=== wb_arbiter_flat ===
Figure 1. Sequential cells grouped by signal name (wb_arbiter_flat).
The bar under the picture is 20 um long. Other sequential cells in the stronger grey, the rest of the logic in the fainter grey.
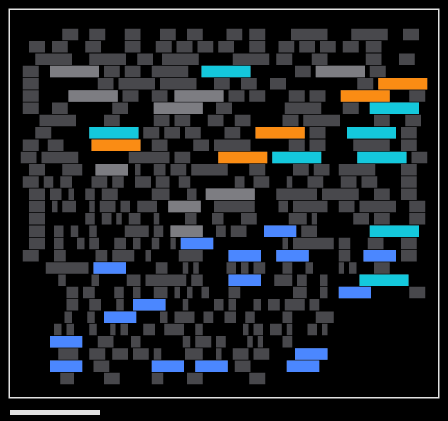

[src/rtl/wb_arbiter_pkg.sv]
// Shared types for the writeback arbiter: register-file field types and the latched writeback entry.
package wb_arbiter_pkg;

  localparam int unsigned MaskWidth    = 8;
  localparam int unsigned VRegIdxWidth = 5;
  localparam int unsigned RsvIdWidth   = 4;

  typedef logic [MaskWidth-1:0]    Mask_t;
  typedef logic [VRegIdxWidth-1:0] VRegIdx_t;
  typedef logic [RsvIdWidth-1:0]   RsvID_t;

  // One writeback/retire entry, used both per pipe and for the output register.
  typedef struct packed {
    Mask_t    mask;
    logic     dst_reg_valid;
    VRegIdx_t vid;
    logic     dst_reg_type;
    RsvID_t   rid;
  } WbEntry_t;

endpackage

[src/rtl/wb_arbiter_if.sv]
// Pipe-side requests and register-file writeback port of the arbiter.
interface wb_arbiter_if
  import wb_arbiter_pkg::*;
#(
  parameter int unsigned NumPipes = 4
);

  logic     [NumPipes-1:0] iOpValid;
  Mask_t    [NumPipes-1:0] iMask;
  logic     [NumPipes-1:0] iDstRegValid;
  VRegIdx_t [NumPipes-1:0] iDstRegVID;
  logic     [NumPipes-1:0] iDstRegType;
  RsvID_t   [NumPipes-1:0] iRID;
  logic     [NumPipes-1:0] oStall;

  logic     iWbReady;
  logic     oWbValid;
  logic     oWbWe;
  Mask_t    oWbMask;
  VRegIdx_t oWbVID;
  logic     oWbType;
  RsvID_t   oWbRID;

  // Pipes and register file side.
  modport master (
    output iOpValid, iMask, iDstRegValid, iDstRegVID, iDstRegType, iRID, iWbReady,
    input  oStall, oWbValid, oWbWe, oWbMask, oWbVID, oWbType, oWbRID
  );

  // Arbiter side.
  modport slave (
    input  iOpValid, iMask, iDstRegValid, iDstRegVID, iDstRegType, iRID, iWbReady,
    output oStall, oWbValid, oWbWe, oWbMask, oWbVID, oWbType, oWbRID
  );

endinterface

[src/rtl/wb_arbiter_rr_arbiter.sv]
// Combinational round-robin picker: first requester at or after ptr_i, wrapping modulo N.
module rr_arbiter #(
  parameter  int unsigned N    = 4,
  localparam int unsigned PtrW = $clog2(N)
) (
  input  logic [N-1:0]    req_i,
  input  logic [PtrW-1:0] ptr_i,
  output logic [N-1:0]    grant_o,
  output logic [PtrW-1:0] winner_o,
  output logic            any_req_o
);

  logic [PtrW:0] idx;

  // Scan from the farthest slot back to ptr_i so the closest requester wins last.
  always_comb begin
    any_req_o = |req_i;
    winner_o  = ptr_i;
    idx       = '0;
    for (int k = N - 1; k >= 0; k--) begin
      idx = {1'b0, ptr_i} + (PtrW + 1)'(k);
      if (idx >= (PtrW + 1)'(N)) begin
        idx = idx - (PtrW + 1)'(N);
      end
      if (req_i[idx[PtrW-1:0]]) begin
        winner_o = idx[PtrW-1:0];
      end
    end
    grant_o = '0;
    if (any_req_o) begin
      grant_o[winner_o] = 1'b1;
    end
  end

endmodule

[src/rtl/wb_arbiter.sv]
// Round-robin arbiter sharing one register-file writeback/retire port among NumPipes pipes.
module wb_arbiter
  import wb_arbiter_pkg::*;
#(
  parameter int unsigned NumPipes = 4,
  parameter int unsigned CntWidth = 16
) (
  input  logic                clk,
  input  logic                rst,
  wb_arbiter_if.slave         bus,
  output logic [CntWidth-1:0] oConflictCnt
);

  localparam int unsigned PtrW = $clog2(NumPipes);

  logic     [NumPipes-1:0] req;
  logic     [NumPipes-1:0] grant_rr;
  logic     [NumPipes-1:0] grant;
  logic     [PtrW-1:0]     winner;
  logic                    any_req;
  logic                    accept;
  WbEntry_t [NumPipes-1:0] pipe_entry;

  logic                valid_q, valid_d;
  WbEntry_t            entry_q, entry_d;
  logic [PtrW-1:0]     ptr_q, ptr_d;
  logic [CntWidth-1:0] cnt_q, cnt_d;

  assign req    = bus.iOpValid;
  assign accept = !rst && (!valid_q || bus.iWbReady);

  rr_arbiter #(.N(NumPipes)) u_rr (
    .req_i     (req),
    .ptr_i     (ptr_q),
    .grant_o   (grant_rr),
    .winner_o  (winner),
    .any_req_o (any_req)
  );

  // A pipe is frozen whenever it has an op that was not taken this cycle.
  assign grant      = accept ? grant_rr : '0;
  assign bus.oStall = req & ~grant;

  // Gather each pipe's fields into an entry bundle.
  always_comb begin
    pipe_entry = '0;
    for (int i = 0; i < NumPipes; i++) begin
      pipe_entry[i].mask          = bus.iMask[i];
      pipe_entry[i].dst_reg_valid = bus.iDstRegValid[i];
      pipe_entry[i].vid           = bus.iDstRegVID[i];
      pipe_entry[i].dst_reg_type  = bus.iDstRegType[i];
      pipe_entry[i].rid           = bus.iRID[i];
    end
  end

  // Next state for the output entry, round-robin pointer and conflict counter.
  always_comb begin
    valid_d = valid_q;
    entry_d = entry_q;
    ptr_d   = ptr_q;
    cnt_d   = cnt_q;
    if (accept) begin
      valid_d = any_req;
      if (any_req) begin
        entry_d = pipe_entry[winner];
        ptr_d   = (winner == PtrW'(NumPipes - 1)) ? '0 : winner + 1'b1;
      end
    end
    // Two or more bits set iff clearing the lowest set bit leaves something.
    if (((req & (req - 1'b1)) != '0) && (cnt_q != '1)) begin
      cnt_d = cnt_q + 1'b1;
    end
  end

  // Control state; reset drops any latched entry without retiring it.
  always_ff @(posedge clk) begin
    if (rst) begin
      valid_q <= 1'b0;
      ptr_q   <= '0;
      cnt_q   <= '0;
    end else begin
      valid_q <= valid_d;
      ptr_q   <= ptr_d;
      cnt_q   <= cnt_d;
    end
  end

  // Entry payload is don't-care while invalid, so it carries no reset.
  always_ff @(posedge clk) begin
    entry_q <= entry_d;
  end

  assign bus.oWbValid = valid_q;
  assign bus.oWbWe    = valid_q && entry_q.dst_reg_valid;
  assign bus.oWbMask  = entry_q.mask;
  assign bus.oWbVID   = entry_q.vid;
  assign bus.oWbType  = entry_q.dst_reg_type;
  assign bus.oWbRID   = entry_q.rid;
  assign oConflictCnt = cnt_q;

endmodule

[src/flat_wrapper.sv]
// flat-port wrapper written by rule: the top's interface ports become plain ports
module wb_arbiter_flat import wb_arbiter_pkg::*;
#(
  parameter int unsigned NumPipes = 4,
  parameter int unsigned CntWidth = 16
)
  (clk, rst, oConflictCnt, bus_iOpValid, bus_iMask, bus_iDstRegValid, bus_iDstRegVID, bus_iDstRegType, bus_iRID, bus_iWbReady, bus_oStall, bus_oWbValid, bus_oWbWe, bus_oWbMask, bus_oWbVID, bus_oWbType, bus_oWbRID);
  wb_arbiter_if #(.NumPipes(NumPipes)) bus_i ();
  input  logic clk;
  input  logic rst;
  output logic [CntWidth-1:0] oConflictCnt;
  input wire logic [$bits(bus_i.iOpValid)-1:0] bus_iOpValid;
  input wire logic [$bits(bus_i.iMask)-1:0] bus_iMask;
  input wire logic [$bits(bus_i.iDstRegValid)-1:0] bus_iDstRegValid;
  input wire logic [$bits(bus_i.iDstRegVID)-1:0] bus_iDstRegVID;
  input wire logic [$bits(bus_i.iDstRegType)-1:0] bus_iDstRegType;
  input wire logic [$bits(bus_i.iRID)-1:0] bus_iRID;
  input wire logic [$bits(bus_i.iWbReady)-1:0] bus_iWbReady;
  output wire logic [$bits(bus_i.oStall)-1:0] bus_oStall;
  output wire logic [$bits(bus_i.oWbValid)-1:0] bus_oWbValid;
  output wire logic [$bits(bus_i.oWbWe)-1:0] bus_oWbWe;
  output wire logic [$bits(bus_i.oWbMask)-1:0] bus_oWbMask;
  output wire logic [$bits(bus_i.oWbVID)-1:0] bus_oWbVID;
  output wire logic [$bits(bus_i.oWbType)-1:0] bus_oWbType;
  output wire logic [$bits(bus_i.oWbRID)-1:0] bus_oWbRID;
  assign bus_i.iOpValid = bus_iOpValid;
  assign bus_i.iMask = bus_iMask;
  assign bus_i.iDstRegValid = bus_iDstRegValid;
  assign bus_i.iDstRegVID = bus_iDstRegVID;
  assign bus_i.iDstRegType = bus_iDstRegType;
  assign bus_i.iRID = bus_iRID;
  assign bus_i.iWbReady = bus_iWbReady;
  assign bus_oStall = bus_i.oStall;
  assign bus_oWbValid = bus_i.oWbValid;
  assign bus_oWbWe = bus_i.oWbWe;
  assign bus_oWbMask = bus_i.oWbMask;
  assign bus_oWbVID = bus_i.oWbVID;
  assign bus_oWbType = bus_i.oWbType;
  assign bus_oWbRID = bus_i.oWbRID;
  wb_arbiter #(.NumPipes(NumPipes), .CntWidth(CntWidth)) u_core (.clk(clk), .rst(rst), .bus(bus_i), .oConflictCnt(oConflictCnt));
endmodule
[config.mk]
export PLATFORM = sky130hd
export DESIGN_NAME = wb_arbiter_flat
export DESIGN_NICKNAME = d
export VERILOG_FILES = /design/src/rtl/wb_arbiter_pkg.sv /design/src/rtl/wb_arbiter_if.sv /design/src/rtl/wb_arbiter_rr_arbiter.sv /design/src/rtl/wb_arbiter.sv /design/src/flat_wrapper.sv
export SDC_FILE = /design/constraint.sdc
export NUM_CORES = 1
export LEC_CHECK = 0
export CAP_MARGIN = 30
export CELL_PAD_IN_SITES_DETAIL_PLACEMENT = 1
export CELL_PAD_IN_SITES_GLOBAL_PLACEMENT = 1
export CORE_ASPECT_RATIO = 0.9
export CORE_MARGIN = 2
export CORE_UTILIZATION = 32
export CTS_BUF_LIST = sky130_fd_sc_hd__clkbuf_16
export DETAILED_ROUTE_END_ITERATION = 16
export PLACE_DENSITY_LB_ADDON = 0.25
export SETUP_SLACK_MARGIN = 0.02
export SKIP_LAST_GASP = 1
export SYNTH_ARGS = -nofsm -noshare
export SYNTH_HDL_FRONTEND = slang
export SYNTH_SLANG_ARGS = --single-unit
[constraint.sdc]
create_clock -name clk -period 3.35 [get_ports clk]
set_input_delay 0.5025 -clock clk [delete_from_list [all_inputs] [get_ports clk]]
set_output_delay 0.5025 -clock clk [all_outputs]
set_load 0.005 [all_outputs]
=== pipe_register_flat ===
`config.mk`:
```
export PLATFORM = sky130hd
export DESIGN_NAME = pipe_register_flat
export DESIGN_NICKNAME = d
export VERILOG_FILES = /design/src/rtl/pipe_register_if.sv /design/src/rtl/pipe_register.sv /design/src/flat_wrapper.sv
export SDC_FILE = /design/constraint.sdc
export NUM_CORES = 1
export LEC_CHECK = 0
export CAP_MARGIN = 20
export CORE_UTILIZATION = 30
export DETAILED_ROUTE_END_ITERATION = 6
export GPL_ROUTABILITY_DRIVEN = 0
export GPL_TIMING_DRIVEN = 0
export PLACE_DENSITY_LB_ADDON = 0.3
export SLEW_MARGIN = 40
export SYNTH_ARGS = -nofsm -noshare
export SYNTH_HDL_FRONTEND = slang
export SYNTH_SLANG_ARGS = --single-unit
```
`constraint.sdc`:
```
create_clock -name clk -period 1.8 [get_ports clk]
set_input_delay 0.36 -clock clk [delete_from_list [all_inputs] [get_ports clk]]
set_output_delay 0.36 -clock clk [all_outputs]
set_load 0.005 [all_outputs]
```
`src/rtl/pipe_register_if.sv`:
```
// Valid/ready channel pair for the elastic pipeline register: the producer
// side (in_*) and the consumer side (out_*) of one word stream.
interface pipe_register_if #(
  parameter int WIDTH = 8
);
  logic             in_valid;
  logic [WIDTH-1:0] in_data;
  logic             in_ready;
  logic             out_valid;
  logic [WIDTH-1:0] out_data;
  logic             out_ready;

  // master: the environment around the pipe (producer + consumer)
  modport master (
    output in_valid, in_data, out_ready,
    input  in_ready, out_valid, out_data
  );

  // slave: the pipe itself
  modport slave (
    input  in_valid, in_data, out_ready,
    output in_ready, out_valid, out_data
  );
endinterface

```
`src/rtl/pipe_register.sv`:
```
// Elastic DEPTH-stage valid/ready pipeline register with bubble collapsing,
// back-pressure and synchronous flush. Optional occupancy count: PIPE_REGISTER_COUNT_EN.

// One pipeline slot: a valid bit plus the word it guards.
module pipe_register_stage #(
  parameter int WIDTH = 8
) (
  input  logic             clk,
  input  logic             rst,
  input  logic             flush,
  input  logic             load,
  input  logic             drain,
  input  logic [WIDTH-1:0] din,
  output logic             vld,
  output logic [WIDTH-1:0] dat
);
  always_ff @(posedge clk or negedge rst) begin
    if (!rst) begin
      vld <= 1'b0;
      dat <= '0;
    end else if (flush) begin
      // data is deliberately left in place; only the valid bit is cleared
      vld <= 1'b0;
    end else if (load) begin
      vld <= 1'b1;
      dat <= din;
    end else if (drain) begin
      vld <= 1'b0;
    end
  end
endmodule

module pipe_register #(
  parameter int WIDTH = 8,
  parameter int DEPTH = 3
) (
  input  logic                          clk,
  input  logic                          rst,
  input  logic                          flush,
  pipe_register_if.slave                bus
`ifdef PIPE_REGISTER_COUNT_EN
  ,
  output logic [$clog2(DEPTH+1)-1:0]    count
`endif
);
  logic [DEPTH-1:0]            vld_pipe;
  logic [DEPTH-1:0]            adv;
  logic [DEPTH-1:0]            load;
  logic [DEPTH-1:0][WIDTH-1:0] dat_pipe;
  logic [DEPTH-1:0][WIDTH-1:0] din;
  logic                        in_rdy;
  logic                        acc;

  // A stage advances when it holds a word and the slot ahead is empty or
  // itself advancing; resolved from the output end backwards.
  always_comb begin
    logic a;
    adv = '0;
    a = vld_pipe[DEPTH-1] & bus.out_ready;
    adv[DEPTH-1] = a;
    for (int i = DEPTH-2; i >= 0; i--) begin
      a = vld_pipe[i] & (~vld_pipe[i+1] | a);
      adv[i] = a;
    end
  end

  // Raw rst gates ready so nothing is accepted while reset is held.
  assign in_rdy = rst & ~flush & (~vld_pipe[0] | adv[0]);
  assign acc    = bus.in_valid & in_rdy;

  genvar g;
  generate
    for (g = 0; g < DEPTH; g++) begin : g_stage
      if (g == 0) begin : g_head
        assign load[g] = acc;
        assign din[g]  = bus.in_data;
      end else begin : g_body
        assign load[g] = adv[g-1];
        assign din[g]  = dat_pipe[g-1];
      end

      pipe_register_stage #(.WIDTH(WIDTH)) u_stage (
        .clk   (clk),
        .rst   (rst),
        .flush (flush),
        .load  (load[g]),
        .drain (adv[g]),
        .din   (din[g]),
        .vld   (vld_pipe[g]),
        .dat   (dat_pipe[g])
      );
    end
  endgenerate

  assign bus.in_ready  = in_rdy;
  assign bus.out_valid = vld_pipe[DEPTH-1];
  assign bus.out_data  = dat_pipe[DEPTH-1];

`ifdef PIPE_REGISTER_COUNT_EN
  localparam int CW = $clog2(DEPTH+1);
  logic pop;
  assign pop = vld_pipe[DEPTH-1] & bus.out_ready;

  // Tracks popcount(vld_pipe) incrementally; push+pop in one cycle nets out.
  always_ff @(posedge clk or negedge rst) begin
    if (!rst)             count <= '0;
    else if (flush)       count <= '0;
    else if (acc & ~pop)  count <= count + CW'(1);
    else if (pop & ~acc)  count <= count - CW'(1);
  end
`endif
endmodule

```
`src/flat_wrapper.sv`:
```
// flat-port wrapper written by rule: the top's interface ports become plain ports
module pipe_register_flat 
#(
  parameter int WIDTH = 8,
  parameter int DEPTH = 3
)
  (clk, rst, flush, bus_in_valid, bus_in_data, bus_out_ready, bus_in_ready, bus_out_valid, bus_out_data);
  pipe_register_if #(.WIDTH(WIDTH)) bus_i ();
  input  logic clk;
  input  logic rst;
  input  logic flush;
  input wire logic [$bits(bus_i.in_valid)-1:0] bus_in_valid;
  input wire logic [$bits(bus_i.in_data)-1:0] bus_in_data;
  input wire logic [$bits(bus_i.out_ready)-1:0] bus_out_ready;
  output wire logic [$bits(bus_i.in_ready)-1:0] bus_in_ready;
  output wire logic [$bits(bus_i.out_valid)-1:0] bus_out_valid;
  output wire logic [$bits(bus_i.out_data)-1:0] bus_out_data;
  assign bus_i.in_valid = bus_in_valid;
  assign bus_i.in_data = bus_in_data;
  assign bus_i.out_ready = bus_out_ready;
  assign bus_in_ready = bus_i.in_ready;
  assign bus_out_valid = bus_i.out_valid;
  assign bus_out_data = bus_i.out_data;
  pipe_register #(.WIDTH(WIDTH), .DEPTH(DEPTH)) u_core (.clk(clk), .rst(rst), .flush(flush), .bus(bus_i));
endmodule
```

==> notes/layouts.md <==
Pictures saved along the way, in no particular order.

Routed metal, one colour a layer.
Two of the layers only.
(a)
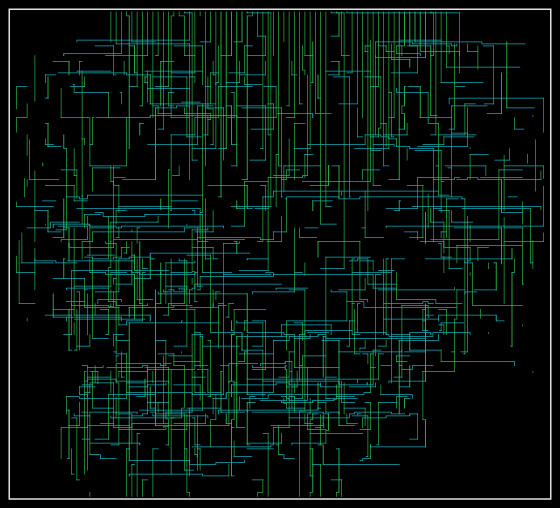
(b)
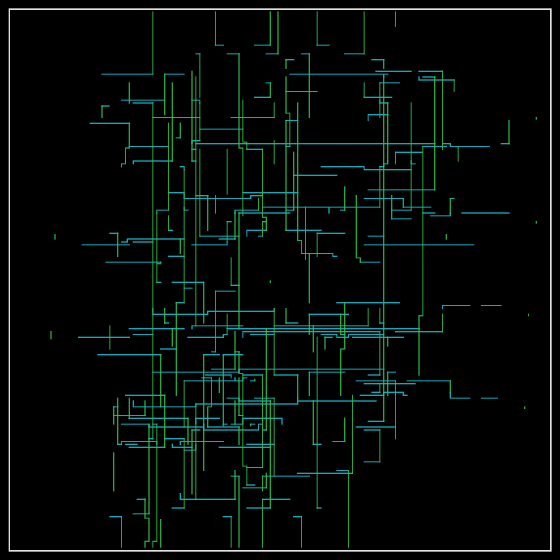
(a) is wb_arbiter_flat.
(b) is pipe_register_flat.
Of these, most wire: (a)

Key to (b):
- metal 2: green (wire length 866 um)
- metal 1: cyan (wire length 732 um)

Figure 2. I/O pins on the die edge (pipe_register_flat).
Pins as bars across the die edge, other pins in grey.
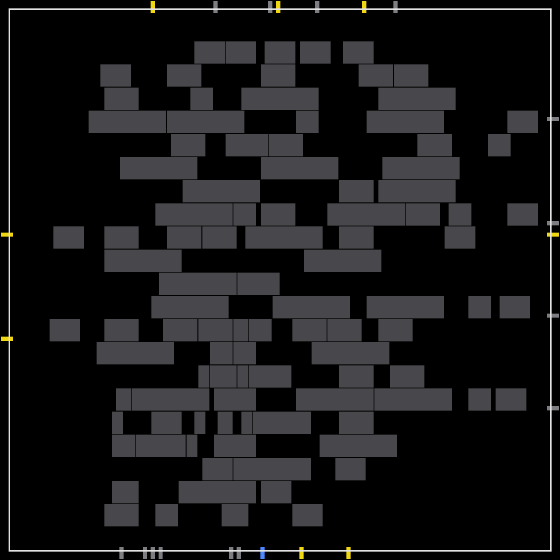
- `bus_out_valid`: blue (pins 1; direction output; edge bottom)
- `bus_in_data`: yellow (pins 8; direction input; edge 3 top, 2 bottom, 2 left, 1 right)
- all pins by edge: 9 bottom, 7 top, 5 right, 2 left
Die H: 63.5 um
port bufs: 21

==> changes_impl.md, pipe_register_flat <==
### Changed

- Remaining Overflow, GRT: 0
- Routed WL per cell: roughly 12 um
- Sw Share: between 20% and 30%
- Hold_buf cts: 0
- Commonest Layout Cell: dfrtp_1
- Number of remaining DRC errors: 0
- Critical path start-end classification: reg -> out
- Cell internal pwr: around 1.2 mW
- Die W: approximately 63 um
- FF-to-FF End: u_core.g_stage[0].u_stage.dat[0]$_DFFE_PN0P_
- Largest Register: u_core.g_stage.u_stage.dat
- GRT Max-Usage Layer: met2
- Post-Synth XOR/XNOR Area: 0%
- Vias after detailed routing: 640
- Max Slew Vio Count: 0
- IR drop worst, VDD: roughly 0.32 mV
- Num CTS Buffers: 3
- Non-Filler Instances: approximately 150
- CP endpoint kind: output pin
- Well Taps: 46
- Status: complete, no violations
- Crit path to: bus_in_ready
- Mux area share: 23.8%
- Worst path bufs/invs: 1
Figure 3. Logic cells by family (wb_arbiter_flat).
The bar under the picture is 20 um long.
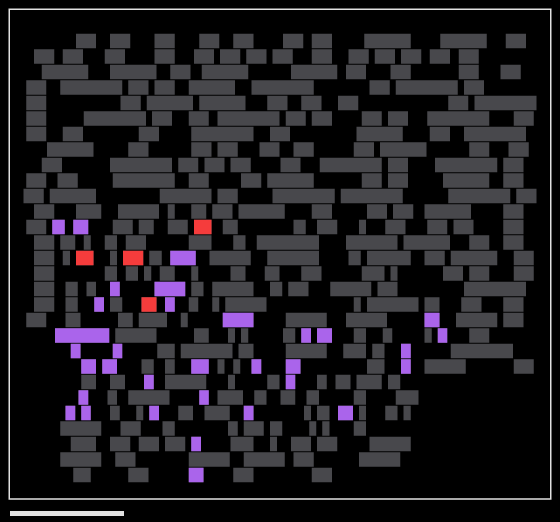
- aoi and oai cells: purple (cells 33; most used a21oi_1)
- non-inverting ao/oa cells: red (cells 4; most used o31a_1; where left middle)
Non-Filler Instances: 406
combinational share of cell area: 32.8%
Commonest Layout Cell: clkdlybuf4s50_1

Figure 4. Clock wiring as the flow saved it (wb_arbiter_flat).
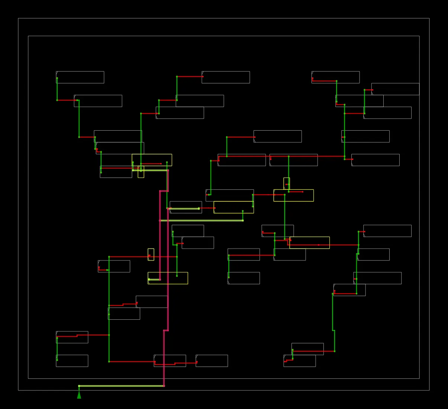
Num CTS Buffers: 5
clk latency of the worst-skew pair: 0.28 ns

About Figure 1:
- `u_core.oConflictCnt`: blue (flops 16)
- `u_core.bus.oWbMask`: cyan (flops 8)
- `u_core.bus.oWbVID`: orange (flops 5)
- not coloured: 9
Core Util, Final: 52.5%
register fraction of the total cell area: 25.5%
P_seq: 0.610 mW

==> changes_impl.md, wb_arbiter_flat <==
### Changed

- Routed WL per cell: 17.5 um
- Invs w/o clock: 7
- Clk power: roughly 0.44 mW
- Synth Area in Adders: 1.64%
- Min-delay src: u_core.oConflictCnt[11]$_SDFFE_PP0P_
- Multi-In Gates: between 100 and 150
- Worst EP required: between 2 and 3 ns
- Vias/cell: around 5.2
- Netlist cell types: between 40 and 50
- Seq pwr share: between 30% and 40%
- Slew @ Worst Pin: 0.762 ns
- Max Cap Viol: 0
- Worst Path Arrival: ~2.7 ns
- Port bufs: about 120
- Largest Pwr Group: combinational cells
- Critical path's largest stage delay: slightly below 0.6 ns
- Antenna Cells: 0
- Syn Nets: around 290
- ANT nets after route: 0
- Status: complete, no violations
- Setup WS pre-CTS: between 0.15 and 0.2 ns
- Cell count after synthesis: between 200 and 250
- CP cell instances: clkdlybuf4s50_1 > or3_2 > nor2_1 > or3_1 > inv_2 > a21boi_1 > clkdlybuf4s50_1
- Initial Utilization: roughly a third

=== l2_cacheline_adapter ===
Figure 5. Clock wiring as the flow saved it (l2_cacheline_adapter).
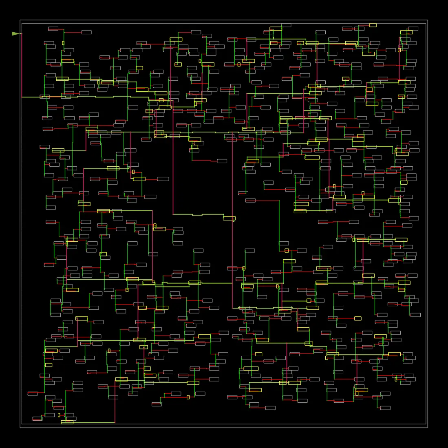

File: config.mk
export PLATFORM = sky130hd
export DESIGN_NAME = l2_cacheline_adapter
export DESIGN_NICKNAME = d
export VERILOG_FILES = /design/src/rtl/l2_cacheline_adapter.sv
export SDC_FILE = /design/constraint.sdc
export NUM_CORES = 1
export LEC_CHECK = 0
export ABC_AREA = 1
export CAP_MARGIN = 20
export CELL_PAD_IN_SITES_DETAIL_PLACEMENT = 2
export CELL_PAD_IN_SITES_GLOBAL_PLACEMENT = 2
export CORE_MARGIN = 1
export CORE_UTILIZATION = 23
export CTS_CLUSTER_SIZE = 28
export DETAILED_ROUTE_END_ITERATION = 8
export HOLD_SLACK_MARGIN = 0.1
export PLACE_DENSITY_LB_ADDON = 0.1
export SYNTH_ARGS = -nofsm -noshare
export SYNTH_HDL_FRONTEND = slang
export SYNTH_SLANG_ARGS = --single-unit
export TNS_END_PERCENT = 100
File: constraint.sdc
create_clock -name clk -period 1.46 [get_ports clk]
set_input_delay 0.146 -clock clk [delete_from_list [all_inputs] [get_ports clk]]
set_output_delay 0.146 -clock clk [all_outputs]
set_load 0.05 [all_outputs]
File: src/rtl/l2_cacheline_adapter.sv
// L2 <-> physical memory line adapter.
// Splits one cache line into a burst of memory beats (fill or eviction).
module l2_cacheline_adapter #(
    parameter int S_LINE  = 256,
    parameter int S_BURST = 64
) (
    input  logic                 clk,
    input  logic                 reset,
    input  logic [31:0]          line_addr_i,
    input  logic                 line_read_i,
    input  logic                 line_write_i,
    input  logic [S_LINE-1:0]    line_wdata_i,
    output logic [S_LINE-1:0]    line_rdata_o,
    output logic                 line_resp_o,
    output logic [31:0]          mem_addr_o,
    output logic                 mem_read_o,
    output logic                 mem_write_o,
    output logic [S_BURST-1:0]   mem_wdata_o,
    input  logic [S_BURST-1:0]   mem_rdata_i,
    input  logic                 mem_resp_i
);

    localparam int BEATS = S_LINE / S_BURST;
    localparam int CW    = (BEATS > 1) ? $clog2(BEATS) : 1;
    localparam int OFS   = $clog2(S_LINE / 8);
    localparam logic [31:0] AMASK = ~((32'd1 << OFS) - 32'd1);
    localparam logic [CW-1:0] LAST = CW'(BEATS - 1);

    typedef enum logic [1:0] {
        IDLE,
        READ,
        WRITE,
        DONE
    } state_e;

    state_e              state_q;
    logic [CW-1:0]       cnt_q;
    logic [31:0]         addr_q;
    logic [S_LINE-1:0]   line_q;
    logic [S_LINE-1:0]   rdata_q;
    logic                resp_q;
    logic                rd_q;
    logic                wr_q;
    logic [S_BURST-1:0]  wbeat;

    always_ff @(posedge clk) begin
        if (!reset) begin
            state_q <= IDLE;
            cnt_q   <= '0;
            addr_q  <= '0;
            line_q  <= '0;
            rdata_q <= '0;
            resp_q  <= 1'b0;
            rd_q    <= 1'b0;
            wr_q    <= 1'b0;
        end else begin
            unique case (state_q)
                IDLE: begin
                    resp_q <= 1'b0;
                    // Write-back wins so a dirty victim leaves before its refill.
                    if (line_write_i) begin
                        state_q <= WRITE;
                        addr_q  <= line_addr_i & AMASK;
                        line_q  <= line_wdata_i;
                        cnt_q   <= '0;
                        wr_q    <= 1'b1;
                    end else if (line_read_i) begin
                        state_q <= READ;
                        addr_q  <= line_addr_i & AMASK;
                        cnt_q   <= '0;
                        rd_q    <= 1'b1;
                    end
                end
                READ: begin
                    if (mem_resp_i) begin
                        for (int b = 0; b < BEATS; b++) begin
                            if (cnt_q == CW'(b)) begin
                                rdata_q[b*S_BURST +: S_BURST] <= mem_rdata_i;
                            end
                        end
                        if (cnt_q == LAST) begin
                            cnt_q   <= '0;
                            state_q <= DONE;
                            rd_q    <= 1'b0;
                            resp_q  <= 1'b1;
                        end else begin
                            cnt_q <= cnt_q + 1'b1;
                        end
                    end
                end
                WRITE: begin
                    if (mem_resp_i) begin
                        if (cnt_q == LAST) begin
                            cnt_q   <= '0;
                            state_q <= DONE;
                            wr_q    <= 1'b0;
                            resp_q  <= 1'b1;
                        end else begin
                            cnt_q <= cnt_q + 1'b1;
                        end
                    end
                end
                DONE: begin
                    state_q <= IDLE;
                    resp_q  <= 1'b0;
                end
                default: begin
                    state_q <= IDLE;
                    resp_q  <= 1'b0;
                    rd_q    <= 1'b0;
                    wr_q    <= 1'b0;
                end
            endcase
        end
    end

    always_comb begin
        wbeat = '0;
        if (wr_q) begin
            for (int b = 0; b < BEATS; b++) begin
                if (cnt_q == CW'(b)) begin
                    wbeat = line_q[b*S_BURST +: S_BURST];
                end
            end
        end
    end

    assign line_rdata_o = rdata_q;
    assign line_resp_o  = resp_q;
    assign mem_addr_o   = addr_q;
    assign mem_read_o   = rd_q;
    assign mem_write_o  = wr_q;
    assign mem_wdata_o  = wbeat;

endmodule

=== ren_conv_wb_dispatch ===
## src/rtl/ren_conv_wb_dispatch.sv

```systemverilog
// ren_conv_wb_dispatch: Wishbone slave-side dispatcher that fans one master
// port out to NO_OF_INSTS convolver slaves. The base page is ADDR_BASE[31:12].
// adr[11:8] picks a slave. Index 0xF is a small local CSR block.
// Optional ack watchdog: define REN_DISP_TIMEOUT_EN to build it in.
module ren_conv_wb_dispatch #(
    parameter int          NO_OF_INSTS = 11,
    parameter logic [31:0] ADDR_BASE   = 32'h3000_0000,
    parameter int          TIMEOUT_CYC = 255
) (
    input  logic                     wb_clk_i,
    input  logic                     wb_rst_i,
    input  logic                     wbs_stb_i,
    input  logic                     wbs_cyc_i,
    input  logic                     wbs_we_i,
    input  logic [3:0]               wbs_sel_i,
    input  logic [31:0]              wbs_dat_i,
    input  logic [31:0]              wbs_adr_i,
    output logic                     wbs_ack_o,
    output logic [31:0]              wbs_dat_o,
    output logic [NO_OF_INSTS-1:0]   m_wb_rst_o,
    output logic [NO_OF_INSTS-1:0]   m_wbs_stb_o,
    input  logic [NO_OF_INSTS-1:0]   m_wbs_ack_i,
    input  logic [32*NO_OF_INSTS-1:0] m_wbs_dat_i
);

    localparam logic [1:0]  ST_IDLE = 2'd0;
    localparam logic [1:0]  ST_BUSY = 2'd1;
    localparam logic [1:0]  ST_ACK  = 2'd2;
    localparam logic [4:0]  N_L     = 5'(NO_OF_INSTS);
    localparam logic [31:0] ID_VAL  = 32'h52C0_0000 | 32'(NO_OF_INSTS);

    logic [1:0]             state_q, state_d;
    logic [3:0]             idx_q, idx_d;
    logic [NO_OF_INSTS-1:0] stb_q, stb_d;
    logic                   ack_q, ack_d;
    logic [31:0]            dat_q, dat_d;
    logic [NO_OF_INSTS-1:0] soft_rst_q, soft_rst_d;

    logic                   req;
    logic                   base_hit;
    logic [3:0]             req_idx;
    logic                   slave_ok;
    logic                   csr_hit;
    logic [31:0]            soft_ext;
    logic [31:0]            soft_wr;
    logic [31:0]            to_stat;
    logic [31:0]            csr_rd;
    logic [NO_OF_INSTS-1:0] req_onehot;
    logic [31:0]            slave_dat [NO_OF_INSTS];
    logic                   sel_ack;

`ifdef REN_DISP_TIMEOUT_EN
    localparam logic [15:0] TO_L = 16'(TIMEOUT_CYC);
    logic        to_flag_q, to_flag_d;
    logic [3:0]  to_idx_q, to_idx_d;
    logic [15:0] cnt_q, cnt_d;
    assign to_stat = {to_flag_q, 27'd0, to_idx_q};
`else
    assign to_stat = 32'd0;
`endif

    assign req      = wbs_stb_i & wbs_cyc_i;
    assign base_hit = (wbs_adr_i[31:12] == ADDR_BASE[31:12]);
    assign req_idx  = wbs_adr_i[11:8];
    assign soft_ext = 32'(soft_rst_q);
    // A slave held in soft reset is treated like an unmapped hole.
    assign slave_ok = base_hit & ({1'b0, req_idx} < N_L) & ~soft_ext[req_idx];
    assign csr_hit  = base_hit & (req_idx == 4'hF);
    assign sel_ack  = m_wbs_ack_i[idx_q];

    genvar gi;
    generate
        for (gi = 0; gi < NO_OF_INSTS; gi++) begin : g_slv
            assign req_onehot[gi] = (req_idx == 4'(gi));
            assign slave_dat[gi]  = m_wbs_dat_i[32*gi +: 32];
        end
        // Byte-lane merge for SOFT_RST writes; bits above NO_OF_INSTS are dropped.
        for (gi = 0; gi < 4; gi++) begin : g_lane
            assign soft_wr[8*gi +: 8] = wbs_sel_i[gi] ? wbs_dat_i[8*gi +: 8]
                                                      : soft_ext[8*gi +: 8];
        end
    endgenerate

    // Local CSR read mux.
    always_comb begin
        csr_rd = 32'd0;
        case (wbs_adr_i[7:0])
            8'h00:   csr_rd = soft_ext;
            8'h04:   csr_rd = to_stat;
            8'h08:   csr_rd = ID_VAL;
            default: csr_rd = 32'd0;
        endcase
    end

    // Dispatcher FSM next-state and datapath.
    always_comb begin
        state_d    = state_q;
        idx_d      = idx_q;
        stb_d      = stb_q;
        ack_d      = 1'b0;
        dat_d      = dat_q;
        soft_rst_d = soft_rst_q;
`ifdef REN_DISP_TIMEOUT_EN
        to_flag_d  = to_flag_q;
        to_idx_d   = to_idx_q;
        cnt_d      = cnt_q;
`endif
        case (state_q)
            ST_IDLE: begin
                if (req) begin
                    if (slave_ok) begin
                        idx_d   = req_idx;
                        stb_d   = req_onehot;
                        state_d = ST_BUSY;
`ifdef REN_DISP_TIMEOUT_EN
                        cnt_d   = 16'd1;
`endif
                    end else begin
                        state_d = ST_ACK;
                        ack_d   = 1'b1;
                        if (csr_hit) begin
                            dat_d = csr_rd;
                            if (wbs_we_i) begin
                                if (wbs_adr_i[7:0] == 8'h00) begin
                                    soft_rst_d = soft_wr[NO_OF_INSTS-1:0];
                                end
`ifdef REN_DISP_TIMEOUT_EN
                                if (wbs_adr_i[7:0] == 8'h04 && wbs_sel_i[3] && wbs_dat_i[31]) begin
                                    to_flag_d = 1'b0;
                                end
`endif
                            end
                        end else begin
                            dat_d = 32'hBADA_DD00 | {28'd0, req_idx};
                        end
                    end
                end
            end
            ST_BUSY: begin
                if (!wbs_cyc_i) begin
                    // Master abandoned the cycle: quietly return without an ack.
                    stb_d   = '0;
                    state_d = ST_IDLE;
                end else if (sel_ack) begin
                    stb_d   = '0;
                    dat_d   = slave_dat[idx_q];
                    ack_d   = 1'b1;
                    state_d = ST_ACK;
`ifdef REN_DISP_TIMEOUT_EN
                end else if (cnt_q == TO_L) begin
                    stb_d     = '0;
                    dat_d     = 32'hDEAD_0000 | {28'd0, idx_q};
                    to_flag_d = 1'b1;
                    to_idx_d  = idx_q;
                    ack_d     = 1'b1;
                    state_d   = ST_ACK;
                end else begin
                    cnt_d = cnt_q + 16'd1;
`endif
                end
            end
            ST_ACK: begin
                state_d = ST_IDLE;
            end
            default: begin
                state_d = ST_IDLE;
                stb_d   = '0;
            end
        endcase
    end

    // State registers with synchronous reset.
    always_ff @(posedge wb_clk_i) begin
        if (wb_rst_i) begin
            state_q    <= ST_IDLE;
            idx_q      <= 4'd0;
            stb_q      <= '0;
            ack_q      <= 1'b0;
            dat_q      <= 32'd0;
            soft_rst_q <= '0;
`ifdef REN_DISP_TIMEOUT_EN
            to_flag_q  <= 1'b0;
            to_idx_q   <= 4'd0;
            cnt_q      <= 16'd0;
`endif
        end else begin
            state_q    <= state_d;
            idx_q      <= idx_d;
            stb_q      <= stb_d;
            ack_q      <= ack_d;
            dat_q      <= dat_d;
            soft_rst_q <= soft_rst_d;
`ifdef REN_DISP_TIMEOUT_EN
            to_flag_q  <= to_flag_d;
            to_idx_q   <= to_idx_d;
            cnt_q      <= cnt_d;
`endif
        end
    end

    assign wbs_ack_o   = ack_q;
    assign wbs_dat_o   = dat_q;
    assign m_wbs_stb_o = stb_q;
    assign m_wb_rst_o  = {NO_OF_INSTS{wb_rst_i}} | soft_rst_q;

endmodule

```

## config.mk

```make
export PLATFORM = sky130hd
export DESIGN_NAME = ren_conv_wb_dispatch
export DESIGN_NICKNAME = d
export VERILOG_FILES = /design/src/rtl/ren_conv_wb_dispatch.sv
export SDC_FILE = /design/constraint.sdc
export NUM_CORES = 1
export LEC_CHECK = 0
export ABC_AREA = 1
export CAP_MARGIN = 20
export CORE_AREA = 5 5 186 188
export DETAILED_ROUTE_END_ITERATION = 10
export DIE_AREA = 0 0 191 193
export SLEW_MARGIN = 40
export SYNTH_ARGS = -nofsm -noshare
export SYNTH_HDL_FRONTEND = slang
export SYNTH_SLANG_ARGS = --single-unit
```

## constraint.sdc

```tcl
create_clock -name wb_clk_i -period 2.69 [get_ports wb_clk_i]
set_input_delay 0.538 -clock wb_clk_i [delete_from_list [all_inputs] [get_ports wb_clk_i]]
set_output_delay 0.538 -clock wb_clk_i [all_outputs]
set_load 0.02 [all_outputs]
```

=== lift_controller_core ===
File: config.mk
export PLATFORM = sky130hd
export DESIGN_NAME = lift_controller_core
export DESIGN_NICKNAME = d
export VERILOG_FILES = /design/src/rtl/lift_controller_core.sv
export SDC_FILE = /design/constraint.sdc
export NUM_CORES = 1
export LEC_CHECK = 0
export CORE_MARGIN = 8
export CORE_UTILIZATION = 40
export CTS_CLUSTER_DIAMETER = 120
export CTS_CLUSTER_SIZE = 24
export DETAILED_ROUTE_END_ITERATION = 10
export MAX_ROUTING_LAYER = met4
export PLACE_DENSITY = 0.68
export SLEW_MARGIN = 20
export SYNTH_ARGS = -nofsm -noshare
export SYNTH_HDL_FRONTEND = slang
export SYNTH_SLANG_ARGS = --single-unit
File: constraint.sdc
create_clock -name clk -period 3.5 [get_ports clk]
set_input_delay 0.525 -clock clk [delete_from_list [all_inputs] [get_ports clk]]
set_output_delay 0.525 -clock clk [all_outputs]
set_load 0.02 [all_outputs]
File: src/rtl/lift_controller_core.sv
// Lift controller core: request latching, position tracking and the
// IDLE / MOVE / DOOR sequencing FSM for a single car.
//
// Ports
//   clk          single clock, rising edge
//   reset        synchronous, active-high
//   up_rqst      hall up-call buttons (level), one bit per floor
//   dn_rqst      hall down-call buttons (level), one bit per floor
//   flr_rqst     in-car floor buttons (level), one bit per floor
//   floor_sense  position sensor, one-hot at a floor, zero between floors
//   force_open   door-hold request (level)
//   direction    1 = up, 0 = down (registered)
//   motion       car commanded to move (registered)
//   door_open    door open (registered)
//
// state | meaning
// IDLE  | parked, doors closed, waiting for a request
// MOVE  | travelling in 'direction', checking each floor for a stop
// DOOR  | doors open, dwell timer running, serving the current floor
module lift_controller_core #(
   parameter int N_FLOORS         = 8,
   parameter int DOOR_OPEN_CYCLES = 16
) (
   input  logic                clk,
   input  logic                reset,
   input  logic [N_FLOORS-1:0] up_rqst,
   input  logic [N_FLOORS-1:0] dn_rqst,
   input  logic [N_FLOORS-1:0] flr_rqst,
   input  logic [N_FLOORS-1:0] floor_sense,
   input  logic                force_open,
   output logic                direction,
   output logic                motion,
   output logic                door_open
);

   localparam int FW = $clog2(N_FLOORS);
   localparam int CW = $clog2(DOOR_OPEN_CYCLES + 1);

   typedef logic [FW-1:0] flr_t;
   typedef logic [CW-1:0] cnt_t;
   typedef enum logic [1:0] {IDLE, MOVE, DOOR} state_t;

   localparam cnt_t CNT_LOAD = cnt_t'(DOOR_OPEN_CYCLES - 1);

   // The top floor has no up call and the bottom floor has no down call.
   localparam logic [N_FLOORS-1:0] UP_MASK = {1'b0, {(N_FLOORS-1){1'b1}}};
   localparam logic [N_FLOORS-1:0] DN_MASK = {{(N_FLOORS-1){1'b1}}, 1'b0};

   state_t              state, state_nxt;
   flr_t                cur_flr;
   logic [N_FLOORS-1:0] up_q, dn_q, flr_q;
   cnt_t                cnt, cnt_nxt;
   logic                dir_nxt;
   logic                door_first;

   logic                sense_hit;
   flr_t                sense_idx;
   logic [N_FLOORS-1:0] req_any;
   logic [N_FLOORS-1:0] cur_mask;
   logic                here, above, below;
   logic                stop_here;
   logic [N_FLOORS-1:0] up_clr, dn_clr, flr_clr;

   function automatic logic any_beyond(input logic [N_FLOORS-1:0] req,
                                       input flr_t f, input logic up);
      logic hit;
      hit = 1'b0;
      for (int i = 0; i < N_FLOORS; i++) begin
         if (req[i] && (up ? (flr_t'(i) > f) : (flr_t'(i) < f))) hit = 1'b1;
      end
      return hit;
   endfunction

   // Lowest set sensor bit wins: scan downward so the last hit is the lowest.
   always_comb begin
      sense_hit = |floor_sense;
      sense_idx = '0;
      for (int i = N_FLOORS - 1; i >= 0; i--) begin
         if (floor_sense[i]) sense_idx = flr_t'(i);
      end
   end

   always_comb begin
      req_any   = up_q | dn_q | flr_q;
      cur_mask  = {{(N_FLOORS-1){1'b0}}, 1'b1} << cur_flr;
      here      = req_any[cur_flr];
      above     = any_beyond(req_any, cur_flr, 1'b1);
      below     = any_beyond(req_any, cur_flr, 1'b0);
      stop_here = flr_q[sense_idx]
                | (direction ? up_q[sense_idx] : dn_q[sense_idx])
                | !any_beyond(req_any, sense_idx, direction);
      flr_clr   = (state == DOOR) ? cur_mask : '0;
      up_clr    = (state == DOOR && direction)  ? cur_mask : '0;
      dn_clr    = (state == DOOR && !direction) ? cur_mask : '0;
   end

   always_comb begin
      state_nxt = state;
      dir_nxt   = direction;
      cnt_nxt   = cnt;
      unique case (state)
         IDLE: begin
            if (force_open || here) begin
               state_nxt = DOOR;
               cnt_nxt   = CNT_LOAD;
            end else if (above) begin
               state_nxt = MOVE;
               dir_nxt   = 1'b1;
            end else if (below) begin
               state_nxt = MOVE;
               dir_nxt   = 1'b0;
            end
         end
         MOVE: begin
            if (sense_hit && stop_here) begin
               state_nxt = DOOR;
               cnt_nxt   = CNT_LOAD;
            end
         end
         DOOR: begin
            // Evaluated in the first open cycle so the arrival-direction bit
            // is cleared first and the opposite bit on the following cycles.
            if (door_first && !any_beyond(req_any, cur_flr, direction)
                && (direction ? dn_q[cur_flr] : up_q[cur_flr]))
               dir_nxt = !direction;
            if (force_open) begin
               cnt_nxt = CNT_LOAD;
            end else if (cnt == '0) begin
               state_nxt = IDLE;
            end else begin
               cnt_nxt = cnt - cnt_t'(1);
            end
         end
         default: state_nxt = IDLE;
      endcase
   end

   always_ff @(posedge clk) begin
      if (reset) begin
         state      <= IDLE;
         cur_flr    <= '0;
         up_q       <= '0;
         dn_q       <= '0;
         flr_q      <= '0;
         cnt        <= '0;
         door_first <= 1'b0;
         direction  <= 1'b1;
         motion     <= 1'b0;
         door_open  <= 1'b0;
      end else begin
         state      <= state_nxt;
         cur_flr    <= sense_hit ? sense_idx : cur_flr;
         up_q       <= (up_q  | (up_rqst & UP_MASK)) & ~up_clr;
         dn_q       <= (dn_q  | (dn_rqst & DN_MASK)) & ~dn_clr;
         flr_q      <= (flr_q | flr_rqst)            & ~flr_clr;
         cnt        <= cnt_nxt;
         door_first <= (state != DOOR) && (state_nxt == DOOR);
         direction  <= dir_nxt;
         motion     <= (state_nxt == MOVE);
         door_open  <= (state_nxt == DOOR);
      end
   end

endmodule

=== lcd_tile_sink ===
[src/rtl/lcd_tile_pkg.sv]
// Shared types and helpers for the LCD tile sink.
// Tile geometry, FSM state encodings and index decode.
package lcd_tile_pkg;

    localparam int TILE_PIX = 16;
    localparam int TILE_W   = 4;

    localparam logic [TILE_W-1:0] LAST_IDX = TILE_W'(TILE_PIX - 1);

    typedef enum logic [1:0] {
        W_IDLE,
        W_FILL,
        W_DROP
    } wr_state_e;

    typedef enum logic {
        R_IDLE,
        R_SEND
    } rd_state_e;

    typedef struct packed {
        logic [1:0] row;
        logic [1:0] col;
    } rowcol_t;

    function automatic rowcol_t idx2rowcol(input logic [TILE_W-1:0] idx);
        rowcol_t rc;
        rc.row = idx[3:2];
        rc.col = idx[1:0];
        return rc;
    endfunction

endpackage

[src/rtl/lcd_tile_bank.sv]
// Ping-pong tile storage: 2 banks x 16 pixels, one write and one read port.
// Contents are not reset; bank validity is tracked by the top level.
module lcd_tile_bank
    import lcd_tile_pkg::*;
#(
    parameter int DW = 8
) (
    input  logic              clk,
    input  logic              we,
    input  logic              w_bank,
    input  logic [TILE_W-1:0] w_idx,
    input  logic [DW-1:0]     w_data,
    input  logic              r_bank,
    input  logic [TILE_W-1:0] r_idx,
    output logic [DW-1:0]     r_data
);

    logic [DW-1:0] mem_q [2][TILE_PIX];
    logic [DW-1:0] mem_d [2][TILE_PIX];

    always_comb begin
        mem_d = mem_q;
        if (we) begin
            mem_d[w_bank][w_idx] = w_data;
        end
    end

    always_ff @(posedge clk) begin
        mem_q <= mem_d;
    end

    assign r_data = mem_q[r_bank][r_idx];

endmodule

[src/rtl/lcd_tile_sink.sv]
// Captures 4x4 pixel bursts into a ping-pong buffer and replays them over valid/ready.
// Optional per-tile XOR checksum output enabled by LCD_TILE_SINK_CKSUM_EN.
module lcd_tile_sink
    import lcd_tile_pkg::*;
#(
    parameter int DW    = 8,
    parameter int CNT_W = 16
) (
    input  logic             clk,
    input  logic             reset,
    input  logic [DW-1:0]    pix_in,
    input  logic             pix_valid,
    output logic [DW-1:0]    px_data,
    output logic             px_valid,
    input  logic             px_ready,
    output logic [1:0]       px_row,
    output logic [1:0]       px_col,
    output logic             px_last,
    input  logic             clr_flags,
    output logic             ovf_flag,
    output logic             short_flag,
    output logic [CNT_W-1:0] tile_cnt
`ifdef LCD_TILE_SINK_CKSUM_EN
    ,
    output logic [DW-1:0]    px_cksum
`endif
);

    wr_state_e         w_st_q, w_st_d;
    logic              wr_bank_q, wr_bank_d;
    logic [TILE_W-1:0] wr_idx_q, wr_idx_d;
    logic [1:0]        full_q, full_d;
    rd_state_e         r_st_q, r_st_d;
    logic              rd_bank_q, rd_bank_d;
    logic [TILE_W-1:0] rd_idx_q, rd_idx_d;
    logic [CNT_W-1:0]  cnt_q, cnt_d;
    logic              ovf_q, ovf_d;
    logic              short_q, short_d;

    logic              we;
    logic [TILE_W-1:0] w_idx;
    logic              rel;
    logic              done;
    logic              bank_free;
    logic              ovf_set;
    logic              short_set;
    logic [DW-1:0]     rdata;
    rowcol_t           rc;

    lcd_tile_bank #(
        .DW(DW)
    ) u_bank (
        .clk   (clk),
        .we    (we),
        .w_bank(wr_bank_q),
        .w_idx (w_idx),
        .w_data(pix_in),
        .r_bank(rd_bank_q),
        .r_idx (rd_idx_q),
        .r_data(rdata)
    );

    always_comb begin
        r_st_d    = r_st_q;
        rd_bank_d = rd_bank_q;
        rd_idx_d  = rd_idx_q;
        cnt_d     = cnt_q;
        rel       = 1'b0;
        unique case (r_st_q)
            R_IDLE: begin
                if (full_q[rd_bank_q]) begin
                    r_st_d   = R_SEND;
                    rd_idx_d = '0;
                end
            end
            R_SEND: begin
                if (px_ready) begin
                    if (rd_idx_q == LAST_IDX) begin
                        rel       = 1'b1;
                        rd_bank_d = ~rd_bank_q;
                        rd_idx_d  = '0;
                        cnt_d     = cnt_q + CNT_W'(1);
                        // Next bank already waiting: keep streaming without a gap.
                        if (!full_q[~rd_bank_q]) begin
                            r_st_d = R_IDLE;
                        end
                    end else begin
                        rd_idx_d = rd_idx_q + TILE_W'(1);
                    end
                end
            end
            default: r_st_d = R_IDLE;
        endcase
    end

    always_comb begin
        w_st_d    = w_st_q;
        wr_bank_d = wr_bank_q;
        wr_idx_d  = wr_idx_q;
        full_d    = full_q;
        we        = 1'b0;
        w_idx     = wr_idx_q;
        ovf_set   = 1'b0;
        short_set = 1'b0;
        done      = 1'b0;
        if (rel) begin
            full_d[rd_bank_q] = 1'b0;
        end
        bank_free = !full_q[wr_bank_q] || (rel && (rd_bank_q == wr_bank_q));
        unique case (w_st_q)
            W_IDLE: begin
                if (pix_valid) begin
                    if (bank_free) begin
                        we       = 1'b1;
                        w_idx    = '0;
                        wr_idx_d = TILE_W'(1);
                        w_st_d   = W_FILL;
                    end else begin
                        ovf_set = 1'b1;
                        w_st_d  = W_DROP;
                    end
                end
            end
            W_FILL: begin
                if (pix_valid) begin
                    we = 1'b1;
                    if (wr_idx_q == LAST_IDX) begin
                        done              = 1'b1;
                        full_d[wr_bank_q] = 1'b1;
                        wr_bank_d         = ~wr_bank_q;
                        wr_idx_d          = '0;
                        w_st_d            = W_IDLE;
                    end else begin
                        wr_idx_d = wr_idx_q + TILE_W'(1);
                    end
                end else begin
                    short_set = 1'b1;
                    wr_idx_d  = '0;
                    w_st_d    = W_IDLE;
                end
            end
            W_DROP: begin
                if (!pix_valid) begin
                    w_st_d = W_IDLE;
                end
            end
            default: w_st_d = W_IDLE;
        endcase
    end

    always_comb begin
        ovf_d   = (ovf_q & ~clr_flags) | ovf_set;
        short_d = (short_q & ~clr_flags) | short_set;
    end

    always_ff @(posedge clk) begin
        if (reset) begin
            w_st_q    <= W_IDLE;
            wr_bank_q <= 1'b0;
            wr_idx_q  <= '0;
            full_q    <= '0;
            r_st_q    <= R_IDLE;
            rd_bank_q <= 1'b0;
            rd_idx_q  <= '0;
            cnt_q     <= '0;
            ovf_q     <= 1'b0;
            short_q   <= 1'b0;
        end else begin
            w_st_q    <= w_st_d;
            wr_bank_q <= wr_bank_d;
            wr_idx_q  <= wr_idx_d;
            full_q    <= full_d;
            r_st_q    <= r_st_d;
            rd_bank_q <= rd_bank_d;
            rd_idx_q  <= rd_idx_d;
            cnt_q     <= cnt_d;
            ovf_q     <= ovf_d;
            short_q   <= short_d;
        end
    end

    assign rc         = idx2rowcol(rd_idx_q);
    assign px_valid   = (r_st_q == R_SEND);
    assign px_data    = px_valid ? rdata : '0;
    assign px_row     = px_valid ? rc.row : 2'b00;
    assign px_col     = px_valid ? rc.col : 2'b00;
    assign px_last    = px_valid && (rd_idx_q == LAST_IDX);
    assign ovf_flag   = ovf_q;
    assign short_flag = short_q;
    assign tile_cnt   = cnt_q;

`ifdef LCD_TILE_SINK_CKSUM_EN
    logic [DW-1:0] acc_q, acc_d;
    logic [DW-1:0] cks_q [2];
    logic [DW-1:0] cks_d [2];

    // Only a completed tile commits its checksum, so aborted bursts leave banks untouched.
    always_comb begin
        acc_d = acc_q;
        cks_d = cks_q;
        if (we) begin
            acc_d = (w_st_q == W_IDLE) ? pix_in : (acc_q ^ pix_in);
        end
        if (done) begin
            cks_d[wr_bank_q] = acc_q ^ pix_in;
        end
    end

    always_ff @(posedge clk) begin
        if (reset) begin
            acc_q    <= '0;
            cks_q[0] <= '0;
            cks_q[1] <= '0;
        end else begin
            acc_q <= acc_d;
            cks_q <= cks_d;
        end
    end

    assign px_cksum = px_last ? cks_q[rd_bank_q] : '0;
`else
    logic unused_done;
    assign unused_done = done;
`endif

endmodule
[config.mk]
export PLATFORM = sky130hd
export DESIGN_NAME = lcd_tile_sink
export DESIGN_NICKNAME = d
export VERILOG_FILES = /design/src/rtl/lcd_tile_pkg.sv /design/src/rtl/lcd_tile_bank.sv /design/src/rtl/lcd_tile_sink.sv
export SDC_FILE = /design/constraint.sdc
export NUM_CORES = 1
export LEC_CHECK = 0
export CAP_MARGIN = 20
export CORE_MARGIN = 4
export CORE_UTILIZATION = 43
export DETAILED_ROUTE_END_ITERATION = 6
export PLACE_DENSITY = 0.67
export SYNTH_ARGS = -nofsm -noshare
export SYNTH_HDL_FRONTEND = slang
export SYNTH_SLANG_ARGS = --single-unit
[constraint.sdc]
create_clock -name clk -period 2.6 [get_ports clk]
set_input_delay 0.39 -clock clk [delete_from_list [all_inputs] [get_ports clk]]
set_output_delay 0.39 -clock clk [all_outputs]
set_load 0.02 [all_outputs]
Figure 6. I/O pins on the die edge (ren_conv_wb_dispatch).
Pins as bars across the die edge, other pins in grey.
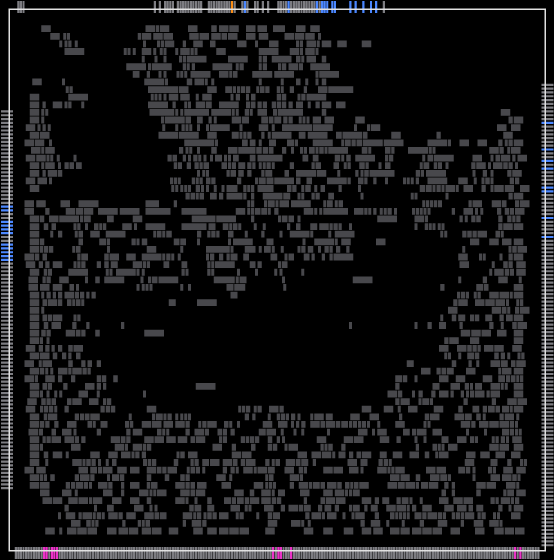
- `wbs_dat_o`: blue (pins 32; direction output; edge 13 top, 11 left, 8 right)
- `wbs_we_i`: orange (pins 1; direction input; edge top)
- `m_wbs_ack_i`: magenta (pins 11; direction input; edge bottom)
Die H: 193 um
port bufs: 467
Die W: 191 um

==> changes_impl.md, ren_conv_wb_dispatch <==
### Changed

- Largest Pwr Group: the clock network
- Die area: 36900 um^2
- Sw Share: about a quarter
- Core area: ~33000 um^2
- Largest net degree at the start of global routing: 152
- Clk power: around 1.4 mW
- Postcts setup bufs: 0
- Final TNS setup: 0 ns
- Vias/cell: around 4.6
- Final worst slack: ~0.34 ns
- P_seq: between 0.9 and 1 mW
- Non-clock buffers: between 500 and 600
- Most common library cells after synthesis: nor2_1, nand2_1, o21ai_0
- Max frequency: about 430 MHz
- Status: complete, no violations
- Fin Clk Skew: between 0.007 and 0.008 ns
- Reg-to-reg critical path startpoint: state_q[0]$_SDFFE_PP0P_
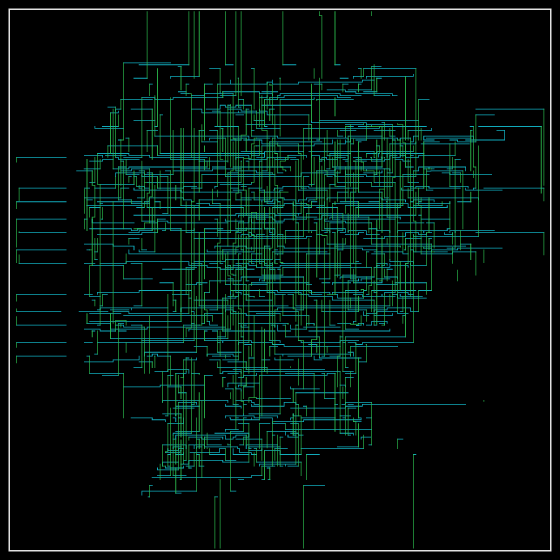
Figure 7: lift_controller_core, routed metal, one colour a layer.
Two of the layers only.
- metal 2: green (wire length 3240 um)
- metal 1: cyan (wire length 3540 um)
Total Routing Usage GR: 17.0%
Routed WL: 7400 um
vias after detailed routing: 2574

==> changes_impl.md, lift_controller_core <==
### Changed

- Status: complete, no violations
- Crit path to: cnt[1]$_SDFFE_PP0P_
- Reg-to-reg critical path startpoint: cur_flr[0]$_SDFFE_PP0P_
- Syn Nets: roughly 340
- Worst setup SP type: primary input
- ANT nets after route: 0
- Combinational cell power: ~0.30 mW
- Final worst slack: approximately 0.58 ns
- Area leader, netlist: dfxtp_1
- Number of cells on the critical path: 9
- Largest net degree at the start of global routing: 39
- Postcts setup bufs: 0
- Layout area overhead: 21.1%
- Fin Clk Skew: 0.00903 ns
- Slew @ Worst Pin: about 0.8 ns
- Top delay family on crit path: AND-OR/OR-AND gates
- IR drop worst, VDD: ~0.24 mV
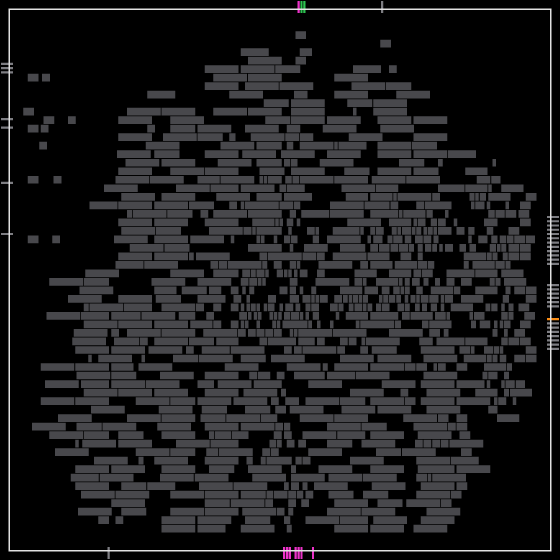
Figure 8: lcd_tile_sink, I/O pins on the die edge.
Pins as bars across the die edge, other pins in grey.
- `px_row`: green (pins 2; direction output; edge top)
- `px_data`: magenta (pins 8; direction output; edge 7 bottom, 1 top)
- `pix_valid`: orange (pins 1; direction input; edge right)
Die H: 173 um
Die W: 173 um
port bufs: 44

==> changes_impl.md, lcd_tile_sink <==
### Changed

- Clk power: ~4.2 mW
- Syn Nets: slightly above 700
- Cell count after synthesis: around 700
- Area share, top type: 66.0%
- Final setup violation count: 8
- Placed cells: around 1100
- Most prevalent standard cell on the critical path: buf_12
- CP endpoint kind: output pin
- Final worst slack: -0.300 ns
- Status: complete, but fails checks
- Yosys cell count: between 600 and 700
- CLK BUF: 34
- Detailed route wirelength on metal3: about 1700 um
- Slew @ Worst Pin: roughly 0.68 ns
- Failing checks: negative setup slack
- Area after DPL: between 10000 and 15000 um^2
- Clock network power share: 44.3%
- DR pass1 iterations: 5
- Hold Path Class: reg -> reg
- Average size of a mapped cell: around 17 um^2
- Non-Filler Instances: roughly 1200
- IR drop worst, VDD: 0.377 mV
- TritonCTS clock tree: yes
- Worst Setup SP: rd_bank_q$_SDFFE_PP0P_
- Hold path cells: 2
- ANT nets after route: 0
Figure 9. I/O pins on the die edge (l2_cacheline_adapter).
Pins as bars across the die edge, other pins in grey.
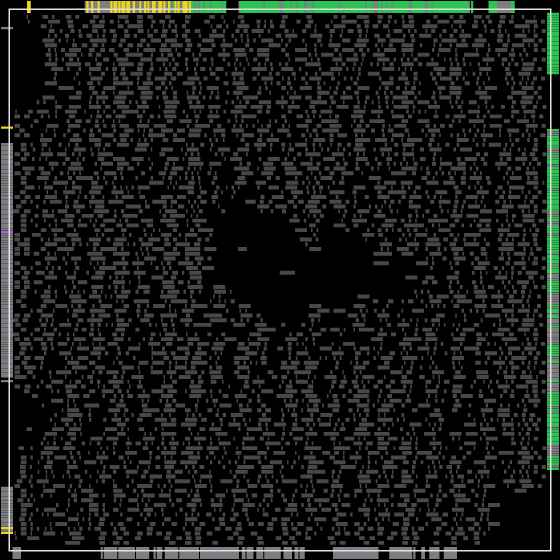
- `line_rdata_o`: green (pins 256; direction output; edge 142 top, 114 right)
- `mem_write_o`: purple (pins 1; direction output; edge left)
- `mem_addr_o`: yellow (pins 32; direction output; edge 29 top, 3 left)
- all pins by edge: 251 top, 170 right, 169 bottom, 122 left
Die W: 310 um
Die H: 310 um

## Picture notes: Figure 5
CLK BUF: 105
Fin Clk Skew: 0.0335 ns
Clk power: 18.1 mW
clk latency of the worst-skew pair: 0.64 ns

==> changes_impl.md, l2_cacheline_adapter <==
### Changed

- DR WL met2: 62300 um
- IR drop worst, VDD: around 0.77 mV
- Final setup violation count: between 500 and 600
- Worst path bufs/invs: 5
- Simple share: 13.4%
- Number of cells on the critical path: 10
- Power density over the cells: between 1500 and 2000 nW/um^2
- Max-slew headroom: roughly 60%
- Setup WS pre-CTS: -0.439 ns
- Nets: between 4000 and 5000
- Critical-path top delay cell: dfxtp_4
- Layout cells sized above 1: between 30% and 40%
- Initial DRC Count: 884
- # IOs: 712
- Main logic family after synthesis: AND-OR/OR-AND gates
- Placed cells: roughly 4800
- Status: complete, but fails checks
- Synth Area in Adders: less than 1%
- Final worst slack: -0.937 ns
- Failing checks: negative setup slack
- Netlist cell types: 23
- Post-synth regs: roughly 550
- Area after DPL: 31300 um^2
- Clock sinks: around 550
- Worst Path Arrival: roughly 2.3 ns
- Routed WL per cell: about 24 um
- Post-synth EDFFs: 0
- Max frequency: about 420 MHz
- Reg-to-reg critical path startpoint: cnt_q[1]$_SDFFE_PN0P_
- Critical path start-end classification: reg -> out

=== crack_result_display ===
Figure 10. Sequential cells grouped by signal name (crack_result_display).
The bar under the picture is 20 um long. Other sequential cells in the stronger grey, the rest of the logic in the fainter grey.
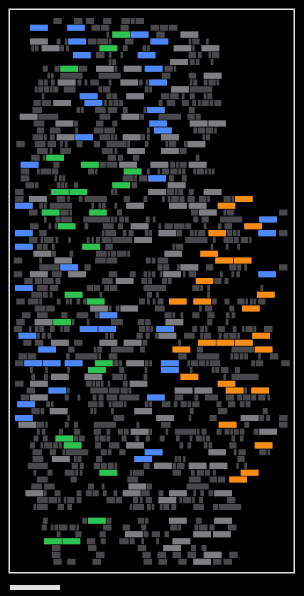

==> config.mk <==
export PLATFORM = sky130hd
export DESIGN_NAME = crack_result_display
export DESIGN_NICKNAME = d
export VERILOG_FILES = /design/src/rtl/crack_result_display.sv
export SDC_FILE = /design/constraint.sdc
export NUM_CORES = 1
export LEC_CHECK = 0
export CELL_PAD_IN_SITES_DETAIL_PLACEMENT = 0
export CELL_PAD_IN_SITES_GLOBAL_PLACEMENT = 1
export CORE_ASPECT_RATIO = 2
export CORE_UTILIZATION = 33
export DETAILED_ROUTE_END_ITERATION = 6
export PLACE_DENSITY = 0.64
export SLEW_MARGIN = 20
export SYNTH_ARGS = -nofsm -noshare
export SYNTH_HDL_FRONTEND = slang
export SYNTH_SLANG_ARGS = --single-unit
export TNS_END_PERCENT = 10
==> constraint.sdc <==
create_clock -name clk -period 4.8 [get_ports clk]
set_input_delay 0.96 -clock clk [delete_from_list [all_inputs] [get_ports clk]]
set_output_delay 0.96 -clock clk [all_outputs]
set_load 0.005 [all_outputs]
==> src/rtl/crack_result_display.sv <==
// Launches an ARC4 crack run over en/rdy, shows a spinner while it runs, then the key (or dashes) on HEX5..HEX0.
// HEX/LEDR are registered (1-cycle latency); crk_en/busy are combinational from state; crk_en waits for crk_rdy.
module crack_result_display #(
    parameter int SPIN_DIV    = 22,
    parameter int TICK_CYCLES = 50000000,
    parameter int SEC_W       = 10
) (
    input  logic        clk,
    input  logic        rst_n,
    input  logic        start,
    input  logic        crk_rdy,
    output logic        crk_en,
    input  logic [23:0] key,
    input  logic        key_valid,
    output logic        busy,
    output logic [6:0]  HEX0,
    output logic [6:0]  HEX1,
    output logic [6:0]  HEX2,
    output logic [6:0]  HEX3,
    output logic [6:0]  HEX4,
    output logic [6:0]  HEX5,
    output logic [9:0]  LEDR
);
    localparam int TICK_W = (TICK_CYCLES > 1) ? $clog2(TICK_CYCLES) : 1;

    typedef enum logic [1:0] {IDLE, LAUNCH, RUN, SHOW} state_t;

    state_t              state, state_nxt;
    logic                first_cyc;
    logic [SPIN_DIV-1:0] pre;
    logic [2:0]          spin_idx;
    logic [TICK_W-1:0]   tick_cnt;
    logic [SEC_W-1:0]    secs;
    logic [23:0]         key_q;
    logic                valid_q;
    logic [6:0]          hex_q   [6];
    logic [6:0]          hex_nxt [6];
    logic [9:0]          ledr_q;
    logic                launch_go;
    logic                run_done;

    function automatic logic [6:0] hex_glyph(input logic [3:0] nib);
        case (nib)
            4'h0:    hex_glyph = 7'h40;
            4'h1:    hex_glyph = 7'h79;
            4'h2:    hex_glyph = 7'h24;
            4'h3:    hex_glyph = 7'h30;
            4'h4:    hex_glyph = 7'h19;
            4'h5:    hex_glyph = 7'h12;
            4'h6:    hex_glyph = 7'h02;
            4'h7:    hex_glyph = 7'h78;
            4'h8:    hex_glyph = 7'h00;
            4'h9:    hex_glyph = 7'h10;
            4'hA:    hex_glyph = 7'h08;
            4'hB:    hex_glyph = 7'h03;
            4'hC:    hex_glyph = 7'h46;
            4'hD:    hex_glyph = 7'h21;
            4'hE:    hex_glyph = 7'h06;
            default: hex_glyph = 7'h0E;
        endcase
    endfunction

    assign launch_go = (state == LAUNCH) && crk_rdy;
    // The engine still shows rdy on the first RUN cycle, so completion is only trusted afterwards.
    assign run_done  = (state == RUN) && !first_cyc && crk_rdy;

    always_comb begin
        state_nxt = state;
        crk_en    = 1'b0;
        busy      = 1'b0;
        case (state)
            IDLE:   if (start) state_nxt = LAUNCH;
            LAUNCH: begin
                busy   = 1'b1;
                crk_en = crk_rdy;
                if (crk_rdy) state_nxt = RUN;
            end
            RUN: begin
                busy = 1'b1;
                if (run_done) state_nxt = SHOW;
            end
            SHOW:   if (start) state_nxt = LAUNCH;
            default: state_nxt = IDLE;
        endcase
    end

    always_ff @(posedge clk) begin
        if (!rst_n) begin
            state     <= IDLE;
            first_cyc <= 1'b0;
            key_q     <= '0;
            valid_q   <= 1'b0;
        end else begin
            state     <= state_nxt;
            first_cyc <= launch_go;
            if (run_done) begin
                key_q   <= key;
                valid_q <= key_valid;
            end
        end
    end

    always_ff @(posedge clk) begin
        if (!rst_n || launch_go) begin
            pre      <= '0;
            spin_idx <= '0;
            tick_cnt <= '0;
            secs     <= '0;
        end else if (state == RUN) begin
            pre <= pre + SPIN_DIV'(1);
            if (&pre) spin_idx <= (spin_idx == 3'd5) ? 3'd0 : spin_idx + 3'd1;
            if (tick_cnt == TICK_W'(TICK_CYCLES - 1)) begin
                tick_cnt <= '0;
                if (!(&secs)) secs <= secs + SEC_W'(1);
            end else begin
                tick_cnt <= tick_cnt + TICK_W'(1);
            end
        end
    end

    always_comb begin
        for (int n = 0; n < 6; n++) begin
            hex_nxt[n] = 7'h7F;
            case (state)
                RUN:     hex_nxt[n] = ~(7'h01 << spin_idx);
                SHOW:    hex_nxt[n] = valid_q ? hex_glyph(key_q[4*n +: 4]) : 7'h3F;
                default: hex_nxt[n] = 7'h7F;
            endcase
        end
    end

    always_ff @(posedge clk) begin
        if (!rst_n) begin
            for (int n = 0; n < 6; n++) hex_q[n] <= 7'h7F;
            ledr_q <= '0;
        end else begin
            for (int n = 0; n < 6; n++) hex_q[n] <= hex_nxt[n];
            ledr_q <= 10'(secs);
        end
    end

    assign HEX0 = hex_q[0];
    assign HEX1 = hex_q[1];
    assign HEX2 = hex_q[2];
    assign HEX3 = hex_q[3];
    assign HEX4 = hex_q[4];
    assign HEX5 = hex_q[5];
    assign LEDR = ledr_q;

endmodule

=== sata_fis_demux_n ===
`src/rtl/sata_fis_demux_n.sv`:
```
// N-way frame-locked SATA FIS demultiplexer with a 2-entry registered input buffer.
// Define SATA_FIS_DEMUX_STAT_EN to add per-channel frame and drop statistics counters.
module sata_fis_demux_n #(
    parameter int DWIDTH    = 32,
    parameter int CHANNELS  = 2,
    parameter int CNTWIDTH  = 16,
    localparam int SELWIDTH = (CHANNELS > 1) ? $clog2(CHANNELS) : 1
) (
    input  logic                         reset,
    input  logic                         clk,
    input  logic [SELWIDTH-1:0]          i_sel,
    input  logic [DWIDTH-1:0]            i_dat,
    input  logic                         i_val,
    input  logic                         i_eop,
    input  logic                         i_err,
    output logic                         i_rdy,
    output logic [CHANNELS*DWIDTH-1:0]   o_dat,
    output logic [CHANNELS-1:0]          o_val,
    output logic [CHANNELS-1:0]          o_eop,
    output logic [CHANNELS-1:0]          o_err,
    input  logic [CHANNELS-1:0]          o_rdy,
    output logic                         drop
`ifdef SATA_FIS_DEMUX_STAT_EN
    ,
    input  logic                         stat_clr,
    output logic [CHANNELS*CNTWIDTH-1:0] stat_frm,
    output logic [CNTWIDTH-1:0]          stat_drop
`endif
);

    logic [DWIDTH-1:0]   dat_q [2];
    logic [SELWIDTH-1:0] tag_q [2];
    logic [1:0]          eop_q;
    logic [1:0]          err_q;
    logic                wr_ptr_q;
    logic                rd_ptr_q;
    logic [1:0]          cnt_q;
    logic [1:0]          cnt_d;
    logic                rdy_q;
    logic                sop_q;
    logic [SELWIDTH-1:0] sel_q;

    logic                push;
    logic                pop;
    logic [SELWIDTH-1:0] in_tag;
    logic                head_vld;
    logic                head_eop;
    logic                head_err;
    logic                head_in_range;
    logic [SELWIDTH-1:0] head_tag;
    logic [DWIDTH-1:0]   head_dat;
    logic [CHANNELS-1:0] hit;

    // The channel is latched on the first word only, so a frame never splits across channels.
    assign push     = i_val & rdy_q;
    assign in_tag   = sop_q ? i_sel : sel_q;
    assign i_rdy    = rdy_q;

    assign head_vld      = (cnt_q != 2'd0);
    assign head_dat      = dat_q[rd_ptr_q];
    assign head_tag      = tag_q[rd_ptr_q];
    assign head_eop      = eop_q[rd_ptr_q];
    assign head_err      = err_q[rd_ptr_q];
    assign head_in_range = ({1'b0, head_tag} < (SELWIDTH+1)'(CHANNELS));

    for (genvar gi = 0; gi < CHANNELS; gi++) begin : g_chan
        assign hit[gi]                    = head_vld & (head_tag == SELWIDTH'(gi));
        assign o_dat[gi*DWIDTH +: DWIDTH] = head_dat;
    end

    assign o_val = hit;
    assign o_eop = hit & {CHANNELS{head_eop}};
    assign o_err = hit & {CHANNELS{head_err}};

    // Words for a missing channel drain without waiting on any consumer.
    assign pop  = head_vld & (~head_in_range | (|(hit & o_rdy)));
    assign drop = head_vld & ~head_in_range & head_eop;

    always_comb begin
        cnt_d = cnt_q;
        if (push && !pop) begin
            cnt_d = cnt_q + 2'd1;
        end else if (!push && pop) begin
            cnt_d = cnt_q - 2'd1;
        end
    end

    always_ff @(posedge clk or posedge reset) begin
        if (reset) begin
            cnt_q    <= 2'd0;
            rdy_q    <= 1'b1;
            wr_ptr_q <= 1'b0;
            rd_ptr_q <= 1'b0;
            sop_q    <= 1'b1;
            sel_q    <= '0;
            eop_q    <= '0;
            err_q    <= '0;
            for (int i = 0; i < 2; i++) begin
                dat_q[i] <= '0;
                tag_q[i] <= '0;
            end
        end else begin
            cnt_q <= cnt_d;
            rdy_q <= (cnt_d != 2'd2);
            if (push) begin
                dat_q[wr_ptr_q] <= i_dat;
                tag_q[wr_ptr_q] <= in_tag;
                eop_q[wr_ptr_q] <= i_eop;
                err_q[wr_ptr_q] <= i_err;
                wr_ptr_q        <= ~wr_ptr_q;
                sop_q           <= i_eop;
                if (sop_q) begin
                    sel_q <= i_sel;
                end
            end
            if (pop) begin
                rd_ptr_q <= ~rd_ptr_q;
            end
        end
    end

`ifdef SATA_FIS_DEMUX_STAT_EN
    logic [CNTWIDTH-1:0] drop_cnt_q;

    always_ff @(posedge clk or posedge reset) begin
        if (reset) begin
            drop_cnt_q <= '0;
        end else if (stat_clr) begin
            drop_cnt_q <= '0;
        end else if (drop) begin
            drop_cnt_q <= drop_cnt_q + CNTWIDTH'(1);
        end
    end

    assign stat_drop = drop_cnt_q;

    for (genvar gi = 0; gi < CHANNELS; gi++) begin : g_stat
        logic [CNTWIDTH-1:0] frm_cnt_q;

        always_ff @(posedge clk or posedge reset) begin
            if (reset) begin
                frm_cnt_q <= '0;
            end else if (stat_clr) begin
                frm_cnt_q <= '0;
            end else if (pop && hit[gi] && head_eop) begin
                frm_cnt_q <= frm_cnt_q + CNTWIDTH'(1);
            end
        end

        assign stat_frm[gi*CNTWIDTH +: CNTWIDTH] = frm_cnt_q;
    end
`endif

endmodule
```
`config.mk`:
```
export PLATFORM = sky130hd
export DESIGN_NAME = sata_fis_demux_n
export DESIGN_NICKNAME = d
export VERILOG_FILES = /design/src/rtl/sata_fis_demux_n.sv
export SDC_FILE = /design/constraint.sdc
export NUM_CORES = 1
export LEC_CHECK = 0
export CELL_PAD_IN_SITES_DETAIL_PLACEMENT = 1
export CELL_PAD_IN_SITES_GLOBAL_PLACEMENT = 2
export CORE_MARGIN = 4
export CORE_UTILIZATION = 27
export DETAILED_ROUTE_END_ITERATION = 12
export PLACE_DENSITY = 0.73
export SLEW_MARGIN = 20
export SYNTH_ARGS = -nofsm -noshare
export SYNTH_HDL_FRONTEND = slang
export SYNTH_SLANG_ARGS = --single-unit
```
`constraint.sdc`:
```
create_clock -name clk -period 3.3 [get_ports clk]
set_clock_uncertainty 0.2 [all_clocks]
set_input_delay 0.66 -clock clk [delete_from_list [all_inputs] [get_ports clk]]
set_output_delay 0.66 -clock clk [all_outputs]
set_load 0.1 [all_outputs]
```
=== pad_hdx_ctrl ===
[config.mk]
export PLATFORM = sky130hd
export DESIGN_NAME = pad_hdx_ctrl
export DESIGN_NICKNAME = d
export VERILOG_FILES = /design/src/rtl/pad_hdx_ctrl.sv
export SDC_FILE = /design/constraint.sdc
export NUM_CORES = 1
export LEC_CHECK = 0
export CAP_MARGIN = 20
export CELL_PAD_IN_SITES_DETAIL_PLACEMENT = 0
export CELL_PAD_IN_SITES_GLOBAL_PLACEMENT = 2
export CORE_MARGIN = 1.5
export CORE_UTILIZATION = 36
export CTS_BUF_LIST = sky130_fd_sc_hd__clkbuf_8
export DETAILED_ROUTE_END_ITERATION = 8
export PLACE_DENSITY_LB_ADDON = 0.1
export SYNTH_ARGS = -nofsm -noshare
export SYNTH_HDL_FRONTEND = slang
export SYNTH_SLANG_ARGS = --single-unit
[constraint.sdc]
create_clock -name CLK -period 2.6 [get_ports CLK]
set_input_delay 0.26 -clock CLK [delete_from_list [all_inputs] [get_ports CLK]]
set_output_delay 0.26 -clock CLK [all_outputs]
set_load 0.02 [all_outputs]
[src/rtl/pad_hdx_ctrl.sv]
// Half-duplex single-wire pad controller: transmits a framed byte, optionally
// turns the pad around and receives a framed reply byte with timeout.
module pad_hdx_ctrl #(
    parameter int unsigned BIT_DIV = 4,
    parameter int unsigned TA_CYC  = 2,
    parameter int unsigned RX_TMO  = 255
) (
    input  logic       CLK,
    input  logic       rst_b,
    input  logic       start,
    input  logic [7:0] tx_data,
    input  logic       rx_req,
    output logic       busy,
    output logic [7:0] rx_data,
    output logic       done,
    output logic       err_tmo,
    output logic       err_frm,
    output logic       pad_A,
    output logic       pad_OEN,
    output logic       pad_PEN,
    output logic       pad_UD,
    input  logic       pad_Z
);

    typedef enum logic [2:0] {
        IDLE,
        TX_BIT,
        TURN,
        RX_WAIT,
        RX_BIT,
        DONE
    } state_t;

    localparam logic [7:0]  DIV_LAST = 8'(BIT_DIV - 1);
    localparam logic [7:0]  DIV_MID  = 8'(BIT_DIV / 2);
    localparam logic [15:0] TA_LAST  = 16'(TA_CYC - 1);
    localparam logic [15:0] TMO_LAST = 16'(RX_TMO - 1);

    state_t      r_state;
    state_t      w_next;
    logic [9:0]  r_txsh;
    logic        r_rxreq;
    logic [7:0]  r_div;
    logic [3:0]  r_bit;
    logic [15:0] r_cnt;
    logic [7:0]  r_rx;
    logic        r_tmo_flag;
    logic        r_frm_flag;
    logic        r_z1;
    logic        r_zs;
    logic        w_bit_end;
    logic        w_mid;

    assign w_bit_end = (r_div == DIV_LAST);
    assign w_mid     = (r_div == DIV_MID);
    assign rx_data   = r_rx;
    assign pad_PEN   = 1'b1;
    assign pad_UD    = 1'b1;

    always_ff @(posedge CLK) begin
        if (!rst_b) begin
            r_state <= IDLE;
        end else begin
            r_state <= w_next;
        end
    end

    always_comb begin
        w_next  = r_state;
        busy    = 1'b1;
        done    = 1'b0;
        pad_OEN = 1'b0;
        pad_A   = 1'b1;
        err_tmo = 1'b0;
        err_frm = 1'b0;
        case (r_state)
            IDLE: begin
                busy = 1'b0;
                if (start) w_next = TX_BIT;
            end
            TX_BIT: begin
                pad_OEN = 1'b1;
                pad_A   = r_txsh[0];
                if (w_bit_end && r_bit == 4'd9) begin
                    if (!r_rxreq)         w_next = DONE;
                    else if (TA_CYC == 0) w_next = RX_WAIT;
                    else                  w_next = TURN;
                end
            end
            TURN: begin
                if (r_cnt == TA_LAST) w_next = RX_WAIT;
            end
            RX_WAIT: begin
                if (!r_zs)                  w_next = RX_BIT;
                else if (r_cnt == TMO_LAST) w_next = DONE;
            end
            RX_BIT: begin
                // a start bit that reads high at mid-bit was a glitch
                if (w_mid) begin
                    if (r_bit == 4'd0 && r_zs) w_next = RX_WAIT;
                    else if (r_bit == 4'd9)    w_next = DONE;
                end
            end
            DONE: begin
                done    = 1'b1;
                err_tmo = r_tmo_flag;
                err_frm = r_frm_flag;
                w_next  = IDLE;
            end
            default: w_next = IDLE;
        endcase
    end

    always_ff @(posedge CLK) begin
        if (!rst_b) begin
            r_z1       <= 1'b1;
            r_zs       <= 1'b1;
            r_txsh     <= '1;
            r_rxreq    <= 1'b0;
            r_div      <= '0;
            r_bit      <= '0;
            r_cnt      <= '0;
            r_rx       <= '0;
            r_tmo_flag <= 1'b0;
            r_frm_flag <= 1'b0;
        end else begin
            r_z1 <= pad_Z;
            r_zs <= r_z1;
            case (r_state)
                IDLE: begin
                    if (start) begin
                        r_txsh     <= {1'b1, tx_data, 1'b0};
                        r_rxreq    <= rx_req;
                        r_div      <= '0;
                        r_bit      <= '0;
                        r_tmo_flag <= 1'b0;
                        r_frm_flag <= 1'b0;
                    end
                end
                TX_BIT: begin
                    r_cnt <= '0;
                    if (w_bit_end) begin
                        r_div  <= '0;
                        r_bit  <= r_bit + 4'd1;
                        r_txsh <= {1'b1, r_txsh[9:1]};
                    end else begin
                        r_div <= r_div + 8'd1;
                    end
                end
                TURN: begin
                    if (r_cnt == TA_LAST) r_cnt <= '0;
                    else                  r_cnt <= r_cnt + 16'd1;
                end
                RX_WAIT: begin
                    r_cnt <= r_cnt + 16'd1;
                    // the cycle the low level is first seen is cycle 0 of the start bit
                    if (!r_zs) begin
                        r_div <= 8'd1;
                        r_bit <= '0;
                    end else if (r_cnt == TMO_LAST) begin
                        r_tmo_flag <= 1'b1;
                    end
                end
                RX_BIT: begin
                    if (w_bit_end) begin
                        r_div <= '0;
                        r_bit <= r_bit + 4'd1;
                    end else begin
                        r_div <= r_div + 8'd1;
                    end
                    if (w_mid) begin
                        if (r_bit >= 4'd1 && r_bit <= 4'd8) r_rx[3'(r_bit - 4'd1)] <= r_zs;
                        if (r_bit == 4'd9) r_frm_flag <= ~r_zs;
                    end
                end
                default: ;
            endcase
        end
    end

endmodule

=== tattr_dma ===
<file path="src/rtl/tattr_dma.sv">
// Register-programmed copy engine: fetches 32-bit words from system memory and
// writes them byte-by-byte into the tile-attribute RAM. Optional macro TATTR_DMA_VBLANK_WAIT_EN.
module tattr_dma #(
    parameter int  TATTR_SIZE = 512,
    parameter int  AW         = 32,
    localparam int TA_W       = $clog2(TATTR_SIZE)
) (
    input  logic            wclk,
    input  logic            rst_n,
    input  logic [1:0]      reg_addr,
    input  logic [31:0]     reg_wdata,
    input  logic            reg_wenable,
    output logic [31:0]     reg_rdata,
    output logic [AW-1:0]   mem_addr,
    output logic            mem_req,
    input  logic            mem_ready,
    input  logic [31:0]     mem_rdata,
    output logic [TA_W-1:0] tattr_addr,
    output logic [7:0]      tattr_wdata,
    output logic            tattr_wenable,
    input  logic            vblank,
    output logic            irq
);

`ifdef TATTR_DMA_VBLANK_WAIT_EN
    typedef enum logic [1:0] {IDLE, FETCH, WRITE, WAIT_VB} state_t;
`else
    typedef enum logic [1:0] {IDLE, FETCH, WRITE} state_t;
`endif

    state_t state, next_state;

    logic [AW-3:0]   src_reg;
    logic [TA_W-1:0] dst_reg;
    logic [9:0]      len_reg;
    logic            irq_en;
    logic            done;

    logic [AW-3:0]   cur_src;
    logic [TA_W-1:0] cur_dst;
    logic [9:0]      remaining;
    logic [31:0]     word;
    logic [1:0]      byte_sel;

    logic busy;
    logic ctrl_wr;
    logic start;
    logic fetch_done;
    logic last_write;
    logic set_done;

    assign busy       = (state != IDLE);
    assign ctrl_wr    = reg_wenable && (reg_addr == 2'd3);
    assign start      = ctrl_wr && reg_wdata[0] && !busy;
    assign fetch_done = (state == FETCH) && mem_ready;
    assign last_write = (state == WRITE) && (remaining == 10'd1);
    assign set_done   = (start && (len_reg == 10'd0)) || last_write;

`ifdef TATTR_DMA_VBLANK_WAIT_EN
    logic vb_meta, vb_sync;

    always_ff @(posedge wclk or negedge rst_n) begin
        if (!rst_n) begin
            vb_meta <= 1'b0;
            vb_sync <= 1'b0;
        end else begin
            vb_meta <= vblank;
            vb_sync <= vb_meta;
        end
    end
`else
    logic unused_vblank;
    assign unused_vblank = vblank;
`endif

    always_ff @(posedge wclk or negedge rst_n) begin
        if (!rst_n) state <= IDLE;
        else        state <= next_state;
    end

    always_comb begin
        next_state = state;
        case (state)
            IDLE: begin
                if (start && (len_reg != 10'd0)) begin
`ifdef TATTR_DMA_VBLANK_WAIT_EN
                    next_state = WAIT_VB;
`else
                    next_state = FETCH;
`endif
                end
            end
`ifdef TATTR_DMA_VBLANK_WAIT_EN
            WAIT_VB: if (vb_sync) next_state = FETCH;
`endif
            FETCH: if (mem_ready) next_state = WRITE;
            WRITE: begin
                if (remaining == 10'd1)     next_state = IDLE;
                else if (byte_sel == 2'd3)  next_state = FETCH;
            end
            default: next_state = IDLE;
        endcase
    end

    // Programming registers are frozen while a copy is in flight
    always_ff @(posedge wclk or negedge rst_n) begin
        if (!rst_n) begin
            src_reg <= '0;
            dst_reg <= '0;
            len_reg <= '0;
            irq_en  <= 1'b0;
        end else if (reg_wenable) begin
            case (reg_addr)
                2'd0: if (!busy) src_reg <= reg_wdata[AW-1:2];
                2'd1: if (!busy) dst_reg <= reg_wdata[TA_W-1:0];
                2'd2: begin
                    if (!busy) begin
                        if (reg_wdata > 32'(TATTR_SIZE)) len_reg <= 10'(TATTR_SIZE);
                        else                             len_reg <= reg_wdata[9:0];
                    end
                end
                default: irq_en <= reg_wdata[1];
            endcase
        end
    end

    // Setting done wins over a simultaneous clear so clear+start of an empty copy still completes
    always_ff @(posedge wclk or negedge rst_n) begin
        if (!rst_n)                     done <= 1'b0;
        else if (set_done)              done <= 1'b1;
        else if (ctrl_wr && reg_wdata[2]) done <= 1'b0;
    end

    always_ff @(posedge wclk or negedge rst_n) begin
        if (!rst_n) begin
            cur_src   <= '0;
            cur_dst   <= '0;
            remaining <= '0;
            word      <= '0;
            byte_sel  <= '0;
        end else if (start) begin
            cur_src   <= src_reg;
            cur_dst   <= dst_reg;
            remaining <= len_reg;
        end else if (fetch_done) begin
            word     <= mem_rdata;
            cur_src  <= cur_src + (AW-2)'(1);
            byte_sel <= 2'd0;
        end else if (state == WRITE) begin
            cur_dst   <= cur_dst + TA_W'(1);
            remaining <= remaining - 10'd1;
            byte_sel  <= byte_sel + 2'd1;
        end
    end

    always_comb begin
        tattr_wdata = word[7:0];
        case (byte_sel)
            2'd1:    tattr_wdata = word[15:8];
            2'd2:    tattr_wdata = word[23:16];
            2'd3:    tattr_wdata = word[31:24];
            default: tattr_wdata = word[7:0];
        endcase
    end

    always_comb begin
        reg_rdata = 32'd0;
        case (reg_addr)
            2'd0:    reg_rdata = 32'({src_reg, 2'b00});
            2'd1:    reg_rdata = 32'(dst_reg);
            2'd2:    reg_rdata = {22'd0, len_reg};
            default: reg_rdata = {29'd0, done, irq_en, busy};
        endcase
    end

    assign mem_req       = (state == FETCH);
    assign mem_addr      = {cur_src, 2'b00};
    assign tattr_wenable = (state == WRITE);
    assign tattr_addr    = cur_dst;
    assign irq           = done && irq_en;

endmodule

</file>
<file path="config.mk">
export PLATFORM = sky130hd
export DESIGN_NAME = tattr_dma
export DESIGN_NICKNAME = d
export VERILOG_FILES = /design/src/rtl/tattr_dma.sv
export SDC_FILE = /design/constraint.sdc
export NUM_CORES = 1
export LEC_CHECK = 0
export CAP_MARGIN = 20
export CORE_UTILIZATION = 35
export DETAILED_ROUTE_END_ITERATION = 8
export PLACE_DENSITY = 0.59
export SLEW_MARGIN = 25
export SYNTH_ARGS = -nofsm -noshare
export SYNTH_HDL_FRONTEND = slang
export SYNTH_SLANG_ARGS = --single-unit
export TNS_END_PERCENT = 1
</file>
<file path="constraint.sdc">
create_clock -name wclk -period 3.02 [get_ports wclk]
set_input_delay 0.604 -clock wclk [delete_from_list [all_inputs] [get_ports wclk]]
set_output_delay 0.604 -clock wclk [all_outputs]
set_load 0.01 [all_outputs]
</file>
=== mem_exec_unit ===
==> src/rtl/mem_exec_unit.sv <==
// mem_exec_unit: LW/SW execution unit between the issue queue, data memory
// and the CDB arbiter. One access in flight at a time.
module mem_exec_unit #(
  parameter int DATA_W = 32,
  parameter int TAG_W  = 6
) (
  input  logic              clk,
  input  logic              reset,
  input  logic              issueque_ready,
  input  logic [DATA_W-1:0] issueque_rs_data,
  input  logic [DATA_W-1:0] issueque_rt_data,
  input  logic [DATA_W-1:0] issueque_imm,
  input  logic [TAG_W-1:0]  issueque_rd_tag,
  input  logic              issueque_opcode,
  output logic              issueblk_done,
  output logic              dmem_req,
  output logic              dmem_we,
  output logic [DATA_W-1:0] dmem_addr,
  output logic [DATA_W-1:0] dmem_wdata,
  input  logic [DATA_W-1:0] dmem_rdata,
  input  logic              dmem_ack,
  output logic              cdb_req,
  output logic [TAG_W-1:0]  cdb_out_tag,
  output logic [DATA_W-1:0] cdb_out_data,
  input  logic              cdb_grant,
  output logic              busy
);

  typedef enum logic [1:0] {
    IDLE,
    MEM_WAIT,
    CDB_WAIT
  } state_t;

  state_t state_q, state_d;

  logic [TAG_W-1:0]  tag_q, tag_d;
  logic              req_d, we_d;
  logic [DATA_W-1:0] addr_d, wdata_d;
  logic              cdb_req_d;
  logic [TAG_W-1:0]  cdb_tag_d;
  logic [DATA_W-1:0] cdb_data_d;
  logic              accept;

  // done is gated by reset so the queue never pops while the core is held
  assign accept        = reset & (state_q == IDLE) & issueque_ready;
  assign issueblk_done = accept;
  assign busy          = (state_q != IDLE);

  always_comb begin
    state_d    = state_q;
    tag_d      = tag_q;
    req_d      = dmem_req;
    we_d       = dmem_we;
    addr_d     = dmem_addr;
    wdata_d    = dmem_wdata;
    cdb_req_d  = cdb_req;
    cdb_tag_d  = cdb_out_tag;
    cdb_data_d = cdb_out_data;
    unique case (state_q)
      IDLE: begin
        if (accept) begin
          addr_d  = issueque_rs_data + issueque_imm;
          wdata_d = issueque_rt_data;
          tag_d   = issueque_rd_tag;
          we_d    = issueque_opcode;
          req_d   = 1'b1;
          state_d = MEM_WAIT;
        end
      end
      MEM_WAIT: begin
        if (dmem_req && dmem_ack) begin
          req_d = 1'b0;
          if (dmem_we) begin
            state_d = IDLE;
          end else begin
            cdb_data_d = dmem_rdata;
            cdb_tag_d  = tag_q;
            cdb_req_d  = 1'b1;
            state_d    = CDB_WAIT;
          end
        end
      end
      CDB_WAIT: begin
        if (cdb_req && cdb_grant) begin
          cdb_req_d = 1'b0;
          state_d   = IDLE;
        end
      end
      default: begin
        req_d     = 1'b0;
        cdb_req_d = 1'b0;
        state_d   = IDLE;
      end
    endcase
  end

  always_ff @(posedge clk or negedge reset) begin
    if (!reset) begin
      state_q      <= IDLE;
      tag_q        <= '0;
      dmem_req     <= 1'b0;
      dmem_we      <= 1'b0;
      dmem_addr    <= '0;
      dmem_wdata   <= '0;
      cdb_req      <= 1'b0;
      cdb_out_tag  <= '0;
      cdb_out_data <= '0;
    end else begin
      state_q      <= state_d;
      tag_q        <= tag_d;
      dmem_req     <= req_d;
      dmem_we      <= we_d;
      dmem_addr    <= addr_d;
      dmem_wdata   <= wdata_d;
      cdb_req      <= cdb_req_d;
      cdb_out_tag  <= cdb_tag_d;
      cdb_out_data <= cdb_data_d;
    end
  end

endmodule
==> config.mk <==
export PLATFORM = sky130hd
export DESIGN_NAME = mem_exec_unit
export DESIGN_NICKNAME = d
export VERILOG_FILES = /design/src/rtl/mem_exec_unit.sv
export SDC_FILE = /design/constraint.sdc
export NUM_CORES = 1
export LEC_CHECK = 0
export ABC_CLOCK_PERIOD_IN_PS = 2200
export CELL_PAD_IN_SITES_DETAIL_PLACEMENT = 0
export CELL_PAD_IN_SITES_GLOBAL_PLACEMENT = 1
export CORE_UTILIZATION = 32
export DETAILED_ROUTE_END_ITERATION = 7
export PLACE_DENSITY = 0.77
export SYNTH_ARGS = -nofsm -noshare
export SYNTH_HDL_FRONTEND = slang
export SYNTH_SLANG_ARGS = --single-unit
==> constraint.sdc <==
create_clock -name clk -period 2.2 [get_ports clk]
set_input_delay 0.33 -clock clk [delete_from_list [all_inputs] [get_ports clk]]
set_output_delay 0.33 -clock clk [all_outputs]
set_load 0.05 [all_outputs]
Figure 11. Routed metal, one colour a layer (tattr_dma).
Two of the layers only.
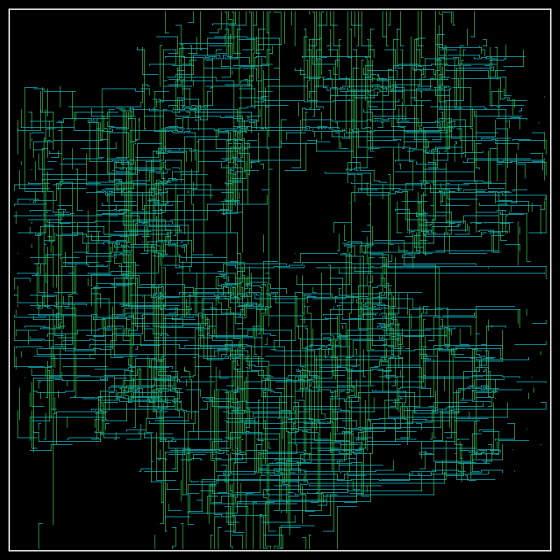
- metal 2: green (wire length 9150 um)
- metal 1: cyan (wire length 8920 um)
vias after detailed routing: 5852
Routed WL per cell: 17.7 um
Routed WL: 19700 um
Total Routing Usage GR: 20.5%

==> changes_impl.md, tattr_dma <==
### Changed

- DR WL met2: ~9200 um
- Detailed route wirelength on metal3: about 1300 um
- # IOs: around 160
- Initial DRC Count: between 200 and 300
- Met2 usage: between 30% and 40%
- Area leader, netlist: dfrtp_1
- Port bufs: ~150
- Max Cap Viol: 0
- Status: complete, no violations
- Mux area share: approximately 9.3%
- Critical path start-end classification: in -> out
- Tmin final: slightly below 3 ns
- Post-synth seq share: 50.0%
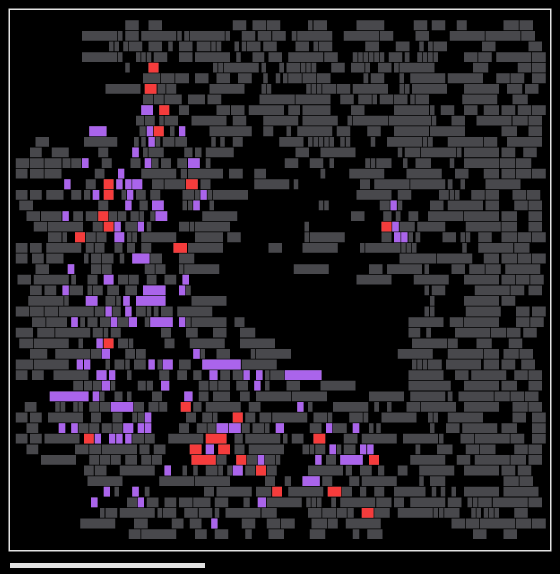
Figure 12: mem_exec_unit, logic cells by family.
The bar under the picture is 50 um long.
- aoi and oai cells: purple (cells 99; most used o21ai_0)
- non-inverting ao/oa cells: red (cells 27; most used a21o_1)
combinational share of cell area: 32.3%
Commonest Layout Cell: clkdlybuf4s50_1
Non-Filler Instances: 1200

==> changes_impl.md, mem_exec_unit <==
### Changed

- Dominant flop cell: dfrtp_1
- Syn Nets: roughly 790
- Routed WL: around 18000 um
- Synth top area cells: dfrtp_1, nand2_1, mux2_2
- Wl on met1: between 7000 and 8000 um
- Main logic family after synthesis: simple AND/OR/NAND/NOR gates
- Area leader, netlist: dfrtp_1
- Longest Clk Path Bufs: 2
- Synthesized area: 5970 um^2
- Status: complete, but fails checks
- Die area: 19200 um^2
- Vias in the first global route: just under 6000
- ClkCell Share: 5.89%
- Met2 usage: 34.8%
- Number of remaining DRC errors: between 50 and 60
- Failing checks: design-rule violations
- First-pass GRT wire length: between 20000 and 30000 um
- Vias/cell: between 4 and 5
- Placed cells: about 1200
- Stage-log warning count: 30
- GRT Max-Usage Layer: met2
- # IOs: 247
- Worst EP required: roughly 2.5 ns
- H-tree depth: 4
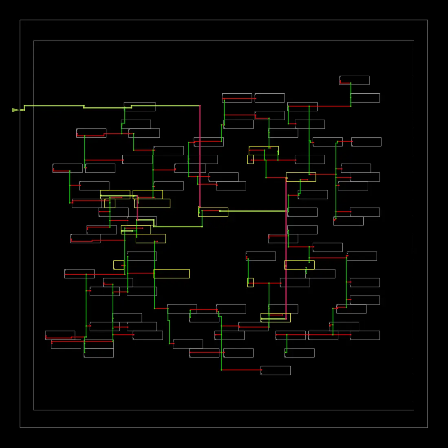
Figure 13: sata_fis_demux_n, clock wiring as the flow saved it.
CLK BUF: 9
clock sinks: 77
count of flip-flops and latches: 77
Num CTS Buffers: 9

Figure 14. I/O pins on the die edge (sata_fis_demux_n).
Pins as bars across the die edge, other pins in grey.
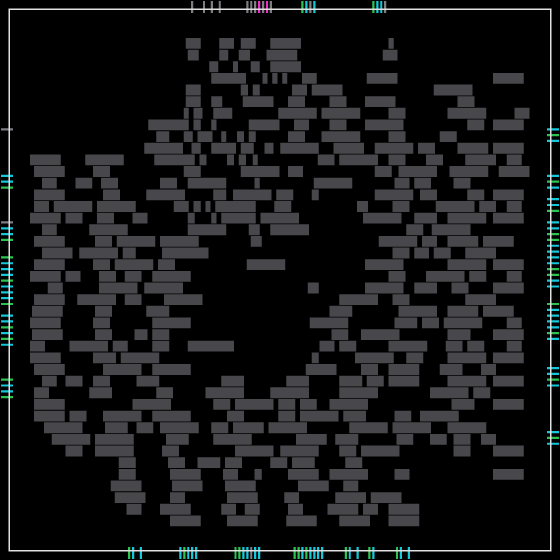
- `i_dat`: green (pins 32; direction input; edge 11 right, 10 bottom, 9 left, 2 top)
- `o_err`: magenta (pins 2; direction output; edge top)
- `o_dat`: cyan (pins 64; direction output; edge 24 right, 20 bottom, 16 left, 4 top)
Die H: 126 um
Die W: 126 um

==> changes_impl.md, sata_fis_demux_n <==
### Changed

- GRT Max-Usage Layer: met2
- Postcts setup bufs: 0
- Die area: about 16000 um^2
- R2R Setup Slk: about 1.2 ns
- Detailed route wirelength on metal3: 423 um
- CP cell instances: buf_4 > mux2i_1 > nor3_1 > buf_12
- Reg-to-reg critical path startpoint: i_rdy$_DFF_PP1_
- Status: complete, no violations
- Area reported by Yosys stat: between 3000 and 4000 um^2
- Min-delay src: dat_q[38]$_DFFE_PP0P_
- Synthesized area: 3770 um^2
- Final setup violation count: 0
- Routed WL per cell: ~16 um
- H-tree depth: 3
- Max FFs per register: roughly 64
- Largest net degree at the start of global routing: 37
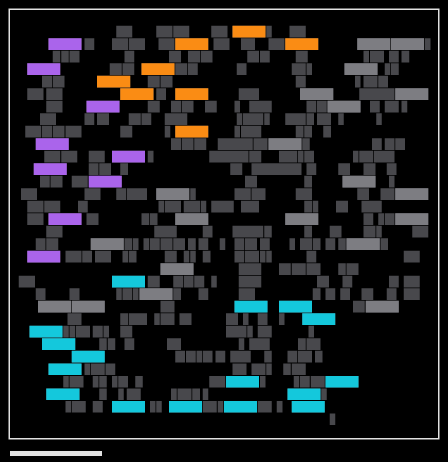
Figure 15: pad_hdx_ctrl, sequential cells grouped by signal name.
The bar under the picture is 20 um long. Other sequential cells in the stronger grey, the rest of the logic in the fainter grey.
- `r_txsh`: purple (flops 9)
- `rx_data`: orange (flops 8; where top middle)
- `r_cnt`: cyan (flops 16)
- not coloured: 20
storage element area: 1060 um^2
Core Util, Final: 43.5%
register fraction of the total cell area: 31.2%

==> changes_impl.md, pad_hdx_ctrl <==
### Changed

- Status: complete, no violations
- RSZ-0062 raised after global routing: no
- Tmin final: 2.39 ns
- Area leader, netlist: dfxtp_1
- Max frequency: 418 MHz
- Yosys cell count: 336
- Hold EP: r_zs$_SDFF_PN1_
- Postcts setup bufs: 0
- Mux area share: approximately 3.4%
- Slew @ Worst Pin: between 0.5 and 0.6 ns
- Die W: between 90 and 100 um
- DR pass1 iterations: 4
- WHS: about 0.42 ns
- Netlist cell types: around 55
- Fin Clk Skew: between 0.01 and 0.015 ns
- TritonCTS clock tree: yes
- Post-DP HPWL: 4570 um
Figure 16. Routed metal, one colour a layer (crack_result_display).
Two of the layers only.
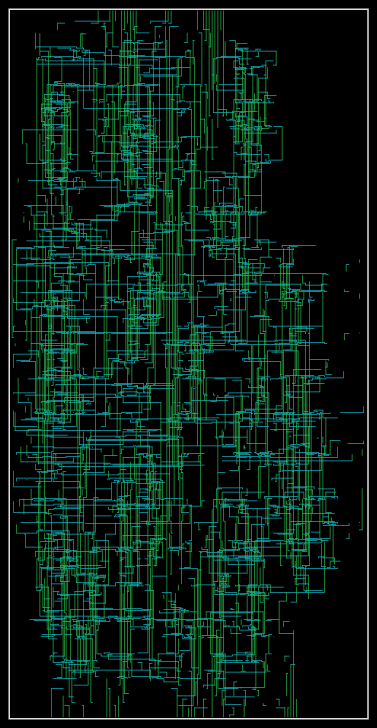
- metal 1: cyan (wire length 7970 um)
- metal 2: green (wire length 11900 um)
Total Routing Usage GR: 17.6%
Routed WL: 20800 um
vias after detailed routing: 6305
Routed WL per cell: 16.6 um

Figure 17. I/O pins on the die edge (crack_result_display).
Pins as bars across the die edge, other pins in grey.
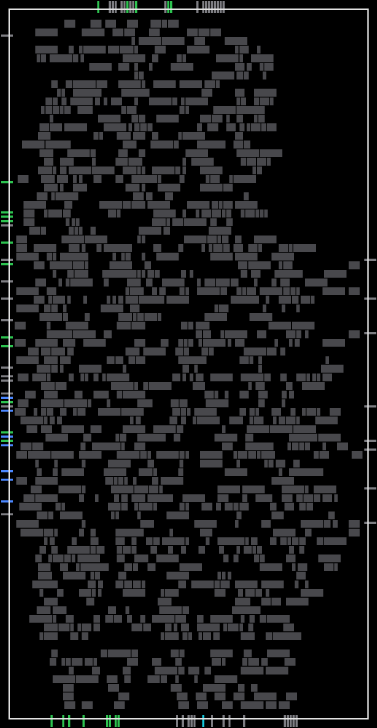
- `key`: green (pins 24; direction input; edge 11 left, 8 bottom, 5 top)
- `crk_en`: cyan (pins 1; direction output; edge bottom)
- `HEX0`: blue (pins 7; direction output; edge left)
Die H: 223 um
port bufs: 82
Die W: 113 um

Notes on Figure 10 above:
- `tick_cnt`: orange (flops 26)
- `hex_q`: blue (flops 42)
- `key_q`: green (flops 24)
- not coloured: 91
storage element area: 3660 um^2
Core Util, Final: 40.8%
register fraction of the total cell area: 37.5%

==> changes_impl.md, crack_result_display <==
### Changed

- Well Taps: 287
- Final setup violation count: 0
- Hold Path Class: reg -> reg
- Commonest Layout Cell: dfxtp_1
- CP endpoint kind: flop
- Yosys top cell by instances: dfxtp_1
- Average size of a mapped cell: 9.14 um^2
- Area leader, netlist: dfxtp_1
- Status: complete, no violations
- Cts repair resizes: 0
- Clk latency of the worst-skew pair: 0.45 ns
- Critical path start-end classification: in -> reg
- Top cells excl fill/tap: dfxtp_1, nand2_1, clkdlybuf4s50_1
- Post-synth regs: around 180
- Syn Nets: roughly 960
- Max Cap Viol: 0
- Mux area share: under 10%

=== tick_sched ===
### config.mk
export PLATFORM = sky130hd
export DESIGN_NAME = tick_sched
export DESIGN_NICKNAME = d
export VERILOG_FILES = /design/src/rtl/tick_sched.sv
export SDC_FILE = /design/constraint.sdc
export NUM_CORES = 1
export LEC_CHECK = 0
export ABC_CLOCK_PERIOD_IN_PS = 10940
export CELL_PAD_IN_SITES_DETAIL_PLACEMENT = 1
export CELL_PAD_IN_SITES_GLOBAL_PLACEMENT = 1
export CORE_AREA = 2 2 123 125
export DETAILED_ROUTE_END_ITERATION = 7
export DIE_AREA = 0 0 125 127
export PLACE_DENSITY_LB_ADDON = 0.1
export SKIP_CTS_REPAIR_TIMING = 1
export SYNTH_ARGS = -nofsm -noshare
export SYNTH_HDL_FRONTEND = slang
export SYNTH_SLANG_ARGS = --single-unit
### constraint.sdc
create_clock -name clk -period 10.94 [get_ports clk]
set_input_delay 2.188 -clock clk [delete_from_list [all_inputs] [get_ports clk]]
set_output_delay 2.188 -clock clk [all_outputs]
set_load 0.02 [all_outputs]
### src/rtl/tick_sched.sv
// tick_sched: multi-channel reloadable tick counters arbitrated to one tick per cycle.
// Optional TICK_SCHED_ROUND_ROBIN_EN selects rotating priority instead of fixed.
module tick_sched #(
   parameter int NUM_CH = 2,
   parameter int CNT_W = 26,
   parameter logic [NUM_CH*CNT_W-1:0] RST_PERIOD = {26'd2_500_000, 26'd42_500_000},
   parameter int CH_W = (NUM_CH > 1 ? $clog2(NUM_CH) : 1)
) (
   input  logic              clk,
   input  logic              rst,
   input  logic              ticking,
   input  logic              period_wr,
   input  logic [CH_W-1:0]   period_ch,
   input  logic [CNT_W-1:0]  period_data,
   input  logic [NUM_CH-1:0] restart,
   input  logic              clr_overrun,
   output logic [NUM_CH-1:0] tick,
   output logic [NUM_CH-1:0] pending,
   output logic [NUM_CH-1:0] overrun
);
   logic [CNT_W-1:0]  period [NUM_CH];
   logic [CNT_W-1:0]  cnt [NUM_CH];
   logic [NUM_CH-1:0] wr_hit, expd, req, gnt;
   always_comb begin
      for (int i = 0; i < NUM_CH; i++) begin
         wr_hit[i] = period_wr && int'(period_ch) == i;
         expd[i] = ticking && !wr_hit[i] && !restart[i] &&
                   cnt[i] == ((period[i] == '0) ? '0 : period[i] - CNT_W'(1));
      end
      req = ticking ? (pending | expd) & ~restart : '0;
   end
`ifdef TICK_SCHED_ROUND_ROBIN_EN
   logic [CH_W-1:0] last_gnt, gnt_idx, j;
   // search begins one past the previous winner and wraps around
   always_comb begin
      gnt = '0;
      gnt_idx = last_gnt;
      j = '0;
      for (int k = 1; k <= NUM_CH; k++) begin
         j = CH_W'((int'(last_gnt) + k) % NUM_CH);
         if (gnt == '0 && req[j]) begin
            gnt[j] = 1'b1;
            gnt_idx = j;
         end
      end
   end
   always_ff @(posedge clk or posedge rst)
      if (rst) last_gnt <= CH_W'(NUM_CH - 1);
      else if (|gnt) last_gnt <= gnt_idx;
`else
   assign gnt = req & (~req + NUM_CH'(1));
`endif
   always_ff @(posedge clk or posedge rst)
      if (rst) begin
         tick <= '0;
         pending <= '0;
         overrun <= '0;
         for (int i = 0; i < NUM_CH; i++) begin
            cnt[i] <= '0;
            period[i] <= RST_PERIOD[i*CNT_W +: CNT_W];
         end
      end else begin
         tick <= gnt;
         pending <= (ticking ? req & ~gnt : pending) & ~restart;
         overrun <= (clr_overrun ? '0 : overrun) | (expd & pending);
         for (int i = 0; i < NUM_CH; i++) begin
            if (wr_hit[i]) period[i] <= period_data;
            if (wr_hit[i] || restart[i] || expd[i]) cnt[i] <= '0;
            else if (ticking) cnt[i] <= cnt[i] + CNT_W'(1);
         end
      end
endmodule

=== pcie_ingress_feeder ===
===== src/rtl/pcie_ingress_feeder_pkg.sv =====
// Shared definitions for the PCIe ingress feeder: FSM states and word layout.
package pcie_ingress_feeder_pkg;

  localparam int WORD_SIZE_DEF = 6;
  // Word bit that selects the destination (0 = D0, 1 = D1)
  localparam int DEST_BIT      = 4;

  typedef enum logic [1:0] {
    INIT_S = 2'd0,
    IDLE   = 2'd1,
    ACTIVE = 2'd2,
    PAUSED = 2'd3
  } state_t;

endpackage


===== src/rtl/feeder_fifo.sv =====
// Small synchronous FIFO buffering host words ahead of the device main FIFO.
// Head word is presented combinationally on o_rdata.
module feeder_fifo #(
  parameter int WORD_SIZE = 6,
  parameter int BUF_DEPTH = 4,
  parameter int BUF_PTR_L = 2
) (
  input  logic                 clk,
  input  logic                 reset,
  input  logic                 i_push,
  input  logic [WORD_SIZE-1:0] i_wdata,
  input  logic                 i_pop,
  output logic [WORD_SIZE-1:0] o_rdata,
  output logic                 o_full,
  output logic                 o_empty,
  output logic [BUF_PTR_L:0]   o_count
);

  logic [WORD_SIZE-1:0] r_mem [BUF_DEPTH];
  logic [BUF_PTR_L-1:0] r_wr_ptr;
  logic [BUF_PTR_L-1:0] r_rd_ptr;
  logic [BUF_PTR_L:0]   r_count;
  logic                 w_do_push;
  logic                 w_do_pop;

  assign o_full    = (r_count == (BUF_PTR_L+1)'(BUF_DEPTH));
  assign o_empty   = (r_count == '0);
  assign o_count   = r_count;
  assign o_rdata   = r_mem[r_rd_ptr];
  assign w_do_push = i_push && !o_full;
  assign w_do_pop  = i_pop && !o_empty;

  // Storage write at the tail; contents need no reset since count gates reads.
  always_ff @(posedge clk) begin
    if (w_do_push) begin
      r_mem[r_wr_ptr] <= i_wdata;
    end
  end

  // Pointers wrap naturally modulo BUF_DEPTH; count tracks occupancy.
  always_ff @(posedge clk) begin
    if (reset) begin
      r_wr_ptr <= '0;
      r_rd_ptr <= '0;
      r_count  <= '0;
    end else begin
      if (w_do_push) r_wr_ptr <= r_wr_ptr + 1'b1;
      if (w_do_pop)  r_rd_ptr <= r_rd_ptr + 1'b1;
      case ({w_do_push, w_do_pop})
        2'b10:   r_count <= r_count + 1'b1;
        2'b01:   r_count <= r_count - 1'b1;
        default: r_count <= r_count;
      endcase
    end
  end

endmodule


===== src/rtl/pcie_ingress_feeder.sv =====
// Upstream feeder: buffers host words, pushes them into the device main FIFO
// honouring its pause, sequences the device init pulse and counts transfers.
module pcie_ingress_feeder
  import pcie_ingress_feeder_pkg::*;
#(
  parameter int WORD_SIZE   = WORD_SIZE_DEF,
  parameter int BUF_DEPTH   = 4,
  parameter int BUF_PTR_L   = 2,
  parameter int INIT_CYCLES = 2,
  parameter int CNT_W       = 8
) (
  input  logic                 clk,
  input  logic                 reset,
  input  logic                 src_valid,
  input  logic [WORD_SIZE-1:0] src_data,
  output logic                 src_ready,
  input  logic                 MAIN_FIFO_pause,
  input  logic                 start,
  output logic                 init_out,
  output logic                 push_out,
  output logic [WORD_SIZE-1:0] data_out,
  output logic [1:0]           state_out,
  output logic [CNT_W-1:0]     sent_d0,
  output logic [CNT_W-1:0]     sent_d1,
  output logic                 overflow_err
);

  localparam int INIT_W = (INIT_CYCLES < 1) ? 1 : $clog2(INIT_CYCLES + 1);

  state_t               r_state;
  state_t               w_next_state;
  logic [INIT_W-1:0]    r_init_cnt;
  logic                 r_init;
  logic                 r_push;
  logic [WORD_SIZE-1:0] r_data;
  logic [CNT_W-1:0]     r_sent_d0;
  logic [CNT_W-1:0]     r_sent_d1;
  logic                 r_overflow;
  logic                 w_init_done;
  logic                 w_wr;
  logic                 w_pop;
  logic [WORD_SIZE-1:0] w_head;
  logic                 w_full;
  logic                 w_empty;
  logic [BUF_PTR_L:0]   w_count;

  assign w_init_done = (r_init_cnt == INIT_W'(INIT_CYCLES));
  assign src_ready   = (w_count < (BUF_PTR_L+1)'(BUF_DEPTH)) && (r_state != INIT_S);
  assign w_wr        = src_valid && src_ready && !w_full;
  assign w_pop       = (r_state == ACTIVE) && !w_empty && !MAIN_FIFO_pause;

  feeder_fifo #(
    .WORD_SIZE (WORD_SIZE),
    .BUF_DEPTH (BUF_DEPTH),
    .BUF_PTR_L (BUF_PTR_L)
  ) u_fifo (
    .clk     (clk),
    .reset   (reset),
    .i_push  (w_wr),
    .i_wdata (src_data),
    .i_pop   (w_pop),
    .o_rdata (w_head),
    .o_full  (w_full),
    .o_empty (w_empty),
    .o_count (w_count)
  );

  // FSM state register.
  always_ff @(posedge clk) begin
    if (reset) r_state <= INIT_S;
    else       r_state <= w_next_state;
  end

  // FSM next-state: init -> idle -> active <-> paused; only reset returns to init.
  always_comb begin
    w_next_state = r_state;
    case (r_state)
      INIT_S:  if (w_init_done)      w_next_state = IDLE;
      IDLE:    if (start)            w_next_state = ACTIVE;
      ACTIVE:  if (MAIN_FIFO_pause)  w_next_state = PAUSED;
      PAUSED:  if (!MAIN_FIFO_pause) w_next_state = ACTIVE;
      default:                       w_next_state = INIT_S;
    endcase
  end

  // Init pulse: high for INIT_CYCLES cycles after reset release, counted in INIT_S.
  always_ff @(posedge clk) begin
    if (reset) begin
      r_init_cnt <= '0;
      r_init     <= 1'b0;
    end else if ((r_state == INIT_S) && !w_init_done) begin
      r_init_cnt <= r_init_cnt + 1'b1;
      r_init     <= 1'b1;
    end else begin
      r_init     <= 1'b0;
    end
  end

  // Push to device and per-destination counters; data_out holds between pushes.
  always_ff @(posedge clk) begin
    if (reset) begin
      r_push    <= 1'b0;
      r_data    <= '0;
      r_sent_d0 <= '0;
      r_sent_d1 <= '0;
    end else begin
      r_push <= w_pop;
      if (w_pop) begin
        r_data <= w_head;
        if (w_head[DEST_BIT]) r_sent_d1 <= r_sent_d1 + CNT_W'(1);
        else                  r_sent_d0 <= r_sent_d0 + CNT_W'(1);
      end
    end
  end

  // Sticky flag for a host word offered while the feeder could not take it.
  always_ff @(posedge clk) begin
    if (reset) begin
      r_overflow <= 1'b0;
    end else if (src_valid && !src_ready && (r_state != INIT_S)) begin
      r_overflow <= 1'b1;
    end
  end

  assign init_out     = r_init;
  assign push_out     = r_push;
  assign data_out     = r_data;
  assign state_out    = r_state;
  assign sent_d0      = r_sent_d0;
  assign sent_d1      = r_sent_d1;
  assign overflow_err = r_overflow;

endmodule


===== config.mk =====
export PLATFORM = sky130hd
export DESIGN_NAME = pcie_ingress_feeder
export DESIGN_NICKNAME = d
export VERILOG_FILES = /design/src/rtl/pcie_ingress_feeder_pkg.sv /design/src/rtl/feeder_fifo.sv /design/src/rtl/pcie_ingress_feeder.sv
export SDC_FILE = /design/constraint.sdc
export NUM_CORES = 1
export LEC_CHECK = 0
export CAP_MARGIN = 15
export CORE_AREA = 3 3 72 74
export DETAILED_ROUTE_END_ITERATION = 10
export DIE_AREA = 0 0 75 77
export PLACE_DENSITY = 0.91
export SYNTH_ARGS = -nofsm -noshare
export SYNTH_HDL_FRONTEND = slang
export SYNTH_SLANG_ARGS = --single-unit

===== constraint.sdc =====
create_clock -name clk -period 5.3 [get_ports clk]
set_input_delay 1.06 -clock clk [delete_from_list [all_inputs] [get_ports clk]]
set_output_delay 1.06 -clock clk [all_outputs]
set_load 0.01 [all_outputs]

=== mul_seq_unit_flat ===
## src/rtl/mul_pkg.sv

```systemverilog
// Shared types and sizing helpers for the sequential shift-add multiplier.
package mul_pkg;

    localparam int MUL_WIDTH_DEF = 32;

    typedef enum logic [1:0] {
        ST_IDLE = 2'd0,
        ST_RUN  = 2'd1,
        ST_DONE = 2'd2
    } mul_state_e;

    // Step counter must hold the value WIDTH itself without wrapping.
    function automatic int cnt_width(input int width);
        return $clog2(width + 1);
    endfunction

endpackage

```

## src/rtl/mul_seq_unit_if.sv

```systemverilog
// Start/busy/done handshake and operand/result bus between the EX stage and the multiplier.
interface mul_seq_unit_if #(
    parameter int WIDTH = 32
);
    logic             start;
    logic             is_signed;
    logic [WIDTH-1:0] dataA;
    logic [WIDTH-1:0] dataB;
    logic             busy;
    logic             done;
    logic [WIDTH-1:0] hi;
    logic [WIDTH-1:0] lo;

    modport master (
        output start, is_signed, dataA, dataB,
        input  busy, done, hi, lo
    );

    modport slave (
        input  start, is_signed, dataA, dataB,
        output busy, done, hi, lo
    );
endinterface

```

## src/rtl/mul_ctrl.sv

```systemverilog
// Sequencing FSM and step counter for mul_seq_unit.
//   state | meaning
//   IDLE  | waiting for start; accepts a new multiply
//   RUN   | one shift-add step per cycle, WIDTH steps total
//   DONE  | result valid on hi/lo, done pulses for one cycle
module mul_ctrl
    import mul_pkg::*;
#(
    parameter int WIDTH = MUL_WIDTH_DEF
) (
    input  logic clk,
    input  logic rst,
    input  logic start_i,
    output logic accept_o,
    output logic run_step_o,
    output logic load_result_o,
    output logic busy_o,
    output logic done_o
);
    localparam int CW = cnt_width(WIDTH);
    localparam logic [1:0]    IDLE = ST_IDLE;
    localparam logic [1:0]    RUN  = ST_RUN;
    localparam logic [1:0]    DONE = ST_DONE;
    localparam logic [CW-1:0] LAST = CW'(WIDTH - 1);

    logic [1:0]    state_q, state_d;
    logic [CW-1:0] cnt_q, cnt_d;

    always_comb begin
        state_d = state_q;
        cnt_d   = cnt_q;
        case (state_q)
            IDLE: begin
                if (start_i) begin
                    state_d = RUN;
                    cnt_d   = '0;
                end
            end
            RUN: begin
                cnt_d = cnt_q + CW'(1);
                if (cnt_q == LAST) state_d = DONE;
            end
            DONE:    state_d = IDLE;
            default: state_d = IDLE;
        endcase
    end

    always_ff @(posedge clk) begin
        if (rst) begin
            state_q <= IDLE;
            cnt_q   <= '0;
        end else begin
            state_q <= state_d;
            cnt_q   <= cnt_d;
        end
    end

    assign accept_o      = (state_q == IDLE) && start_i;
    assign run_step_o    = (state_q == RUN);
    assign load_result_o = (state_q == RUN) && (cnt_q == LAST);
    assign busy_o        = (state_q == RUN) || (state_q == DONE);
    assign done_o        = (state_q == DONE);

endmodule

```

## src/rtl/mul_seq_unit.sv

```systemverilog
// Multi-cycle shift-add multiplier producing a 2*WIDTH product into HI/LO.
// Signed MULT support is built only when MUL_SIGNED_EN is defined.
module mul_seq_unit
    import mul_pkg::*;
#(
    parameter int WIDTH = MUL_WIDTH_DEF
) (
    input  logic          clk,
    input  logic          rst,
    mul_seq_unit_if.slave bus
);
    logic accept, run_step, load_result;

    logic [WIDTH-1:0]   mcand_q, mcand_d;
    logic [2*WIDTH-1:0] prod_q, prod_d;
    logic [WIDTH-1:0]   hi_q, lo_q;
    logic [2*WIDTH-1:0] res_d;
    logic [WIDTH:0]     sum;
    logic [2*WIDTH-1:0] stepped;
    logic [WIDTH-1:0]   cap_a, cap_b;
    logic               sign_q, sign_d;

    mul_ctrl #(.WIDTH(WIDTH)) u_ctrl (
        .clk           (clk),
        .rst           (rst),
        .start_i       (bus.start),
        .accept_o      (accept),
        .run_step_o    (run_step),
        .load_result_o (load_result),
        .busy_o        (bus.busy),
        .done_o        (bus.done)
    );

`ifdef MUL_SIGNED_EN
    // -2^(WIDTH-1) negates to itself, which read unsigned is the correct magnitude.
    always_comb begin
        cap_a  = (bus.is_signed && bus.dataA[WIDTH-1]) ? -bus.dataA : bus.dataA;
        cap_b  = (bus.is_signed && bus.dataB[WIDTH-1]) ? -bus.dataB : bus.dataB;
        sign_d = accept ? (bus.is_signed && (bus.dataA[WIDTH-1] ^ bus.dataB[WIDTH-1])) : sign_q;
    end
`else
    logic unused_is_signed;
    assign unused_is_signed = bus.is_signed;
    always_comb begin
        cap_a  = bus.dataA;
        cap_b  = bus.dataB;
        sign_d = 1'b0;
    end
`endif

    always_comb begin
        sum     = {1'b0, prod_q[2*WIDTH-1:WIDTH]} + (prod_q[0] ? {1'b0, mcand_q} : '0);
        stepped = {sum, prod_q[WIDTH-1:1]};
        res_d   = sign_q ? -stepped : stepped;
        mcand_d = mcand_q;
        prod_d  = prod_q;
        if (accept) begin
            mcand_d = cap_a;
            prod_d  = {{WIDTH{1'b0}}, cap_b};
        end else if (run_step) begin
            prod_d  = stepped;
        end
    end

    always_ff @(posedge clk) begin
        if (rst) begin
            mcand_q <= '0;
            prod_q  <= '0;
            sign_q  <= 1'b0;
            hi_q    <= '0;
            lo_q    <= '0;
        end else begin
            mcand_q <= mcand_d;
            prod_q  <= prod_d;
            sign_q  <= sign_d;
            if (load_result) begin
                hi_q <= res_d[2*WIDTH-1:WIDTH];
                lo_q <= res_d[WIDTH-1:0];
            end
        end
    end

    assign bus.hi = hi_q;
    assign bus.lo = lo_q;

endmodule

```

## src/flat_wrapper.sv

```systemverilog
// flat-port wrapper written by rule: the top's interface ports become plain ports
module mul_seq_unit_flat import mul_pkg::*;
#(
    parameter int WIDTH = MUL_WIDTH_DEF
)
  (clk, rst, bus_start, bus_is_signed, bus_dataA, bus_dataB, bus_busy, bus_done, bus_hi, bus_lo);
  mul_seq_unit_if #(.WIDTH(WIDTH)) bus_i ();
  input  logic clk;
  input  logic rst;
  input wire logic [$bits(bus_i.start)-1:0] bus_start;
  input wire logic [$bits(bus_i.is_signed)-1:0] bus_is_signed;
  input wire logic [$bits(bus_i.dataA)-1:0] bus_dataA;
  input wire logic [$bits(bus_i.dataB)-1:0] bus_dataB;
  output wire logic [$bits(bus_i.busy)-1:0] bus_busy;
  output wire logic [$bits(bus_i.done)-1:0] bus_done;
  output wire logic [$bits(bus_i.hi)-1:0] bus_hi;
  output wire logic [$bits(bus_i.lo)-1:0] bus_lo;
  assign bus_i.start = bus_start;
  assign bus_i.is_signed = bus_is_signed;
  assign bus_i.dataA = bus_dataA;
  assign bus_i.dataB = bus_dataB;
  assign bus_busy = bus_i.busy;
  assign bus_done = bus_i.done;
  assign bus_hi = bus_i.hi;
  assign bus_lo = bus_i.lo;
  mul_seq_unit #(.WIDTH(WIDTH)) u_core (.clk(clk), .rst(rst), .bus(bus_i));
endmodule
```

## config.mk

```make
export PLATFORM = sky130hd
export DESIGN_NAME = mul_seq_unit_flat
export DESIGN_NICKNAME = d
export VERILOG_FILES = /design/src/rtl/mul_pkg.sv /design/src/rtl/mul_seq_unit_if.sv /design/src/rtl/mul_ctrl.sv /design/src/rtl/mul_seq_unit.sv /design/src/flat_wrapper.sv
export SDC_FILE = /design/constraint.sdc
export NUM_CORES = 1
export LEC_CHECK = 0
export CORE_ASPECT_RATIO = 1.1
export CORE_MARGIN = 4
export CORE_UTILIZATION = 23
export CTS_CLUSTER_SIZE = 20
export DETAILED_ROUTE_END_ITERATION = 8
export PLACE_DENSITY = 0.41
export SLEW_MARGIN = 25
export SYNTH_ARGS = -nofsm -noshare
export SYNTH_HDL_FRONTEND = slang
export SYNTH_SLANG_ARGS = --single-unit
```

## constraint.sdc

```tcl
create_clock -name clk -period 2.8 [get_ports clk]
set_input_delay 0.56 -clock clk [delete_from_list [all_inputs] [get_ports clk]]
set_output_delay 0.56 -clock clk [all_outputs]
set_load 0.02 [all_outputs]
```

Figure 18. Logic cells by family (pcie_ingress_feeder).
The bar under the picture is 20 um long.
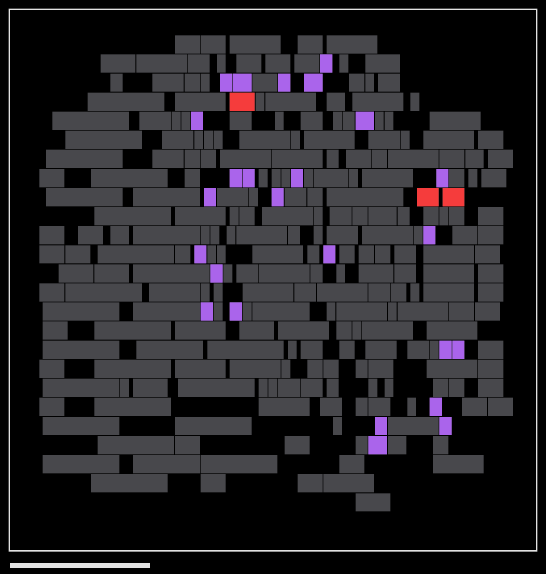
- aoi and oai cells: purple (cells 25; most used a21oi_1)
- non-inverting ao/oa cells: red (cells 3; most used a31o_2)
combinational share of cell area: 31.1%
Non-Filler Instances: 320

Figure 19. Routed metal, one colour a layer (pcie_ingress_feeder).
Two of the layers only.
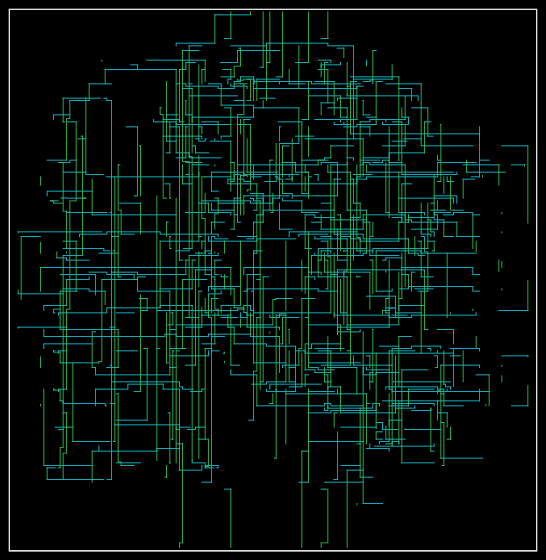
- metal 1: cyan (wire length 1970 um)
- metal 2: green (wire length 2290 um)
Routed WL: 4700 um
Total Routing Usage GR: 18.4%
vias after detailed routing: 1774
Routed WL per cell: 14.7 um

==> changes_impl.md, pcie_ingress_feeder <==
### Changed

- Hold Path Class: reg -> reg
- Cell count after synthesis: roughly 220
- Largest Register: u_fifo.r_mem
- Vias/cell: ~5.5
- Final worst slack: roughly 1.5 ns
- Worst path bufs/invs: 3
- Top delay family on crit path: simple AND/OR/NAND/NOR gates
- Max Slew Vio Count: 0
- Most common library cells after synthesis: dfxtp_1, edfxtp_1, nor2_1
- Netlist cell types: 39
- Critical path start-end classification: in -> reg
- Crit share post-route: between 70 and 80%
- Post-Synth XOR/XNOR Area: around 4.8%
- Post-synth regs: 62
- Seq pwr share: 50.5%
- Status: complete, no violations
- Psw: roughly 0.27 mW
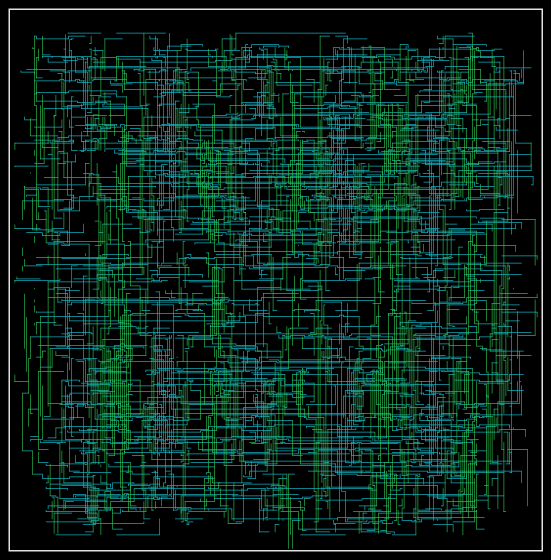
Figure 20: tick_sched, routed metal, one colour a layer.
Two of the layers only.
- metal 1: cyan (wire length 10500 um)
- metal 2: green (wire length 10300 um)
Routed WL: 22600 um
vias after detailed routing: 6350
Routed WL per cell: 22.8 um
Total Routing Usage GR: 29.6%

Figure 21. Sequential cells grouped by signal name (tick_sched).
The bar under the picture is 50 um long. Other sequential cells in the stronger grey, the rest of the logic in the fainter grey.
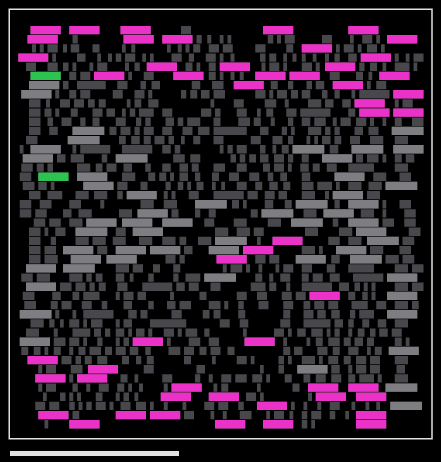
- `pending`: green (flops 2)
- `cnt`: magenta (flops 52; where spread over the die)
- not coloured: 56
Core Util, Final: 56.2%
P_seq: 0.502 mW

==> changes_impl.md, tick_sched <==
### Changed

- Detailed route wirelength on metal3: 1480 um
- Vias/cell: approximately 6.4
- Cell internal pwr: between 0.7 and 0.8 mW
- Remaining Overflow, GRT: 0
- Reg-to-reg critical path startpoint: period[7]$_DFFE_PP1P_
- Largest net degree at the start of global routing: about 83
- Non-clock buffers: approximately 45
- Placed cells: approximately 970
- TritonCTS clock tree: yes
- Layout cells sized above 1: 13.9%
- Crit share post-route: between 40% and 50%
- CP Max Fanout: 26
- Die H: around 130 um
- Die area: between 15000 and 20000 um^2
- Top cell category: logic gates
- Status: complete, no violations
- Worst path bufs/invs: 1
Figure 22. Routed metal, one colour a layer (mul_seq_unit_flat).
Two of the layers only.
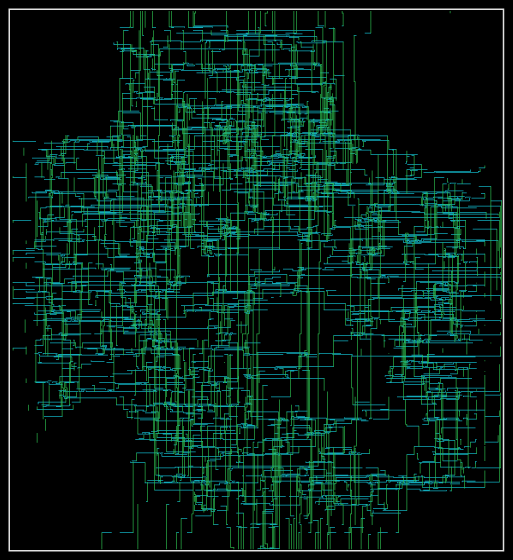
- metal 2: green (wire length 12800 um)
- metal 1: cyan (wire length 12600 um)
Routed WL per cell: 15.6 um
Routed WL: 26500 um
Total Routing Usage GR: 13.5%
vias after detailed routing: 7611

==> changes_impl.md, mul_seq_unit_flat <==
### Changed

- Final TNS setup: -1.37 ns
- Nets: ~1300
- Most prevalent standard cell on the critical path: and2_4
- Psw: ~1.5 mW
- Simple share: around 22%
- Multi-In Gates: about 760
- Failing checks: negative setup slack
- Final worst slack: -0.175 ns
- Worst path bufs/invs: 1
- Final setup violation count: 14
- Yosys cell count: a little over 1000
- Commonest Layout Cell: nand2_1
- Register fraction of the total cell area: 28.2%
- Vias in the first global route: between 7000 and 8000
- Grt met3 use: under 10%
- Hold path cells: 2
- Clock network power share: between 40 and 50%
- Yosys top cell by instances: nand2_1
- Port bufs: ~130
- Clock-pin slew on the worst setup and hold paths: approximately 0.070 ns
- Yosys aoi share: 19.7%
- Status: complete, but fails checks
- Netlist cell types: approximately 66
- Max Cap Viol: 0

==> notes/layouts.md <==
Pictures saved along the way, in no particular order.

I/O pins on the die edge.
Pins as bars across the die edge, other pins in grey.
picture 1
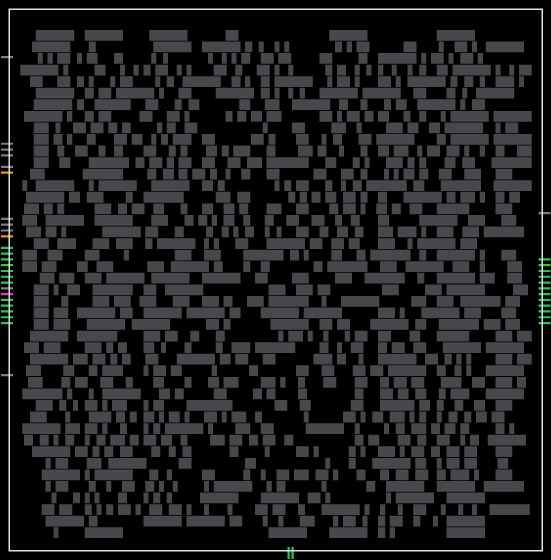
picture 2
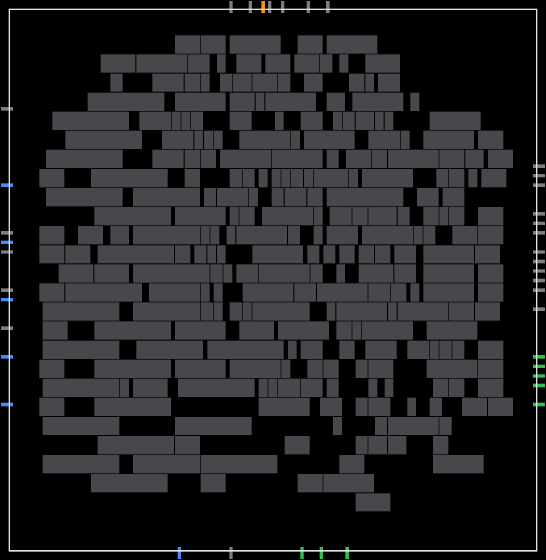
picture 3
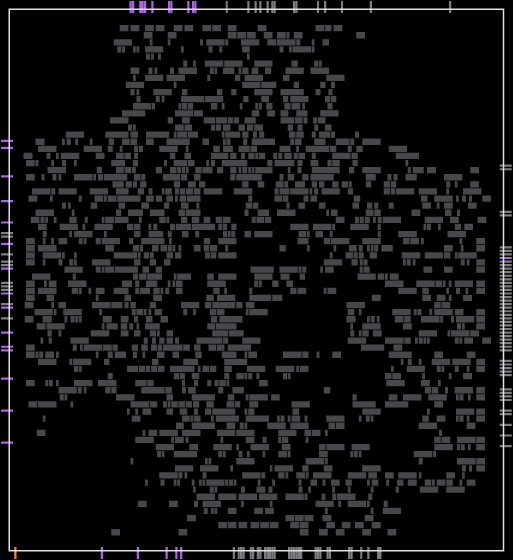
picture 1 -> tick_sched
picture 2 -> pcie_ingress_feeder
picture 3 -> mul_seq_unit_flat
Of these, most pins: picture 3

Key to picture 1:
- `period_data`: green (pins 26; direction input; edge 12 right, 12 left, 2 bottom)
- `restart`: orange (pins 2; direction input; edge left)
- `period_wr`: magenta (pins 1; direction input; edge left)
- all pins by edge: 25 left, 13 right, 2 bottom


=== pipe_stage_reg ===
File: src/rtl/pipe_stage_reg.sv
// Inter-stage pipeline register with valid/ready handshake and a one-entry skid buffer.
// Control bits are masked to zero on bubbles. A saturating counter tracks downstream stalls.
module pipe_stage_reg #(
  parameter int CTRL_W = 8,
  parameter int DATA_W = 143,
  parameter int CNT_W  = 16
) (
  input  logic              clk,
  input  logic              rst,
  input  logic              flush,
  input  logic              in_valid,
  output logic              in_ready,
  input  logic [CTRL_W-1:0] in_ctrl,
  input  logic [DATA_W-1:0] in_data,
  output logic              out_valid,
  input  logic              out_ready,
  output logic [CTRL_W-1:0] out_ctrl,
  output logic [DATA_W-1:0] out_data,
  output logic [CNT_W-1:0]  stall_cnt
);

  logic              main_valid, skid_valid;
  logic [CTRL_W-1:0] main_ctrl, skid_ctrl;
  logic [DATA_W-1:0] main_data, skid_data;
  logic              acc, pop;

  assign acc = in_valid & in_ready;
  assign pop = main_valid & out_ready;

  // The skid entry is only occupied while main is occupied, so a full stage is
  // exactly skid_valid. That keeps in_ready a pure register output.
  assign in_ready  = ~skid_valid;
  assign out_valid = main_valid;
  assign out_ctrl  = main_valid ? main_ctrl : '0;
  assign out_data  = main_data;

  // NOTE: every register here is clocked state, so only non-blocking assignments
  // are used; the data registers are reset too because out_data is defined after reset.
  always_ff @(posedge clk) begin
    if (rst) begin
      main_valid <= 1'b0;
      skid_valid <= 1'b0;
      main_ctrl  <= '0;
      skid_ctrl  <= '0;
      main_data  <= '0;
      skid_data  <= '0;
    end else if (flush) begin
      // Data registers keep their contents; an entry accepted now is dropped.
      main_valid <= 1'b0;
      skid_valid <= 1'b0;
    end else if (!main_valid || pop) begin
      if (skid_valid) begin
        main_valid <= 1'b1;
        main_ctrl  <= skid_ctrl;
        main_data  <= skid_data;
        if (acc) begin
          skid_ctrl <= in_ctrl;
          skid_data <= in_data;
        end else begin
          skid_valid <= 1'b0;
        end
      end else if (acc) begin
        main_valid <= 1'b1;
        main_ctrl  <= in_ctrl;
        main_data  <= in_data;
      end else begin
        main_valid <= 1'b0;
      end
    end else if (acc) begin
      skid_valid <= 1'b1;
      skid_ctrl  <= in_ctrl;
      skid_data  <= in_data;
    end
  end

  always_ff @(posedge clk) begin
    if (rst) begin
      stall_cnt <= '0;
    end else if (main_valid && !out_ready && (stall_cnt != {CNT_W{1'b1}})) begin
      stall_cnt <= stall_cnt + CNT_W'(1);
    end
  end

endmodule

File: config.mk
export PLATFORM = sky130hd
export DESIGN_NAME = pipe_stage_reg
export DESIGN_NICKNAME = d
export VERILOG_FILES = /design/src/rtl/pipe_stage_reg.sv
export SDC_FILE = /design/constraint.sdc
export NUM_CORES = 1
export LEC_CHECK = 0
export ABC_CLOCK_PERIOD_IN_PS = 3650
export CORE_AREA = 4 4 147 185
export CTS_CLUSTER_SIZE = 12
export DETAILED_ROUTE_END_ITERATION = 6
export DIE_AREA = 0 0 151 189
export GPL_TIMING_DRIVEN = 0
export PLACE_DENSITY = 0.81
export SLEW_MARGIN = 20
export SYNTH_ARGS = -nofsm -noshare
export SYNTH_HDL_FRONTEND = slang
export SYNTH_SLANG_ARGS = --single-unit
File: constraint.sdc
create_clock -name clk -period 3.65 [get_ports clk]
set_clock_uncertainty 0.05 [all_clocks]
set_input_delay 0.9125 -clock clk [delete_from_list [all_inputs] [get_ports clk]]
set_output_delay 0.9125 -clock clk [all_outputs]
set_load 0.01 [all_outputs]
=== fp_norm_pipe ===
--- config.mk ---
export PLATFORM = sky130hd
export DESIGN_NAME = fp_norm_pipe
export DESIGN_NICKNAME = d
export VERILOG_FILES = /design/src/rtl/fp_norm_pipe.sv
export SDC_FILE = /design/constraint.sdc
export NUM_CORES = 1
export LEC_CHECK = 0
export CORE_AREA = 10 10 151 153
export DETAILED_ROUTE_END_ITERATION = 6
export DIE_AREA = 0 0 161 163
export MAX_ROUTING_LAYER = met4
export PLACE_DENSITY_LB_ADDON = 0.3
export SLEW_MARGIN = 20
export SYNTH_ARGS = -nofsm -noshare
export SYNTH_HDL_FRONTEND = slang
export SYNTH_SLANG_ARGS = --single-unit
--- constraint.sdc ---
create_clock -name clk -period 2.3 [get_ports clk]
set_input_delay 0.46 -clock clk [delete_from_list [all_inputs] [get_ports clk]]
set_output_delay 0.46 -clock clk [all_outputs]
set_load 0.02 [all_outputs]
--- src/rtl/fp_norm_pipe.sv ---
// Two-stage mantissa/exponent normaliser sitting behind a 32-bit LZC.
// Produces a 24-bit normalised mantissa with guard/sticky bits and zero/underflow/overflow class flags.
module fp_norm_pipe #(
    parameter int UF_CNT_W = 16
) (
    input  logic                clk,
    input  logic                rst_n,
    input  logic                in_valid,
    output logic                in_ready,
    input  logic                in_sign,
    input  logic [31:0]         in_mant,
    input  logic [9:0]          in_exp,
    input  logic [4:0]          lzc_cnt,
    input  logic                lzc_v,
    output logic                out_valid,
    input  logic                out_ready,
    output logic                out_sign,
    output logic [7:0]          out_exp,
    output logic [23:0]         out_mant,
    output logic                out_guard,
    output logic                out_sticky,
    output logic                out_zero,
    output logic                out_uf,
    output logic                out_of,
    input  logic                uf_clr,
    output logic [UF_CNT_W-1:0] uf_count
);

    logic        s1_valid_q;
    logic        s1_sign_q;
    logic        s1_nz_q;
    logic [31:0] s1_shift_q;
    logic [9:0]  s1_exp_q;

    logic [31:0] shift_d;
    logic [9:0]  exp_pre_d;
    logic        s1_adv;

    logic        out_valid_q;
    logic        out_sign_q,   out_sign_d;
    logic [7:0]  out_exp_q,    out_exp_d;
    logic [23:0] out_mant_q,   out_mant_d;
    logic        out_guard_q,  out_guard_d;
    logic        out_sticky_q, out_sticky_d;
    logic        out_zero_q,   out_zero_d;
    logic        out_uf_q,     out_uf_d;
    logic        out_of_q,     out_of_d;

    logic [UF_CNT_W-1:0] uf_cnt_q;

    // in_ready depends only on register state and out_ready, never on in_valid
    assign s1_adv   = !out_valid_q || out_ready;
    assign in_ready = !s1_valid_q || s1_adv;

    always_comb begin
        shift_d   = in_mant << lzc_cnt;
        exp_pre_d = in_exp - {5'd0, lzc_cnt};
    end

    always_ff @(posedge clk or negedge rst_n) begin
        if (!rst_n) begin
            s1_valid_q <= 1'b0;
            s1_sign_q  <= 1'b0;
            s1_nz_q    <= 1'b0;
            s1_shift_q <= '0;
            s1_exp_q   <= '0;
        end else if (in_ready) begin
            s1_valid_q <= in_valid;
            if (in_valid) begin
                s1_sign_q  <= in_sign;
                s1_nz_q    <= lzc_v;
                s1_shift_q <= shift_d;
                s1_exp_q   <= exp_pre_d;
            end
        end
    end

    // Zero outranks underflow, which outranks overflow; exp_pre is compared as signed
    always_comb begin
        out_sign_d   = s1_sign_q;
        out_exp_d    = '0;
        out_mant_d   = '0;
        out_guard_d  = 1'b0;
        out_sticky_d = 1'b0;
        out_zero_d   = 1'b0;
        out_uf_d     = 1'b0;
        out_of_d     = 1'b0;
        if (!s1_nz_q) begin
            out_zero_d = 1'b1;
        end else if ($signed(s1_exp_q) <= 10'sd0) begin
            out_uf_d = 1'b1;
        end else if ($signed(s1_exp_q) >= 10'sd255) begin
            out_of_d  = 1'b1;
            out_exp_d = 8'hFF;
        end else begin
            out_exp_d    = s1_exp_q[7:0];
            out_mant_d   = s1_shift_q[31:8];
            out_guard_d  = s1_shift_q[7];
            out_sticky_d = |s1_shift_q[6:0];
        end
    end

    always_ff @(posedge clk or negedge rst_n) begin
        if (!rst_n) begin
            out_valid_q  <= 1'b0;
            out_sign_q   <= 1'b0;
            out_exp_q    <= '0;
            out_mant_q   <= '0;
            out_guard_q  <= 1'b0;
            out_sticky_q <= 1'b0;
            out_zero_q   <= 1'b0;
            out_uf_q     <= 1'b0;
            out_of_q     <= 1'b0;
        end else if (s1_adv) begin
            out_valid_q <= s1_valid_q;
            if (s1_valid_q) begin
                out_sign_q   <= out_sign_d;
                out_exp_q    <= out_exp_d;
                out_mant_q   <= out_mant_d;
                out_guard_q  <= out_guard_d;
                out_sticky_q <= out_sticky_d;
                out_zero_q   <= out_zero_d;
                out_uf_q     <= out_uf_d;
                out_of_q     <= out_of_d;
            end
        end
    end

    // A clear request beats a coincident underflow transfer
    always_ff @(posedge clk or negedge rst_n) begin
        if (!rst_n) begin
            uf_cnt_q <= '0;
        end else if (uf_clr) begin
            uf_cnt_q <= '0;
        end else if (out_valid_q && out_ready && out_uf_q && (uf_cnt_q != '1)) begin
            uf_cnt_q <= uf_cnt_q + {{(UF_CNT_W-1){1'b0}}, 1'b1};
        end
    end

    assign out_valid  = out_valid_q;
    assign out_sign   = out_sign_q;
    assign out_exp    = out_exp_q;
    assign out_mant   = out_mant_q;
    assign out_guard  = out_guard_q;
    assign out_sticky = out_sticky_q;
    assign out_zero   = out_zero_q;
    assign out_uf     = out_uf_q;
    assign out_of     = out_of_q;
    assign uf_count   = uf_cnt_q;

endmodule

=== flash_prog_ctrl ===
**config.mk**
```make
export PLATFORM = sky130hd
export DESIGN_NAME = flash_prog_ctrl
export DESIGN_NICKNAME = d
export VERILOG_FILES = /design/src/rtl/flash_prog_ctrl.sv
export SDC_FILE = /design/constraint.sdc
export NUM_CORES = 1
export LEC_CHECK = 0
export CORE_MARGIN = 2
export CORE_UTILIZATION = 51
export CTS_BUF_LIST = sky130_fd_sc_hd__clkbuf_16
export CTS_CLUSTER_DIAMETER = 40
export DETAILED_ROUTE_END_ITERATION = 6
export MAX_ROUTING_LAYER = met4
export PLACE_DENSITY = 0.86
export SYNTH_ARGS = -nofsm -noshare
export SYNTH_HDL_FRONTEND = slang
export SYNTH_SLANG_ARGS = --single-unit
```
**constraint.sdc**
```tcl
create_clock -name clk -period 5.4 [get_ports clk]
set_clock_uncertainty 0.1 [all_clocks]
set_input_delay 1.62 -clock clk [delete_from_list [all_inputs] [get_ports clk]]
set_output_delay 1.62 -clock clk [all_outputs]
set_load 0.01 [all_outputs]
```
**src/rtl/flash_prog_ctrl.sv**
```systemverilog
// Program/erase sequencer for a dual 16-bit parallel flash pair sharing one 32-bit bus.
// Optional build macro FLASH_UNLOCK_EN prefixes each block erase with a block-unlock sequence.
//
// state    | meaning
// ---------+-----------------------------------------------------------
// IDLE     | waiting for req
// ARB      | bus_req raised, waiting for pin-mux grant
// UNLK1/2  | block unlock (0x60, 0xD0), erase only, FLASH_UNLOCK_EN builds
// CMD1     | program setup 0x40 / erase setup 0x20
// CMD2     | program data / erase confirm 0xD0
// WAIT_RDY | 16-cycle blanking, then poll ready with timeout
// SR_CMD   | read-status command 0x70
// SR_RD    | bus read of both status registers
// SR_CLR   | clear status 0x50, only after a device error
// RD_ARRAY | return to read-array mode 0xFF
// DONE     | one-cycle completion pulse, bus released
module flash_prog_ctrl #(
    parameter int CLK_FREQ   = 100,
    parameter int ADDR_BITS  = 25,
    parameter int T_WP_NS    = 60,
    parameter int T_WPH_NS   = 30,
    parameter int T_RD_NS    = 110,
    parameter int TIMEOUT_US = 5000000
) (
    input  logic                 clk,
    input  logic                 rst_n,
    input  logic                 req,
    input  logic                 cmd,
    input  logic [ADDR_BITS-3:0] addr,
    input  logic [31:0]          data,
    output logic                 busy,
    output logic                 done,
    output logic [1:0]           err_code,
    output logic [15:0]          status,
    output logic                 bus_req,
    input  logic                 bus_gnt,
    output logic [1:0]           flash_ce_n,
    output logic                 flash_oe_n,
    output logic                 flash_we_n,
    output logic [ADDR_BITS-3:0] flash_addr,
    output logic [31:0]          flash_dout,
    output logic                 flash_dout_en,
    input  logic [31:0]          flash_din,
    input  logic [1:0]           flash_ready
);

    localparam int WP_RAW  = (CLK_FREQ * T_WP_NS + 999) / 1000;
    localparam int WPH_RAW = (CLK_FREQ * T_WPH_NS + 999) / 1000;
    localparam int RD_RAW  = (CLK_FREQ * T_RD_NS + 999) / 1000;
    localparam int WP_CYC  = (WP_RAW < 1) ? 1 : WP_RAW;
    localparam int WPH_CYC = (WPH_RAW < 1) ? 1 : WPH_RAW;
    localparam int RD_CYC  = (RD_RAW < 1) ? 1 : RD_RAW;
    localparam int WR_LEN  = 1 + WP_CYC + WPH_CYC;
    localparam int RD_LEN  = RD_CYC + 1;
    localparam int PH_MAX  = (WR_LEN > RD_LEN) ? WR_LEN : RD_LEN;
    localparam int PH_W    = $clog2(PH_MAX);

    localparam longint TO_CYC = longint'(CLK_FREQ) * longint'(TIMEOUT_US);
    localparam int     TMR_W  = $clog2(TO_CYC + 1);

    localparam logic [TMR_W-1:0] TMR_LOAD = TMR_W'(TO_CYC - 1);
    localparam logic [PH_W-1:0]  WR_LAST  = PH_W'(WR_LEN - 1);
    localparam logic [PH_W-1:0]  WP_END   = PH_W'(WP_CYC);
    localparam logic [PH_W-1:0]  RD_CAP   = PH_W'(RD_CYC - 1);
    localparam logic [PH_W-1:0]  RD_END   = PH_W'(RD_CYC);
    localparam logic [4:0]       BLANK_LOAD = 5'd16;
    localparam logic [7:0]       SR_ERR_MASK = 8'h3A;

    localparam logic [31:0] W_UNLOCK  = 32'h0060_0060;
    localparam logic [31:0] W_CONFIRM = 32'h00D0_00D0;
    localparam logic [31:0] W_ERASE   = 32'h0020_0020;
    localparam logic [31:0] W_PROG    = 32'h0040_0040;
    localparam logic [31:0] W_RDSR    = 32'h0070_0070;
    localparam logic [31:0] W_CLRSR   = 32'h0050_0050;
    localparam logic [31:0] W_RDARR   = 32'h00FF_00FF;

    typedef enum logic [3:0] {
        IDLE, ARB, UNLK1, UNLK2, CMD1, CMD2, WAIT_RDY,
        SR_CMD, SR_RD, SR_CLR, RD_ARRAY, DONE
    } state_t;

    state_t                 state, state_nxt;
    logic [PH_W-1:0]        phase;
    logic [TMR_W-1:0]       tmr;
    logic [4:0]             blank;
    logic                   cmd_q;
    logic [ADDR_BITS-3:0]   addr_q;
    logic [31:0]            data_q;
    logic                   to_hit;
    logic                   wr_last;
    logic                   is_wr;
    logic [31:0]            wr_word;
    logic [7:0]             sr_any;
    logic                   unused_din;

    assign wr_last    = (phase == WR_LAST);
    assign sr_any     = flash_din[23:16] | flash_din[7:0];
    assign unused_din = ^{flash_din[31:24], flash_din[15:8]};

    always_comb begin
        state_nxt = state;
        to_hit    = 1'b0;
        case (state)
            IDLE:     if (req) state_nxt = ARB;
            ARB: begin
                if (bus_gnt) begin
`ifdef FLASH_UNLOCK_EN
                    state_nxt = cmd_q ? UNLK1 : CMD1;
`else
                    state_nxt = CMD1;
`endif
                end
            end
            UNLK1:    if (wr_last) state_nxt = UNLK2;
            UNLK2:    if (wr_last) state_nxt = CMD1;
            CMD1:     if (wr_last) state_nxt = CMD2;
            CMD2:     if (wr_last) state_nxt = WAIT_RDY;
            WAIT_RDY: begin
                if ((blank == '0) && (&flash_ready)) begin
                    state_nxt = SR_CMD;
                end else if (tmr == '0) begin
                    to_hit    = 1'b1;
                    state_nxt = RD_ARRAY;
                end
            end
            SR_CMD:   if (wr_last) state_nxt = SR_RD;
            SR_RD: begin
                // err_code was updated at the capture cycle, so it is valid here
                if (phase == RD_END) state_nxt = (err_code == 2'b01) ? SR_CLR : RD_ARRAY;
            end
            SR_CLR:   if (wr_last) state_nxt = RD_ARRAY;
            RD_ARRAY: if (wr_last) state_nxt = DONE;
            DONE:     state_nxt = IDLE;
            default:  state_nxt = IDLE;
        endcase
    end

    always_comb begin
        is_wr   = 1'b1;
        wr_word = '0;
        case (state)
            UNLK1:    wr_word = W_UNLOCK;
            UNLK2:    wr_word = W_CONFIRM;
            CMD1:     wr_word = cmd_q ? W_ERASE : W_PROG;
            CMD2:     wr_word = cmd_q ? W_CONFIRM : data_q;
            SR_CMD:   wr_word = W_RDSR;
            SR_CLR:   wr_word = W_CLRSR;
            RD_ARRAY: wr_word = W_RDARR;
            default:  is_wr = 1'b0;
        endcase
    end

    always_comb begin
        flash_ce_n    = 2'b11;
        flash_oe_n    = 1'b1;
        flash_we_n    = 1'b1;
        flash_addr    = '0;
        flash_dout    = '0;
        flash_dout_en = 1'b0;
        if (is_wr && bus_gnt) begin
            flash_addr = addr_q;
            flash_dout = wr_word;
            if (!wr_last) begin
                flash_ce_n    = 2'b00;
                flash_dout_en = 1'b1;
                flash_we_n    = !((phase != '0) && (phase <= WP_END));
            end
        end else if ((state == SR_RD) && bus_gnt) begin
            flash_addr = addr_q;
            if (phase < RD_END) begin
                flash_ce_n = 2'b00;
                flash_oe_n = 1'b0;
            end
        end
    end

    assign busy    = (state != IDLE) && (state != DONE);
    assign bus_req = busy;
    assign done    = (state == DONE);

    always_ff @(posedge clk) begin
        if (!rst_n) begin
            state    <= IDLE;
            phase    <= '0;
            tmr      <= TMR_LOAD;
            blank    <= BLANK_LOAD;
            cmd_q    <= 1'b0;
            addr_q   <= '0;
            data_q   <= '0;
            err_code <= 2'b00;
            status   <= '0;
        end else begin
            state <= state_nxt;
            phase <= (state_nxt != state) ? '0 : phase + 1'b1;

            if ((state == IDLE) && req) begin
                cmd_q    <= cmd;
                addr_q   <= addr;
                data_q   <= data;
                err_code <= 2'b00;
                status   <= '0;
            end

            // timeout and blanking counters reload whenever the poll state is left
            if (state == WAIT_RDY) begin
                if (tmr != '0)   tmr   <= tmr - 1'b1;
                if (blank != '0) blank <= blank - 1'b1;
            end else begin
                tmr   <= TMR_LOAD;
                blank <= BLANK_LOAD;
            end

            if (to_hit) err_code <= 2'b10;

            if ((state == SR_RD) && (phase == RD_CAP)) begin
                status <= {flash_din[23:16], flash_din[7:0]};
                if ((sr_any & SR_ERR_MASK) != '0) err_code <= 2'b01;
            end
        end
    end

endmodule
```
=== dec_key_sequencer ===
**config.mk**
```make
export PLATFORM = sky130hd
export DESIGN_NAME = dec_key_sequencer
export DESIGN_NICKNAME = d
export VERILOG_FILES = /design/src/rtl/dec_key_sequencer_pkg.sv /design/src/rtl/dec_key_sequencer_round_key_ram.sv /design/src/rtl/dec_key_sequencer.sv
export SDC_FILE = /design/constraint.sdc
export NUM_CORES = 1
export LEC_CHECK = 0
export CAP_MARGIN = 20
export CORE_ASPECT_RATIO = 1.1
export CORE_MARGIN = 4
export CORE_UTILIZATION = 35
export DETAILED_ROUTE_END_ITERATION = 8
export PLACE_DENSITY = 0.47
export SYNTH_ARGS = -nofsm -noshare
export SYNTH_HDL_FRONTEND = slang
export SYNTH_SLANG_ARGS = --single-unit
```
**constraint.sdc**
```tcl
create_clock -name clk -period 16.8 [get_ports clk]
set_input_delay 1.68 -clock clk [delete_from_list [all_inputs] [get_ports clk]]
set_output_delay 1.68 -clock clk [all_outputs]
set_load 0.02 [all_outputs]
```
**src/rtl/dec_key_sequencer_pkg.sv**
```systemverilog
// Shared AES key-schedule definitions.
// Holds the default round count, the round-key width, the index width and
// the key-sequencer state encoding. The encryption key FSM uses the same
// package.
package dec_key_sequencer_pkg;

  localparam int AES_NR    = 10;   // AES-128 round count; must stay <= 15
  localparam int AES_KEY_W = 128;
  localparam int AES_IDX_W = 4;

  typedef enum logic [1:0] {
    EMPTY  = 2'd0,
    LOADED = 2'd1,
    ISSUE  = 2'd2,
    DONE   = 2'd3
  } key_seq_state_e;

endpackage

```
**src/rtl/dec_key_sequencer_round_key_ram.sv**
```systemverilog
// round_key_ram: (NR+1) x KEY_W round-key store.
// It has one synchronous write port and one asynchronous read port. The
// storage has no reset, so stale contents stay unreachable until the FSM
// has rewritten them.
// Ports:
//   clk      write clock
//   we_i     write enable
//   waddr_i  write slot
//   wdata_i  write data
//   raddr_i  read slot (combinational read)
//   rdata_o  read data
module round_key_ram
  import dec_key_sequencer_pkg::*;
#(
  parameter int NR    = AES_NR,
  parameter int KEY_W = AES_KEY_W
) (
  input  logic                 clk,
  input  logic                 we_i,
  input  logic [AES_IDX_W-1:0] waddr_i,
  input  logic [KEY_W-1:0]     wdata_i,
  input  logic [AES_IDX_W-1:0] raddr_i,
  output logic [KEY_W-1:0]     rdata_o
);

  logic [KEY_W-1:0] mem_q [0:NR];

  always_ff @(posedge clk) begin
    if (we_i) mem_q[waddr_i] <= wdata_i;
  end

  assign rdata_o = mem_q[raddr_i];

endmodule

```
**src/rtl/dec_key_sequencer.sv**
```systemverilog
// dec_key_sequencer: stores the NR+1 forward-order round keys that come
// from key expansion. On request it replays them in reverse order (NR down
// to 0) to the inverse-cipher datapath, using a valid/ready handshake.
// Ports:
//   clk, rst           clock; asynchronous active-low reset
//   wr_valid/wr_key    incoming round key (index 0 first)
//   wr_ready           high while keys are being collected (EMPTY)
//   clear              drop stored keys and abort; beats every other request
//   start              begin a reverse sequence (legal only in LOADED)
//   rd_ready           datapath consumes the presented key
//   key_valid/key_out/key_idx  presented key, zero outside ISSUE
//   loaded             all NR+1 keys are stored
//   done               one-cycle pulse after key 0 is consumed
//   err                one-cycle pulse after an ignored start or wr_valid
module dec_key_sequencer
  import dec_key_sequencer_pkg::*;
#(
  parameter int NR    = AES_NR,
  parameter int KEY_W = AES_KEY_W
) (
  input  logic                 clk,
  input  logic                 rst,
  input  logic                 wr_valid,
  input  logic [KEY_W-1:0]     wr_key,
  output logic                 wr_ready,
  input  logic                 clear,
  input  logic                 start,
  input  logic                 rd_ready,
  output logic                 key_valid,
  output logic [KEY_W-1:0]     key_out,
  output logic [AES_IDX_W-1:0] key_idx,
  output logic                 loaded,
  output logic                 done,
  output logic                 err
);

  localparam logic [AES_IDX_W-1:0] LAST = AES_IDX_W'(NR);

  key_seq_state_e       state_q, state_d;
  logic [AES_IDX_W-1:0] wr_cnt_q, wr_cnt_d;
  logic [AES_IDX_W-1:0] rd_idx_q, rd_idx_d;
  logic                 err_q, err_d;
  logic                 ram_we;
  logic [KEY_W-1:0]     ram_rdata;

  round_key_ram #(.NR(NR), .KEY_W(KEY_W)) u_ram (
    .clk     (clk),
    .we_i    (ram_we),
    .waddr_i (wr_cnt_q),
    .wdata_i (wr_key),
    .raddr_i (rd_idx_q),
    .rdata_o (ram_rdata)
  );

  always_ff @(posedge clk or negedge rst) begin
    if (!rst) begin
      state_q  <= EMPTY;
      wr_cnt_q <= '0;
      rd_idx_q <= '0;
      err_q    <= 1'b0;
    end else begin
      state_q  <= state_d;
      wr_cnt_q <= wr_cnt_d;
      rd_idx_q <= rd_idx_d;
      err_q    <= err_d;
    end
  end

  always_comb begin
    state_d  = state_q;
    wr_cnt_d = wr_cnt_q;
    rd_idx_d = rd_idx_q;
    err_d    = 1'b0;
    ram_we   = 1'b0;
    if (clear) begin
      // Abort without error or done; any write attempted this cycle is dropped.
      state_d  = EMPTY;
      wr_cnt_d = '0;
      rd_idx_d = '0;
    end else begin
      unique case (state_q)
        EMPTY: begin
          err_d = start;
          if (wr_valid) begin
            ram_we = 1'b1;
            if (wr_cnt_q == LAST) begin
              state_d  = LOADED;
              wr_cnt_d = '0;
            end else begin
              wr_cnt_d = wr_cnt_q + 4'd1;
            end
          end
        end
        LOADED: begin
          err_d = wr_valid;
          if (start) begin
            state_d  = ISSUE;
            rd_idx_d = LAST;
          end
        end
        ISSUE: begin
          err_d = start | wr_valid;
          if (rd_ready) begin
            if (rd_idx_q == '0) state_d  = DONE;
            else                rd_idx_d = rd_idx_q - 4'd1;
          end
        end
        DONE: begin
          // Start here is rejected, not queued; the next sequence needs LOADED.
          err_d   = start | wr_valid;
          state_d = LOADED;
        end
        default: state_d = EMPTY;
      endcase
    end
  end

  assign wr_ready  = (state_q == EMPTY);
  assign loaded    = (state_q != EMPTY);
  assign done      = (state_q == DONE);
  assign err       = err_q;
  assign key_valid = (state_q == ISSUE);
  assign key_out   = key_valid ? ram_rdata : '0;
  assign key_idx   = key_valid ? rd_idx_q : '0;

endmodule

```
Figure 23. Clock wiring as the flow saved it (fp_norm_pipe).
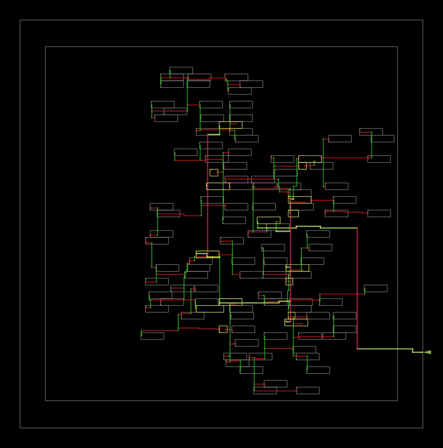
clock sinks: 100
Fin Clk Skew: 0.00600 ns
clk latency of the worst-skew pair: 0.35 ns
Clk power: 1.55 mW
Num CTS Buffers: 9

==> changes_impl.md, fp_norm_pipe <==
### Changed

- Post-Synth XOR/XNOR Area: roughly 2.6%
- FF-to-FF End: s1_shift_q[25]$_DFFE_PN0P_
- Worst path bufs/invs: 4
- Largest net degree at the start of global routing: between 60 and 70
- Most prevalent standard cell on the critical path: buf_4
- Post-synth regs: ~100
- Status: complete, no violations
- CP endpoint kind: flop
- Reg-to-reg critical path startpoint: out_valid$_DFFE_PN0P_
- GRT Max-Usage Layer: met2
- Met2 usage: between 20% and 30%
- Vias/cell: roughly 5
- Pleak: 3.37 nW
- Invs w/o clock: 8
- H-tree depth: 3
- Cts repair resizes: 2
- Critical path's largest stage delay: between 0.5 and 0.6 ns
- DR WL met2: ~8400 um
- Post-synth seq share: between 40% and 50%
- Combinational share of cell area: a little under two fifths
- Area after DPL: between 7000 and 8000 um^2
- Initial DRC Count: between 300 and 400
- Number of cells on the critical path: 8
- Worst setup SP type: primary input
- Power density over the cells: ~620 nW/um^2
- Core Util, Final: 39.5%
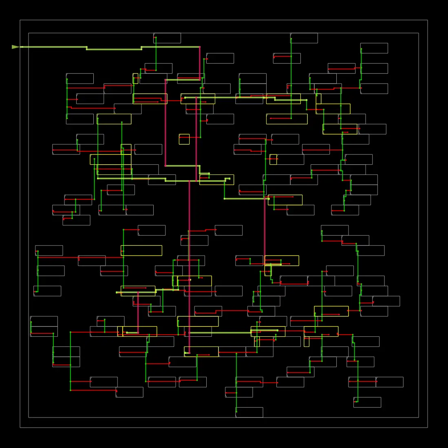
Figure 24: flash_prog_ctrl, clock wiring as the flow saved it.
count of flip-flops and latches: 116
Num CTS Buffers: 17
clock sinks: 116
clk latency of the worst-skew pair: 0.41 ns
CLK BUF: 17

==> changes_impl.md, flash_prog_ctrl <==
### Changed

- Power density over the cells: ~290 nW/um^2
- Synthesized area: roughly 5700 um^2
- Core Util, Final: between 70% and 80%
- Highest Signal Layer: met4
- Synth Area in Adders: under 10%
- Combinational cell power: between 0.2 and 0.25 mW
- Clock-pin slew on the worst setup and hold paths: ~0.050 ns
- Worst Path Arrival: 3.35 ns
- Synthesis Warnings: 0
- Total Routing Usage GR: a little over a quarter
- Biggest regs: data_q (32), tmr (29), addr_q (23)
- Non-clock buffers: 166
- Die H: around 110 um
- Max FFs per register: 32
- Sw Share: a little under a quarter
- Detailed route wirelength on metal3: 952 um
- Status: complete, no violations
- Invs w/o clock: 9
- Initial antenna violation count: 0
- Longest Clk Path Bufs: 2
- Cell count after synthesis: ~700
- Async SR Flop Fraction: 0%
- Largest net degree at the start of global routing: between 70 and 80
- Post-DP HPWL: 10700 um
Figure 25. Clock wiring as the flow saved it (dec_key_sequencer).
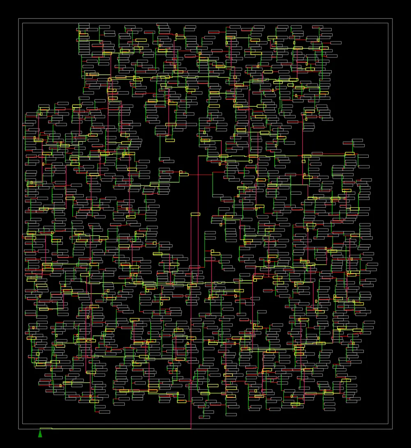
Clk power: 3.26 mW
clk latency of the worst-skew pair: 0.78 ns

Figure 26. Sequential cells grouped by signal name (dec_key_sequencer).
The bar under the picture is 100 um long. Other sequential cells in the stronger grey, the rest of the logic in the fainter grey.
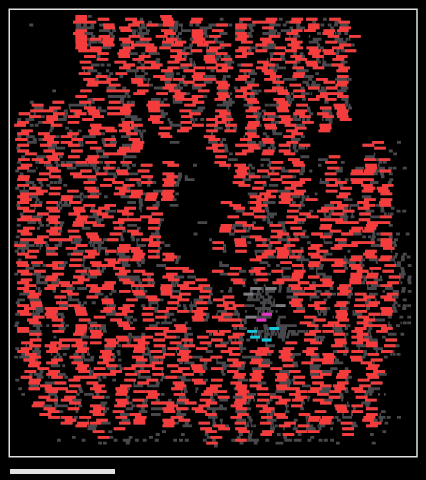
- `wr_cnt_q`: cyan (flops 4)
- `state_q`: magenta (flops 2)
- `u_ram.mem_q`: red (flops 1408; where spread over the die)
- not coloured: 5
register fraction of the total cell area: 65.9%
storage element area: 42600 um^2

==> changes_impl.md, dec_key_sequencer <==
### Changed

- P_seq: 4.04 mW
- Psw: 2.65 mW
- Hold Fails Final Rpt: 0
- Critical-path top delay cell: buf_4
- Commonest Layout Cell: edfxtp_1
- Hold path cells: 2
- CP cell instances: buf_12 > buf_4 > buf_4 > mux4_2 > a32o_1 > clkdlybuf4s50_1
- Die W: slightly below 400 um
- TritonCTS clock tree: yes
- Routed WL per cell: around 28 um
- Initial antenna violation count: 33
- Antenna Cells: 16
- R2R Setup Slk: about 12 ns
- Port bufs: around 270
- Yosys aoi share: 6.47%
- ClkCell Share: 7.48%
- Status: complete, no violations
- Critical path start-end classification: reg -> out
- Dominant flop cell: edfxtp_1
- Postcts setup bufs: 0
- Cts repair resizes: 0
Figure 27. Routed metal, one colour a layer (pipe_stage_reg).
Two of the layers only.
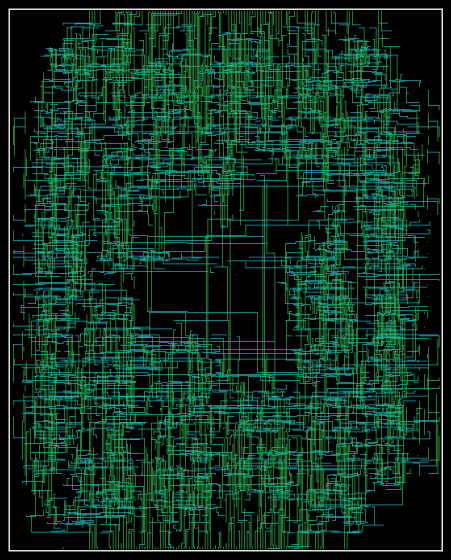
- metal 2: green (wire length 19000 um)
- metal 1: cyan (wire length 14500 um)
vias after detailed routing: 11657
Routed WL per cell: 17.6 um
Routed WL: 37800 um
Total Routing Usage GR: 25.5%

Figure 28. Clock wiring as the flow saved it (pipe_stage_reg).
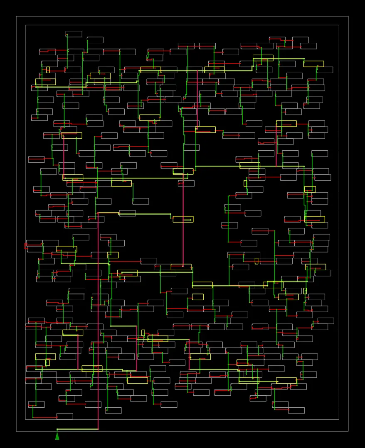
clk latency of the worst-skew pair: 0.55 ns
Num CTS Buffers: 31
CLK BUF: 40
clock sinks: 320

==> changes_impl.md, pipe_stage_reg <==
### Changed

- Status: complete, no violations
- Port bufs: 323
- Top delay family on crit path: buffers and inverters
- Row count: about 66
- First-pass GRT wire length: between 50000 and 60000 um
- Synth Area in Adders: 0.0995%
- Yosys top cell by instances: dfxtp_1
- Simple share: between 10% and 20%
- Cts repair resizes: 0
- Hold path cells: 2
- Seq pwr share: ~50%
- R2R cell count: 7
- Max frequency: 302 MHz
- Tmin final: approximately 3.3 ns
- Top cell category: registers
- Area after DPL: 16200 um^2
- Combinational cell power: between 0.8 and 0.9 mW
- Worst Setup SP: skid_valid$_SDFFE_PP0P_
- Async SR Flop Fraction: 0%
- Main logic family after synthesis: AND-OR/OR-AND gates
- Wl on met1: about 15000 um
- Netlist cell types: 38

## Gallery

I/O pins on the die edge.
Pins as bars across the die edge, other pins in grey.
image #1
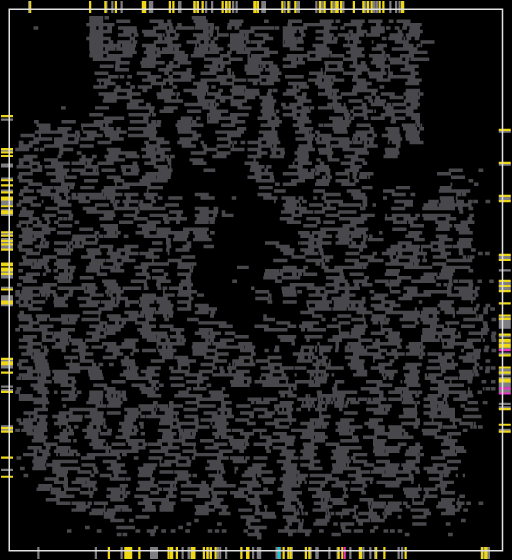
image #2
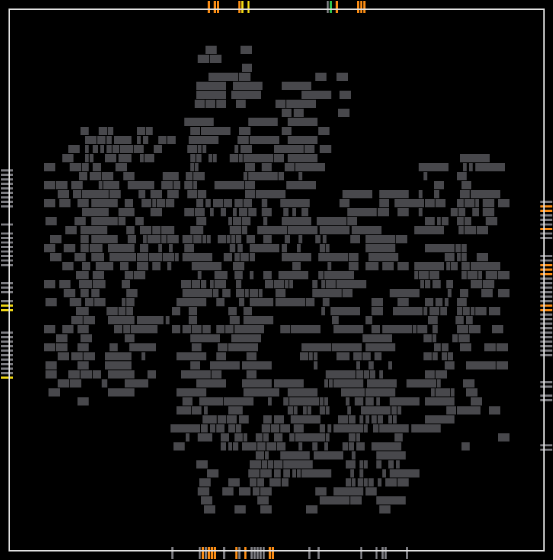
image #3
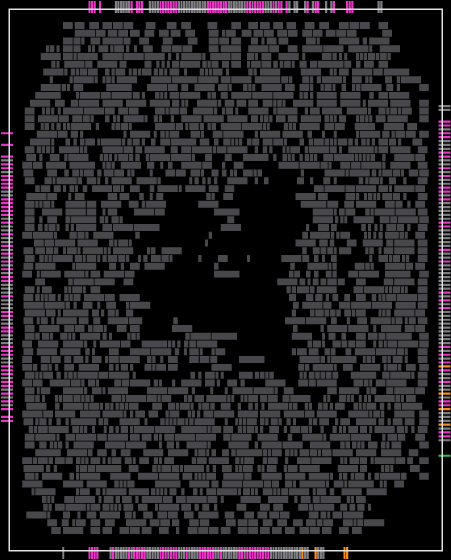
image #4
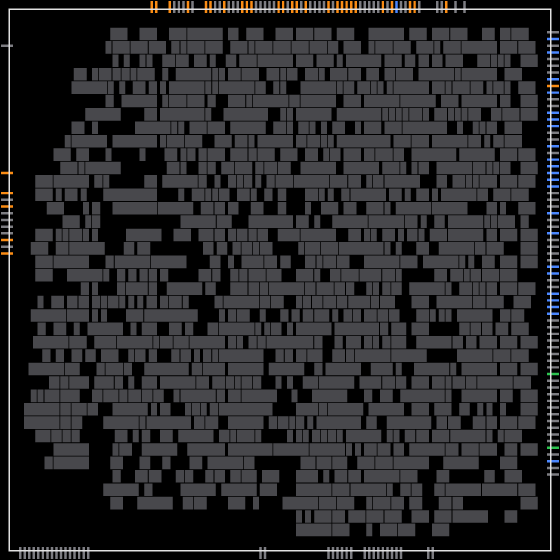
For fp_norm_pipe, see image #2.
For flash_prog_ctrl, see image #4.
For dec_key_sequencer, see image #1.
For pipe_stage_reg, see image #3.
- most pins: image #3


=== regfile_wb_arbiter ===
<file path="src/rtl/regfile_wb_arbiter_pkg.sv">
// Shared constants and requester encoding for the writeback arbiter slice.
// Latency: n/a (declarations only).
// Backpressure: n/a.
package regfile_wb_arbiter_pkg;

    localparam int RF_XLEN   = 32;
    localparam int RF_NREG   = 32;
    localparam int REG_IDX_W = 5;

    typedef enum logic [1:0] {
        REQ_ALU  = 2'd0,
        REQ_LSU  = 2'd1,
        REQ_MDU  = 2'd2,
        REQ_NONE = 2'd3
    } req_id_t;

endpackage

</file>
<file path="src/rtl/regfile_wb_arbiter_scoreboard.sv">
// Pending-write scoreboard: tracks long-latency destinations, flags double marks, answers operand busy queries.
// Latency: mark/clear take effect on the next edge; busy lookup is combinational.
// Backpressure: none; marks and clears are always absorbed.
module wb_scoreboard
    import regfile_wb_arbiter_pkg::*;
#(
    parameter int NREG = RF_NREG
) (
    input  logic                 clk,
    input  logic                 rst,
    input  logic                 mark_valid,
    input  logic [REG_IDX_W-1:0] mark_rd,
    input  logic                 clr_valid,
    input  logic [REG_IDX_W-1:0] clr_rd,
    input  logic [REG_IDX_W-1:0] q_rs1,
    input  logic [REG_IDX_W-1:0] q_rs2,
    output logic                 rs1_busy,
    output logic                 rs2_busy,
    output logic                 sb_conflict
);

    logic [NREG-1:0] pending;
    logic [NREG-1:0] set_vec;
    logic [NREG-1:0] clr_vec;
    logic            mark_hit;

    always_comb begin
        set_vec = '0;
        clr_vec = '0;
        if (mark_valid && (mark_rd != '0)) begin
            set_vec[mark_rd] = 1'b1;
        end
        if (clr_valid) begin
            clr_vec[clr_rd] = 1'b1;
        end
    end

    // A mark that lands on a bit being retired this cycle is a legal reuse, not a conflict.
    assign mark_hit = |(set_vec & pending & ~clr_vec);

    always_ff @(posedge clk) begin
        if (rst) begin
            pending     <= '0;
            sb_conflict <= 1'b0;
        end else begin
            pending <= set_vec | (pending & ~clr_vec);
            if (mark_hit) begin
                sb_conflict <= 1'b1;
            end
        end
    end

    // The regfile bypasses the value being written, so that register is not busy this cycle.
    assign rs1_busy = (q_rs1 != '0) && pending[q_rs1] && !(clr_valid && (clr_rd == q_rs1));
    assign rs2_busy = (q_rs2 != '0) && pending[q_rs2] && !(clr_valid && (clr_rd == q_rs2));

endmodule

</file>
<file path="src/rtl/regfile_wb_arbiter.sv">
// Arbitrates ALU/LSU/MDU writebacks onto one regfile write port and hosts the scoreboard.
// Latency: accepted request appears on reg_write/wr_rd/wr_result one cycle later.
// Backpressure: one grant per cycle; ALU first, LSU/MDU round-robin, starvation guard after 3 waits.
module regfile_wb_arbiter
    import regfile_wb_arbiter_pkg::*;
#(
    parameter int XLEN = RF_XLEN,
    parameter int NREG = RF_NREG
) (
    input  logic                 clk,
    input  logic                 rst,
    input  logic                 alu_valid,
    input  logic [REG_IDX_W-1:0] alu_rd,
    input  logic [XLEN-1:0]      alu_data,
    output logic                 alu_ready,
    input  logic                 lsu_valid,
    input  logic [REG_IDX_W-1:0] lsu_rd,
    input  logic [XLEN-1:0]      lsu_data,
    output logic                 lsu_ready,
    input  logic                 mdu_valid,
    input  logic [REG_IDX_W-1:0] mdu_rd,
    input  logic [XLEN-1:0]      mdu_data,
    output logic                 mdu_ready,
    input  logic                 mark_valid,
    input  logic [REG_IDX_W-1:0] mark_rd,
    input  logic [REG_IDX_W-1:0] q_rs1,
    input  logic [REG_IDX_W-1:0] q_rs2,
    output logic                 rs1_busy,
    output logic                 rs2_busy,
    output logic                 reg_write,
    output logic [REG_IDX_W-1:0] wr_rd,
    output logic [XLEN-1:0]      wr_result,
    output logic                 sb_conflict
);

    localparam logic [1:0] WAIT_MAX = 2'd3;

    req_id_t              grant;
    logic                 last_winner;
    logic [1:0]           lsu_wait;
    logic [1:0]           mdu_wait;
    logic                 wr_vld_q;
    logic [REG_IDX_W-1:0] grant_rd;
    logic [XLEN-1:0]      grant_dat;

    always_comb begin
        grant = REQ_NONE;
        if (!rst) begin
            if (lsu_valid && (lsu_wait == WAIT_MAX)) begin
                grant = REQ_LSU;
            end else if (mdu_valid && (mdu_wait == WAIT_MAX)) begin
                grant = REQ_MDU;
            end else if (alu_valid) begin
                grant = REQ_ALU;
            end else if (lsu_valid && mdu_valid) begin
                grant = last_winner ? REQ_LSU : REQ_MDU;
            end else if (lsu_valid) begin
                grant = REQ_LSU;
            end else if (mdu_valid) begin
                grant = REQ_MDU;
            end
        end
    end

    assign alu_ready = (grant == REQ_ALU);
    assign lsu_ready = (grant == REQ_LSU);
    assign mdu_ready = (grant == REQ_MDU);

    always_comb begin
        grant_rd  = '0;
        grant_dat = '0;
        case (grant)
            REQ_ALU: begin
                grant_rd  = alu_rd;
                grant_dat = alu_data;
            end
            REQ_LSU: begin
                grant_rd  = lsu_rd;
                grant_dat = lsu_data;
            end
            REQ_MDU: begin
                grant_rd  = mdu_rd;
                grant_dat = mdu_data;
            end
            default: ;
        endcase
    end

    always_ff @(posedge clk) begin
        if (rst) begin
            wr_vld_q    <= 1'b0;
            wr_rd       <= '0;
            wr_result   <= '0;
            last_winner <= 1'b1;
            lsu_wait    <= '0;
            mdu_wait    <= '0;
        end else begin
            // Writes to x0 are consumed but never reach the regfile.
            wr_vld_q <= (grant != REQ_NONE) && (grant_rd != '0);
            if (grant != REQ_NONE) begin
                wr_rd     <= grant_rd;
                wr_result <= grant_dat;
            end
            if (lsu_ready) begin
                lsu_wait    <= '0;
                last_winner <= 1'b0;
            end else if (lsu_valid && (lsu_wait != WAIT_MAX)) begin
                lsu_wait <= lsu_wait + 2'd1;
            end
            if (mdu_ready) begin
                mdu_wait    <= '0;
                last_winner <= 1'b1;
            end else if (mdu_valid && (mdu_wait != WAIT_MAX)) begin
                mdu_wait <= mdu_wait + 2'd1;
            end
        end
    end

    // A result still in flight when reset arrives is dropped rather than written.
    assign reg_write = wr_vld_q && !rst;

    wb_scoreboard #(
        .NREG (NREG)
    ) u_scoreboard (
        .clk         (clk),
        .rst         (rst),
        .mark_valid  (mark_valid),
        .mark_rd     (mark_rd),
        .clr_valid   (reg_write),
        .clr_rd      (wr_rd),
        .q_rs1       (q_rs1),
        .q_rs2       (q_rs2),
        .rs1_busy    (rs1_busy),
        .rs2_busy    (rs2_busy),
        .sb_conflict (sb_conflict)
    );

endmodule

</file>
<file path="config.mk">
export PLATFORM = sky130hd
export DESIGN_NAME = regfile_wb_arbiter
export DESIGN_NICKNAME = d
export VERILOG_FILES = /design/src/rtl/regfile_wb_arbiter_pkg.sv /design/src/rtl/regfile_wb_arbiter_scoreboard.sv /design/src/rtl/regfile_wb_arbiter.sv
export SDC_FILE = /design/constraint.sdc
export NUM_CORES = 1
export LEC_CHECK = 0
export CAP_MARGIN = 0
export CORE_MARGIN = 4
export CORE_UTILIZATION = 40
export DETAILED_ROUTE_END_ITERATION = 7
export PLACE_DENSITY = 0.74
export SKIP_LAST_GASP = 1
export SLEW_MARGIN = 20
export SYNTH_ARGS = -nofsm -noshare
export SYNTH_HDL_FRONTEND = slang
export SYNTH_SLANG_ARGS = --single-unit
</file>
<file path="constraint.sdc">
create_clock -name clk -period 2.69 [get_ports clk]
set_input_delay 0.269 -clock clk [delete_from_list [all_inputs] [get_ports clk]]
set_output_delay 0.269 -clock clk [all_outputs]
set_load 0.05 [all_outputs]
</file>
=== gcd_lcm_unit ===
File: src/rtl/gcd_lcm_unit.sv
// Iterative GCD (subtractive or binary/Stein) followed by a restoring divider
// and a multiply that produces the LCM from the same operand pair.
module gcd_lcm_unit #(
    parameter int W  = 8,
    parameter int CW = 8
) (
    input  logic           CLK,
    input  logic           RST,
    input  logic [W-1:0]   A,
    input  logic [W-1:0]   B,
    input  logic           MODE,
    input  logic           START,
    output logic           BUSY,
    output logic           DONE,
    output logic           ERROR,
    output logic [W-1:0]   Y,
    output logic [2*W-1:0] LCM,
    output logic [CW-1:0]  ITER
);

    localparam int KW = $clog2(W);
    localparam int DW = $clog2(W + 1);

    typedef enum logic [1:0] {IDLE, CALC, DIV, FINISH} state_t;

    state_t         state, state_next;
    logic [W-1:0]   a, b, a0, b0, g;
    logic           mode;
    logic [KW-1:0]  k;
    logic [CW-1:0]  iter;
    logic [W-1:0]   dvd, rem, quo;
    logic [DW-1:0]  dcnt;

    logic [W-1:0]   a_nxt, b_nxt, g_nxt;
    logic [KW-1:0]  k_nxt;
    logic [CW-1:0]  iter_inc;
    logic           zero_op, calc_eq, div_last;
    logic [W:0]     rem_sh;
    logic           ge;
    logic [W-1:0]   rem_nxt, q_nxt;
    logic [2*W-1:0] lcm_prod;

    assign BUSY     = (state != IDLE);
    assign DONE     = (state == FINISH);
    assign zero_op  = (A == '0) || (B == '0);
    assign calc_eq  = (a == b);
    assign div_last = (dcnt == DW'(W - 1));
    assign iter_inc = (&iter) ? iter : iter + CW'(1);

    // Restoring divider step: shift in the next dividend bit, subtract if it fits
    assign rem_sh   = {rem, dvd[W-1]};
    assign ge       = (rem_sh >= {1'b0, g});
    assign rem_nxt  = ge ? W'(rem_sh - {1'b0, g}) : rem_sh[W-1:0];
    assign q_nxt    = W'({quo, ge});
    assign lcm_prod = {{W{1'b0}}, q_nxt} * {{W{1'b0}}, b0};

    always_comb begin
        state_next = state;
        case (state)
            IDLE:    if (START) state_next = zero_op ? FINISH : CALC;
            CALC:    if (calc_eq) state_next = DIV;
            DIV:     if (div_last) state_next = FINISH;
            FINISH:  state_next = IDLE;
            default: state_next = IDLE;
        endcase
    end

    always_comb begin
        a_nxt = a;
        b_nxt = b;
        g_nxt = g;
        k_nxt = k;
        if (calc_eq) begin
            g_nxt = mode ? (a << k) : a;
        end else if (!mode) begin
            if (a > b) a_nxt = a - b;
            else       b_nxt = b - a;
        end else if (!a[0] && !b[0]) begin
            a_nxt = a >> 1;
            b_nxt = b >> 1;
            k_nxt = k + KW'(1);
        end else if (!a[0]) begin
            a_nxt = a >> 1;
        end else if (!b[0]) begin
            b_nxt = b >> 1;
        end else if (a > b) begin
            a_nxt = (a - b) >> 1;
        end else begin
            b_nxt = (b - a) >> 1;
        end
    end

    always_ff @(posedge CLK) begin
        if (RST) state <= IDLE;
        else     state <= state_next;
    end

    always_ff @(posedge CLK) begin
        if (RST) begin
            a     <= '0;
            b     <= '0;
            a0    <= '0;
            b0    <= '0;
            g     <= '0;
            mode  <= 1'b0;
            k     <= '0;
            iter  <= '0;
            dvd   <= '0;
            rem   <= '0;
            quo   <= '0;
            dcnt  <= '0;
            Y     <= '0;
            LCM   <= '0;
            ERROR <= 1'b0;
            ITER  <= '0;
        end else begin
            case (state)
                IDLE: begin
                    if (START) begin
                        a    <= A;
                        b    <= B;
                        a0   <= A;
                        b0   <= B;
                        mode <= MODE;
                        k    <= '0;
                        iter <= '0;
                        if (zero_op) begin
                            Y     <= '0;
                            LCM   <= '0;
                            ERROR <= 1'b1;
                            ITER  <= '0;
                        end
                    end
                end
                CALC: begin
                    iter <= iter_inc;
                    a    <= a_nxt;
                    b    <= b_nxt;
                    g    <= g_nxt;
                    k    <= k_nxt;
                    if (calc_eq) begin
                        dvd  <= a0;
                        rem  <= '0;
                        quo  <= '0;
                        dcnt <= '0;
                    end
                end
                DIV: begin
                    dvd  <= dvd << 1;
                    rem  <= rem_nxt;
                    quo  <= q_nxt;
                    dcnt <= dcnt + DW'(1);
                    // Final quotient bit is folded straight into the product
                    if (div_last) begin
                        Y     <= g;
                        LCM   <= lcm_prod;
                        ERROR <= 1'b0;
                        ITER  <= iter;
                    end
                end
                default: ;
            endcase
        end
    end

endmodule

File: config.mk
export PLATFORM = sky130hd
export DESIGN_NAME = gcd_lcm_unit
export DESIGN_NICKNAME = d
export VERILOG_FILES = /design/src/rtl/gcd_lcm_unit.sv
export SDC_FILE = /design/constraint.sdc
export NUM_CORES = 1
export LEC_CHECK = 0
export CAP_MARGIN = 20
export CORE_AREA = 5 5 152 154
export DETAILED_ROUTE_END_ITERATION = 7
export DIE_AREA = 0 0 157 159
export PLACE_DENSITY_LB_ADDON = 0.3
export SLEW_MARGIN = 20
export SYNTH_ARGS = -nofsm -noshare
export SYNTH_HDL_FRONTEND = slang
export SYNTH_SLANG_ARGS = --single-unit
export TNS_END_PERCENT = 10
File: constraint.sdc
create_clock -name CLK -period 5.75 [get_ports CLK]
set_input_delay 1.15 -clock CLK [delete_from_list [all_inputs] [get_ports CLK]]
set_output_delay 1.15 -clock CLK [all_outputs]
set_load 0.005 [all_outputs]
=== tug_light_bar ===
==> config.mk <==
export PLATFORM = sky130hd
export DESIGN_NAME = tug_light_bar
export DESIGN_NICKNAME = d
export VERILOG_FILES = /design/src/rtl/tug_pkg.sv /design/src/rtl/key_edge.sv /design/src/rtl/tug_light_bar.sv
export SDC_FILE = /design/constraint.sdc
export NUM_CORES = 1
export LEC_CHECK = 0
export CAP_MARGIN = 0
export CORE_MARGIN = 2
export CORE_UTILIZATION = 53
export DETAILED_ROUTE_END_ITERATION = 12
export GPL_TIMING_DRIVEN = 0
export PLACE_DENSITY = 0.79
export SLEW_MARGIN = 30
export SYNTH_ARGS = -nofsm -noshare
export SYNTH_HDL_FRONTEND = slang
export SYNTH_SLANG_ARGS = --single-unit
==> constraint.sdc <==
create_clock -name clk -period 2.7 [get_ports clk]
set_input_delay 0.405 -clock clk [delete_from_list [all_inputs] [get_ports clk]]
set_output_delay 0.405 -clock clk [all_outputs]
set_load 0.02 [all_outputs]
==> src/rtl/tug_pkg.sv <==
// Shared types and defaults for the tug-of-war light bar.
package tug_pkg;

  localparam int unsigned DEFAULT_N_LIGHTS  = 9;
  localparam int unsigned DEFAULT_WIN_SCORE = 7;
  localparam int unsigned SCORE_W           = 4;

  typedef enum logic [1:0] {
    PLAY       = 2'd0,
    WON_L      = 2'd1,
    WON_R      = 2'd2,
    MATCH_DONE = 2'd3
  } state_t;

endpackage

==> src/rtl/key_edge.sv <==
// Rising-edge detector for one synchronised key level.
module key_edge (
  input  logic clk,
  input  logic reset,
  input  logic key,
  output logic press
);

  logic prev;

  // History resets high so a key held through reset is not seen as a press.
  always_ff @(posedge clk) begin
    if (!reset) prev <= 1'b1;
    else        prev <= key;
  end

  assign press = key & ~prev;

endmodule

==> src/rtl/tug_light_bar.sv <==
// Two-player tug-of-war light bar: presses move a lit spot, edge hits win rounds.
module tug_light_bar
  import tug_pkg::*;
#(
  parameter int unsigned N_LIGHTS  = DEFAULT_N_LIGHTS,
  parameter int unsigned WIN_SCORE = DEFAULT_WIN_SCORE
) (
  input  logic                clk,
  input  logic                reset,
  input  logic                L,
  input  logic                R,
  input  logic                nextRound,
  output logic [N_LIGHTS-1:0] lights,
  output logic                winL,
  output logic                winR,
  output logic [SCORE_W-1:0]  scoreL,
  output logic [SCORE_W-1:0]  scoreR,
  output logic                matchOver
);

  localparam int unsigned       POS_W  = $clog2(N_LIGHTS);
  localparam logic [POS_W-1:0]  CENTER = POS_W'((N_LIGHTS - 1) / 2);
  localparam logic [POS_W-1:0]  LAST   = POS_W'(N_LIGHTS - 1);
  localparam logic [SCORE_W-1:0] WIN   = SCORE_W'(WIN_SCORE);

  state_t             state, state_n;
  logic [POS_W-1:0]   pos, pos_n;
  logic [SCORE_W-1:0] score_l_n, score_r_n;
  logic               press_l, press_r;
  logic               lone_l, lone_r;

  key_edge u_edge_l (.clk(clk), .reset(reset), .key(L), .press(press_l));
  key_edge u_edge_r (.clk(clk), .reset(reset), .key(R), .press(press_r));

  assign lone_l = press_l & ~press_r;
  assign lone_r = press_r & ~press_l;

  // Next-state logic; simultaneous presses cancel, nextRound beats a press.
  always_comb begin
    state_n   = state;
    pos_n     = pos;
    score_l_n = scoreL;
    score_r_n = scoreR;
    case (state)
      PLAY: begin
        if (nextRound) begin
          pos_n = CENTER;
        end else if (lone_l) begin
          if (pos == LAST) begin
            score_l_n = scoreL + SCORE_W'(1);
            state_n   = (score_l_n == WIN) ? MATCH_DONE : WON_L;
          end else begin
            pos_n = pos + POS_W'(1);
          end
        end else if (lone_r) begin
          if (pos == '0) begin
            score_r_n = scoreR + SCORE_W'(1);
            state_n   = (score_r_n == WIN) ? MATCH_DONE : WON_R;
          end else begin
            pos_n = pos - POS_W'(1);
          end
        end
      end
      WON_L, WON_R: begin
        if (nextRound) begin
          state_n = PLAY;
          pos_n   = CENTER;
        end
      end
      default: ;
    endcase
  end

  // State and Moore outputs registered together from the next-state values.
  always_ff @(posedge clk) begin
    if (!reset) begin
      state     <= PLAY;
      pos       <= CENTER;
      scoreL    <= '0;
      scoreR    <= '0;
      lights    <= N_LIGHTS'(1) << CENTER;
      winL      <= 1'b0;
      winR      <= 1'b0;
      matchOver <= 1'b0;
    end else begin
      state     <= state_n;
      pos       <= pos_n;
      scoreL    <= score_l_n;
      scoreR    <= score_r_n;
      lights    <= (state_n == PLAY) ? (N_LIGHTS'(1) << pos_n) : '0;
      winL      <= (state_n == WON_L) || (state_n == MATCH_DONE && score_l_n == WIN);
      winR      <= (state_n == WON_R) || (state_n == MATCH_DONE && score_r_n == WIN);
      matchOver <= (state_n == MATCH_DONE);
    end
  end

endmodule

=== mem_arb ===
===== src/rtl/mem_arb.sv =====
`default_nettype none
// +--------------------------------------------------------------------+
// | mem_arb                                                            |
// | Round-robin arbiter sharing one single-port memory between a fetch |
// | port and a data port, with fixed memory read latency MEM_LAT.      |
// | Revision: 1.0                                                      |
// +--------------------------------------------------------------------+
module mem_arb #(
  parameter int DW      = 32,
  parameter int AW      = 16,
  parameter int MEM_LAT = 1
) (
  input  logic          clk,
  input  logic          rst,
  input  logic          f_req,
  input  logic          d_req,
  input  logic [AW-1:0] f_addr,
  input  logic [AW-1:0] d_addr,
  input  logic          d_we,
  input  logic [DW-1:0] d_wdata,
  input  logic          hold,
  output logic          f_ack,
  output logic          d_ack,
  output logic [DW-1:0] f_rdata,
  output logic [DW-1:0] d_rdata,
  output logic          mem_en,
  output logic          mem_we,
  output logic [AW-1:0] mem_addr,
  output logic [DW-1:0] mem_wdata,
  input  logic [DW-1:0] mem_rdata,
  output logic          busy
);

  localparam logic       c_GNT_F = 1'b0;
  localparam logic       c_GNT_D = 1'b1;
  localparam logic [2:0] c_LAT   = 3'(MEM_LAT);

  typedef enum logic [1:0] {
    S_IDLE = 2'd0,
    S_ACC  = 2'd1,
    S_WAIT = 2'd2
  } state_t;

  state_t        r_state;
  logic [2:0]    r_cnt;
  logic          r_last_gnt;
  logic          r_gnt;
  logic [AW-1:0] r_addr;
  logic          r_we;
  logic [DW-1:0] r_wdata;
  logic          r_f_ack;
  logic          r_d_ack;
  logic          r_mem_en;
  logic          r_mem_we;
  logic          r_busy;

  logic          w_pick_d;
  logic          w_grant;
  logic [2:0]    w_cnt_inc;

  // Data wins when it is the only requester or when fetch was served last.
  assign w_pick_d  = d_req && (!f_req || (r_last_gnt == c_GNT_F));
  assign w_grant   = (r_state == S_IDLE) && !hold && (f_req || d_req);
  assign w_cnt_inc = r_cnt + 3'd1;

  always_ff @(posedge clk) begin
    if (rst) begin
      r_state    <= S_IDLE;
      r_cnt      <= 3'd0;
      r_last_gnt <= c_GNT_D;
      r_gnt      <= c_GNT_F;
      r_addr     <= '0;
      r_we       <= 1'b0;
      r_wdata    <= '0;
      r_f_ack    <= 1'b0;
      r_d_ack    <= 1'b0;
      r_mem_en   <= 1'b0;
      r_mem_we   <= 1'b0;
      r_busy     <= 1'b0;
    end else begin
      r_f_ack  <= 1'b0;
      r_d_ack  <= 1'b0;
      r_mem_en <= 1'b0;
      r_mem_we <= 1'b0;
      case (r_state)
        S_IDLE: begin
          if (w_grant) begin
            r_gnt      <= w_pick_d;
            r_last_gnt <= w_pick_d;
            r_addr     <= w_pick_d ? d_addr : f_addr;
            r_we       <= w_pick_d && d_we;
            r_wdata    <= w_pick_d ? d_wdata : '0;
            r_mem_en   <= 1'b1;
            r_mem_we   <= w_pick_d && d_we;
            r_busy     <= 1'b1;
            r_state    <= S_ACC;
          end
        end
        S_ACC: begin
          r_cnt   <= 3'd1;
          r_state <= S_WAIT;
          // Acks are registered, so they are raised one cycle ahead of cnt==MEM_LAT.
          if (c_LAT == 3'd1) begin
            r_f_ack <= (r_gnt == c_GNT_F);
            r_d_ack <= (r_gnt == c_GNT_D);
          end
        end
        S_WAIT: begin
          if (r_cnt < c_LAT) begin
            r_cnt <= w_cnt_inc;
            if (w_cnt_inc == c_LAT) begin
              r_f_ack <= (r_gnt == c_GNT_F);
              r_d_ack <= (r_gnt == c_GNT_D);
            end
          end else begin
            r_cnt   <= 3'd0;
            r_busy  <= 1'b0;
            r_state <= S_IDLE;
          end
        end
        default: begin
          r_cnt   <= 3'd0;
          r_busy  <= 1'b0;
          r_state <= S_IDLE;
        end
      endcase
    end
  end

  assign f_ack     = r_f_ack;
  assign d_ack     = r_d_ack;
  assign f_rdata   = r_f_ack ? mem_rdata : '0;
  assign d_rdata   = (r_d_ack && !r_we) ? mem_rdata : '0;
  assign mem_en    = r_mem_en;
  assign mem_we    = r_mem_we;
  assign mem_addr  = r_addr;
  assign mem_wdata = r_wdata;
  assign busy      = r_busy;

endmodule
`default_nettype wire


===== config.mk =====
export PLATFORM = sky130hd
export DESIGN_NAME = mem_arb
export DESIGN_NICKNAME = d
export VERILOG_FILES = /design/src/rtl/mem_arb.sv
export SDC_FILE = /design/constraint.sdc
export NUM_CORES = 1
export LEC_CHECK = 0
export CORE_UTILIZATION = 34
export DETAILED_ROUTE_END_ITERATION = 7
export HOLD_SLACK_MARGIN = 0.08
export PLACE_DENSITY_LB_ADDON = 0.08
export SLEW_MARGIN = 15
export SYNTH_ARGS = -nofsm -noshare
export SYNTH_HDL_FRONTEND = slang
export SYNTH_SLANG_ARGS = --single-unit

===== constraint.sdc =====
create_clock -name clk -period 1.9 [get_ports clk]
set_input_delay 0.38 -clock clk [delete_from_list [all_inputs] [get_ports clk]]
set_output_delay 0.38 -clock clk [all_outputs]
set_load 0.02 [all_outputs]


## Gallery

Clock wiring as the flow saved it.
panel A
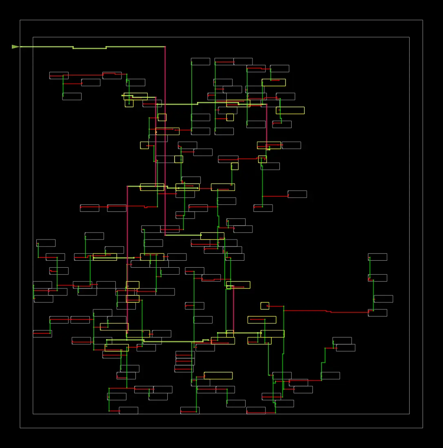
panel B
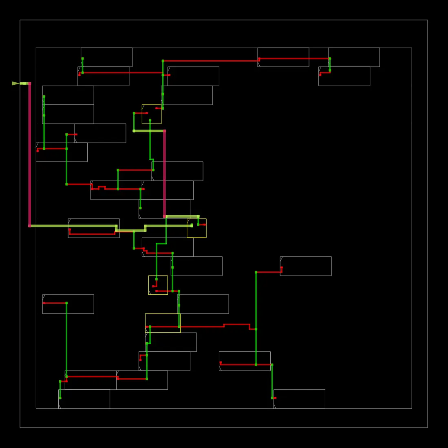
panel C
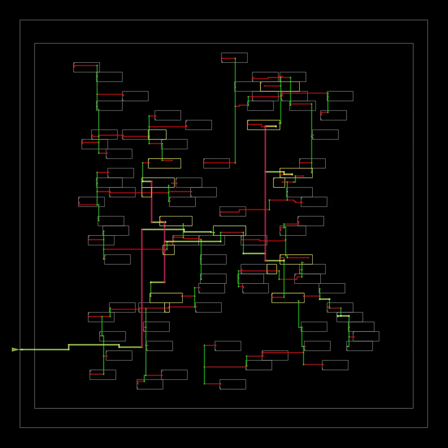
panel D
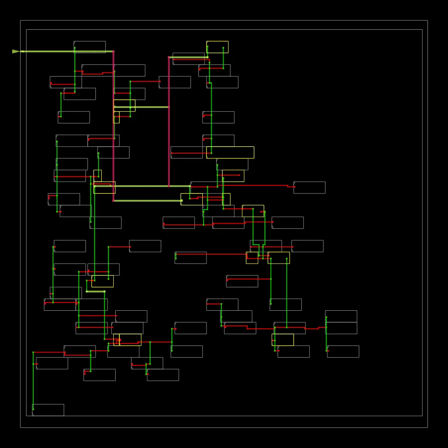
| picture | from |
|---|---|
| panel A | gcd_lcm_unit |
| panel D | mem_arb |
| panel C | regfile_wb_arbiter |
| panel B | tug_light_bar |

Figure 29. Logic cells by family (mem_arb).
The bar under the picture is 20 um long.
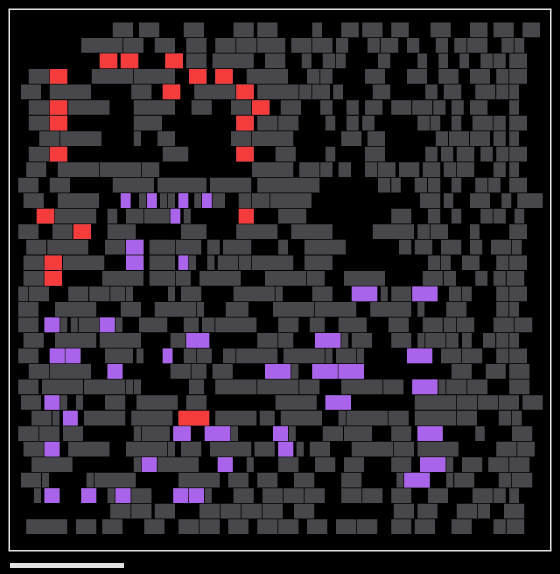
- aoi and oai cells: purple (cells 41; most used a22oi_1)
- non-inverting ao/oa cells: red (cells 20; most used a22o_1)
Commonest Layout Cell: clkdlybuf4s50_1
Non-Filler Instances: 624

==> changes_impl.md, mem_arb <==
### Changed

- Status: complete, no violations
- Clock sinks: between 60 and 70
- Dominant flop cell: dfxtp_1
- Worst Path Arrival: around 1.4 ns
- Row count: 33
- Psw: 1.43 mW
- Area share, top type: approximately two fifths
- Synthesis Warnings: 0
- ANT nets after route: 0
- Stage-log warning count: 31
- Port bufs: approximately 220
- Netlist cell types: 36
- Storage element area: 1220 um^2
- Wl on met1: 3700 um
- # IOs: 219
- Routed WL per cell: around 15 um
- DR WL met2: around 4600 um
- Critical-path top delay cell: dfxtp_1
- Vias in the first global route: roughly 2700
- Total Routing Usage GR: 20.0%
- Sw Share: between 30% and 40%
- Final worst slack: between 0.15 and 0.2 ns
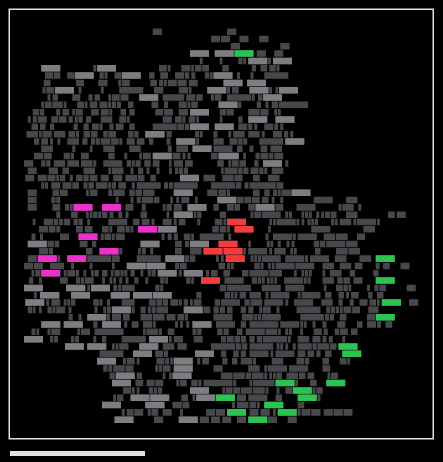
Figure 30: gcd_lcm_unit, sequential cells grouped by signal name.
The bar under the picture is 50 um long. Other sequential cells in the stronger grey, the rest of the logic in the fainter grey.
- `LCM`: green (flops 16)
- `b`: magenta (flops 8; where left middle)
- `quo`: red (flops 7; where middle)
- not coloured: 83
register fraction of the total cell area: 23.2%
Core Util, Final: 45.7%
storage element area: 2280 um^2
P_seq: 1.04 mW

==> changes_impl.md, gcd_lcm_unit <==
### Changed

- Top cells excl fill/tap: nor2_1, dfxtp_1, nand2_1
- Routed WL: roughly 22000 um
- Combinational cell power: approximately 2.0 mW
- Worst path bufs/invs: 5
- Non-clock buffers: about 65
- Netlist cell types: 74
- Initial DRC Count: 405
- Crit path to: LCM[15]$_SDFFE_PP0P_
- Clk latency of the worst-skew pair: around 0.43 ns
- Die W: 157 um
- Stage-log warning count: 40
- Max FFs per register: 16
- Top delay family on crit path: adder cells
- Status: complete, no violations
- Layout area overhead: 16.6%
- Critical path start-end classification: reg -> reg
- Synthesized area: about 8400 um^2
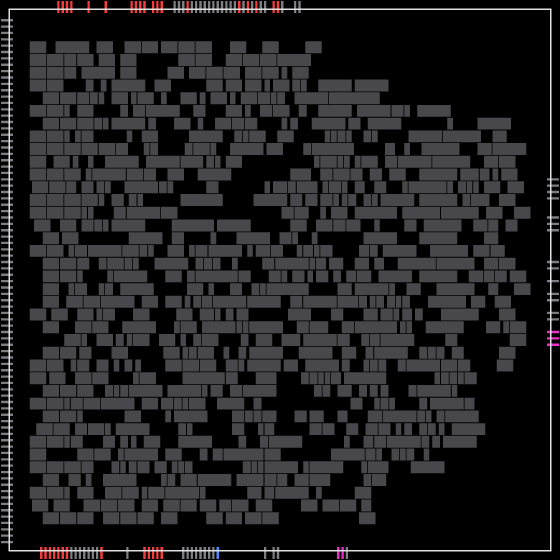
Figure 31: regfile_wb_arbiter, I/O pins on the die edge.
Pins as bars across the die edge, other pins in grey.
- `wr_result`: red (pins 32; direction output; edge 19 top, 13 bottom)
- `mark_rd`: magenta (pins 5; direction input; edge 3 right, 2 bottom)
- `lsu_ready`: blue (pins 1; direction output; edge bottom)
port bufs: 175
Die W: 115 um
Die H: 115 um

==> changes_impl.md, regfile_wb_arbiter <==
### Changed

- Status: complete, no violations
- Top cell category: logic gates
- Wl on met1: about 6000 um
- Final Cell Area: about 6900 um^2
- Hold EP: u_scoreboard.pending[9]$_SDFF_PP0_
- Final setup violation count: 0
- Postcts setup bufs: 0
- Worst Path Arrival: 2.35 ns
- Initial antenna violation count: 0
- Routed WL: around 16000 um
- Hold_buf cts: 0
- Comb area: 2930 um^2
- Top delay family on crit path: multiplexers
- Max FFs per register: 32
- First-pass GRT wire length: around 26000 um
- Synthesized area: around 4600 um^2
- Well Taps: 140
- Stage-log warning count: 26
- Mux area share: 18.2%
- Pleak: ~2.6 nW
Figure 32. I/O pins on the die edge (tug_light_bar).
Pins as bars across the die edge, other pins in grey.
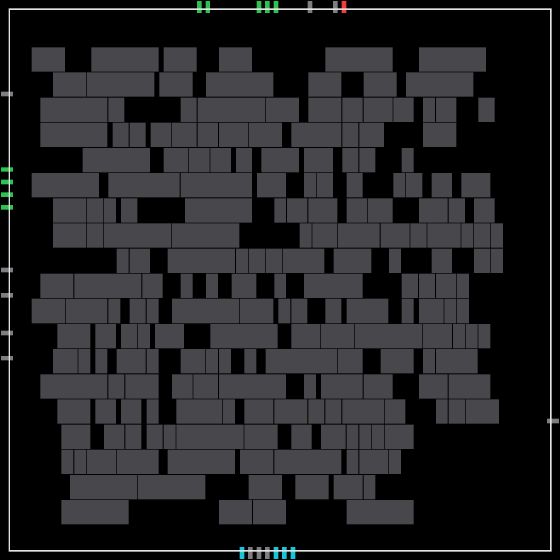
- `R`: red (pins 1; direction input; edge top)
- `scoreL`: cyan (pins 4; direction output; edge bottom)
- `lights`: green (pins 9; direction output; edge 5 top, 4 left)
port bufs: 24
Die H: 58.4 um
Die W: 58.4 um

==> changes_impl.md, tug_light_bar <==
### Changed

- Yosys cell count: roughly 180
- RSZ-0062 raised after global routing: no
- Yosys top cell by instances: dfxtp_1
- Hold EP: scoreR[1]$_SDFF_PN0_
- Top delay family on crit path: AND-OR/OR-AND gates
- Detailed route wirelength on metal3: about 120 um
- Synth top area cells: dfxtp_1, ha_1, nor2_1
- Area share, top type: 35.8%
- Most prevalent standard cell on the critical path: inv_1
- Largest net degree at the start of global routing: 16
- Clk latency of the worst-skew pair: roughly 0.33 ns
- Hold path cells: 2
- Largest Register: lights
- Critical path start-end classification: reg -> reg
- Top cells excl fill/tap: dfxtp_1, nor2_1, clkdlybuf4s50_1
- Routed WL per cell: about 15 um
- Worst Setup SP: state[0]$_SDFF_PN0_
- Main logic family after synthesis: simple AND/OR/NAND/NOR gates
- Status: complete, no violations
- Final TNS setup: 0 ns
- Number of cells on the critical path: 8
- Final setup violation count: 0
- Number of remaining DRC errors: 0
- P_seq: 0.433 mW
- Top cell category: logic gates
- Routed WL: between 3000 and 4000 um

=== pipe_rca_flat ===
Figure 33. I/O pins on the die edge (pipe_rca_flat).
Pins as bars across the die edge, other pins in grey.
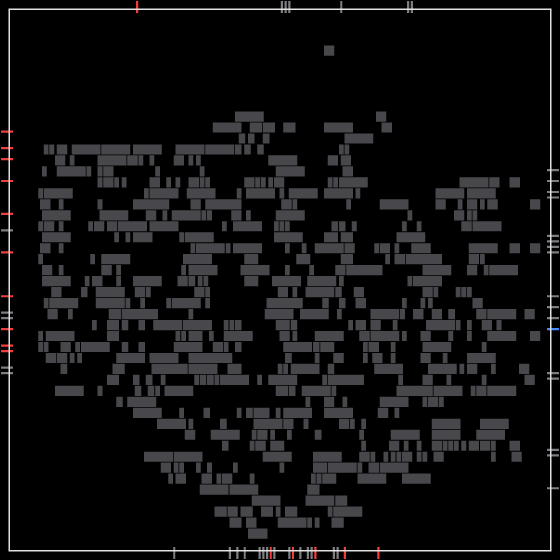

### config.mk
export PLATFORM = sky130hd
export DESIGN_NAME = pipe_rca_flat
export DESIGN_NICKNAME = d
export VERILOG_FILES = /design/src/rtl/rca_pkg.sv /design/src/rtl/pipe_rca_if.sv /design/src/rtl/rca_slice.sv /design/src/rtl/pipe_rca.sv /design/src/flat_wrapper.sv
export SDC_FILE = /design/constraint.sdc
export NUM_CORES = 1
export LEC_CHECK = 0
export CAP_MARGIN = 20
export CORE_MARGIN = 2
export CORE_UTILIZATION = 25
export DETAILED_ROUTE_END_ITERATION = 12
export DONT_BUFFER_PORTS = 1
export GPL_TIMING_DRIVEN = 0
export PLACE_DENSITY = 0.45
export SLEW_MARGIN = 0
export SYNTH_ARGS = -nofsm -noshare
export SYNTH_HDL_FRONTEND = slang
export SYNTH_SLANG_ARGS = --single-unit
### constraint.sdc
create_clock -name clk -period 6.2 [get_ports clk]
set_clock_uncertainty 0.1 [all_clocks]
set_input_delay 1.24 -clock clk [delete_from_list [all_inputs] [get_ports clk]]
set_output_delay 1.24 -clock clk [all_outputs]
set_load 0.005 [all_outputs]
### src/rtl/rca_pkg.sv
// Shared constants and helpers for the pipelined ripple-carry adder/subtractor.
// Holds default geometry, slice-width derivation and the full-adder cell.
package rca_pkg;

  localparam int DEF_WIDTH  = 16;
  localparam int DEF_STAGES = 4;

  typedef enum logic {
    OP_ADD = 1'b0,
    OP_SUB = 1'b1
  } op_e;

  function automatic int slice_width(input int width, input int stages);
    return (stages > 0) ? width / stages : width;
  endfunction

  function automatic bit geometry_ok(input int width, input int stages);
    return (width >= 2) && (stages >= 1) && ((width % stages) == 0);
  endfunction

  // Returns {carry_out, sum_bit}.
  function automatic logic [1:0] full_add(input logic x, input logic y, input logic ci);
    return {(x & y) | (ci & (x ^ y)), x ^ y ^ ci};
  endfunction

endpackage

### src/rtl/pipe_rca_if.sv
// Operand/result handshake bundle for pipe_rca (valid/ready on both sides).
// master = producer/consumer side, slave = the adder pipeline.
interface pipe_rca_if
  import rca_pkg::*;
#(
  parameter int WIDTH = DEF_WIDTH
);

  logic             in_valid;
  logic             in_ready;
  logic [WIDTH-1:0] a;
  logic [WIDTH-1:0] b;
  logic             cin;
  logic             sub;
  logic             out_valid;
  logic             out_ready;
  logic [WIDTH-1:0] sum;
  logic             cout;
  logic             ovf;

  modport master (
    output in_valid, a, b, cin, sub, out_ready,
    input  in_ready, out_valid, sum, cout, ovf
  );

  modport slave (
    input  in_valid, a, b, cin, sub, out_ready,
    output in_ready, out_valid, sum, cout, ovf
  );

endinterface

### src/rtl/rca_slice.sv
// Combinational SW-bit full-adder ripple chain; zero latency, no handshake.
// Also exports the carry into its MSB so the top slice can derive signed overflow.
module rca_slice
  import rca_pkg::*;
#(
  parameter int SW = 4
) (
  input  logic [SW-1:0] a,
  input  logic [SW-1:0] b,
  input  logic          cin,
  output logic [SW-1:0] sum,
  output logic          cout,
  output logic          cmsb
);

  logic [SW:0] c;

  always_comb begin
    c    = '0;
    sum  = '0;
    c[0] = cin;
    for (int i = 0; i < SW; i++) begin
      {c[i+1], sum[i]} = full_add(a[i], b[i], c[i]);
    end
    cout = c[SW];
    cmsb = c[SW-1];
  end

endmodule

### src/rtl/pipe_rca.sv
// Pipelined add/subtract, STAGES slices of WIDTH/STAGES bits; latency STAGES edges, 1 op/cycle.
// Backpressure: whole pipeline freezes while out_valid && !out_ready; in_ready = out_ready || !out_valid.
module pipe_rca
  import rca_pkg::*;
#(
  parameter int WIDTH  = DEF_WIDTH,
  parameter int STAGES = DEF_STAGES
) (
  input logic       clk,
  input logic       rst_n,
  pipe_rca_if.slave bus
);

  localparam int SW   = slice_width(WIDTH, STAGES);
  localparam int LAST = STAGES - 1;

  if (!geometry_ok(WIDTH, STAGES)) begin : g_bad_geometry
    $error("pipe_rca: WIDTH must be >= 2 and an integer multiple of STAGES >= 1");
  end

  logic             vld_q   [STAGES];
  logic             vld_d   [STAGES];
  logic             carry_q [STAGES];
  logic             carry_d [STAGES];
  logic [WIDTH-1:0] sum_q   [STAGES];
  logic [WIDTH-1:0] sum_d   [STAGES];
  logic             ovf_q;
  logic             ovf_d;

  logic [SW-1:0]    sl_s  [STAGES];
  logic             sl_co [STAGES];
  logic             sl_cm [STAGES];

  logic [WIDTH-1:0] b_in;
  logic             c_in;
  logic             advance;

  // Subtract is a + ~b + !cin, so the operand and carry are conditioned once at entry.
  always_comb begin
    b_in = (op_e'(bus.sub) == OP_SUB) ? ~bus.b : bus.b;
    c_in = bus.sub ^ bus.cin;
  end

  assign advance = bus.out_ready || !vld_q[LAST];

  // Operands of not-yet-added slices travel alongside the partial result.
  if (STAGES > 1) begin : g_skew
    logic [WIDTH-1:0] a_q [STAGES-1];
    logic [WIDTH-1:0] a_d [STAGES-1];
    logic [WIDTH-1:0] b_q [STAGES-1];
    logic [WIDTH-1:0] b_d [STAGES-1];

    always_comb begin
      for (int k = 0; k < STAGES - 1; k++) begin
        a_d[k] = a_q[k];
        b_d[k] = b_q[k];
      end
      if (advance) begin
        a_d[0] = bus.a;
        b_d[0] = b_in;
        for (int k = 1; k < STAGES - 1; k++) begin
          a_d[k] = a_q[k-1];
          b_d[k] = b_q[k-1];
        end
      end
    end

    always_ff @(posedge clk) begin
      if (!rst_n) begin
        for (int k = 0; k < STAGES - 1; k++) begin
          a_q[k] <= '0;
          b_q[k] <= '0;
        end
      end else begin
        a_q <= a_d;
        b_q <= b_d;
      end
    end
  end

  for (genvar k = 0; k < STAGES; k++) begin : g_slice
    logic [SW-1:0] op_a;
    logic [SW-1:0] op_b;
    logic          op_c;

    if (k == 0) begin : g_first
      assign op_a = bus.a[SW-1:0];
      assign op_b = b_in[SW-1:0];
      assign op_c = c_in;
    end else begin : g_next
      assign op_a = g_skew.a_q[k-1][k*SW +: SW];
      assign op_b = g_skew.b_q[k-1][k*SW +: SW];
      assign op_c = carry_q[k-1];
    end

    rca_slice #(
      .SW (SW)
    ) u_slice (
      .a    (op_a),
      .b    (op_b),
      .cin  (op_c),
      .sum  (sl_s[k]),
      .cout (sl_co[k]),
      .cmsb (sl_cm[k])
    );
  end

  always_comb begin
    for (int k = 0; k < STAGES; k++) begin
      vld_d[k]   = vld_q[k];
      carry_d[k] = carry_q[k];
      sum_d[k]   = sum_q[k];
    end
    ovf_d = ovf_q;
    if (advance) begin
      vld_d[0]          = bus.in_valid;
      carry_d[0]        = sl_co[0];
      sum_d[0]          = '0;
      sum_d[0][SW-1:0]  = sl_s[0];
      for (int k = 1; k < STAGES; k++) begin
        vld_d[k]               = vld_q[k-1];
        carry_d[k]             = sl_co[k];
        sum_d[k]               = sum_q[k-1];
        sum_d[k][k*SW +: SW]   = sl_s[k];
      end
      // Signed overflow: carry into the word MSB differs from carry out of it.
      ovf_d = sl_cm[LAST] ^ sl_co[LAST];
    end
  end

  always_ff @(posedge clk) begin
    if (!rst_n) begin
      for (int k = 0; k < STAGES; k++) begin
        vld_q[k]   <= 1'b0;
        carry_q[k] <= 1'b0;
        sum_q[k]   <= '0;
      end
      ovf_q <= 1'b0;
    end else begin
      vld_q   <= vld_d;
      carry_q <= carry_d;
      sum_q   <= sum_d;
      ovf_q   <= ovf_d;
    end
  end

  assign bus.in_ready  = advance;
  assign bus.out_valid = vld_q[LAST];
  assign bus.sum       = sum_q[LAST];
  assign bus.cout      = carry_q[LAST];
  assign bus.ovf       = ovf_q;

endmodule

### src/flat_wrapper.sv
// flat-port wrapper written by rule: the top's interface ports become plain ports
module pipe_rca_flat import rca_pkg::*;
#(
  parameter int WIDTH  = DEF_WIDTH,
  parameter int STAGES = DEF_STAGES
)
  (clk, rst_n, bus_in_valid, bus_a, bus_b, bus_cin, bus_sub, bus_out_ready, bus_in_ready, bus_out_valid, bus_sum, bus_cout, bus_ovf);
  pipe_rca_if #(.WIDTH(WIDTH)) bus_i ();
  input logic clk;
  input logic rst_n;
  input wire logic [$bits(bus_i.in_valid)-1:0] bus_in_valid;
  input wire logic [$bits(bus_i.a)-1:0] bus_a;
  input wire logic [$bits(bus_i.b)-1:0] bus_b;
  input wire logic [$bits(bus_i.cin)-1:0] bus_cin;
  input wire logic [$bits(bus_i.sub)-1:0] bus_sub;
  input wire logic [$bits(bus_i.out_ready)-1:0] bus_out_ready;
  output wire logic [$bits(bus_i.in_ready)-1:0] bus_in_ready;
  output wire logic [$bits(bus_i.out_valid)-1:0] bus_out_valid;
  output wire logic [$bits(bus_i.sum)-1:0] bus_sum;
  output wire logic [$bits(bus_i.cout)-1:0] bus_cout;
  output wire logic [$bits(bus_i.ovf)-1:0] bus_ovf;
  assign bus_i.in_valid = bus_in_valid;
  assign bus_i.a = bus_a;
  assign bus_i.b = bus_b;
  assign bus_i.cin = bus_cin;
  assign bus_i.sub = bus_sub;
  assign bus_i.out_ready = bus_out_ready;
  assign bus_in_ready = bus_i.in_ready;
  assign bus_out_valid = bus_i.out_valid;
  assign bus_sum = bus_i.sum;
  assign bus_cout = bus_i.cout;
  assign bus_ovf = bus_i.ovf;
  pipe_rca #(.WIDTH(WIDTH), .STAGES(STAGES)) u_core (.clk(clk), .rst_n(rst_n), .bus(bus_i));
endmodule
=== store_buffer ===
## src/rtl/store_buffer.sv

```systemverilog
// Posted-write store buffer between the CPU memory stage and the data memory port.
// Optional store-to-load forwarding is enabled by defining STORE_BUFFER_FWD_EN.
module store_buffer #(
    parameter int DEPTH = 4,
    parameter int AW    = 32,
    parameter int DW    = 32
) (
    input  logic                   clk,
    input  logic                   rst,
    input  logic [AW-1:0]          cpu_addr,
    input  logic [DW-1:0]          cpu_wdata,
    input  logic                   cpu_read,
    input  logic                   cpu_write,
    output logic [DW-1:0]          cpu_rdata,
    output logic                   cpu_stall,
    output logic [AW-1:0]          mem_addr,
    output logic [DW-1:0]          mem_wdata,
    output logic                   mem_read,
    output logic                   mem_write,
    input  logic [DW-1:0]          mem_rdata,
    output logic [$clog2(DEPTH):0] buf_count,
    output logic                   buf_empty
);

    localparam int PW = $clog2(DEPTH);
    localparam int CW = PW + 1;

    logic [AW-1:0] addr_q [DEPTH];
    logic [DW-1:0] data_q [DEPTH];
    logic [PW-1:0] head;
    logic [PW-1:0] tail;
    logic [CW-1:0] count;

    logic          is_store;
    logic          is_load;
    logic          full;
    logic          enq;
    logic          drain;
    logic          hit;
    logic          ld_stall;
    logic [DW-1:0] hit_data;
    logic [PW-1:0] idx;

    assign is_store = cpu_write & ~rst;
    assign is_load  = cpu_read & ~cpu_write & ~rst;
    assign full     = (count == CW'(DEPTH));
    assign enq      = is_store & ~full;

    // Walk oldest to youngest so the last match seen is the youngest.
    always_comb begin
        hit      = 1'b0;
        hit_data = '0;
        idx      = '0;
        for (int i = 0; i < DEPTH; i++) begin
            idx = head + PW'(i);
            if (CW'(i) < count && addr_q[idx] == cpu_addr) begin
                hit      = 1'b1;
                hit_data = data_q[idx];
            end
        end
    end

    assign mem_read = is_load & ~hit;
    assign drain    = (count != '0) & ~mem_read & ~rst;

`ifdef STORE_BUFFER_FWD_EN
    assign ld_stall  = 1'b0;
    assign cpu_rdata = !is_load ? '0 :
                       hit      ? hit_data : mem_rdata;
`else
    // A matching load waits for the older stores to reach memory.
    assign ld_stall  = is_load & hit;
    assign cpu_rdata = mem_read ? mem_rdata : '0;
`endif

    assign cpu_stall = (is_store & full) | ld_stall;
    assign mem_write = drain;
    assign mem_addr  = mem_read ? cpu_addr     :
                       drain    ? addr_q[head] : '0;
    assign mem_wdata = drain ? data_q[head] : '0;
    assign buf_count = count;
    assign buf_empty = (count == '0);

    always_ff @(posedge clk) begin
        if (enq) begin
            addr_q[tail] <= cpu_addr;
            data_q[tail] <= cpu_wdata;
        end
    end

    always_ff @(posedge clk or posedge rst) begin
        if (rst) begin
            head  <= '0;
            tail  <= '0;
            count <= '0;
        end else begin
            if (enq) begin
                tail <= tail + 1'b1;
            end
            if (drain) begin
                head <= head + 1'b1;
            end
            unique case ({enq, drain})
                2'b10:   count <= count + 1'b1;
                2'b01:   count <= count - 1'b1;
                default: count <= count;
            endcase
        end
    end

endmodule
```

## config.mk

```make
export PLATFORM = sky130hd
export DESIGN_NAME = store_buffer
export DESIGN_NICKNAME = d
export VERILOG_FILES = /design/src/rtl/store_buffer.sv
export SDC_FILE = /design/constraint.sdc
export NUM_CORES = 1
export LEC_CHECK = 0
export ABC_CLOCK_PERIOD_IN_PS = 5590
export CORE_MARGIN = 8
export CORE_UTILIZATION = 60
export DETAILED_ROUTE_END_ITERATION = 16
export HOLD_SLACK_MARGIN = 0.12
export PLACE_DENSITY_LB_ADDON = 0.1
export REMOVE_ABC_BUFFERS = 1
export SLEW_MARGIN = 30
export SYNTH_ARGS = -nofsm -noshare
export SYNTH_HDL_FRONTEND = slang
export SYNTH_SLANG_ARGS = --single-unit
```

## constraint.sdc

```tcl
create_clock -name clk -period 5.59 [get_ports clk]
set_clock_uncertainty 0.2 [all_clocks]
set_input_delay 0.8385 -clock clk [delete_from_list [all_inputs] [get_ports clk]]
set_output_delay 0.8385 -clock clk [all_outputs]
set_load 0.01 [all_outputs]
```

=== rr_mux_stream ===
$ cat config.mk
export PLATFORM = sky130hd
export DESIGN_NAME = rr_mux_stream
export DESIGN_NICKNAME = d
export VERILOG_FILES = /design/src/rtl/rr_mux_stream.sv
export SDC_FILE = /design/constraint.sdc
export NUM_CORES = 1
export LEC_CHECK = 0
export CORE_MARGIN = 2
export CORE_UTILIZATION = 46
export DETAILED_ROUTE_END_ITERATION = 10
export PLACE_DENSITY = 0.87
export SLEW_MARGIN = 20
export SYNTH_ARGS = -nofsm -noshare
export SYNTH_HDL_FRONTEND = slang
export SYNTH_SLANG_ARGS = --single-unit
$ cat constraint.sdc
create_clock -name clk -period 7.1 [get_ports clk]
set_input_delay 0.71 -clock clk [delete_from_list [all_inputs] [get_ports clk]]
set_output_delay 0.71 -clock clk [all_outputs]
set_load 0.01 [all_outputs]
$ cat src/rtl/rr_mux_stream.sv
`default_nettype none
// ============================================================================
// Module      : rr_mux_stream
// Description : WAYS-input, WIDTH-bit valid/ready stream mux with round-robin
//               arbitration into a one-entry registered output stage.
//               Optional packet locking compiled in with RR_MUX_LOCK_EN.
// Revision    : 1.0 - initial release
// ============================================================================
module rr_mux_stream #(
    parameter int WIDTH = 8,
    parameter int WAYS  = 8,
    localparam int SEL_W = $clog2(WAYS)
) (
    input  logic                  clk,
    input  logic                  rst,
    input  logic [WAYS*WIDTH-1:0] in_data,
    input  logic [WAYS-1:0]       in_valid,
    output logic [WAYS-1:0]       in_ready,
`ifdef RR_MUX_LOCK_EN
    input  logic [WAYS-1:0]       in_last,
    output logic                  out_last,
`endif
    output logic [WIDTH-1:0]      out_data,
    output logic [SEL_W-1:0]      out_sel,
    output logic                  out_valid,
    input  logic                  out_ready
);

    logic [SEL_W-1:0] r_last_grant;
    logic [WIDTH-1:0] r_out_data;
    logic [SEL_W-1:0] r_out_sel;
    logic             r_out_valid;

    logic             w_load_en;
    logic [WAYS-1:0]  w_elig;
    logic             w_any;
    logic [SEL_W-1:0] w_grant;
    logic             w_load;

    assign w_load_en = !r_out_valid || out_ready;
    assign w_load    = w_load_en && w_any;

    // Scan last_grant+1 .. last_grant+WAYS modulo WAYS; first eligible wins.
    always_comb begin
        logic [SEL_W-1:0] idx;
        w_any   = 1'b0;
        w_grant = '0;
        idx     = '0;
        for (int k = 1; k <= WAYS; k++) begin
            idx = SEL_W'((int'(r_last_grant) + k) % WAYS);
            if (!w_any && w_elig[idx]) begin
                w_any   = 1'b1;
                w_grant = idx;
            end
        end
    end

    // Gated by rst so producers never see an acceptance that reset will discard.
    assign in_ready = (w_load && !rst) ? (WAYS'(1) << w_grant) : '0;

`ifdef RR_MUX_LOCK_EN
    localparam logic [0:0] c_ST_ARB    = 1'b0;
    localparam logic [0:0] c_ST_LOCKED = 1'b1;

    logic [0:0]       r_state;
    logic [0:0]       w_state_nxt;
    logic [SEL_W-1:0] r_lock_ch;
    logic [SEL_W-1:0] w_lock_ch_nxt;
    logic             r_out_last;

    always_ff @(posedge clk) begin
        if (rst) begin
            r_state   <= c_ST_ARB;
            r_lock_ch <= '0;
        end else begin
            r_state   <= w_state_nxt;
            r_lock_ch <= w_lock_ch_nxt;
        end
    end

    always_comb begin
        w_state_nxt   = r_state;
        w_lock_ch_nxt = r_lock_ch;
        if (w_load) begin
            case (r_state)
                c_ST_ARB: begin
                    if (!in_last[w_grant]) begin
                        w_state_nxt   = c_ST_LOCKED;
                        w_lock_ch_nxt = w_grant;
                    end
                end
                c_ST_LOCKED: begin
                    if (in_last[w_grant]) begin
                        w_state_nxt = c_ST_ARB;
                    end
                end
                default: w_state_nxt = c_ST_ARB;
            endcase
        end
    end

    // While locked only the owning channel may compete.
    always_comb begin
        w_elig = in_valid;
        if (r_state == c_ST_LOCKED) begin
            w_elig = in_valid & (WAYS'(1) << r_lock_ch);
        end
    end

    always_ff @(posedge clk) begin
        if (rst) begin
            r_out_last <= 1'b0;
        end else if (w_load) begin
            r_out_last <= in_last[w_grant];
        end
    end

    assign out_last = r_out_last;
`else
    assign w_elig = in_valid;
`endif

    always_ff @(posedge clk) begin
        if (rst) begin
            r_out_valid  <= 1'b0;
            r_out_data   <= '0;
            r_out_sel    <= '0;
            r_last_grant <= SEL_W'(WAYS - 1);
        end else if (w_load_en) begin
            r_out_valid <= w_any;
            if (w_any) begin
                r_out_data   <= in_data[int'(w_grant)*WIDTH +: WIDTH];
                r_out_sel    <= w_grant;
                r_last_grant <= w_grant;
            end
        end
    end

    assign out_data  = r_out_data;
    assign out_sel   = r_out_sel;
    assign out_valid = r_out_valid;

endmodule
`default_nettype wire

==> notes/layouts.md <==
Pictures saved along the way, in no particular order.

Clock wiring as the flow saved it.
shot_01.png
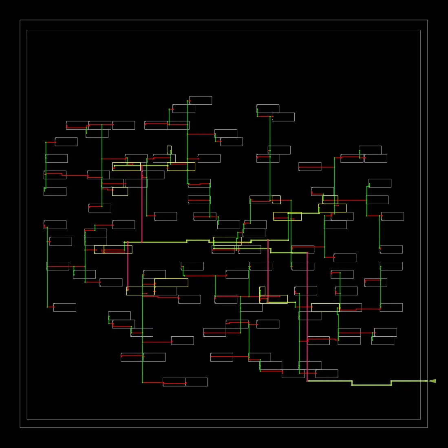
shot_02.png
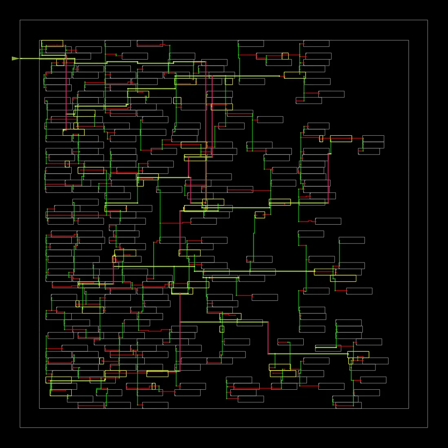
shot_03.png
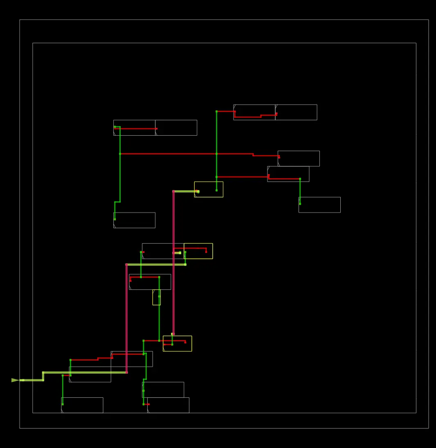
| from | picture |
|---|---|
| pipe_rca_flat | shot_01.png |
| rr_mux_stream | shot_03.png |
| store_buffer | shot_02.png |
The one with the fewest sequential cells is shot_03.png.
The one with the fewest clock buffers is shot_03.png.

Figure 34. I/O pins on the die edge (store_buffer).
Pins as bars across the die edge, other pins in grey.
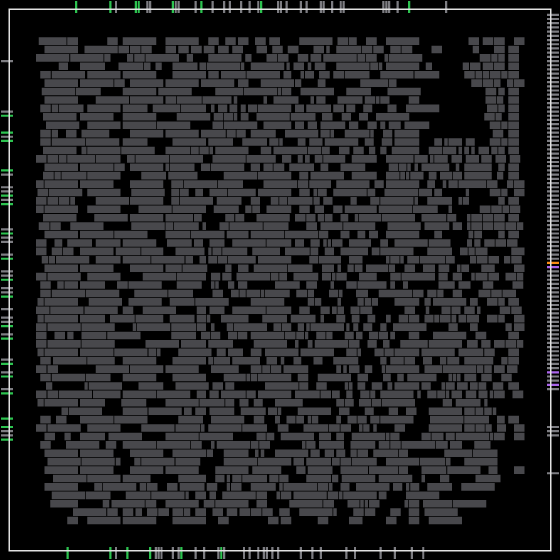
- `cpu_wdata`: green (pins 32; direction input; edge 18 left, 8 top, 6 bottom)
- `cpu_stall`: orange (pins 1; direction output; edge right)
- `buf_count`: purple (pins 3; direction output; edge right)
port bufs: 202
Die H: 175 um
Die W: 175 um

Figure 35. Routed metal, one colour a layer (store_buffer).
Two of the layers only.
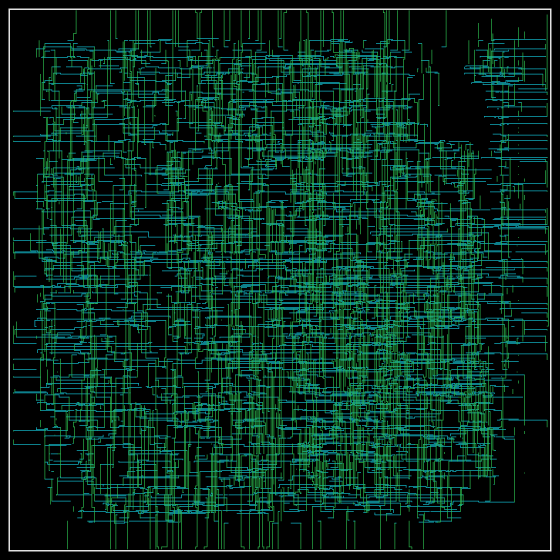
- metal 1: cyan (wire length 15400 um)
- metal 2: green (wire length 18100 um)
vias after detailed routing: 9857
Routed WL: 37900 um
Total Routing Usage GR: 24.5%
Routed WL per cell: 24.3 um

==> changes_impl.md, store_buffer <==
### Changed

- Clock-pin slew on the worst setup and hold paths: ~0.060 ns
- Netlist cell types: ~62
- Vias/cell: approximately 6.3
- Count of flip-flops and latches: 263
- Max-slew headroom: about 40%
- Status: complete, no violations
- Layout area overhead: 24.6%
- ClkCell Share: around 4.9%
- Initial DRC Count: ~870
- Storage element area: 7870 um^2
- # IOs: between 200 and 250
- P_seq: approximately 2.6 mW
- Power density over the cells: between 400 and 500 nW/um^2
- Wl on met1: around 15000 um
- Area share, top type: roughly half
- Non-Filler Instances: about 1600
- Cts repair resizes: 3
Figure 36. Sequential cells grouped by signal name (pipe_rca_flat).
The bar under the picture is 50 um long. Other sequential cells in the stronger grey, the rest of the logic in the fainter grey.
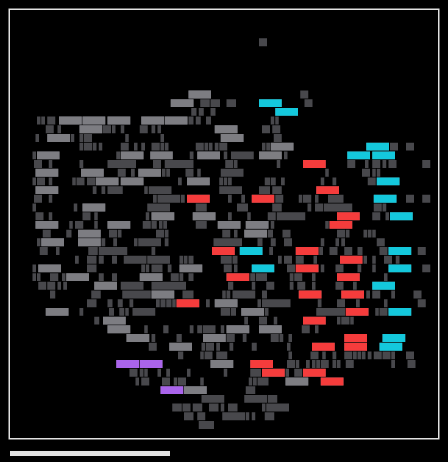
- `u_core.sum_q`: red (flops 24)
- `u_core.bus.sum`: cyan (flops 16)
- `u_core.vld_q`: purple (flops 3)
- not coloured: 54
register fraction of the total cell area: 40.5%
Core Util, Final: 29.0%

About Figure 33:
- `rst_n`: blue (pins 1; direction input; edge right)
- `bus_a`: red (pins 16; direction input; edge 10 left, 5 bottom, 1 top)
Die W: 134 um
Die H: 134 um
port bufs: 0

==> changes_impl.md, pipe_rca_flat <==
### Changed

- Final TNS setup: 0 ns
- Status: complete, no violations
- DR WL met2: around 4600 um
- Grt met3 use: about 3.6%
- CP endpoint kind: flop
- Clk latency of the worst-skew pair: ~0.34 ns
- Post-Synth XOR/XNOR Area: under 10%
- Count of flip-flops and latches: between 90 and 100
- Slew @ Worst Pin: 0.479 ns
- Clock network power share: 41.3%
- Hold Path Class: reg -> reg
- Cts repair resizes: 0
- Main logic family after synthesis: AND-OR/OR-AND gates
- Yosys cell count: around 470
- Worst path bufs/invs: 4
- Core area: 16500 um^2
- Storage element area: slightly below 2000 um^2
- CTS root buf: clkbuf_16
- CLK BUF: 12
- Hold_buf cts: 0
- Setup WS pre-CTS: around 2.5 ns
- Synthesized area: ~4200 um^2
- Most common library cells after synthesis: nand2_1, dfxtp_1, a21boi_1
Figure 37. Sequential cells grouped by signal name (rr_mux_stream).
The bar under the picture is 20 um long. Other sequential cells in the stronger grey, the rest of the logic in the fainter grey.
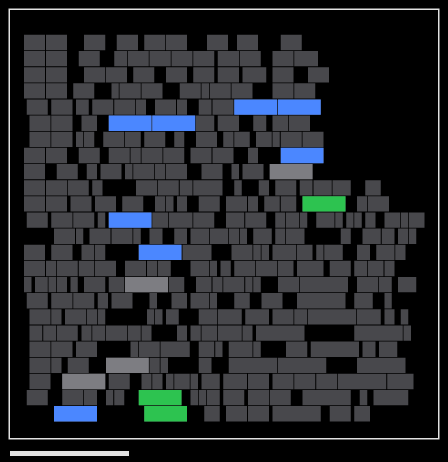
- `r_last_grant`: green (flops 3)
- `out_data`: blue (flops 8)
- not coloured: 4
Core Util, Final: 70.5%
storage element area: 300 um^2
register fraction of the total cell area: 9.65%

==> changes_impl.md, rr_mux_stream <==
### Changed

- Overall power: around 1.7 mW
- R2R Setup Slk: 2.22 ns
- Critical path's largest stage delay: about 0.64 ns
- Yosys cell count: 255
- H-tree depth: 1
- First-pass GRT wire length: approximately 12000 um
- IR drop worst, VDD: between 0.3 and 0.4 mV
- Final worst slack: 1.46 ns
- Num CTS Buffers: 3
- Synth Area in Adders: under 10%
- Async SR Flop Fraction: 0%
- Status: complete, no violations
- Netlist cell types: between 50 and 60
- Vias in the first global route: around 2500
- Top cell category: logic gates
- Postcts setup bufs: 0
- Logic pwr share: a little under nine tenths
- Longest Clk Path Bufs: 2
- Power density over the cells: approximately 540 nW/um^2
- Clock-pin slew on the worst setup and hold paths: about 0.070 ns
- Gpl congestion: between 0.8 and 0.9

=== uart_rx_frame_ctrl ===
Figure 38. Sequential cells grouped by signal name (uart_rx_frame_ctrl).
The bar under the picture is 50 um long. Other sequential cells in the stronger grey, the rest of the logic in the fainter grey.
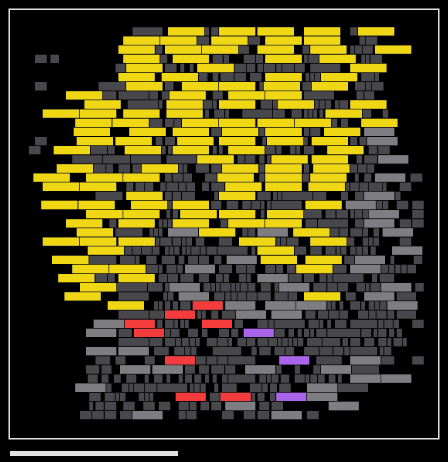

**config.mk**
```make
export PLATFORM = sky130hd
export DESIGN_NAME = uart_rx_frame_ctrl
export DESIGN_NICKNAME = d
export VERILOG_FILES = /design/src/rtl/uart_pkg.sv /design/src/rtl/uart_frame_buf.sv /design/src/rtl/uart_rx_frame_ctrl.sv
export SDC_FILE = /design/constraint.sdc
export NUM_CORES = 1
export LEC_CHECK = 0
export CAP_MARGIN = 20
export CORE_MARGIN = 4
export CORE_UTILIZATION = 61
export CTS_CLUSTER_DIAMETER = 40
export DETAILED_ROUTE_END_ITERATION = 6
export PLACE_DENSITY = 0.9
export SYNTH_ARGS = -nofsm -noshare
export SYNTH_HDL_FRONTEND = slang
export SYNTH_SLANG_ARGS = --single-unit
```
**constraint.sdc**
```tcl
create_clock -name clk -period 7.1 [get_ports clk]
set_input_delay 1.775 -clock clk [delete_from_list [all_inputs] [get_ports clk]]
set_output_delay 1.775 -clock clk [all_outputs]
set_load 0.1 [all_outputs]
```
**src/rtl/uart_pkg.sv**
```systemverilog
// rtl/uart_pkg.sv - shared types and constants for the UART frame receiver
package uart_pkg;

  typedef enum logic [2:0] {
    ST_IDLE,
    ST_LEN,
    ST_PAYLOAD,
    ST_CHK,
    ST_DRAIN
  } state_t;

  localparam logic [1:0] ERR_NONE    = 2'd0;
  localparam logic [1:0] ERR_LEN     = 2'd1;
  localparam logic [1:0] ERR_CHK     = 2'd2;
  localparam logic [1:0] ERR_TIMEOUT = 2'd3;

  localparam logic [7:0] SOF_DEFAULT = 8'hA5;

endpackage

```
**src/rtl/uart_frame_buf.sv**
```systemverilog
// rtl/uart_frame_buf.sv - payload store: MAX_LEN x 8 registers, one write port, async read port
module uart_frame_buf #(
  parameter int MAX_LEN = 16,
  parameter int AW      = 4
) (
  input  logic          clk,
  input  logic          we,
  input  logic [AW-1:0] waddr,
  input  logic [7:0]    wdata,
  input  logic [AW-1:0] raddr,
  output logic [7:0]    rdata
);

  logic [7:0] mem [MAX_LEN];

  always_ff @(posedge clk) begin
    if (we) begin
      mem[waddr] <= wdata;
    end
  end

  assign rdata = mem[raddr];

endmodule

```
**src/rtl/uart_rx_frame_ctrl.sv**
```systemverilog
// rtl/uart_rx_frame_ctrl.sv - SOF/LEN/payload/CHK frame parser with valid/ready payload drain
// Optional inter-byte timeout enabled by defining UART_FRAME_TIMEOUT_EN.
module uart_rx_frame_ctrl
  import uart_pkg::*;
#(
  parameter int         MAX_LEN        = 16,
  parameter logic [7:0] SOF            = SOF_DEFAULT,
  parameter int         TIMEOUT_CYCLES = 52080
) (
  input  logic       clk,
  input  logic       reset,
  input  logic [7:0] rx_data,
  input  logic       rx_valid,
  output logic [7:0] out_data,
  output logic       out_valid,
  input  logic       out_ready,
  output logic       out_last,
  output logic       frame_ok,
  output logic       frame_err,
  output logic [1:0] err_code,
  output logic       busy,
  output logic [7:0] drop_cnt
);

  localparam int         AW        = (MAX_LEN > 1) ? $clog2(MAX_LEN) : 1;
  localparam logic [7:0] MAX_LEN_B = 8'(MAX_LEN);

  if (MAX_LEN < 1 || MAX_LEN > 255 || TIMEOUT_CYCLES < 2) begin : g_bad_params
    $error("uart_rx_frame_ctrl: parameter out of range");
  end

  state_t          state;
  logic [7:0]      len;
  logic [7:0]      cnt;
  logic [7:0]      chk;
  logic [7:0]      rd_idx;
  logic [7:0]      rd_next;
  logic            buf_we;
  logic [AW-1:0]   buf_waddr;
  logic [AW-1:0]   buf_raddr;
  logic [7:0]      buf_rdata;
  logic            timeout;

  assign busy      = (state != ST_IDLE);
  assign rd_next   = rd_idx + 8'd1;
  assign buf_we    = (state == ST_PAYLOAD) && rx_valid;
  assign buf_waddr = cnt[AW-1:0];
  // While in CHK the read port already points at entry 0, so a good checksum can present it at once.
  assign buf_raddr = (state == ST_DRAIN) ? rd_next[AW-1:0] : '0;

  uart_frame_buf #(
    .MAX_LEN (MAX_LEN),
    .AW      (AW)
  ) u_buf (
    .clk   (clk),
    .we    (buf_we),
    .waddr (buf_waddr),
    .wdata (rx_data),
    .raddr (buf_raddr),
    .rdata (buf_rdata)
  );

`ifdef UART_FRAME_TIMEOUT_EN
  localparam int TW = $clog2(TIMEOUT_CYCLES);

  logic [TW-1:0] timer;
  logic          timer_run;

  assign timer_run = (state == ST_LEN) || (state == ST_PAYLOAD) || (state == ST_CHK);
  // Expires on the edge where the silent-cycle count reaches TIMEOUT_CYCLES-1; a byte on that edge wins.
  assign timeout   = timer_run && !rx_valid && (timer == TW'(TIMEOUT_CYCLES - 2));

  always_ff @(posedge clk or posedge reset) begin
    if (reset) begin
      timer <= '0;
    end else if (!timer_run || rx_valid || timeout) begin
      timer <= '0;
    end else begin
      timer <= timer + 1'b1;
    end
  end
`else
  assign timeout = 1'b0;
`endif

  always_ff @(posedge clk or posedge reset) begin
    if (reset) begin
      state     <= ST_IDLE;
      len       <= 8'd0;
      cnt       <= 8'd0;
      chk       <= 8'd0;
      rd_idx    <= 8'd0;
      out_data  <= 8'd0;
      out_valid <= 1'b0;
      out_last  <= 1'b0;
      frame_ok  <= 1'b0;
      frame_err <= 1'b0;
      err_code  <= ERR_NONE;
      drop_cnt  <= 8'd0;
    end else begin
      frame_ok  <= 1'b0;
      frame_err <= 1'b0;
      if (timeout) begin
        state     <= ST_IDLE;
        frame_err <= 1'b1;
        err_code  <= ERR_TIMEOUT;
      end else begin
        case (state)
          ST_IDLE: begin
            if (rx_valid && rx_data == SOF) begin
              state <= ST_LEN;
            end
          end
          ST_LEN: begin
            if (rx_valid) begin
              if (rx_data == 8'd0 || rx_data > MAX_LEN_B) begin
                state     <= ST_IDLE;
                frame_err <= 1'b1;
                err_code  <= ERR_LEN;
              end else begin
                len   <= rx_data;
                chk   <= rx_data;
                cnt   <= 8'd0;
                state <= ST_PAYLOAD;
              end
            end
          end
          ST_PAYLOAD: begin
            if (rx_valid) begin
              chk <= chk ^ rx_data;
              cnt <= cnt + 8'd1;
              if (cnt + 8'd1 == len) begin
                state <= ST_CHK;
              end
            end
          end
          ST_CHK: begin
            if (rx_valid) begin
              if (rx_data == chk) begin
                state     <= ST_DRAIN;
                frame_ok  <= 1'b1;
                out_valid <= 1'b1;
                out_data  <= buf_rdata;
                out_last  <= (len == 8'd1);
                rd_idx    <= 8'd0;
              end else begin
                state     <= ST_IDLE;
                frame_err <= 1'b1;
                err_code  <= ERR_CHK;
              end
            end
          end
          ST_DRAIN: begin
            if (rx_valid && drop_cnt != 8'hFF) begin
              drop_cnt <= drop_cnt + 8'd1;
            end
            if (out_valid && out_ready) begin
              if (out_last) begin
                out_valid <= 1'b0;
                out_last  <= 1'b0;
                state     <= ST_IDLE;
              end else begin
                rd_idx   <= rd_next;
                out_data <= buf_rdata;
                out_last <= (rd_next == len - 8'd1);
              end
            end
          end
          default: state <= ST_IDLE;
        endcase
      end
    end
  end

endmodule
```
=== ripple_count_capture ===
### config.mk
export PLATFORM = sky130hd
export DESIGN_NAME = ripple_count_capture
export DESIGN_NICKNAME = d
export VERILOG_FILES = /design/src/rtl/ripple_cap_pkg.sv /design/src/rtl/ripple_count_capture_sync_stable_filter.sv /design/src/rtl/ripple_count_capture.sv
export SDC_FILE = /design/constraint.sdc
export NUM_CORES = 1
export LEC_CHECK = 0
export ABC_AREA = 1
export ABC_CLOCK_PERIOD_IN_PS = 1500
export CORE_MARGIN = 5
export CORE_UTILIZATION = 30
export DETAILED_ROUTE_END_ITERATION = 8
export HOLD_SLACK_MARGIN = 0.15
export PLACE_DENSITY = 0.6
export SETUP_SLACK_MARGIN = 0.05
export SLEW_MARGIN = 5
export SYNTH_ARGS = -nofsm -noshare
export SYNTH_HDL_FRONTEND = slang
export SYNTH_SLANG_ARGS = --single-unit
### constraint.sdc
create_clock -name clk -period 1.5 [get_ports clk]
set_input_delay 0.3 -clock clk [delete_from_list [all_inputs] [get_ports clk]]
set_output_delay 0.3 -clock clk [all_outputs]
set_load 0.1 [all_outputs]
### src/rtl/ripple_cap_pkg.sv
// Shared constants and the next-count helper for the ripple counter capture block.
package ripple_cap_pkg;

    localparam int unsigned DefaultWidth        = 4;
    localparam int unsigned DefaultStableCycles = 2;
    localparam int unsigned DefaultWrapW        = 8;

    localparam logic MODE_UP   = 1'b0;
    localparam logic MODE_DOWN = 1'b1;

    // Next count in the given direction, wrapped to the low 'width' bits (width <= 32).
    function automatic logic [31:0] exp_next(input logic [31:0]    cnt,
                                             input logic           mode,
                                             input int unsigned    width);
        logic [31:0] mask;
        logic [31:0] nxt;
        mask = (width >= 32) ? '1 : ((32'h1 << width) - 32'h1);
        nxt  = (mode == MODE_UP) ? (cnt + 32'h1) : (cnt - 32'h1);
        return nxt & mask;
    endfunction

endpackage

### src/rtl/ripple_count_capture_sync_stable_filter.sv
// Two-flop resynchroniser followed by a stability filter that strobes 'accept' once a new
// value has been seen for STABLE_CYCLES consecutive synchronised samples.
module sync_stable_filter
    import ripple_cap_pkg::*;
#(
    parameter int unsigned WIDTH         = DefaultWidth,
    parameter int unsigned STABLE_CYCLES = DefaultStableCycles
) (
    input  logic             clk,
    input  logic             rst,
    input  logic [WIDTH-1:0] cnt_in,
    input  logic [WIDTH-1:0] cur_cnt,
    output logic             accept,
    output logic [WIDTH-1:0] cand
);

    localparam int unsigned      StabW   = $clog2(STABLE_CYCLES);
    localparam logic [StabW-1:0] StabMax = StabW'(STABLE_CYCLES - 1);
    localparam logic [StabW-1:0] StabHit = StabW'(STABLE_CYCLES - 2);

    logic [WIDTH-1:0] s1_q, s2_q;
    logic [WIDTH-1:0] cand_q, cand_d;
    logic [StabW-1:0] stab_q, stab_d;
    logic             same;

    always_comb begin
        same   = (s2_q == cand_q);
        cand_d = cand_q;
        stab_d = stab_q;
        if (!same) begin
            cand_d = s2_q;
            stab_d = '0;
        end else if (stab_q != StabMax) begin
            stab_d = stab_q + 1'b1;
        end
        // Fires only on the edge the run length first reaches STABLE_CYCLES.
        accept = same && (stab_q == StabHit) && (cand_q != cur_cnt);
    end

    always_ff @(posedge clk) begin
        if (rst) begin
            s1_q   <= '0;
            s2_q   <= '0;
            cand_q <= '0;
            stab_q <= '0;
        end else begin
            s1_q   <= cnt_in;
            s2_q   <= s1_q;
            cand_q <= cand_d;
            stab_q <= stab_d;
        end
    end

    assign cand = cand_q;

endmodule

### src/rtl/ripple_count_capture.sv
// Captures an asynchronous ripple counter into the clk domain, publishes accepted counts,
// and tracks terminal count, wrap-arounds and direction-inconsistent steps.
module ripple_count_capture
    import ripple_cap_pkg::*;
#(
    parameter int unsigned WIDTH         = DefaultWidth,
    parameter int unsigned STABLE_CYCLES = DefaultStableCycles,
    parameter int unsigned WRAP_W        = DefaultWrapW
) (
    input  logic              clk,
    input  logic              rst,
    input  logic [WIDTH-1:0]  cnt_in,
    input  logic              mode,
    input  logic              err_clr,
    output logic [WIDTH-1:0]  cnt_q,
    output logic              cnt_valid,
    output logic              tc,
    output logic              wrap_pulse,
    output logic [WRAP_W-1:0] wrap_count,
    output logic              step_err
);

    localparam logic [WIDTH-1:0] CntMax = '1;

    logic              accept;
    logic [WIDTH-1:0]  cand;
    logic [WIDTH-1:0]  cnt_d;
    logic [WIDTH-1:0]  exp_cnt;
    logic              first_seen_q, first_seen_d;
    logic              valid_q, valid_d;
    logic              wrap_q, wrap_d;
    logic [WRAP_W-1:0] wrap_cnt_q, wrap_cnt_d;
    logic              err_q, err_d;
    logic              step_bad;
    logic              wrap_hit;

    sync_stable_filter #(
        .WIDTH         (WIDTH),
        .STABLE_CYCLES (STABLE_CYCLES)
    ) u_filter (
        .clk     (clk),
        .rst     (rst),
        .cnt_in  (cnt_in),
        .cur_cnt (cnt_q),
        .accept  (accept),
        .cand    (cand)
    );

    always_comb begin
        exp_cnt  = WIDTH'(exp_next(32'(cnt_q), mode, WIDTH));
        // The first accept after reset has no predecessor, so it is neither checked nor a wrap.
        step_bad = accept && first_seen_q && (cand != exp_cnt);
        wrap_hit = accept && first_seen_q &&
                   (((mode == MODE_UP)   && (cnt_q == CntMax) && (cand == '0)) ||
                    ((mode == MODE_DOWN) && (cnt_q == '0)     && (cand == CntMax)));

        cnt_d        = accept ? cand : cnt_q;
        first_seen_d = first_seen_q | accept;
        valid_d      = accept;
        wrap_d       = wrap_hit;

        wrap_cnt_d = wrap_cnt_q;
        if (wrap_hit && (wrap_cnt_q != '1)) begin
            wrap_cnt_d = wrap_cnt_q + 1'b1;
        end

        // A new error beats a simultaneous clear.
        err_d = step_bad ? 1'b1 : (err_clr ? 1'b0 : err_q);

        tc = ((mode == MODE_UP)   && (cnt_q == CntMax)) ||
             ((mode == MODE_DOWN) && (cnt_q == '0));
    end

    always_ff @(posedge clk) begin
        if (rst) begin
            cnt_q        <= '0;
            first_seen_q <= 1'b0;
            valid_q      <= 1'b0;
            wrap_q       <= 1'b0;
            wrap_cnt_q   <= '0;
            err_q        <= 1'b0;
        end else begin
            cnt_q        <= cnt_d;
            first_seen_q <= first_seen_d;
            valid_q      <= valid_d;
            wrap_q       <= wrap_d;
            wrap_cnt_q   <= wrap_cnt_d;
            err_q        <= err_d;
        end
    end

    assign cnt_valid  = valid_q;
    assign wrap_pulse = wrap_q;
    assign wrap_count = wrap_cnt_q;
    assign step_err   = err_q;

endmodule
=== dm_access_ctrl ===
## src/rtl/dm_access_ctrl.sv

```systemverilog
// Load/store controller between the multicycle CPU datapath and the data memory.
// Adds sign/zero extension on loads, read-modify-write for sb/sh, and alignment/range rejection.
module dm_access_ctrl #(
  parameter int ADDR_W   = 14,
  parameter int DM_BYTES = 12288
) (
  input  logic              clk,
  input  logic              rst_n,
  input  logic              req,
  input  logic              wr,
  input  logic [1:0]        size,
  input  logic              sext,
  input  logic [ADDR_W-1:0] addr,
  input  logic [31:0]       wdata,
  output logic [31:0]       rdata,
  output logic              done,
  output logic              err,
  output logic              busy,
  output logic [ADDR_W-1:0] dm_addr,
  output logic [31:0]       dm_din,
  output logic              dm_we,
  input  logic [31:0]       dm_dout
);

  typedef enum logic [1:0] {
    S_IDLE = 2'b00,
    S_RD   = 2'b01,
    S_WR   = 2'b10,
    S_RESP = 2'b11
  } state_t;

  localparam logic [1:0]        SZ_B      = 2'b00;
  localparam logic [1:0]        SZ_H      = 2'b01;
  localparam logic [1:0]        SZ_W      = 2'b10;
  localparam logic [1:0]        SZ_BAD    = 2'b11;
  localparam logic [ADDR_W-1:0] LAST_BASE = ADDR_W'(DM_BYTES - 4);

  state_t            r_state;
  state_t            w_next;
  logic              w_bad;
  logic              r_wr;
  logic [1:0]        r_size;
  logic              r_sext;
  logic [31:0]       r_wdata;
  logic [31:0]       r_buf;
  logic [31:0]       r_rdata;
  logic              r_done;
  logic              r_err;
  logic              r_busy;
  logic              r_dm_we;
  logic [ADDR_W-1:0] r_dm_addr;

  // Memory has no byte enables, so sub-word stores splice new bytes into the word just read.
  function automatic logic [31:0] merge_store(input logic [1:0] sz, input logic [31:0] old_w,
                                              input logic [31:0] new_w);
    logic [31:0] m;
    m = old_w;
    case (sz)
      SZ_B:    m[7:0]  = new_w[7:0];
      SZ_H:    m[15:0] = new_w[15:0];
      default: m       = new_w;
    endcase
    return m;
  endfunction

  function automatic logic [31:0] load_ext(input logic [1:0] sz, input logic sx,
                                           input logic [31:0] w);
    logic [31:0] r;
    case (sz)
      SZ_B:    r = {{24{sx & w[7]}}, w[7:0]};
      SZ_H:    r = {{16{sx & w[15]}}, w[15:0]};
      default: r = w;
    endcase
    return r;
  endfunction

  assign w_bad = (size == SZ_BAD) ||
                 ((size == SZ_H) && addr[0]) ||
                 ((size == SZ_W) && (addr[1:0] != 2'b00)) ||
                 (addr > LAST_BASE);

  // State register.
  always_ff @(posedge clk or negedge rst_n) begin
    if (!rst_n) begin
      r_state <= S_IDLE;
    end else begin
      r_state <= w_next;
    end
  end

  // Next-state decode; req outside IDLE is simply not looked at.
  always_comb begin
    w_next = r_state;
    case (r_state)
      S_IDLE: begin
        if (!req) begin
          w_next = S_IDLE;
        end else if (w_bad) begin
          w_next = S_RESP;
        end else if (wr && (size == SZ_W)) begin
          w_next = S_WR;
        end else begin
          w_next = S_RD;
        end
      end
      S_RD: begin
        if (r_wr) begin
          w_next = S_WR;
        end else begin
          w_next = S_RESP;
        end
      end
      S_WR:    w_next = S_RESP;
      S_RESP:  w_next = S_IDLE;
      default: w_next = S_IDLE;
    endcase
  end

  // Request latches, read buffer and registered handshake/memory strobes.
  always_ff @(posedge clk or negedge rst_n) begin
    if (!rst_n) begin
      r_wr      <= 1'b0;
      r_size    <= 2'b00;
      r_sext    <= 1'b0;
      r_wdata   <= 32'h0000_0000;
      r_buf     <= 32'h0000_0000;
      r_rdata   <= 32'h0000_0000;
      r_done    <= 1'b0;
      r_err     <= 1'b0;
      r_busy    <= 1'b0;
      r_dm_we   <= 1'b0;
      r_dm_addr <= {ADDR_W{1'b0}};
    end else begin
      if ((r_state == S_IDLE) && req) begin
        r_wr    <= wr;
        r_size  <= size;
        r_sext  <= sext;
        r_wdata <= wdata;
      end else begin
        r_wr    <= r_wr;
        r_size  <= r_size;
        r_sext  <= r_sext;
        r_wdata <= r_wdata;
      end
      // Rejected accesses never move dm_addr, so memory sees nothing of them.
      if ((r_state == S_IDLE) && ((w_next == S_RD) || (w_next == S_WR))) begin
        r_dm_addr <= addr;
      end else begin
        r_dm_addr <= r_dm_addr;
      end
      if (r_state == S_RD) begin
        r_buf <= dm_dout;
      end else begin
        r_buf <= r_buf;
      end
      if ((r_state == S_RD) && !r_wr) begin
        r_rdata <= load_ext(r_size, r_sext, dm_dout);
      end else begin
        r_rdata <= r_rdata;
      end
      r_done  <= (w_next == S_RESP);
      r_err   <= (r_state == S_IDLE) && (w_next == S_RESP);
      r_busy  <= (w_next != S_IDLE);
      r_dm_we <= (w_next == S_WR);
    end
  end

  assign rdata   = r_rdata;
  assign done    = r_done;
  assign err     = r_err;
  assign busy    = r_busy;
  assign dm_we   = r_dm_we;
  assign dm_addr = r_dm_addr;
  assign dm_din  = merge_store(r_size, r_buf, r_wdata);

endmodule

```

## config.mk

```make
export PLATFORM = sky130hd
export DESIGN_NAME = dm_access_ctrl
export DESIGN_NICKNAME = d
export VERILOG_FILES = /design/src/rtl/dm_access_ctrl.sv
export SDC_FILE = /design/constraint.sdc
export NUM_CORES = 1
export LEC_CHECK = 0
export ABC_AREA = 1
export CAP_MARGIN = 20
export CORE_ASPECT_RATIO = 1.75
export CORE_MARGIN = 8
export CORE_UTILIZATION = 35
export DETAILED_ROUTE_END_ITERATION = 10
export GPL_TIMING_DRIVEN = 0
export HOLD_SLACK_MARGIN = 0.05
export PLACE_DENSITY = 0.73
export SLEW_MARGIN = 20
export SYNTH_ARGS = -nofsm -noshare
export SYNTH_HDL_FRONTEND = slang
export SYNTH_SLANG_ARGS = --single-unit
export TNS_END_PERCENT = 100
```

## constraint.sdc

```tcl
create_clock -name clk -period 2.5 [get_ports clk]
set_input_delay 0.75 -clock clk [delete_from_list [all_inputs] [get_ports clk]]
set_output_delay 0.75 -clock clk [all_outputs]
set_load 0.02 [all_outputs]
```


==> gallery <==
Logic cells by family.
Plate I
The bar under the picture is 50 um long.
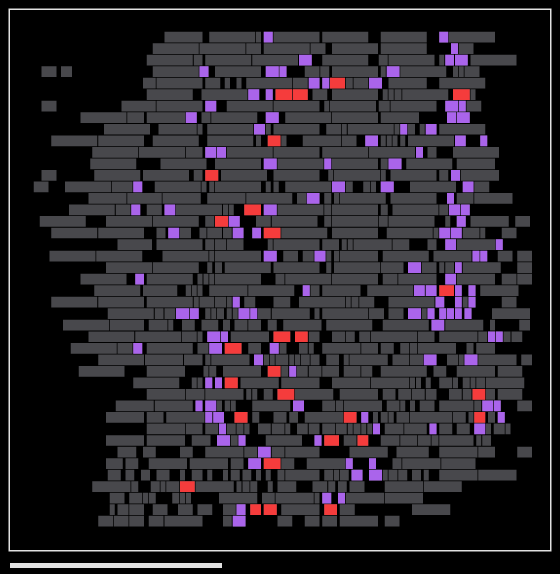
Plate II
The bar under the picture is 20 um long.
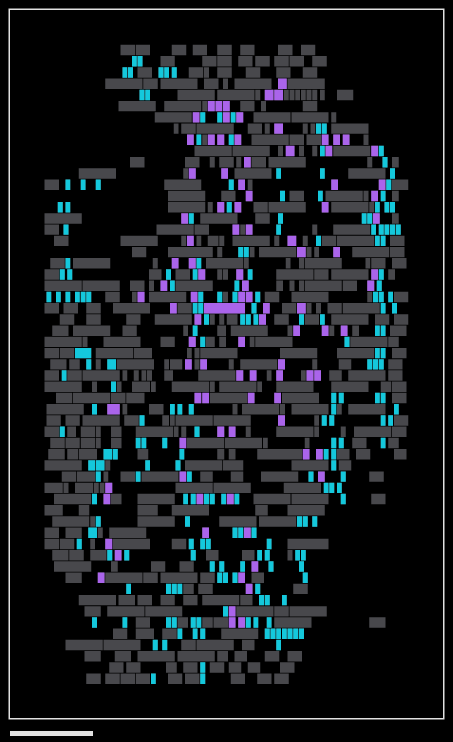
Plate III
The bar under the picture is 20 um long.
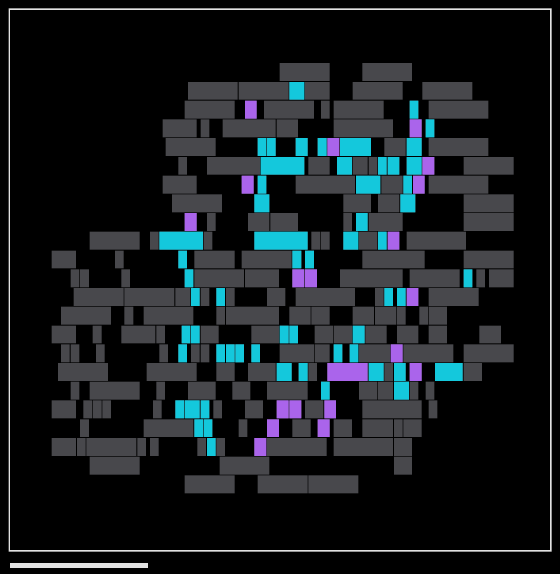
- fewest cells: Plate III
- ripple_count_capture = Plate III
- dm_access_ctrl = Plate II
- uart_rx_frame_ctrl = Plate I

Figure 39. I/O pins on the die edge (uart_rx_frame_ctrl).
Pins as bars across the die edge, other pins in grey.
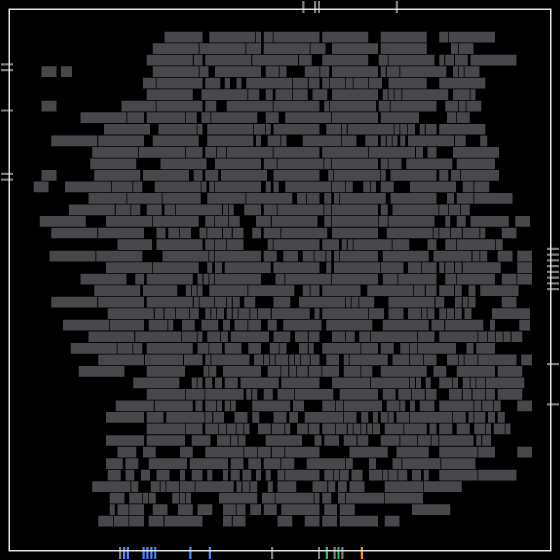
- `frame_err`: orange (pins 1; direction output; edge bottom)
- `err_code`: green (pins 2; direction output; edge bottom)
- `drop_cnt`: blue (pins 8; direction output; edge bottom)
- all pins by edge: 16 bottom, 10 right, 5 left, 4 top
port bufs: 34
Die W: 127 um
Die H: 127 um

Notes on Figure 38 above:
- `u_buf.mem`: yellow (flops 128)
- `state`: purple (flops 3)
- `cnt`: red (flops 8; where bottom middle)
- not coloured: 46
P_seq: 1.28 mW
register fraction of the total cell area: 53.6%
Core Util, Final: 70.6%
storage element area: 5270 um^2

==> changes_impl.md, uart_rx_frame_ctrl <==
### Changed

- Status: complete, no violations
- R2R cell count: 8
- Final worst slack: 2.52 ns
- Highest Signal Layer: met4
- Fillers: between 800 and 900
- Core area: 13900 um^2
- Detailed route wirelength on metal3: roughly 2300 um
- Average size of a mapped cell: approximately 13 um^2
- Area share, top type: around 44%
- Invs w/o clock: 12
- Number of remaining DRC errors: 0
- Synthesized area: 8700 um^2
- Hold Path Class: reg -> reg
- Max FFs per register: 128
- Seq pwr share: a little under half
- Simple share: 12.4%
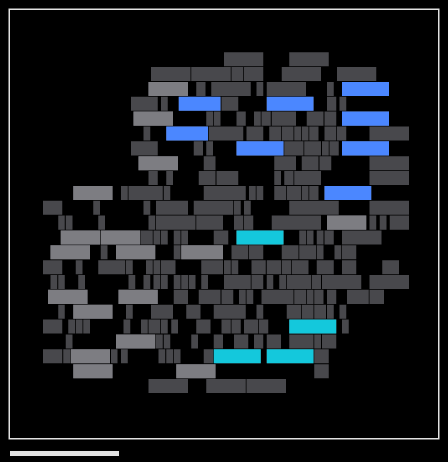
Figure 40: ripple_count_capture, sequential cells grouped by signal name.
The bar under the picture is 20 um long. Other sequential cells in the stronger grey, the rest of the logic in the fainter grey.
- `cnt_q`: cyan (flops 4)
- `wrap_count`: blue (flops 8)
- not coloured: 17
storage element area: 622 um^2
P_seq: 0.888 mW
Core Util, Final: 51.4%

Figure 41. I/O pins on the die edge (ripple_count_capture).
Pins as bars across the die edge, other pins in grey.
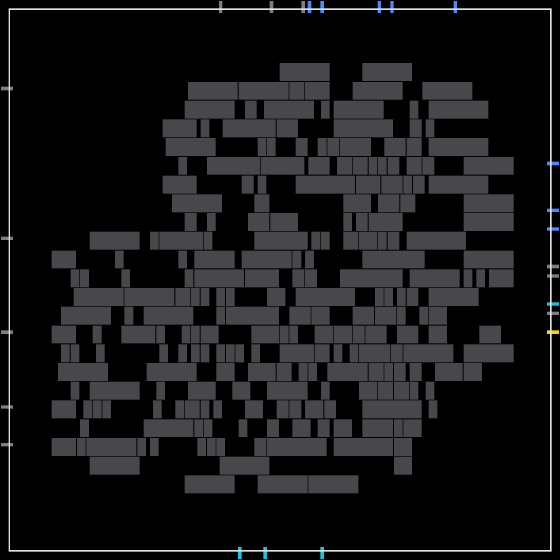
- `wrap_count`: blue (pins 8; direction output; edge 5 top, 3 right)
- `mode`: yellow (pins 1; direction input; edge right)
- `cnt_q`: cyan (pins 4; direction output; edge 3 bottom, 1 right)
Die H: 78.4 um
port bufs: 23
Die W: 78.4 um

==> changes_impl.md, ripple_count_capture <==
### Changed

- Sw Share: 36.9%
- Worst path bufs/invs: 1
- Crit share post-route: 108%
- R2R Setup Slk: -0.12 ns
- # IOs: 24
- Final setup violation count: 8
- Dominant flop cell: dfxtp_1
- Worst setup SP type: flop
- Final worst slack: -0.123 ns
- Max Slew Vio Count: 0
- Psw: just under 1 mW
- Highest Signal Layer: met4
- Wl on met1: 1420 um
- Placed cells: 277
- Register fraction of the total cell area: 27.2%
- Logic pwr share: between 30% and 40%
- TritonCTS clock tree: yes
- H-tree depth: 2
- Status: complete, but fails checks
- Detailed route wirelength on metal3: around 190 um
- Top delay family on crit path: adder cells
- Comb area: 785 um^2
- DR WL met2: about 1500 um
- Layout area overhead: 62.9%
- Setup WS pre-CTS: -0.612 ns
- Failing checks: negative setup slack
- Post-synth seq share: 41.4%
Figure 42. Sequential cells grouped by signal name (dm_access_ctrl).
The bar under the picture is 20 um long. Other sequential cells in the stronger grey, the rest of the logic in the fainter grey.
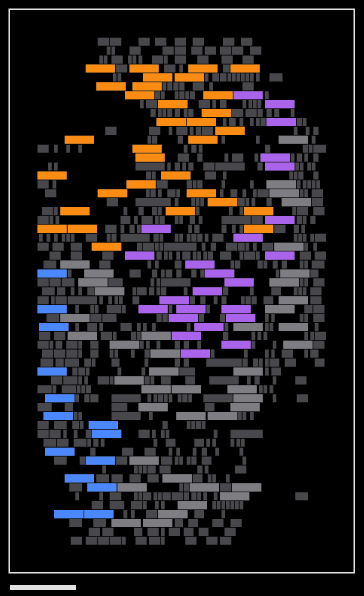
- `dm_addr`: blue (flops 14)
- `rdata`: orange (flops 32)
- `r_buf`: purple (flops 24)
- not coloured: 42
P_seq: 3.15 mW
storage element area: 2800 um^2
Core Util, Final: 52.2%

==> changes_impl.md, dm_access_ctrl <==
### Changed

- Worst setup SP type: primary input
- Clock network power share: approximately 16%
- Status: complete, no violations
- Initial Utilization: between 30% and 40%
- Longest Clk Path Bufs: 2
- Worst Setup SP: size[0]
- Final worst slack: between 0.05 and 0.06 ns
- Comb area: approximately 1600 um^2
- FF-to-FF End: dm_addr[13]$_DFFE_PN0P_
- Area after DPL: 6750 um^2
- Final Cell Area: a little over 7000 um^2
- CP endpoint kind: flop
- Hold_buf cts: 0
- Count of flip-flops and latches: ~110
- Max-slew headroom: approximately three fifths


==> gallery <==
Logic cells by family.
image #1
The bar under the picture is 50 um long.
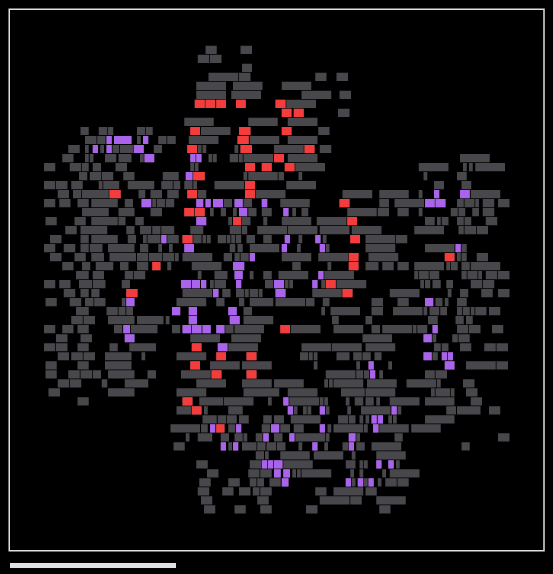
image #2
The bar under the picture is 50 um long.
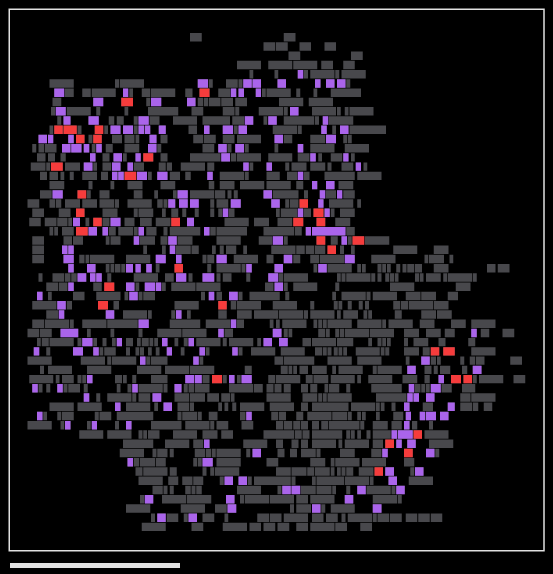
image #3
The bar under the picture is 20 um long.
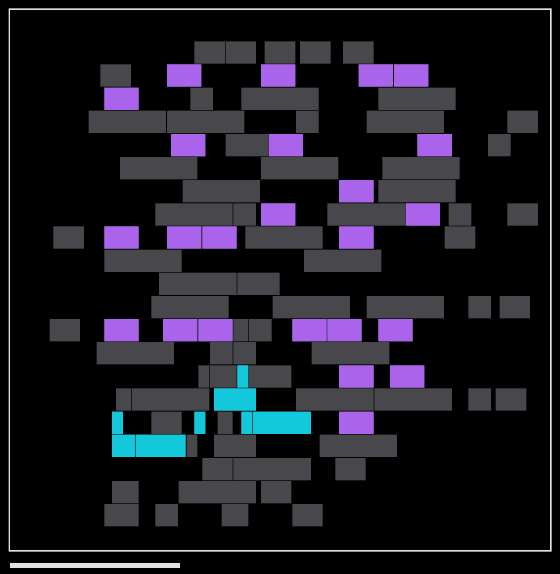
image #4
The bar under the picture is 20 um long.
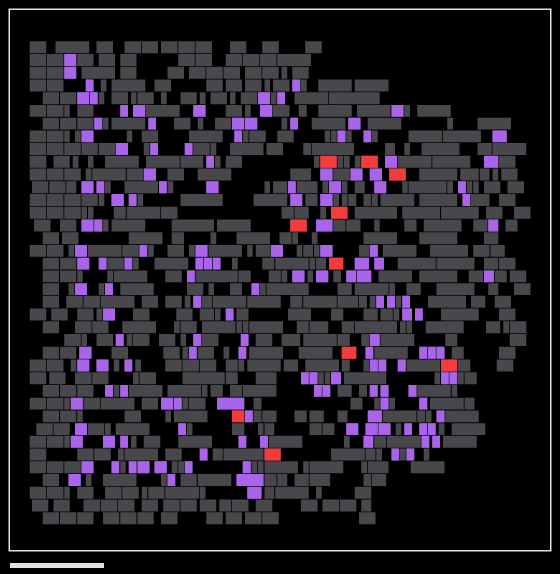
image #5
The bar under the picture is 50 um long.
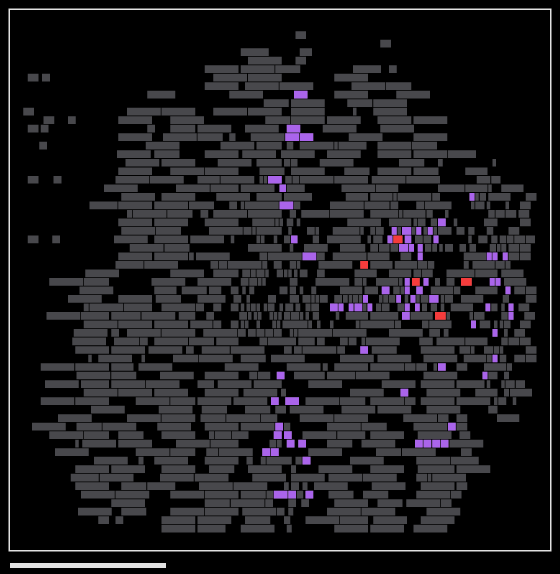
image #6
The bar under the picture is 100 um long.
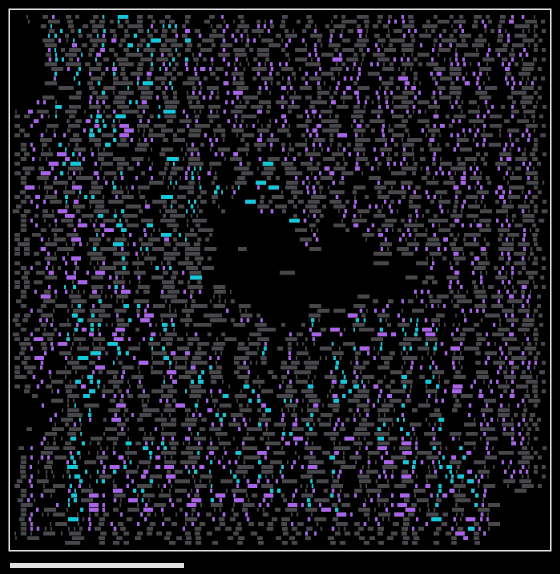
| picture | from |
|---|---|
| image #4 | regfile_wb_arbiter |
| image #6 | l2_cacheline_adapter |
| image #1 | fp_norm_pipe |
| image #2 | gcd_lcm_unit |
| image #5 | lcd_tile_sink |
| image #3 | pipe_register_flat |
- most cells: image #6
- largest die: image #6


==> gallery <==
Clock wiring as the flow saved it.
panel A
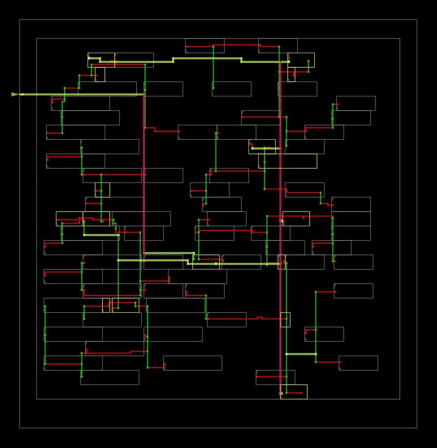
panel B
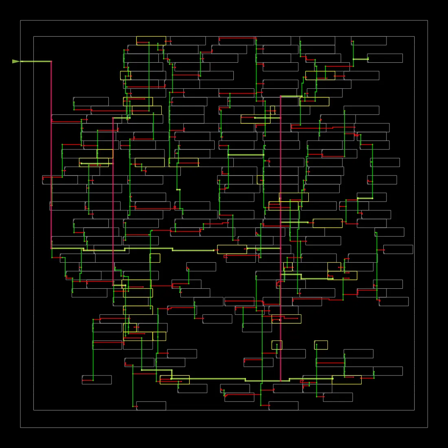
panel C
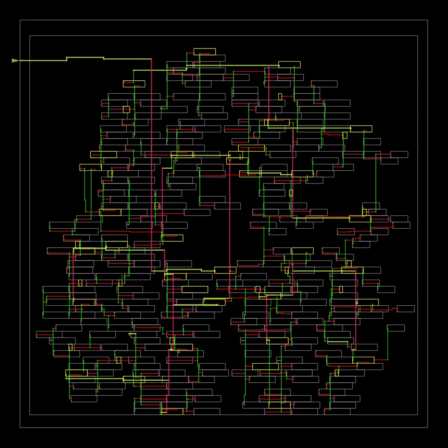
panel D
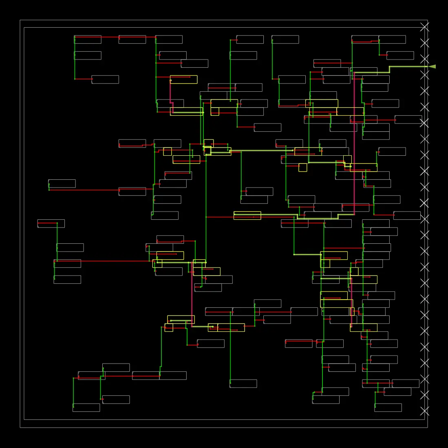
panel E
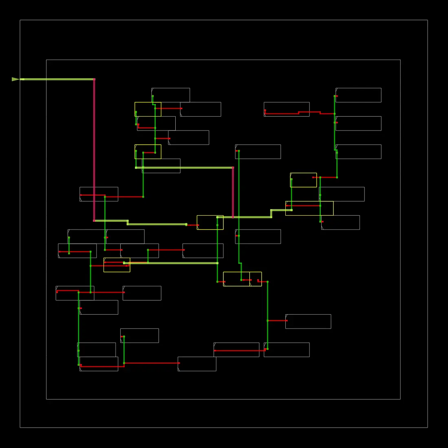
panel F
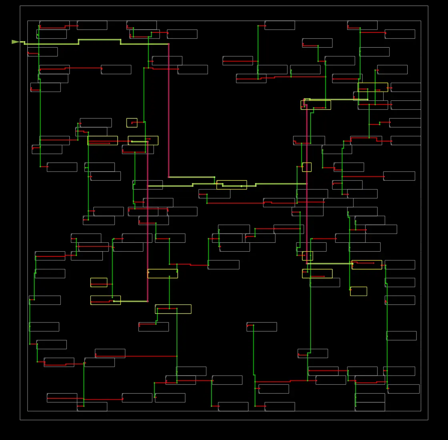
panel E -> ripple_count_capture
panel F -> tick_sched
panel D -> mem_exec_unit
panel C -> lcd_tile_sink
panel A -> pcie_ingress_feeder
panel B -> uart_rx_frame_ctrl
Of these, fewest clock buffers: panel E
Of these, most sequential cells: panel C

Power is estimated from default activity; no workload was simulated.
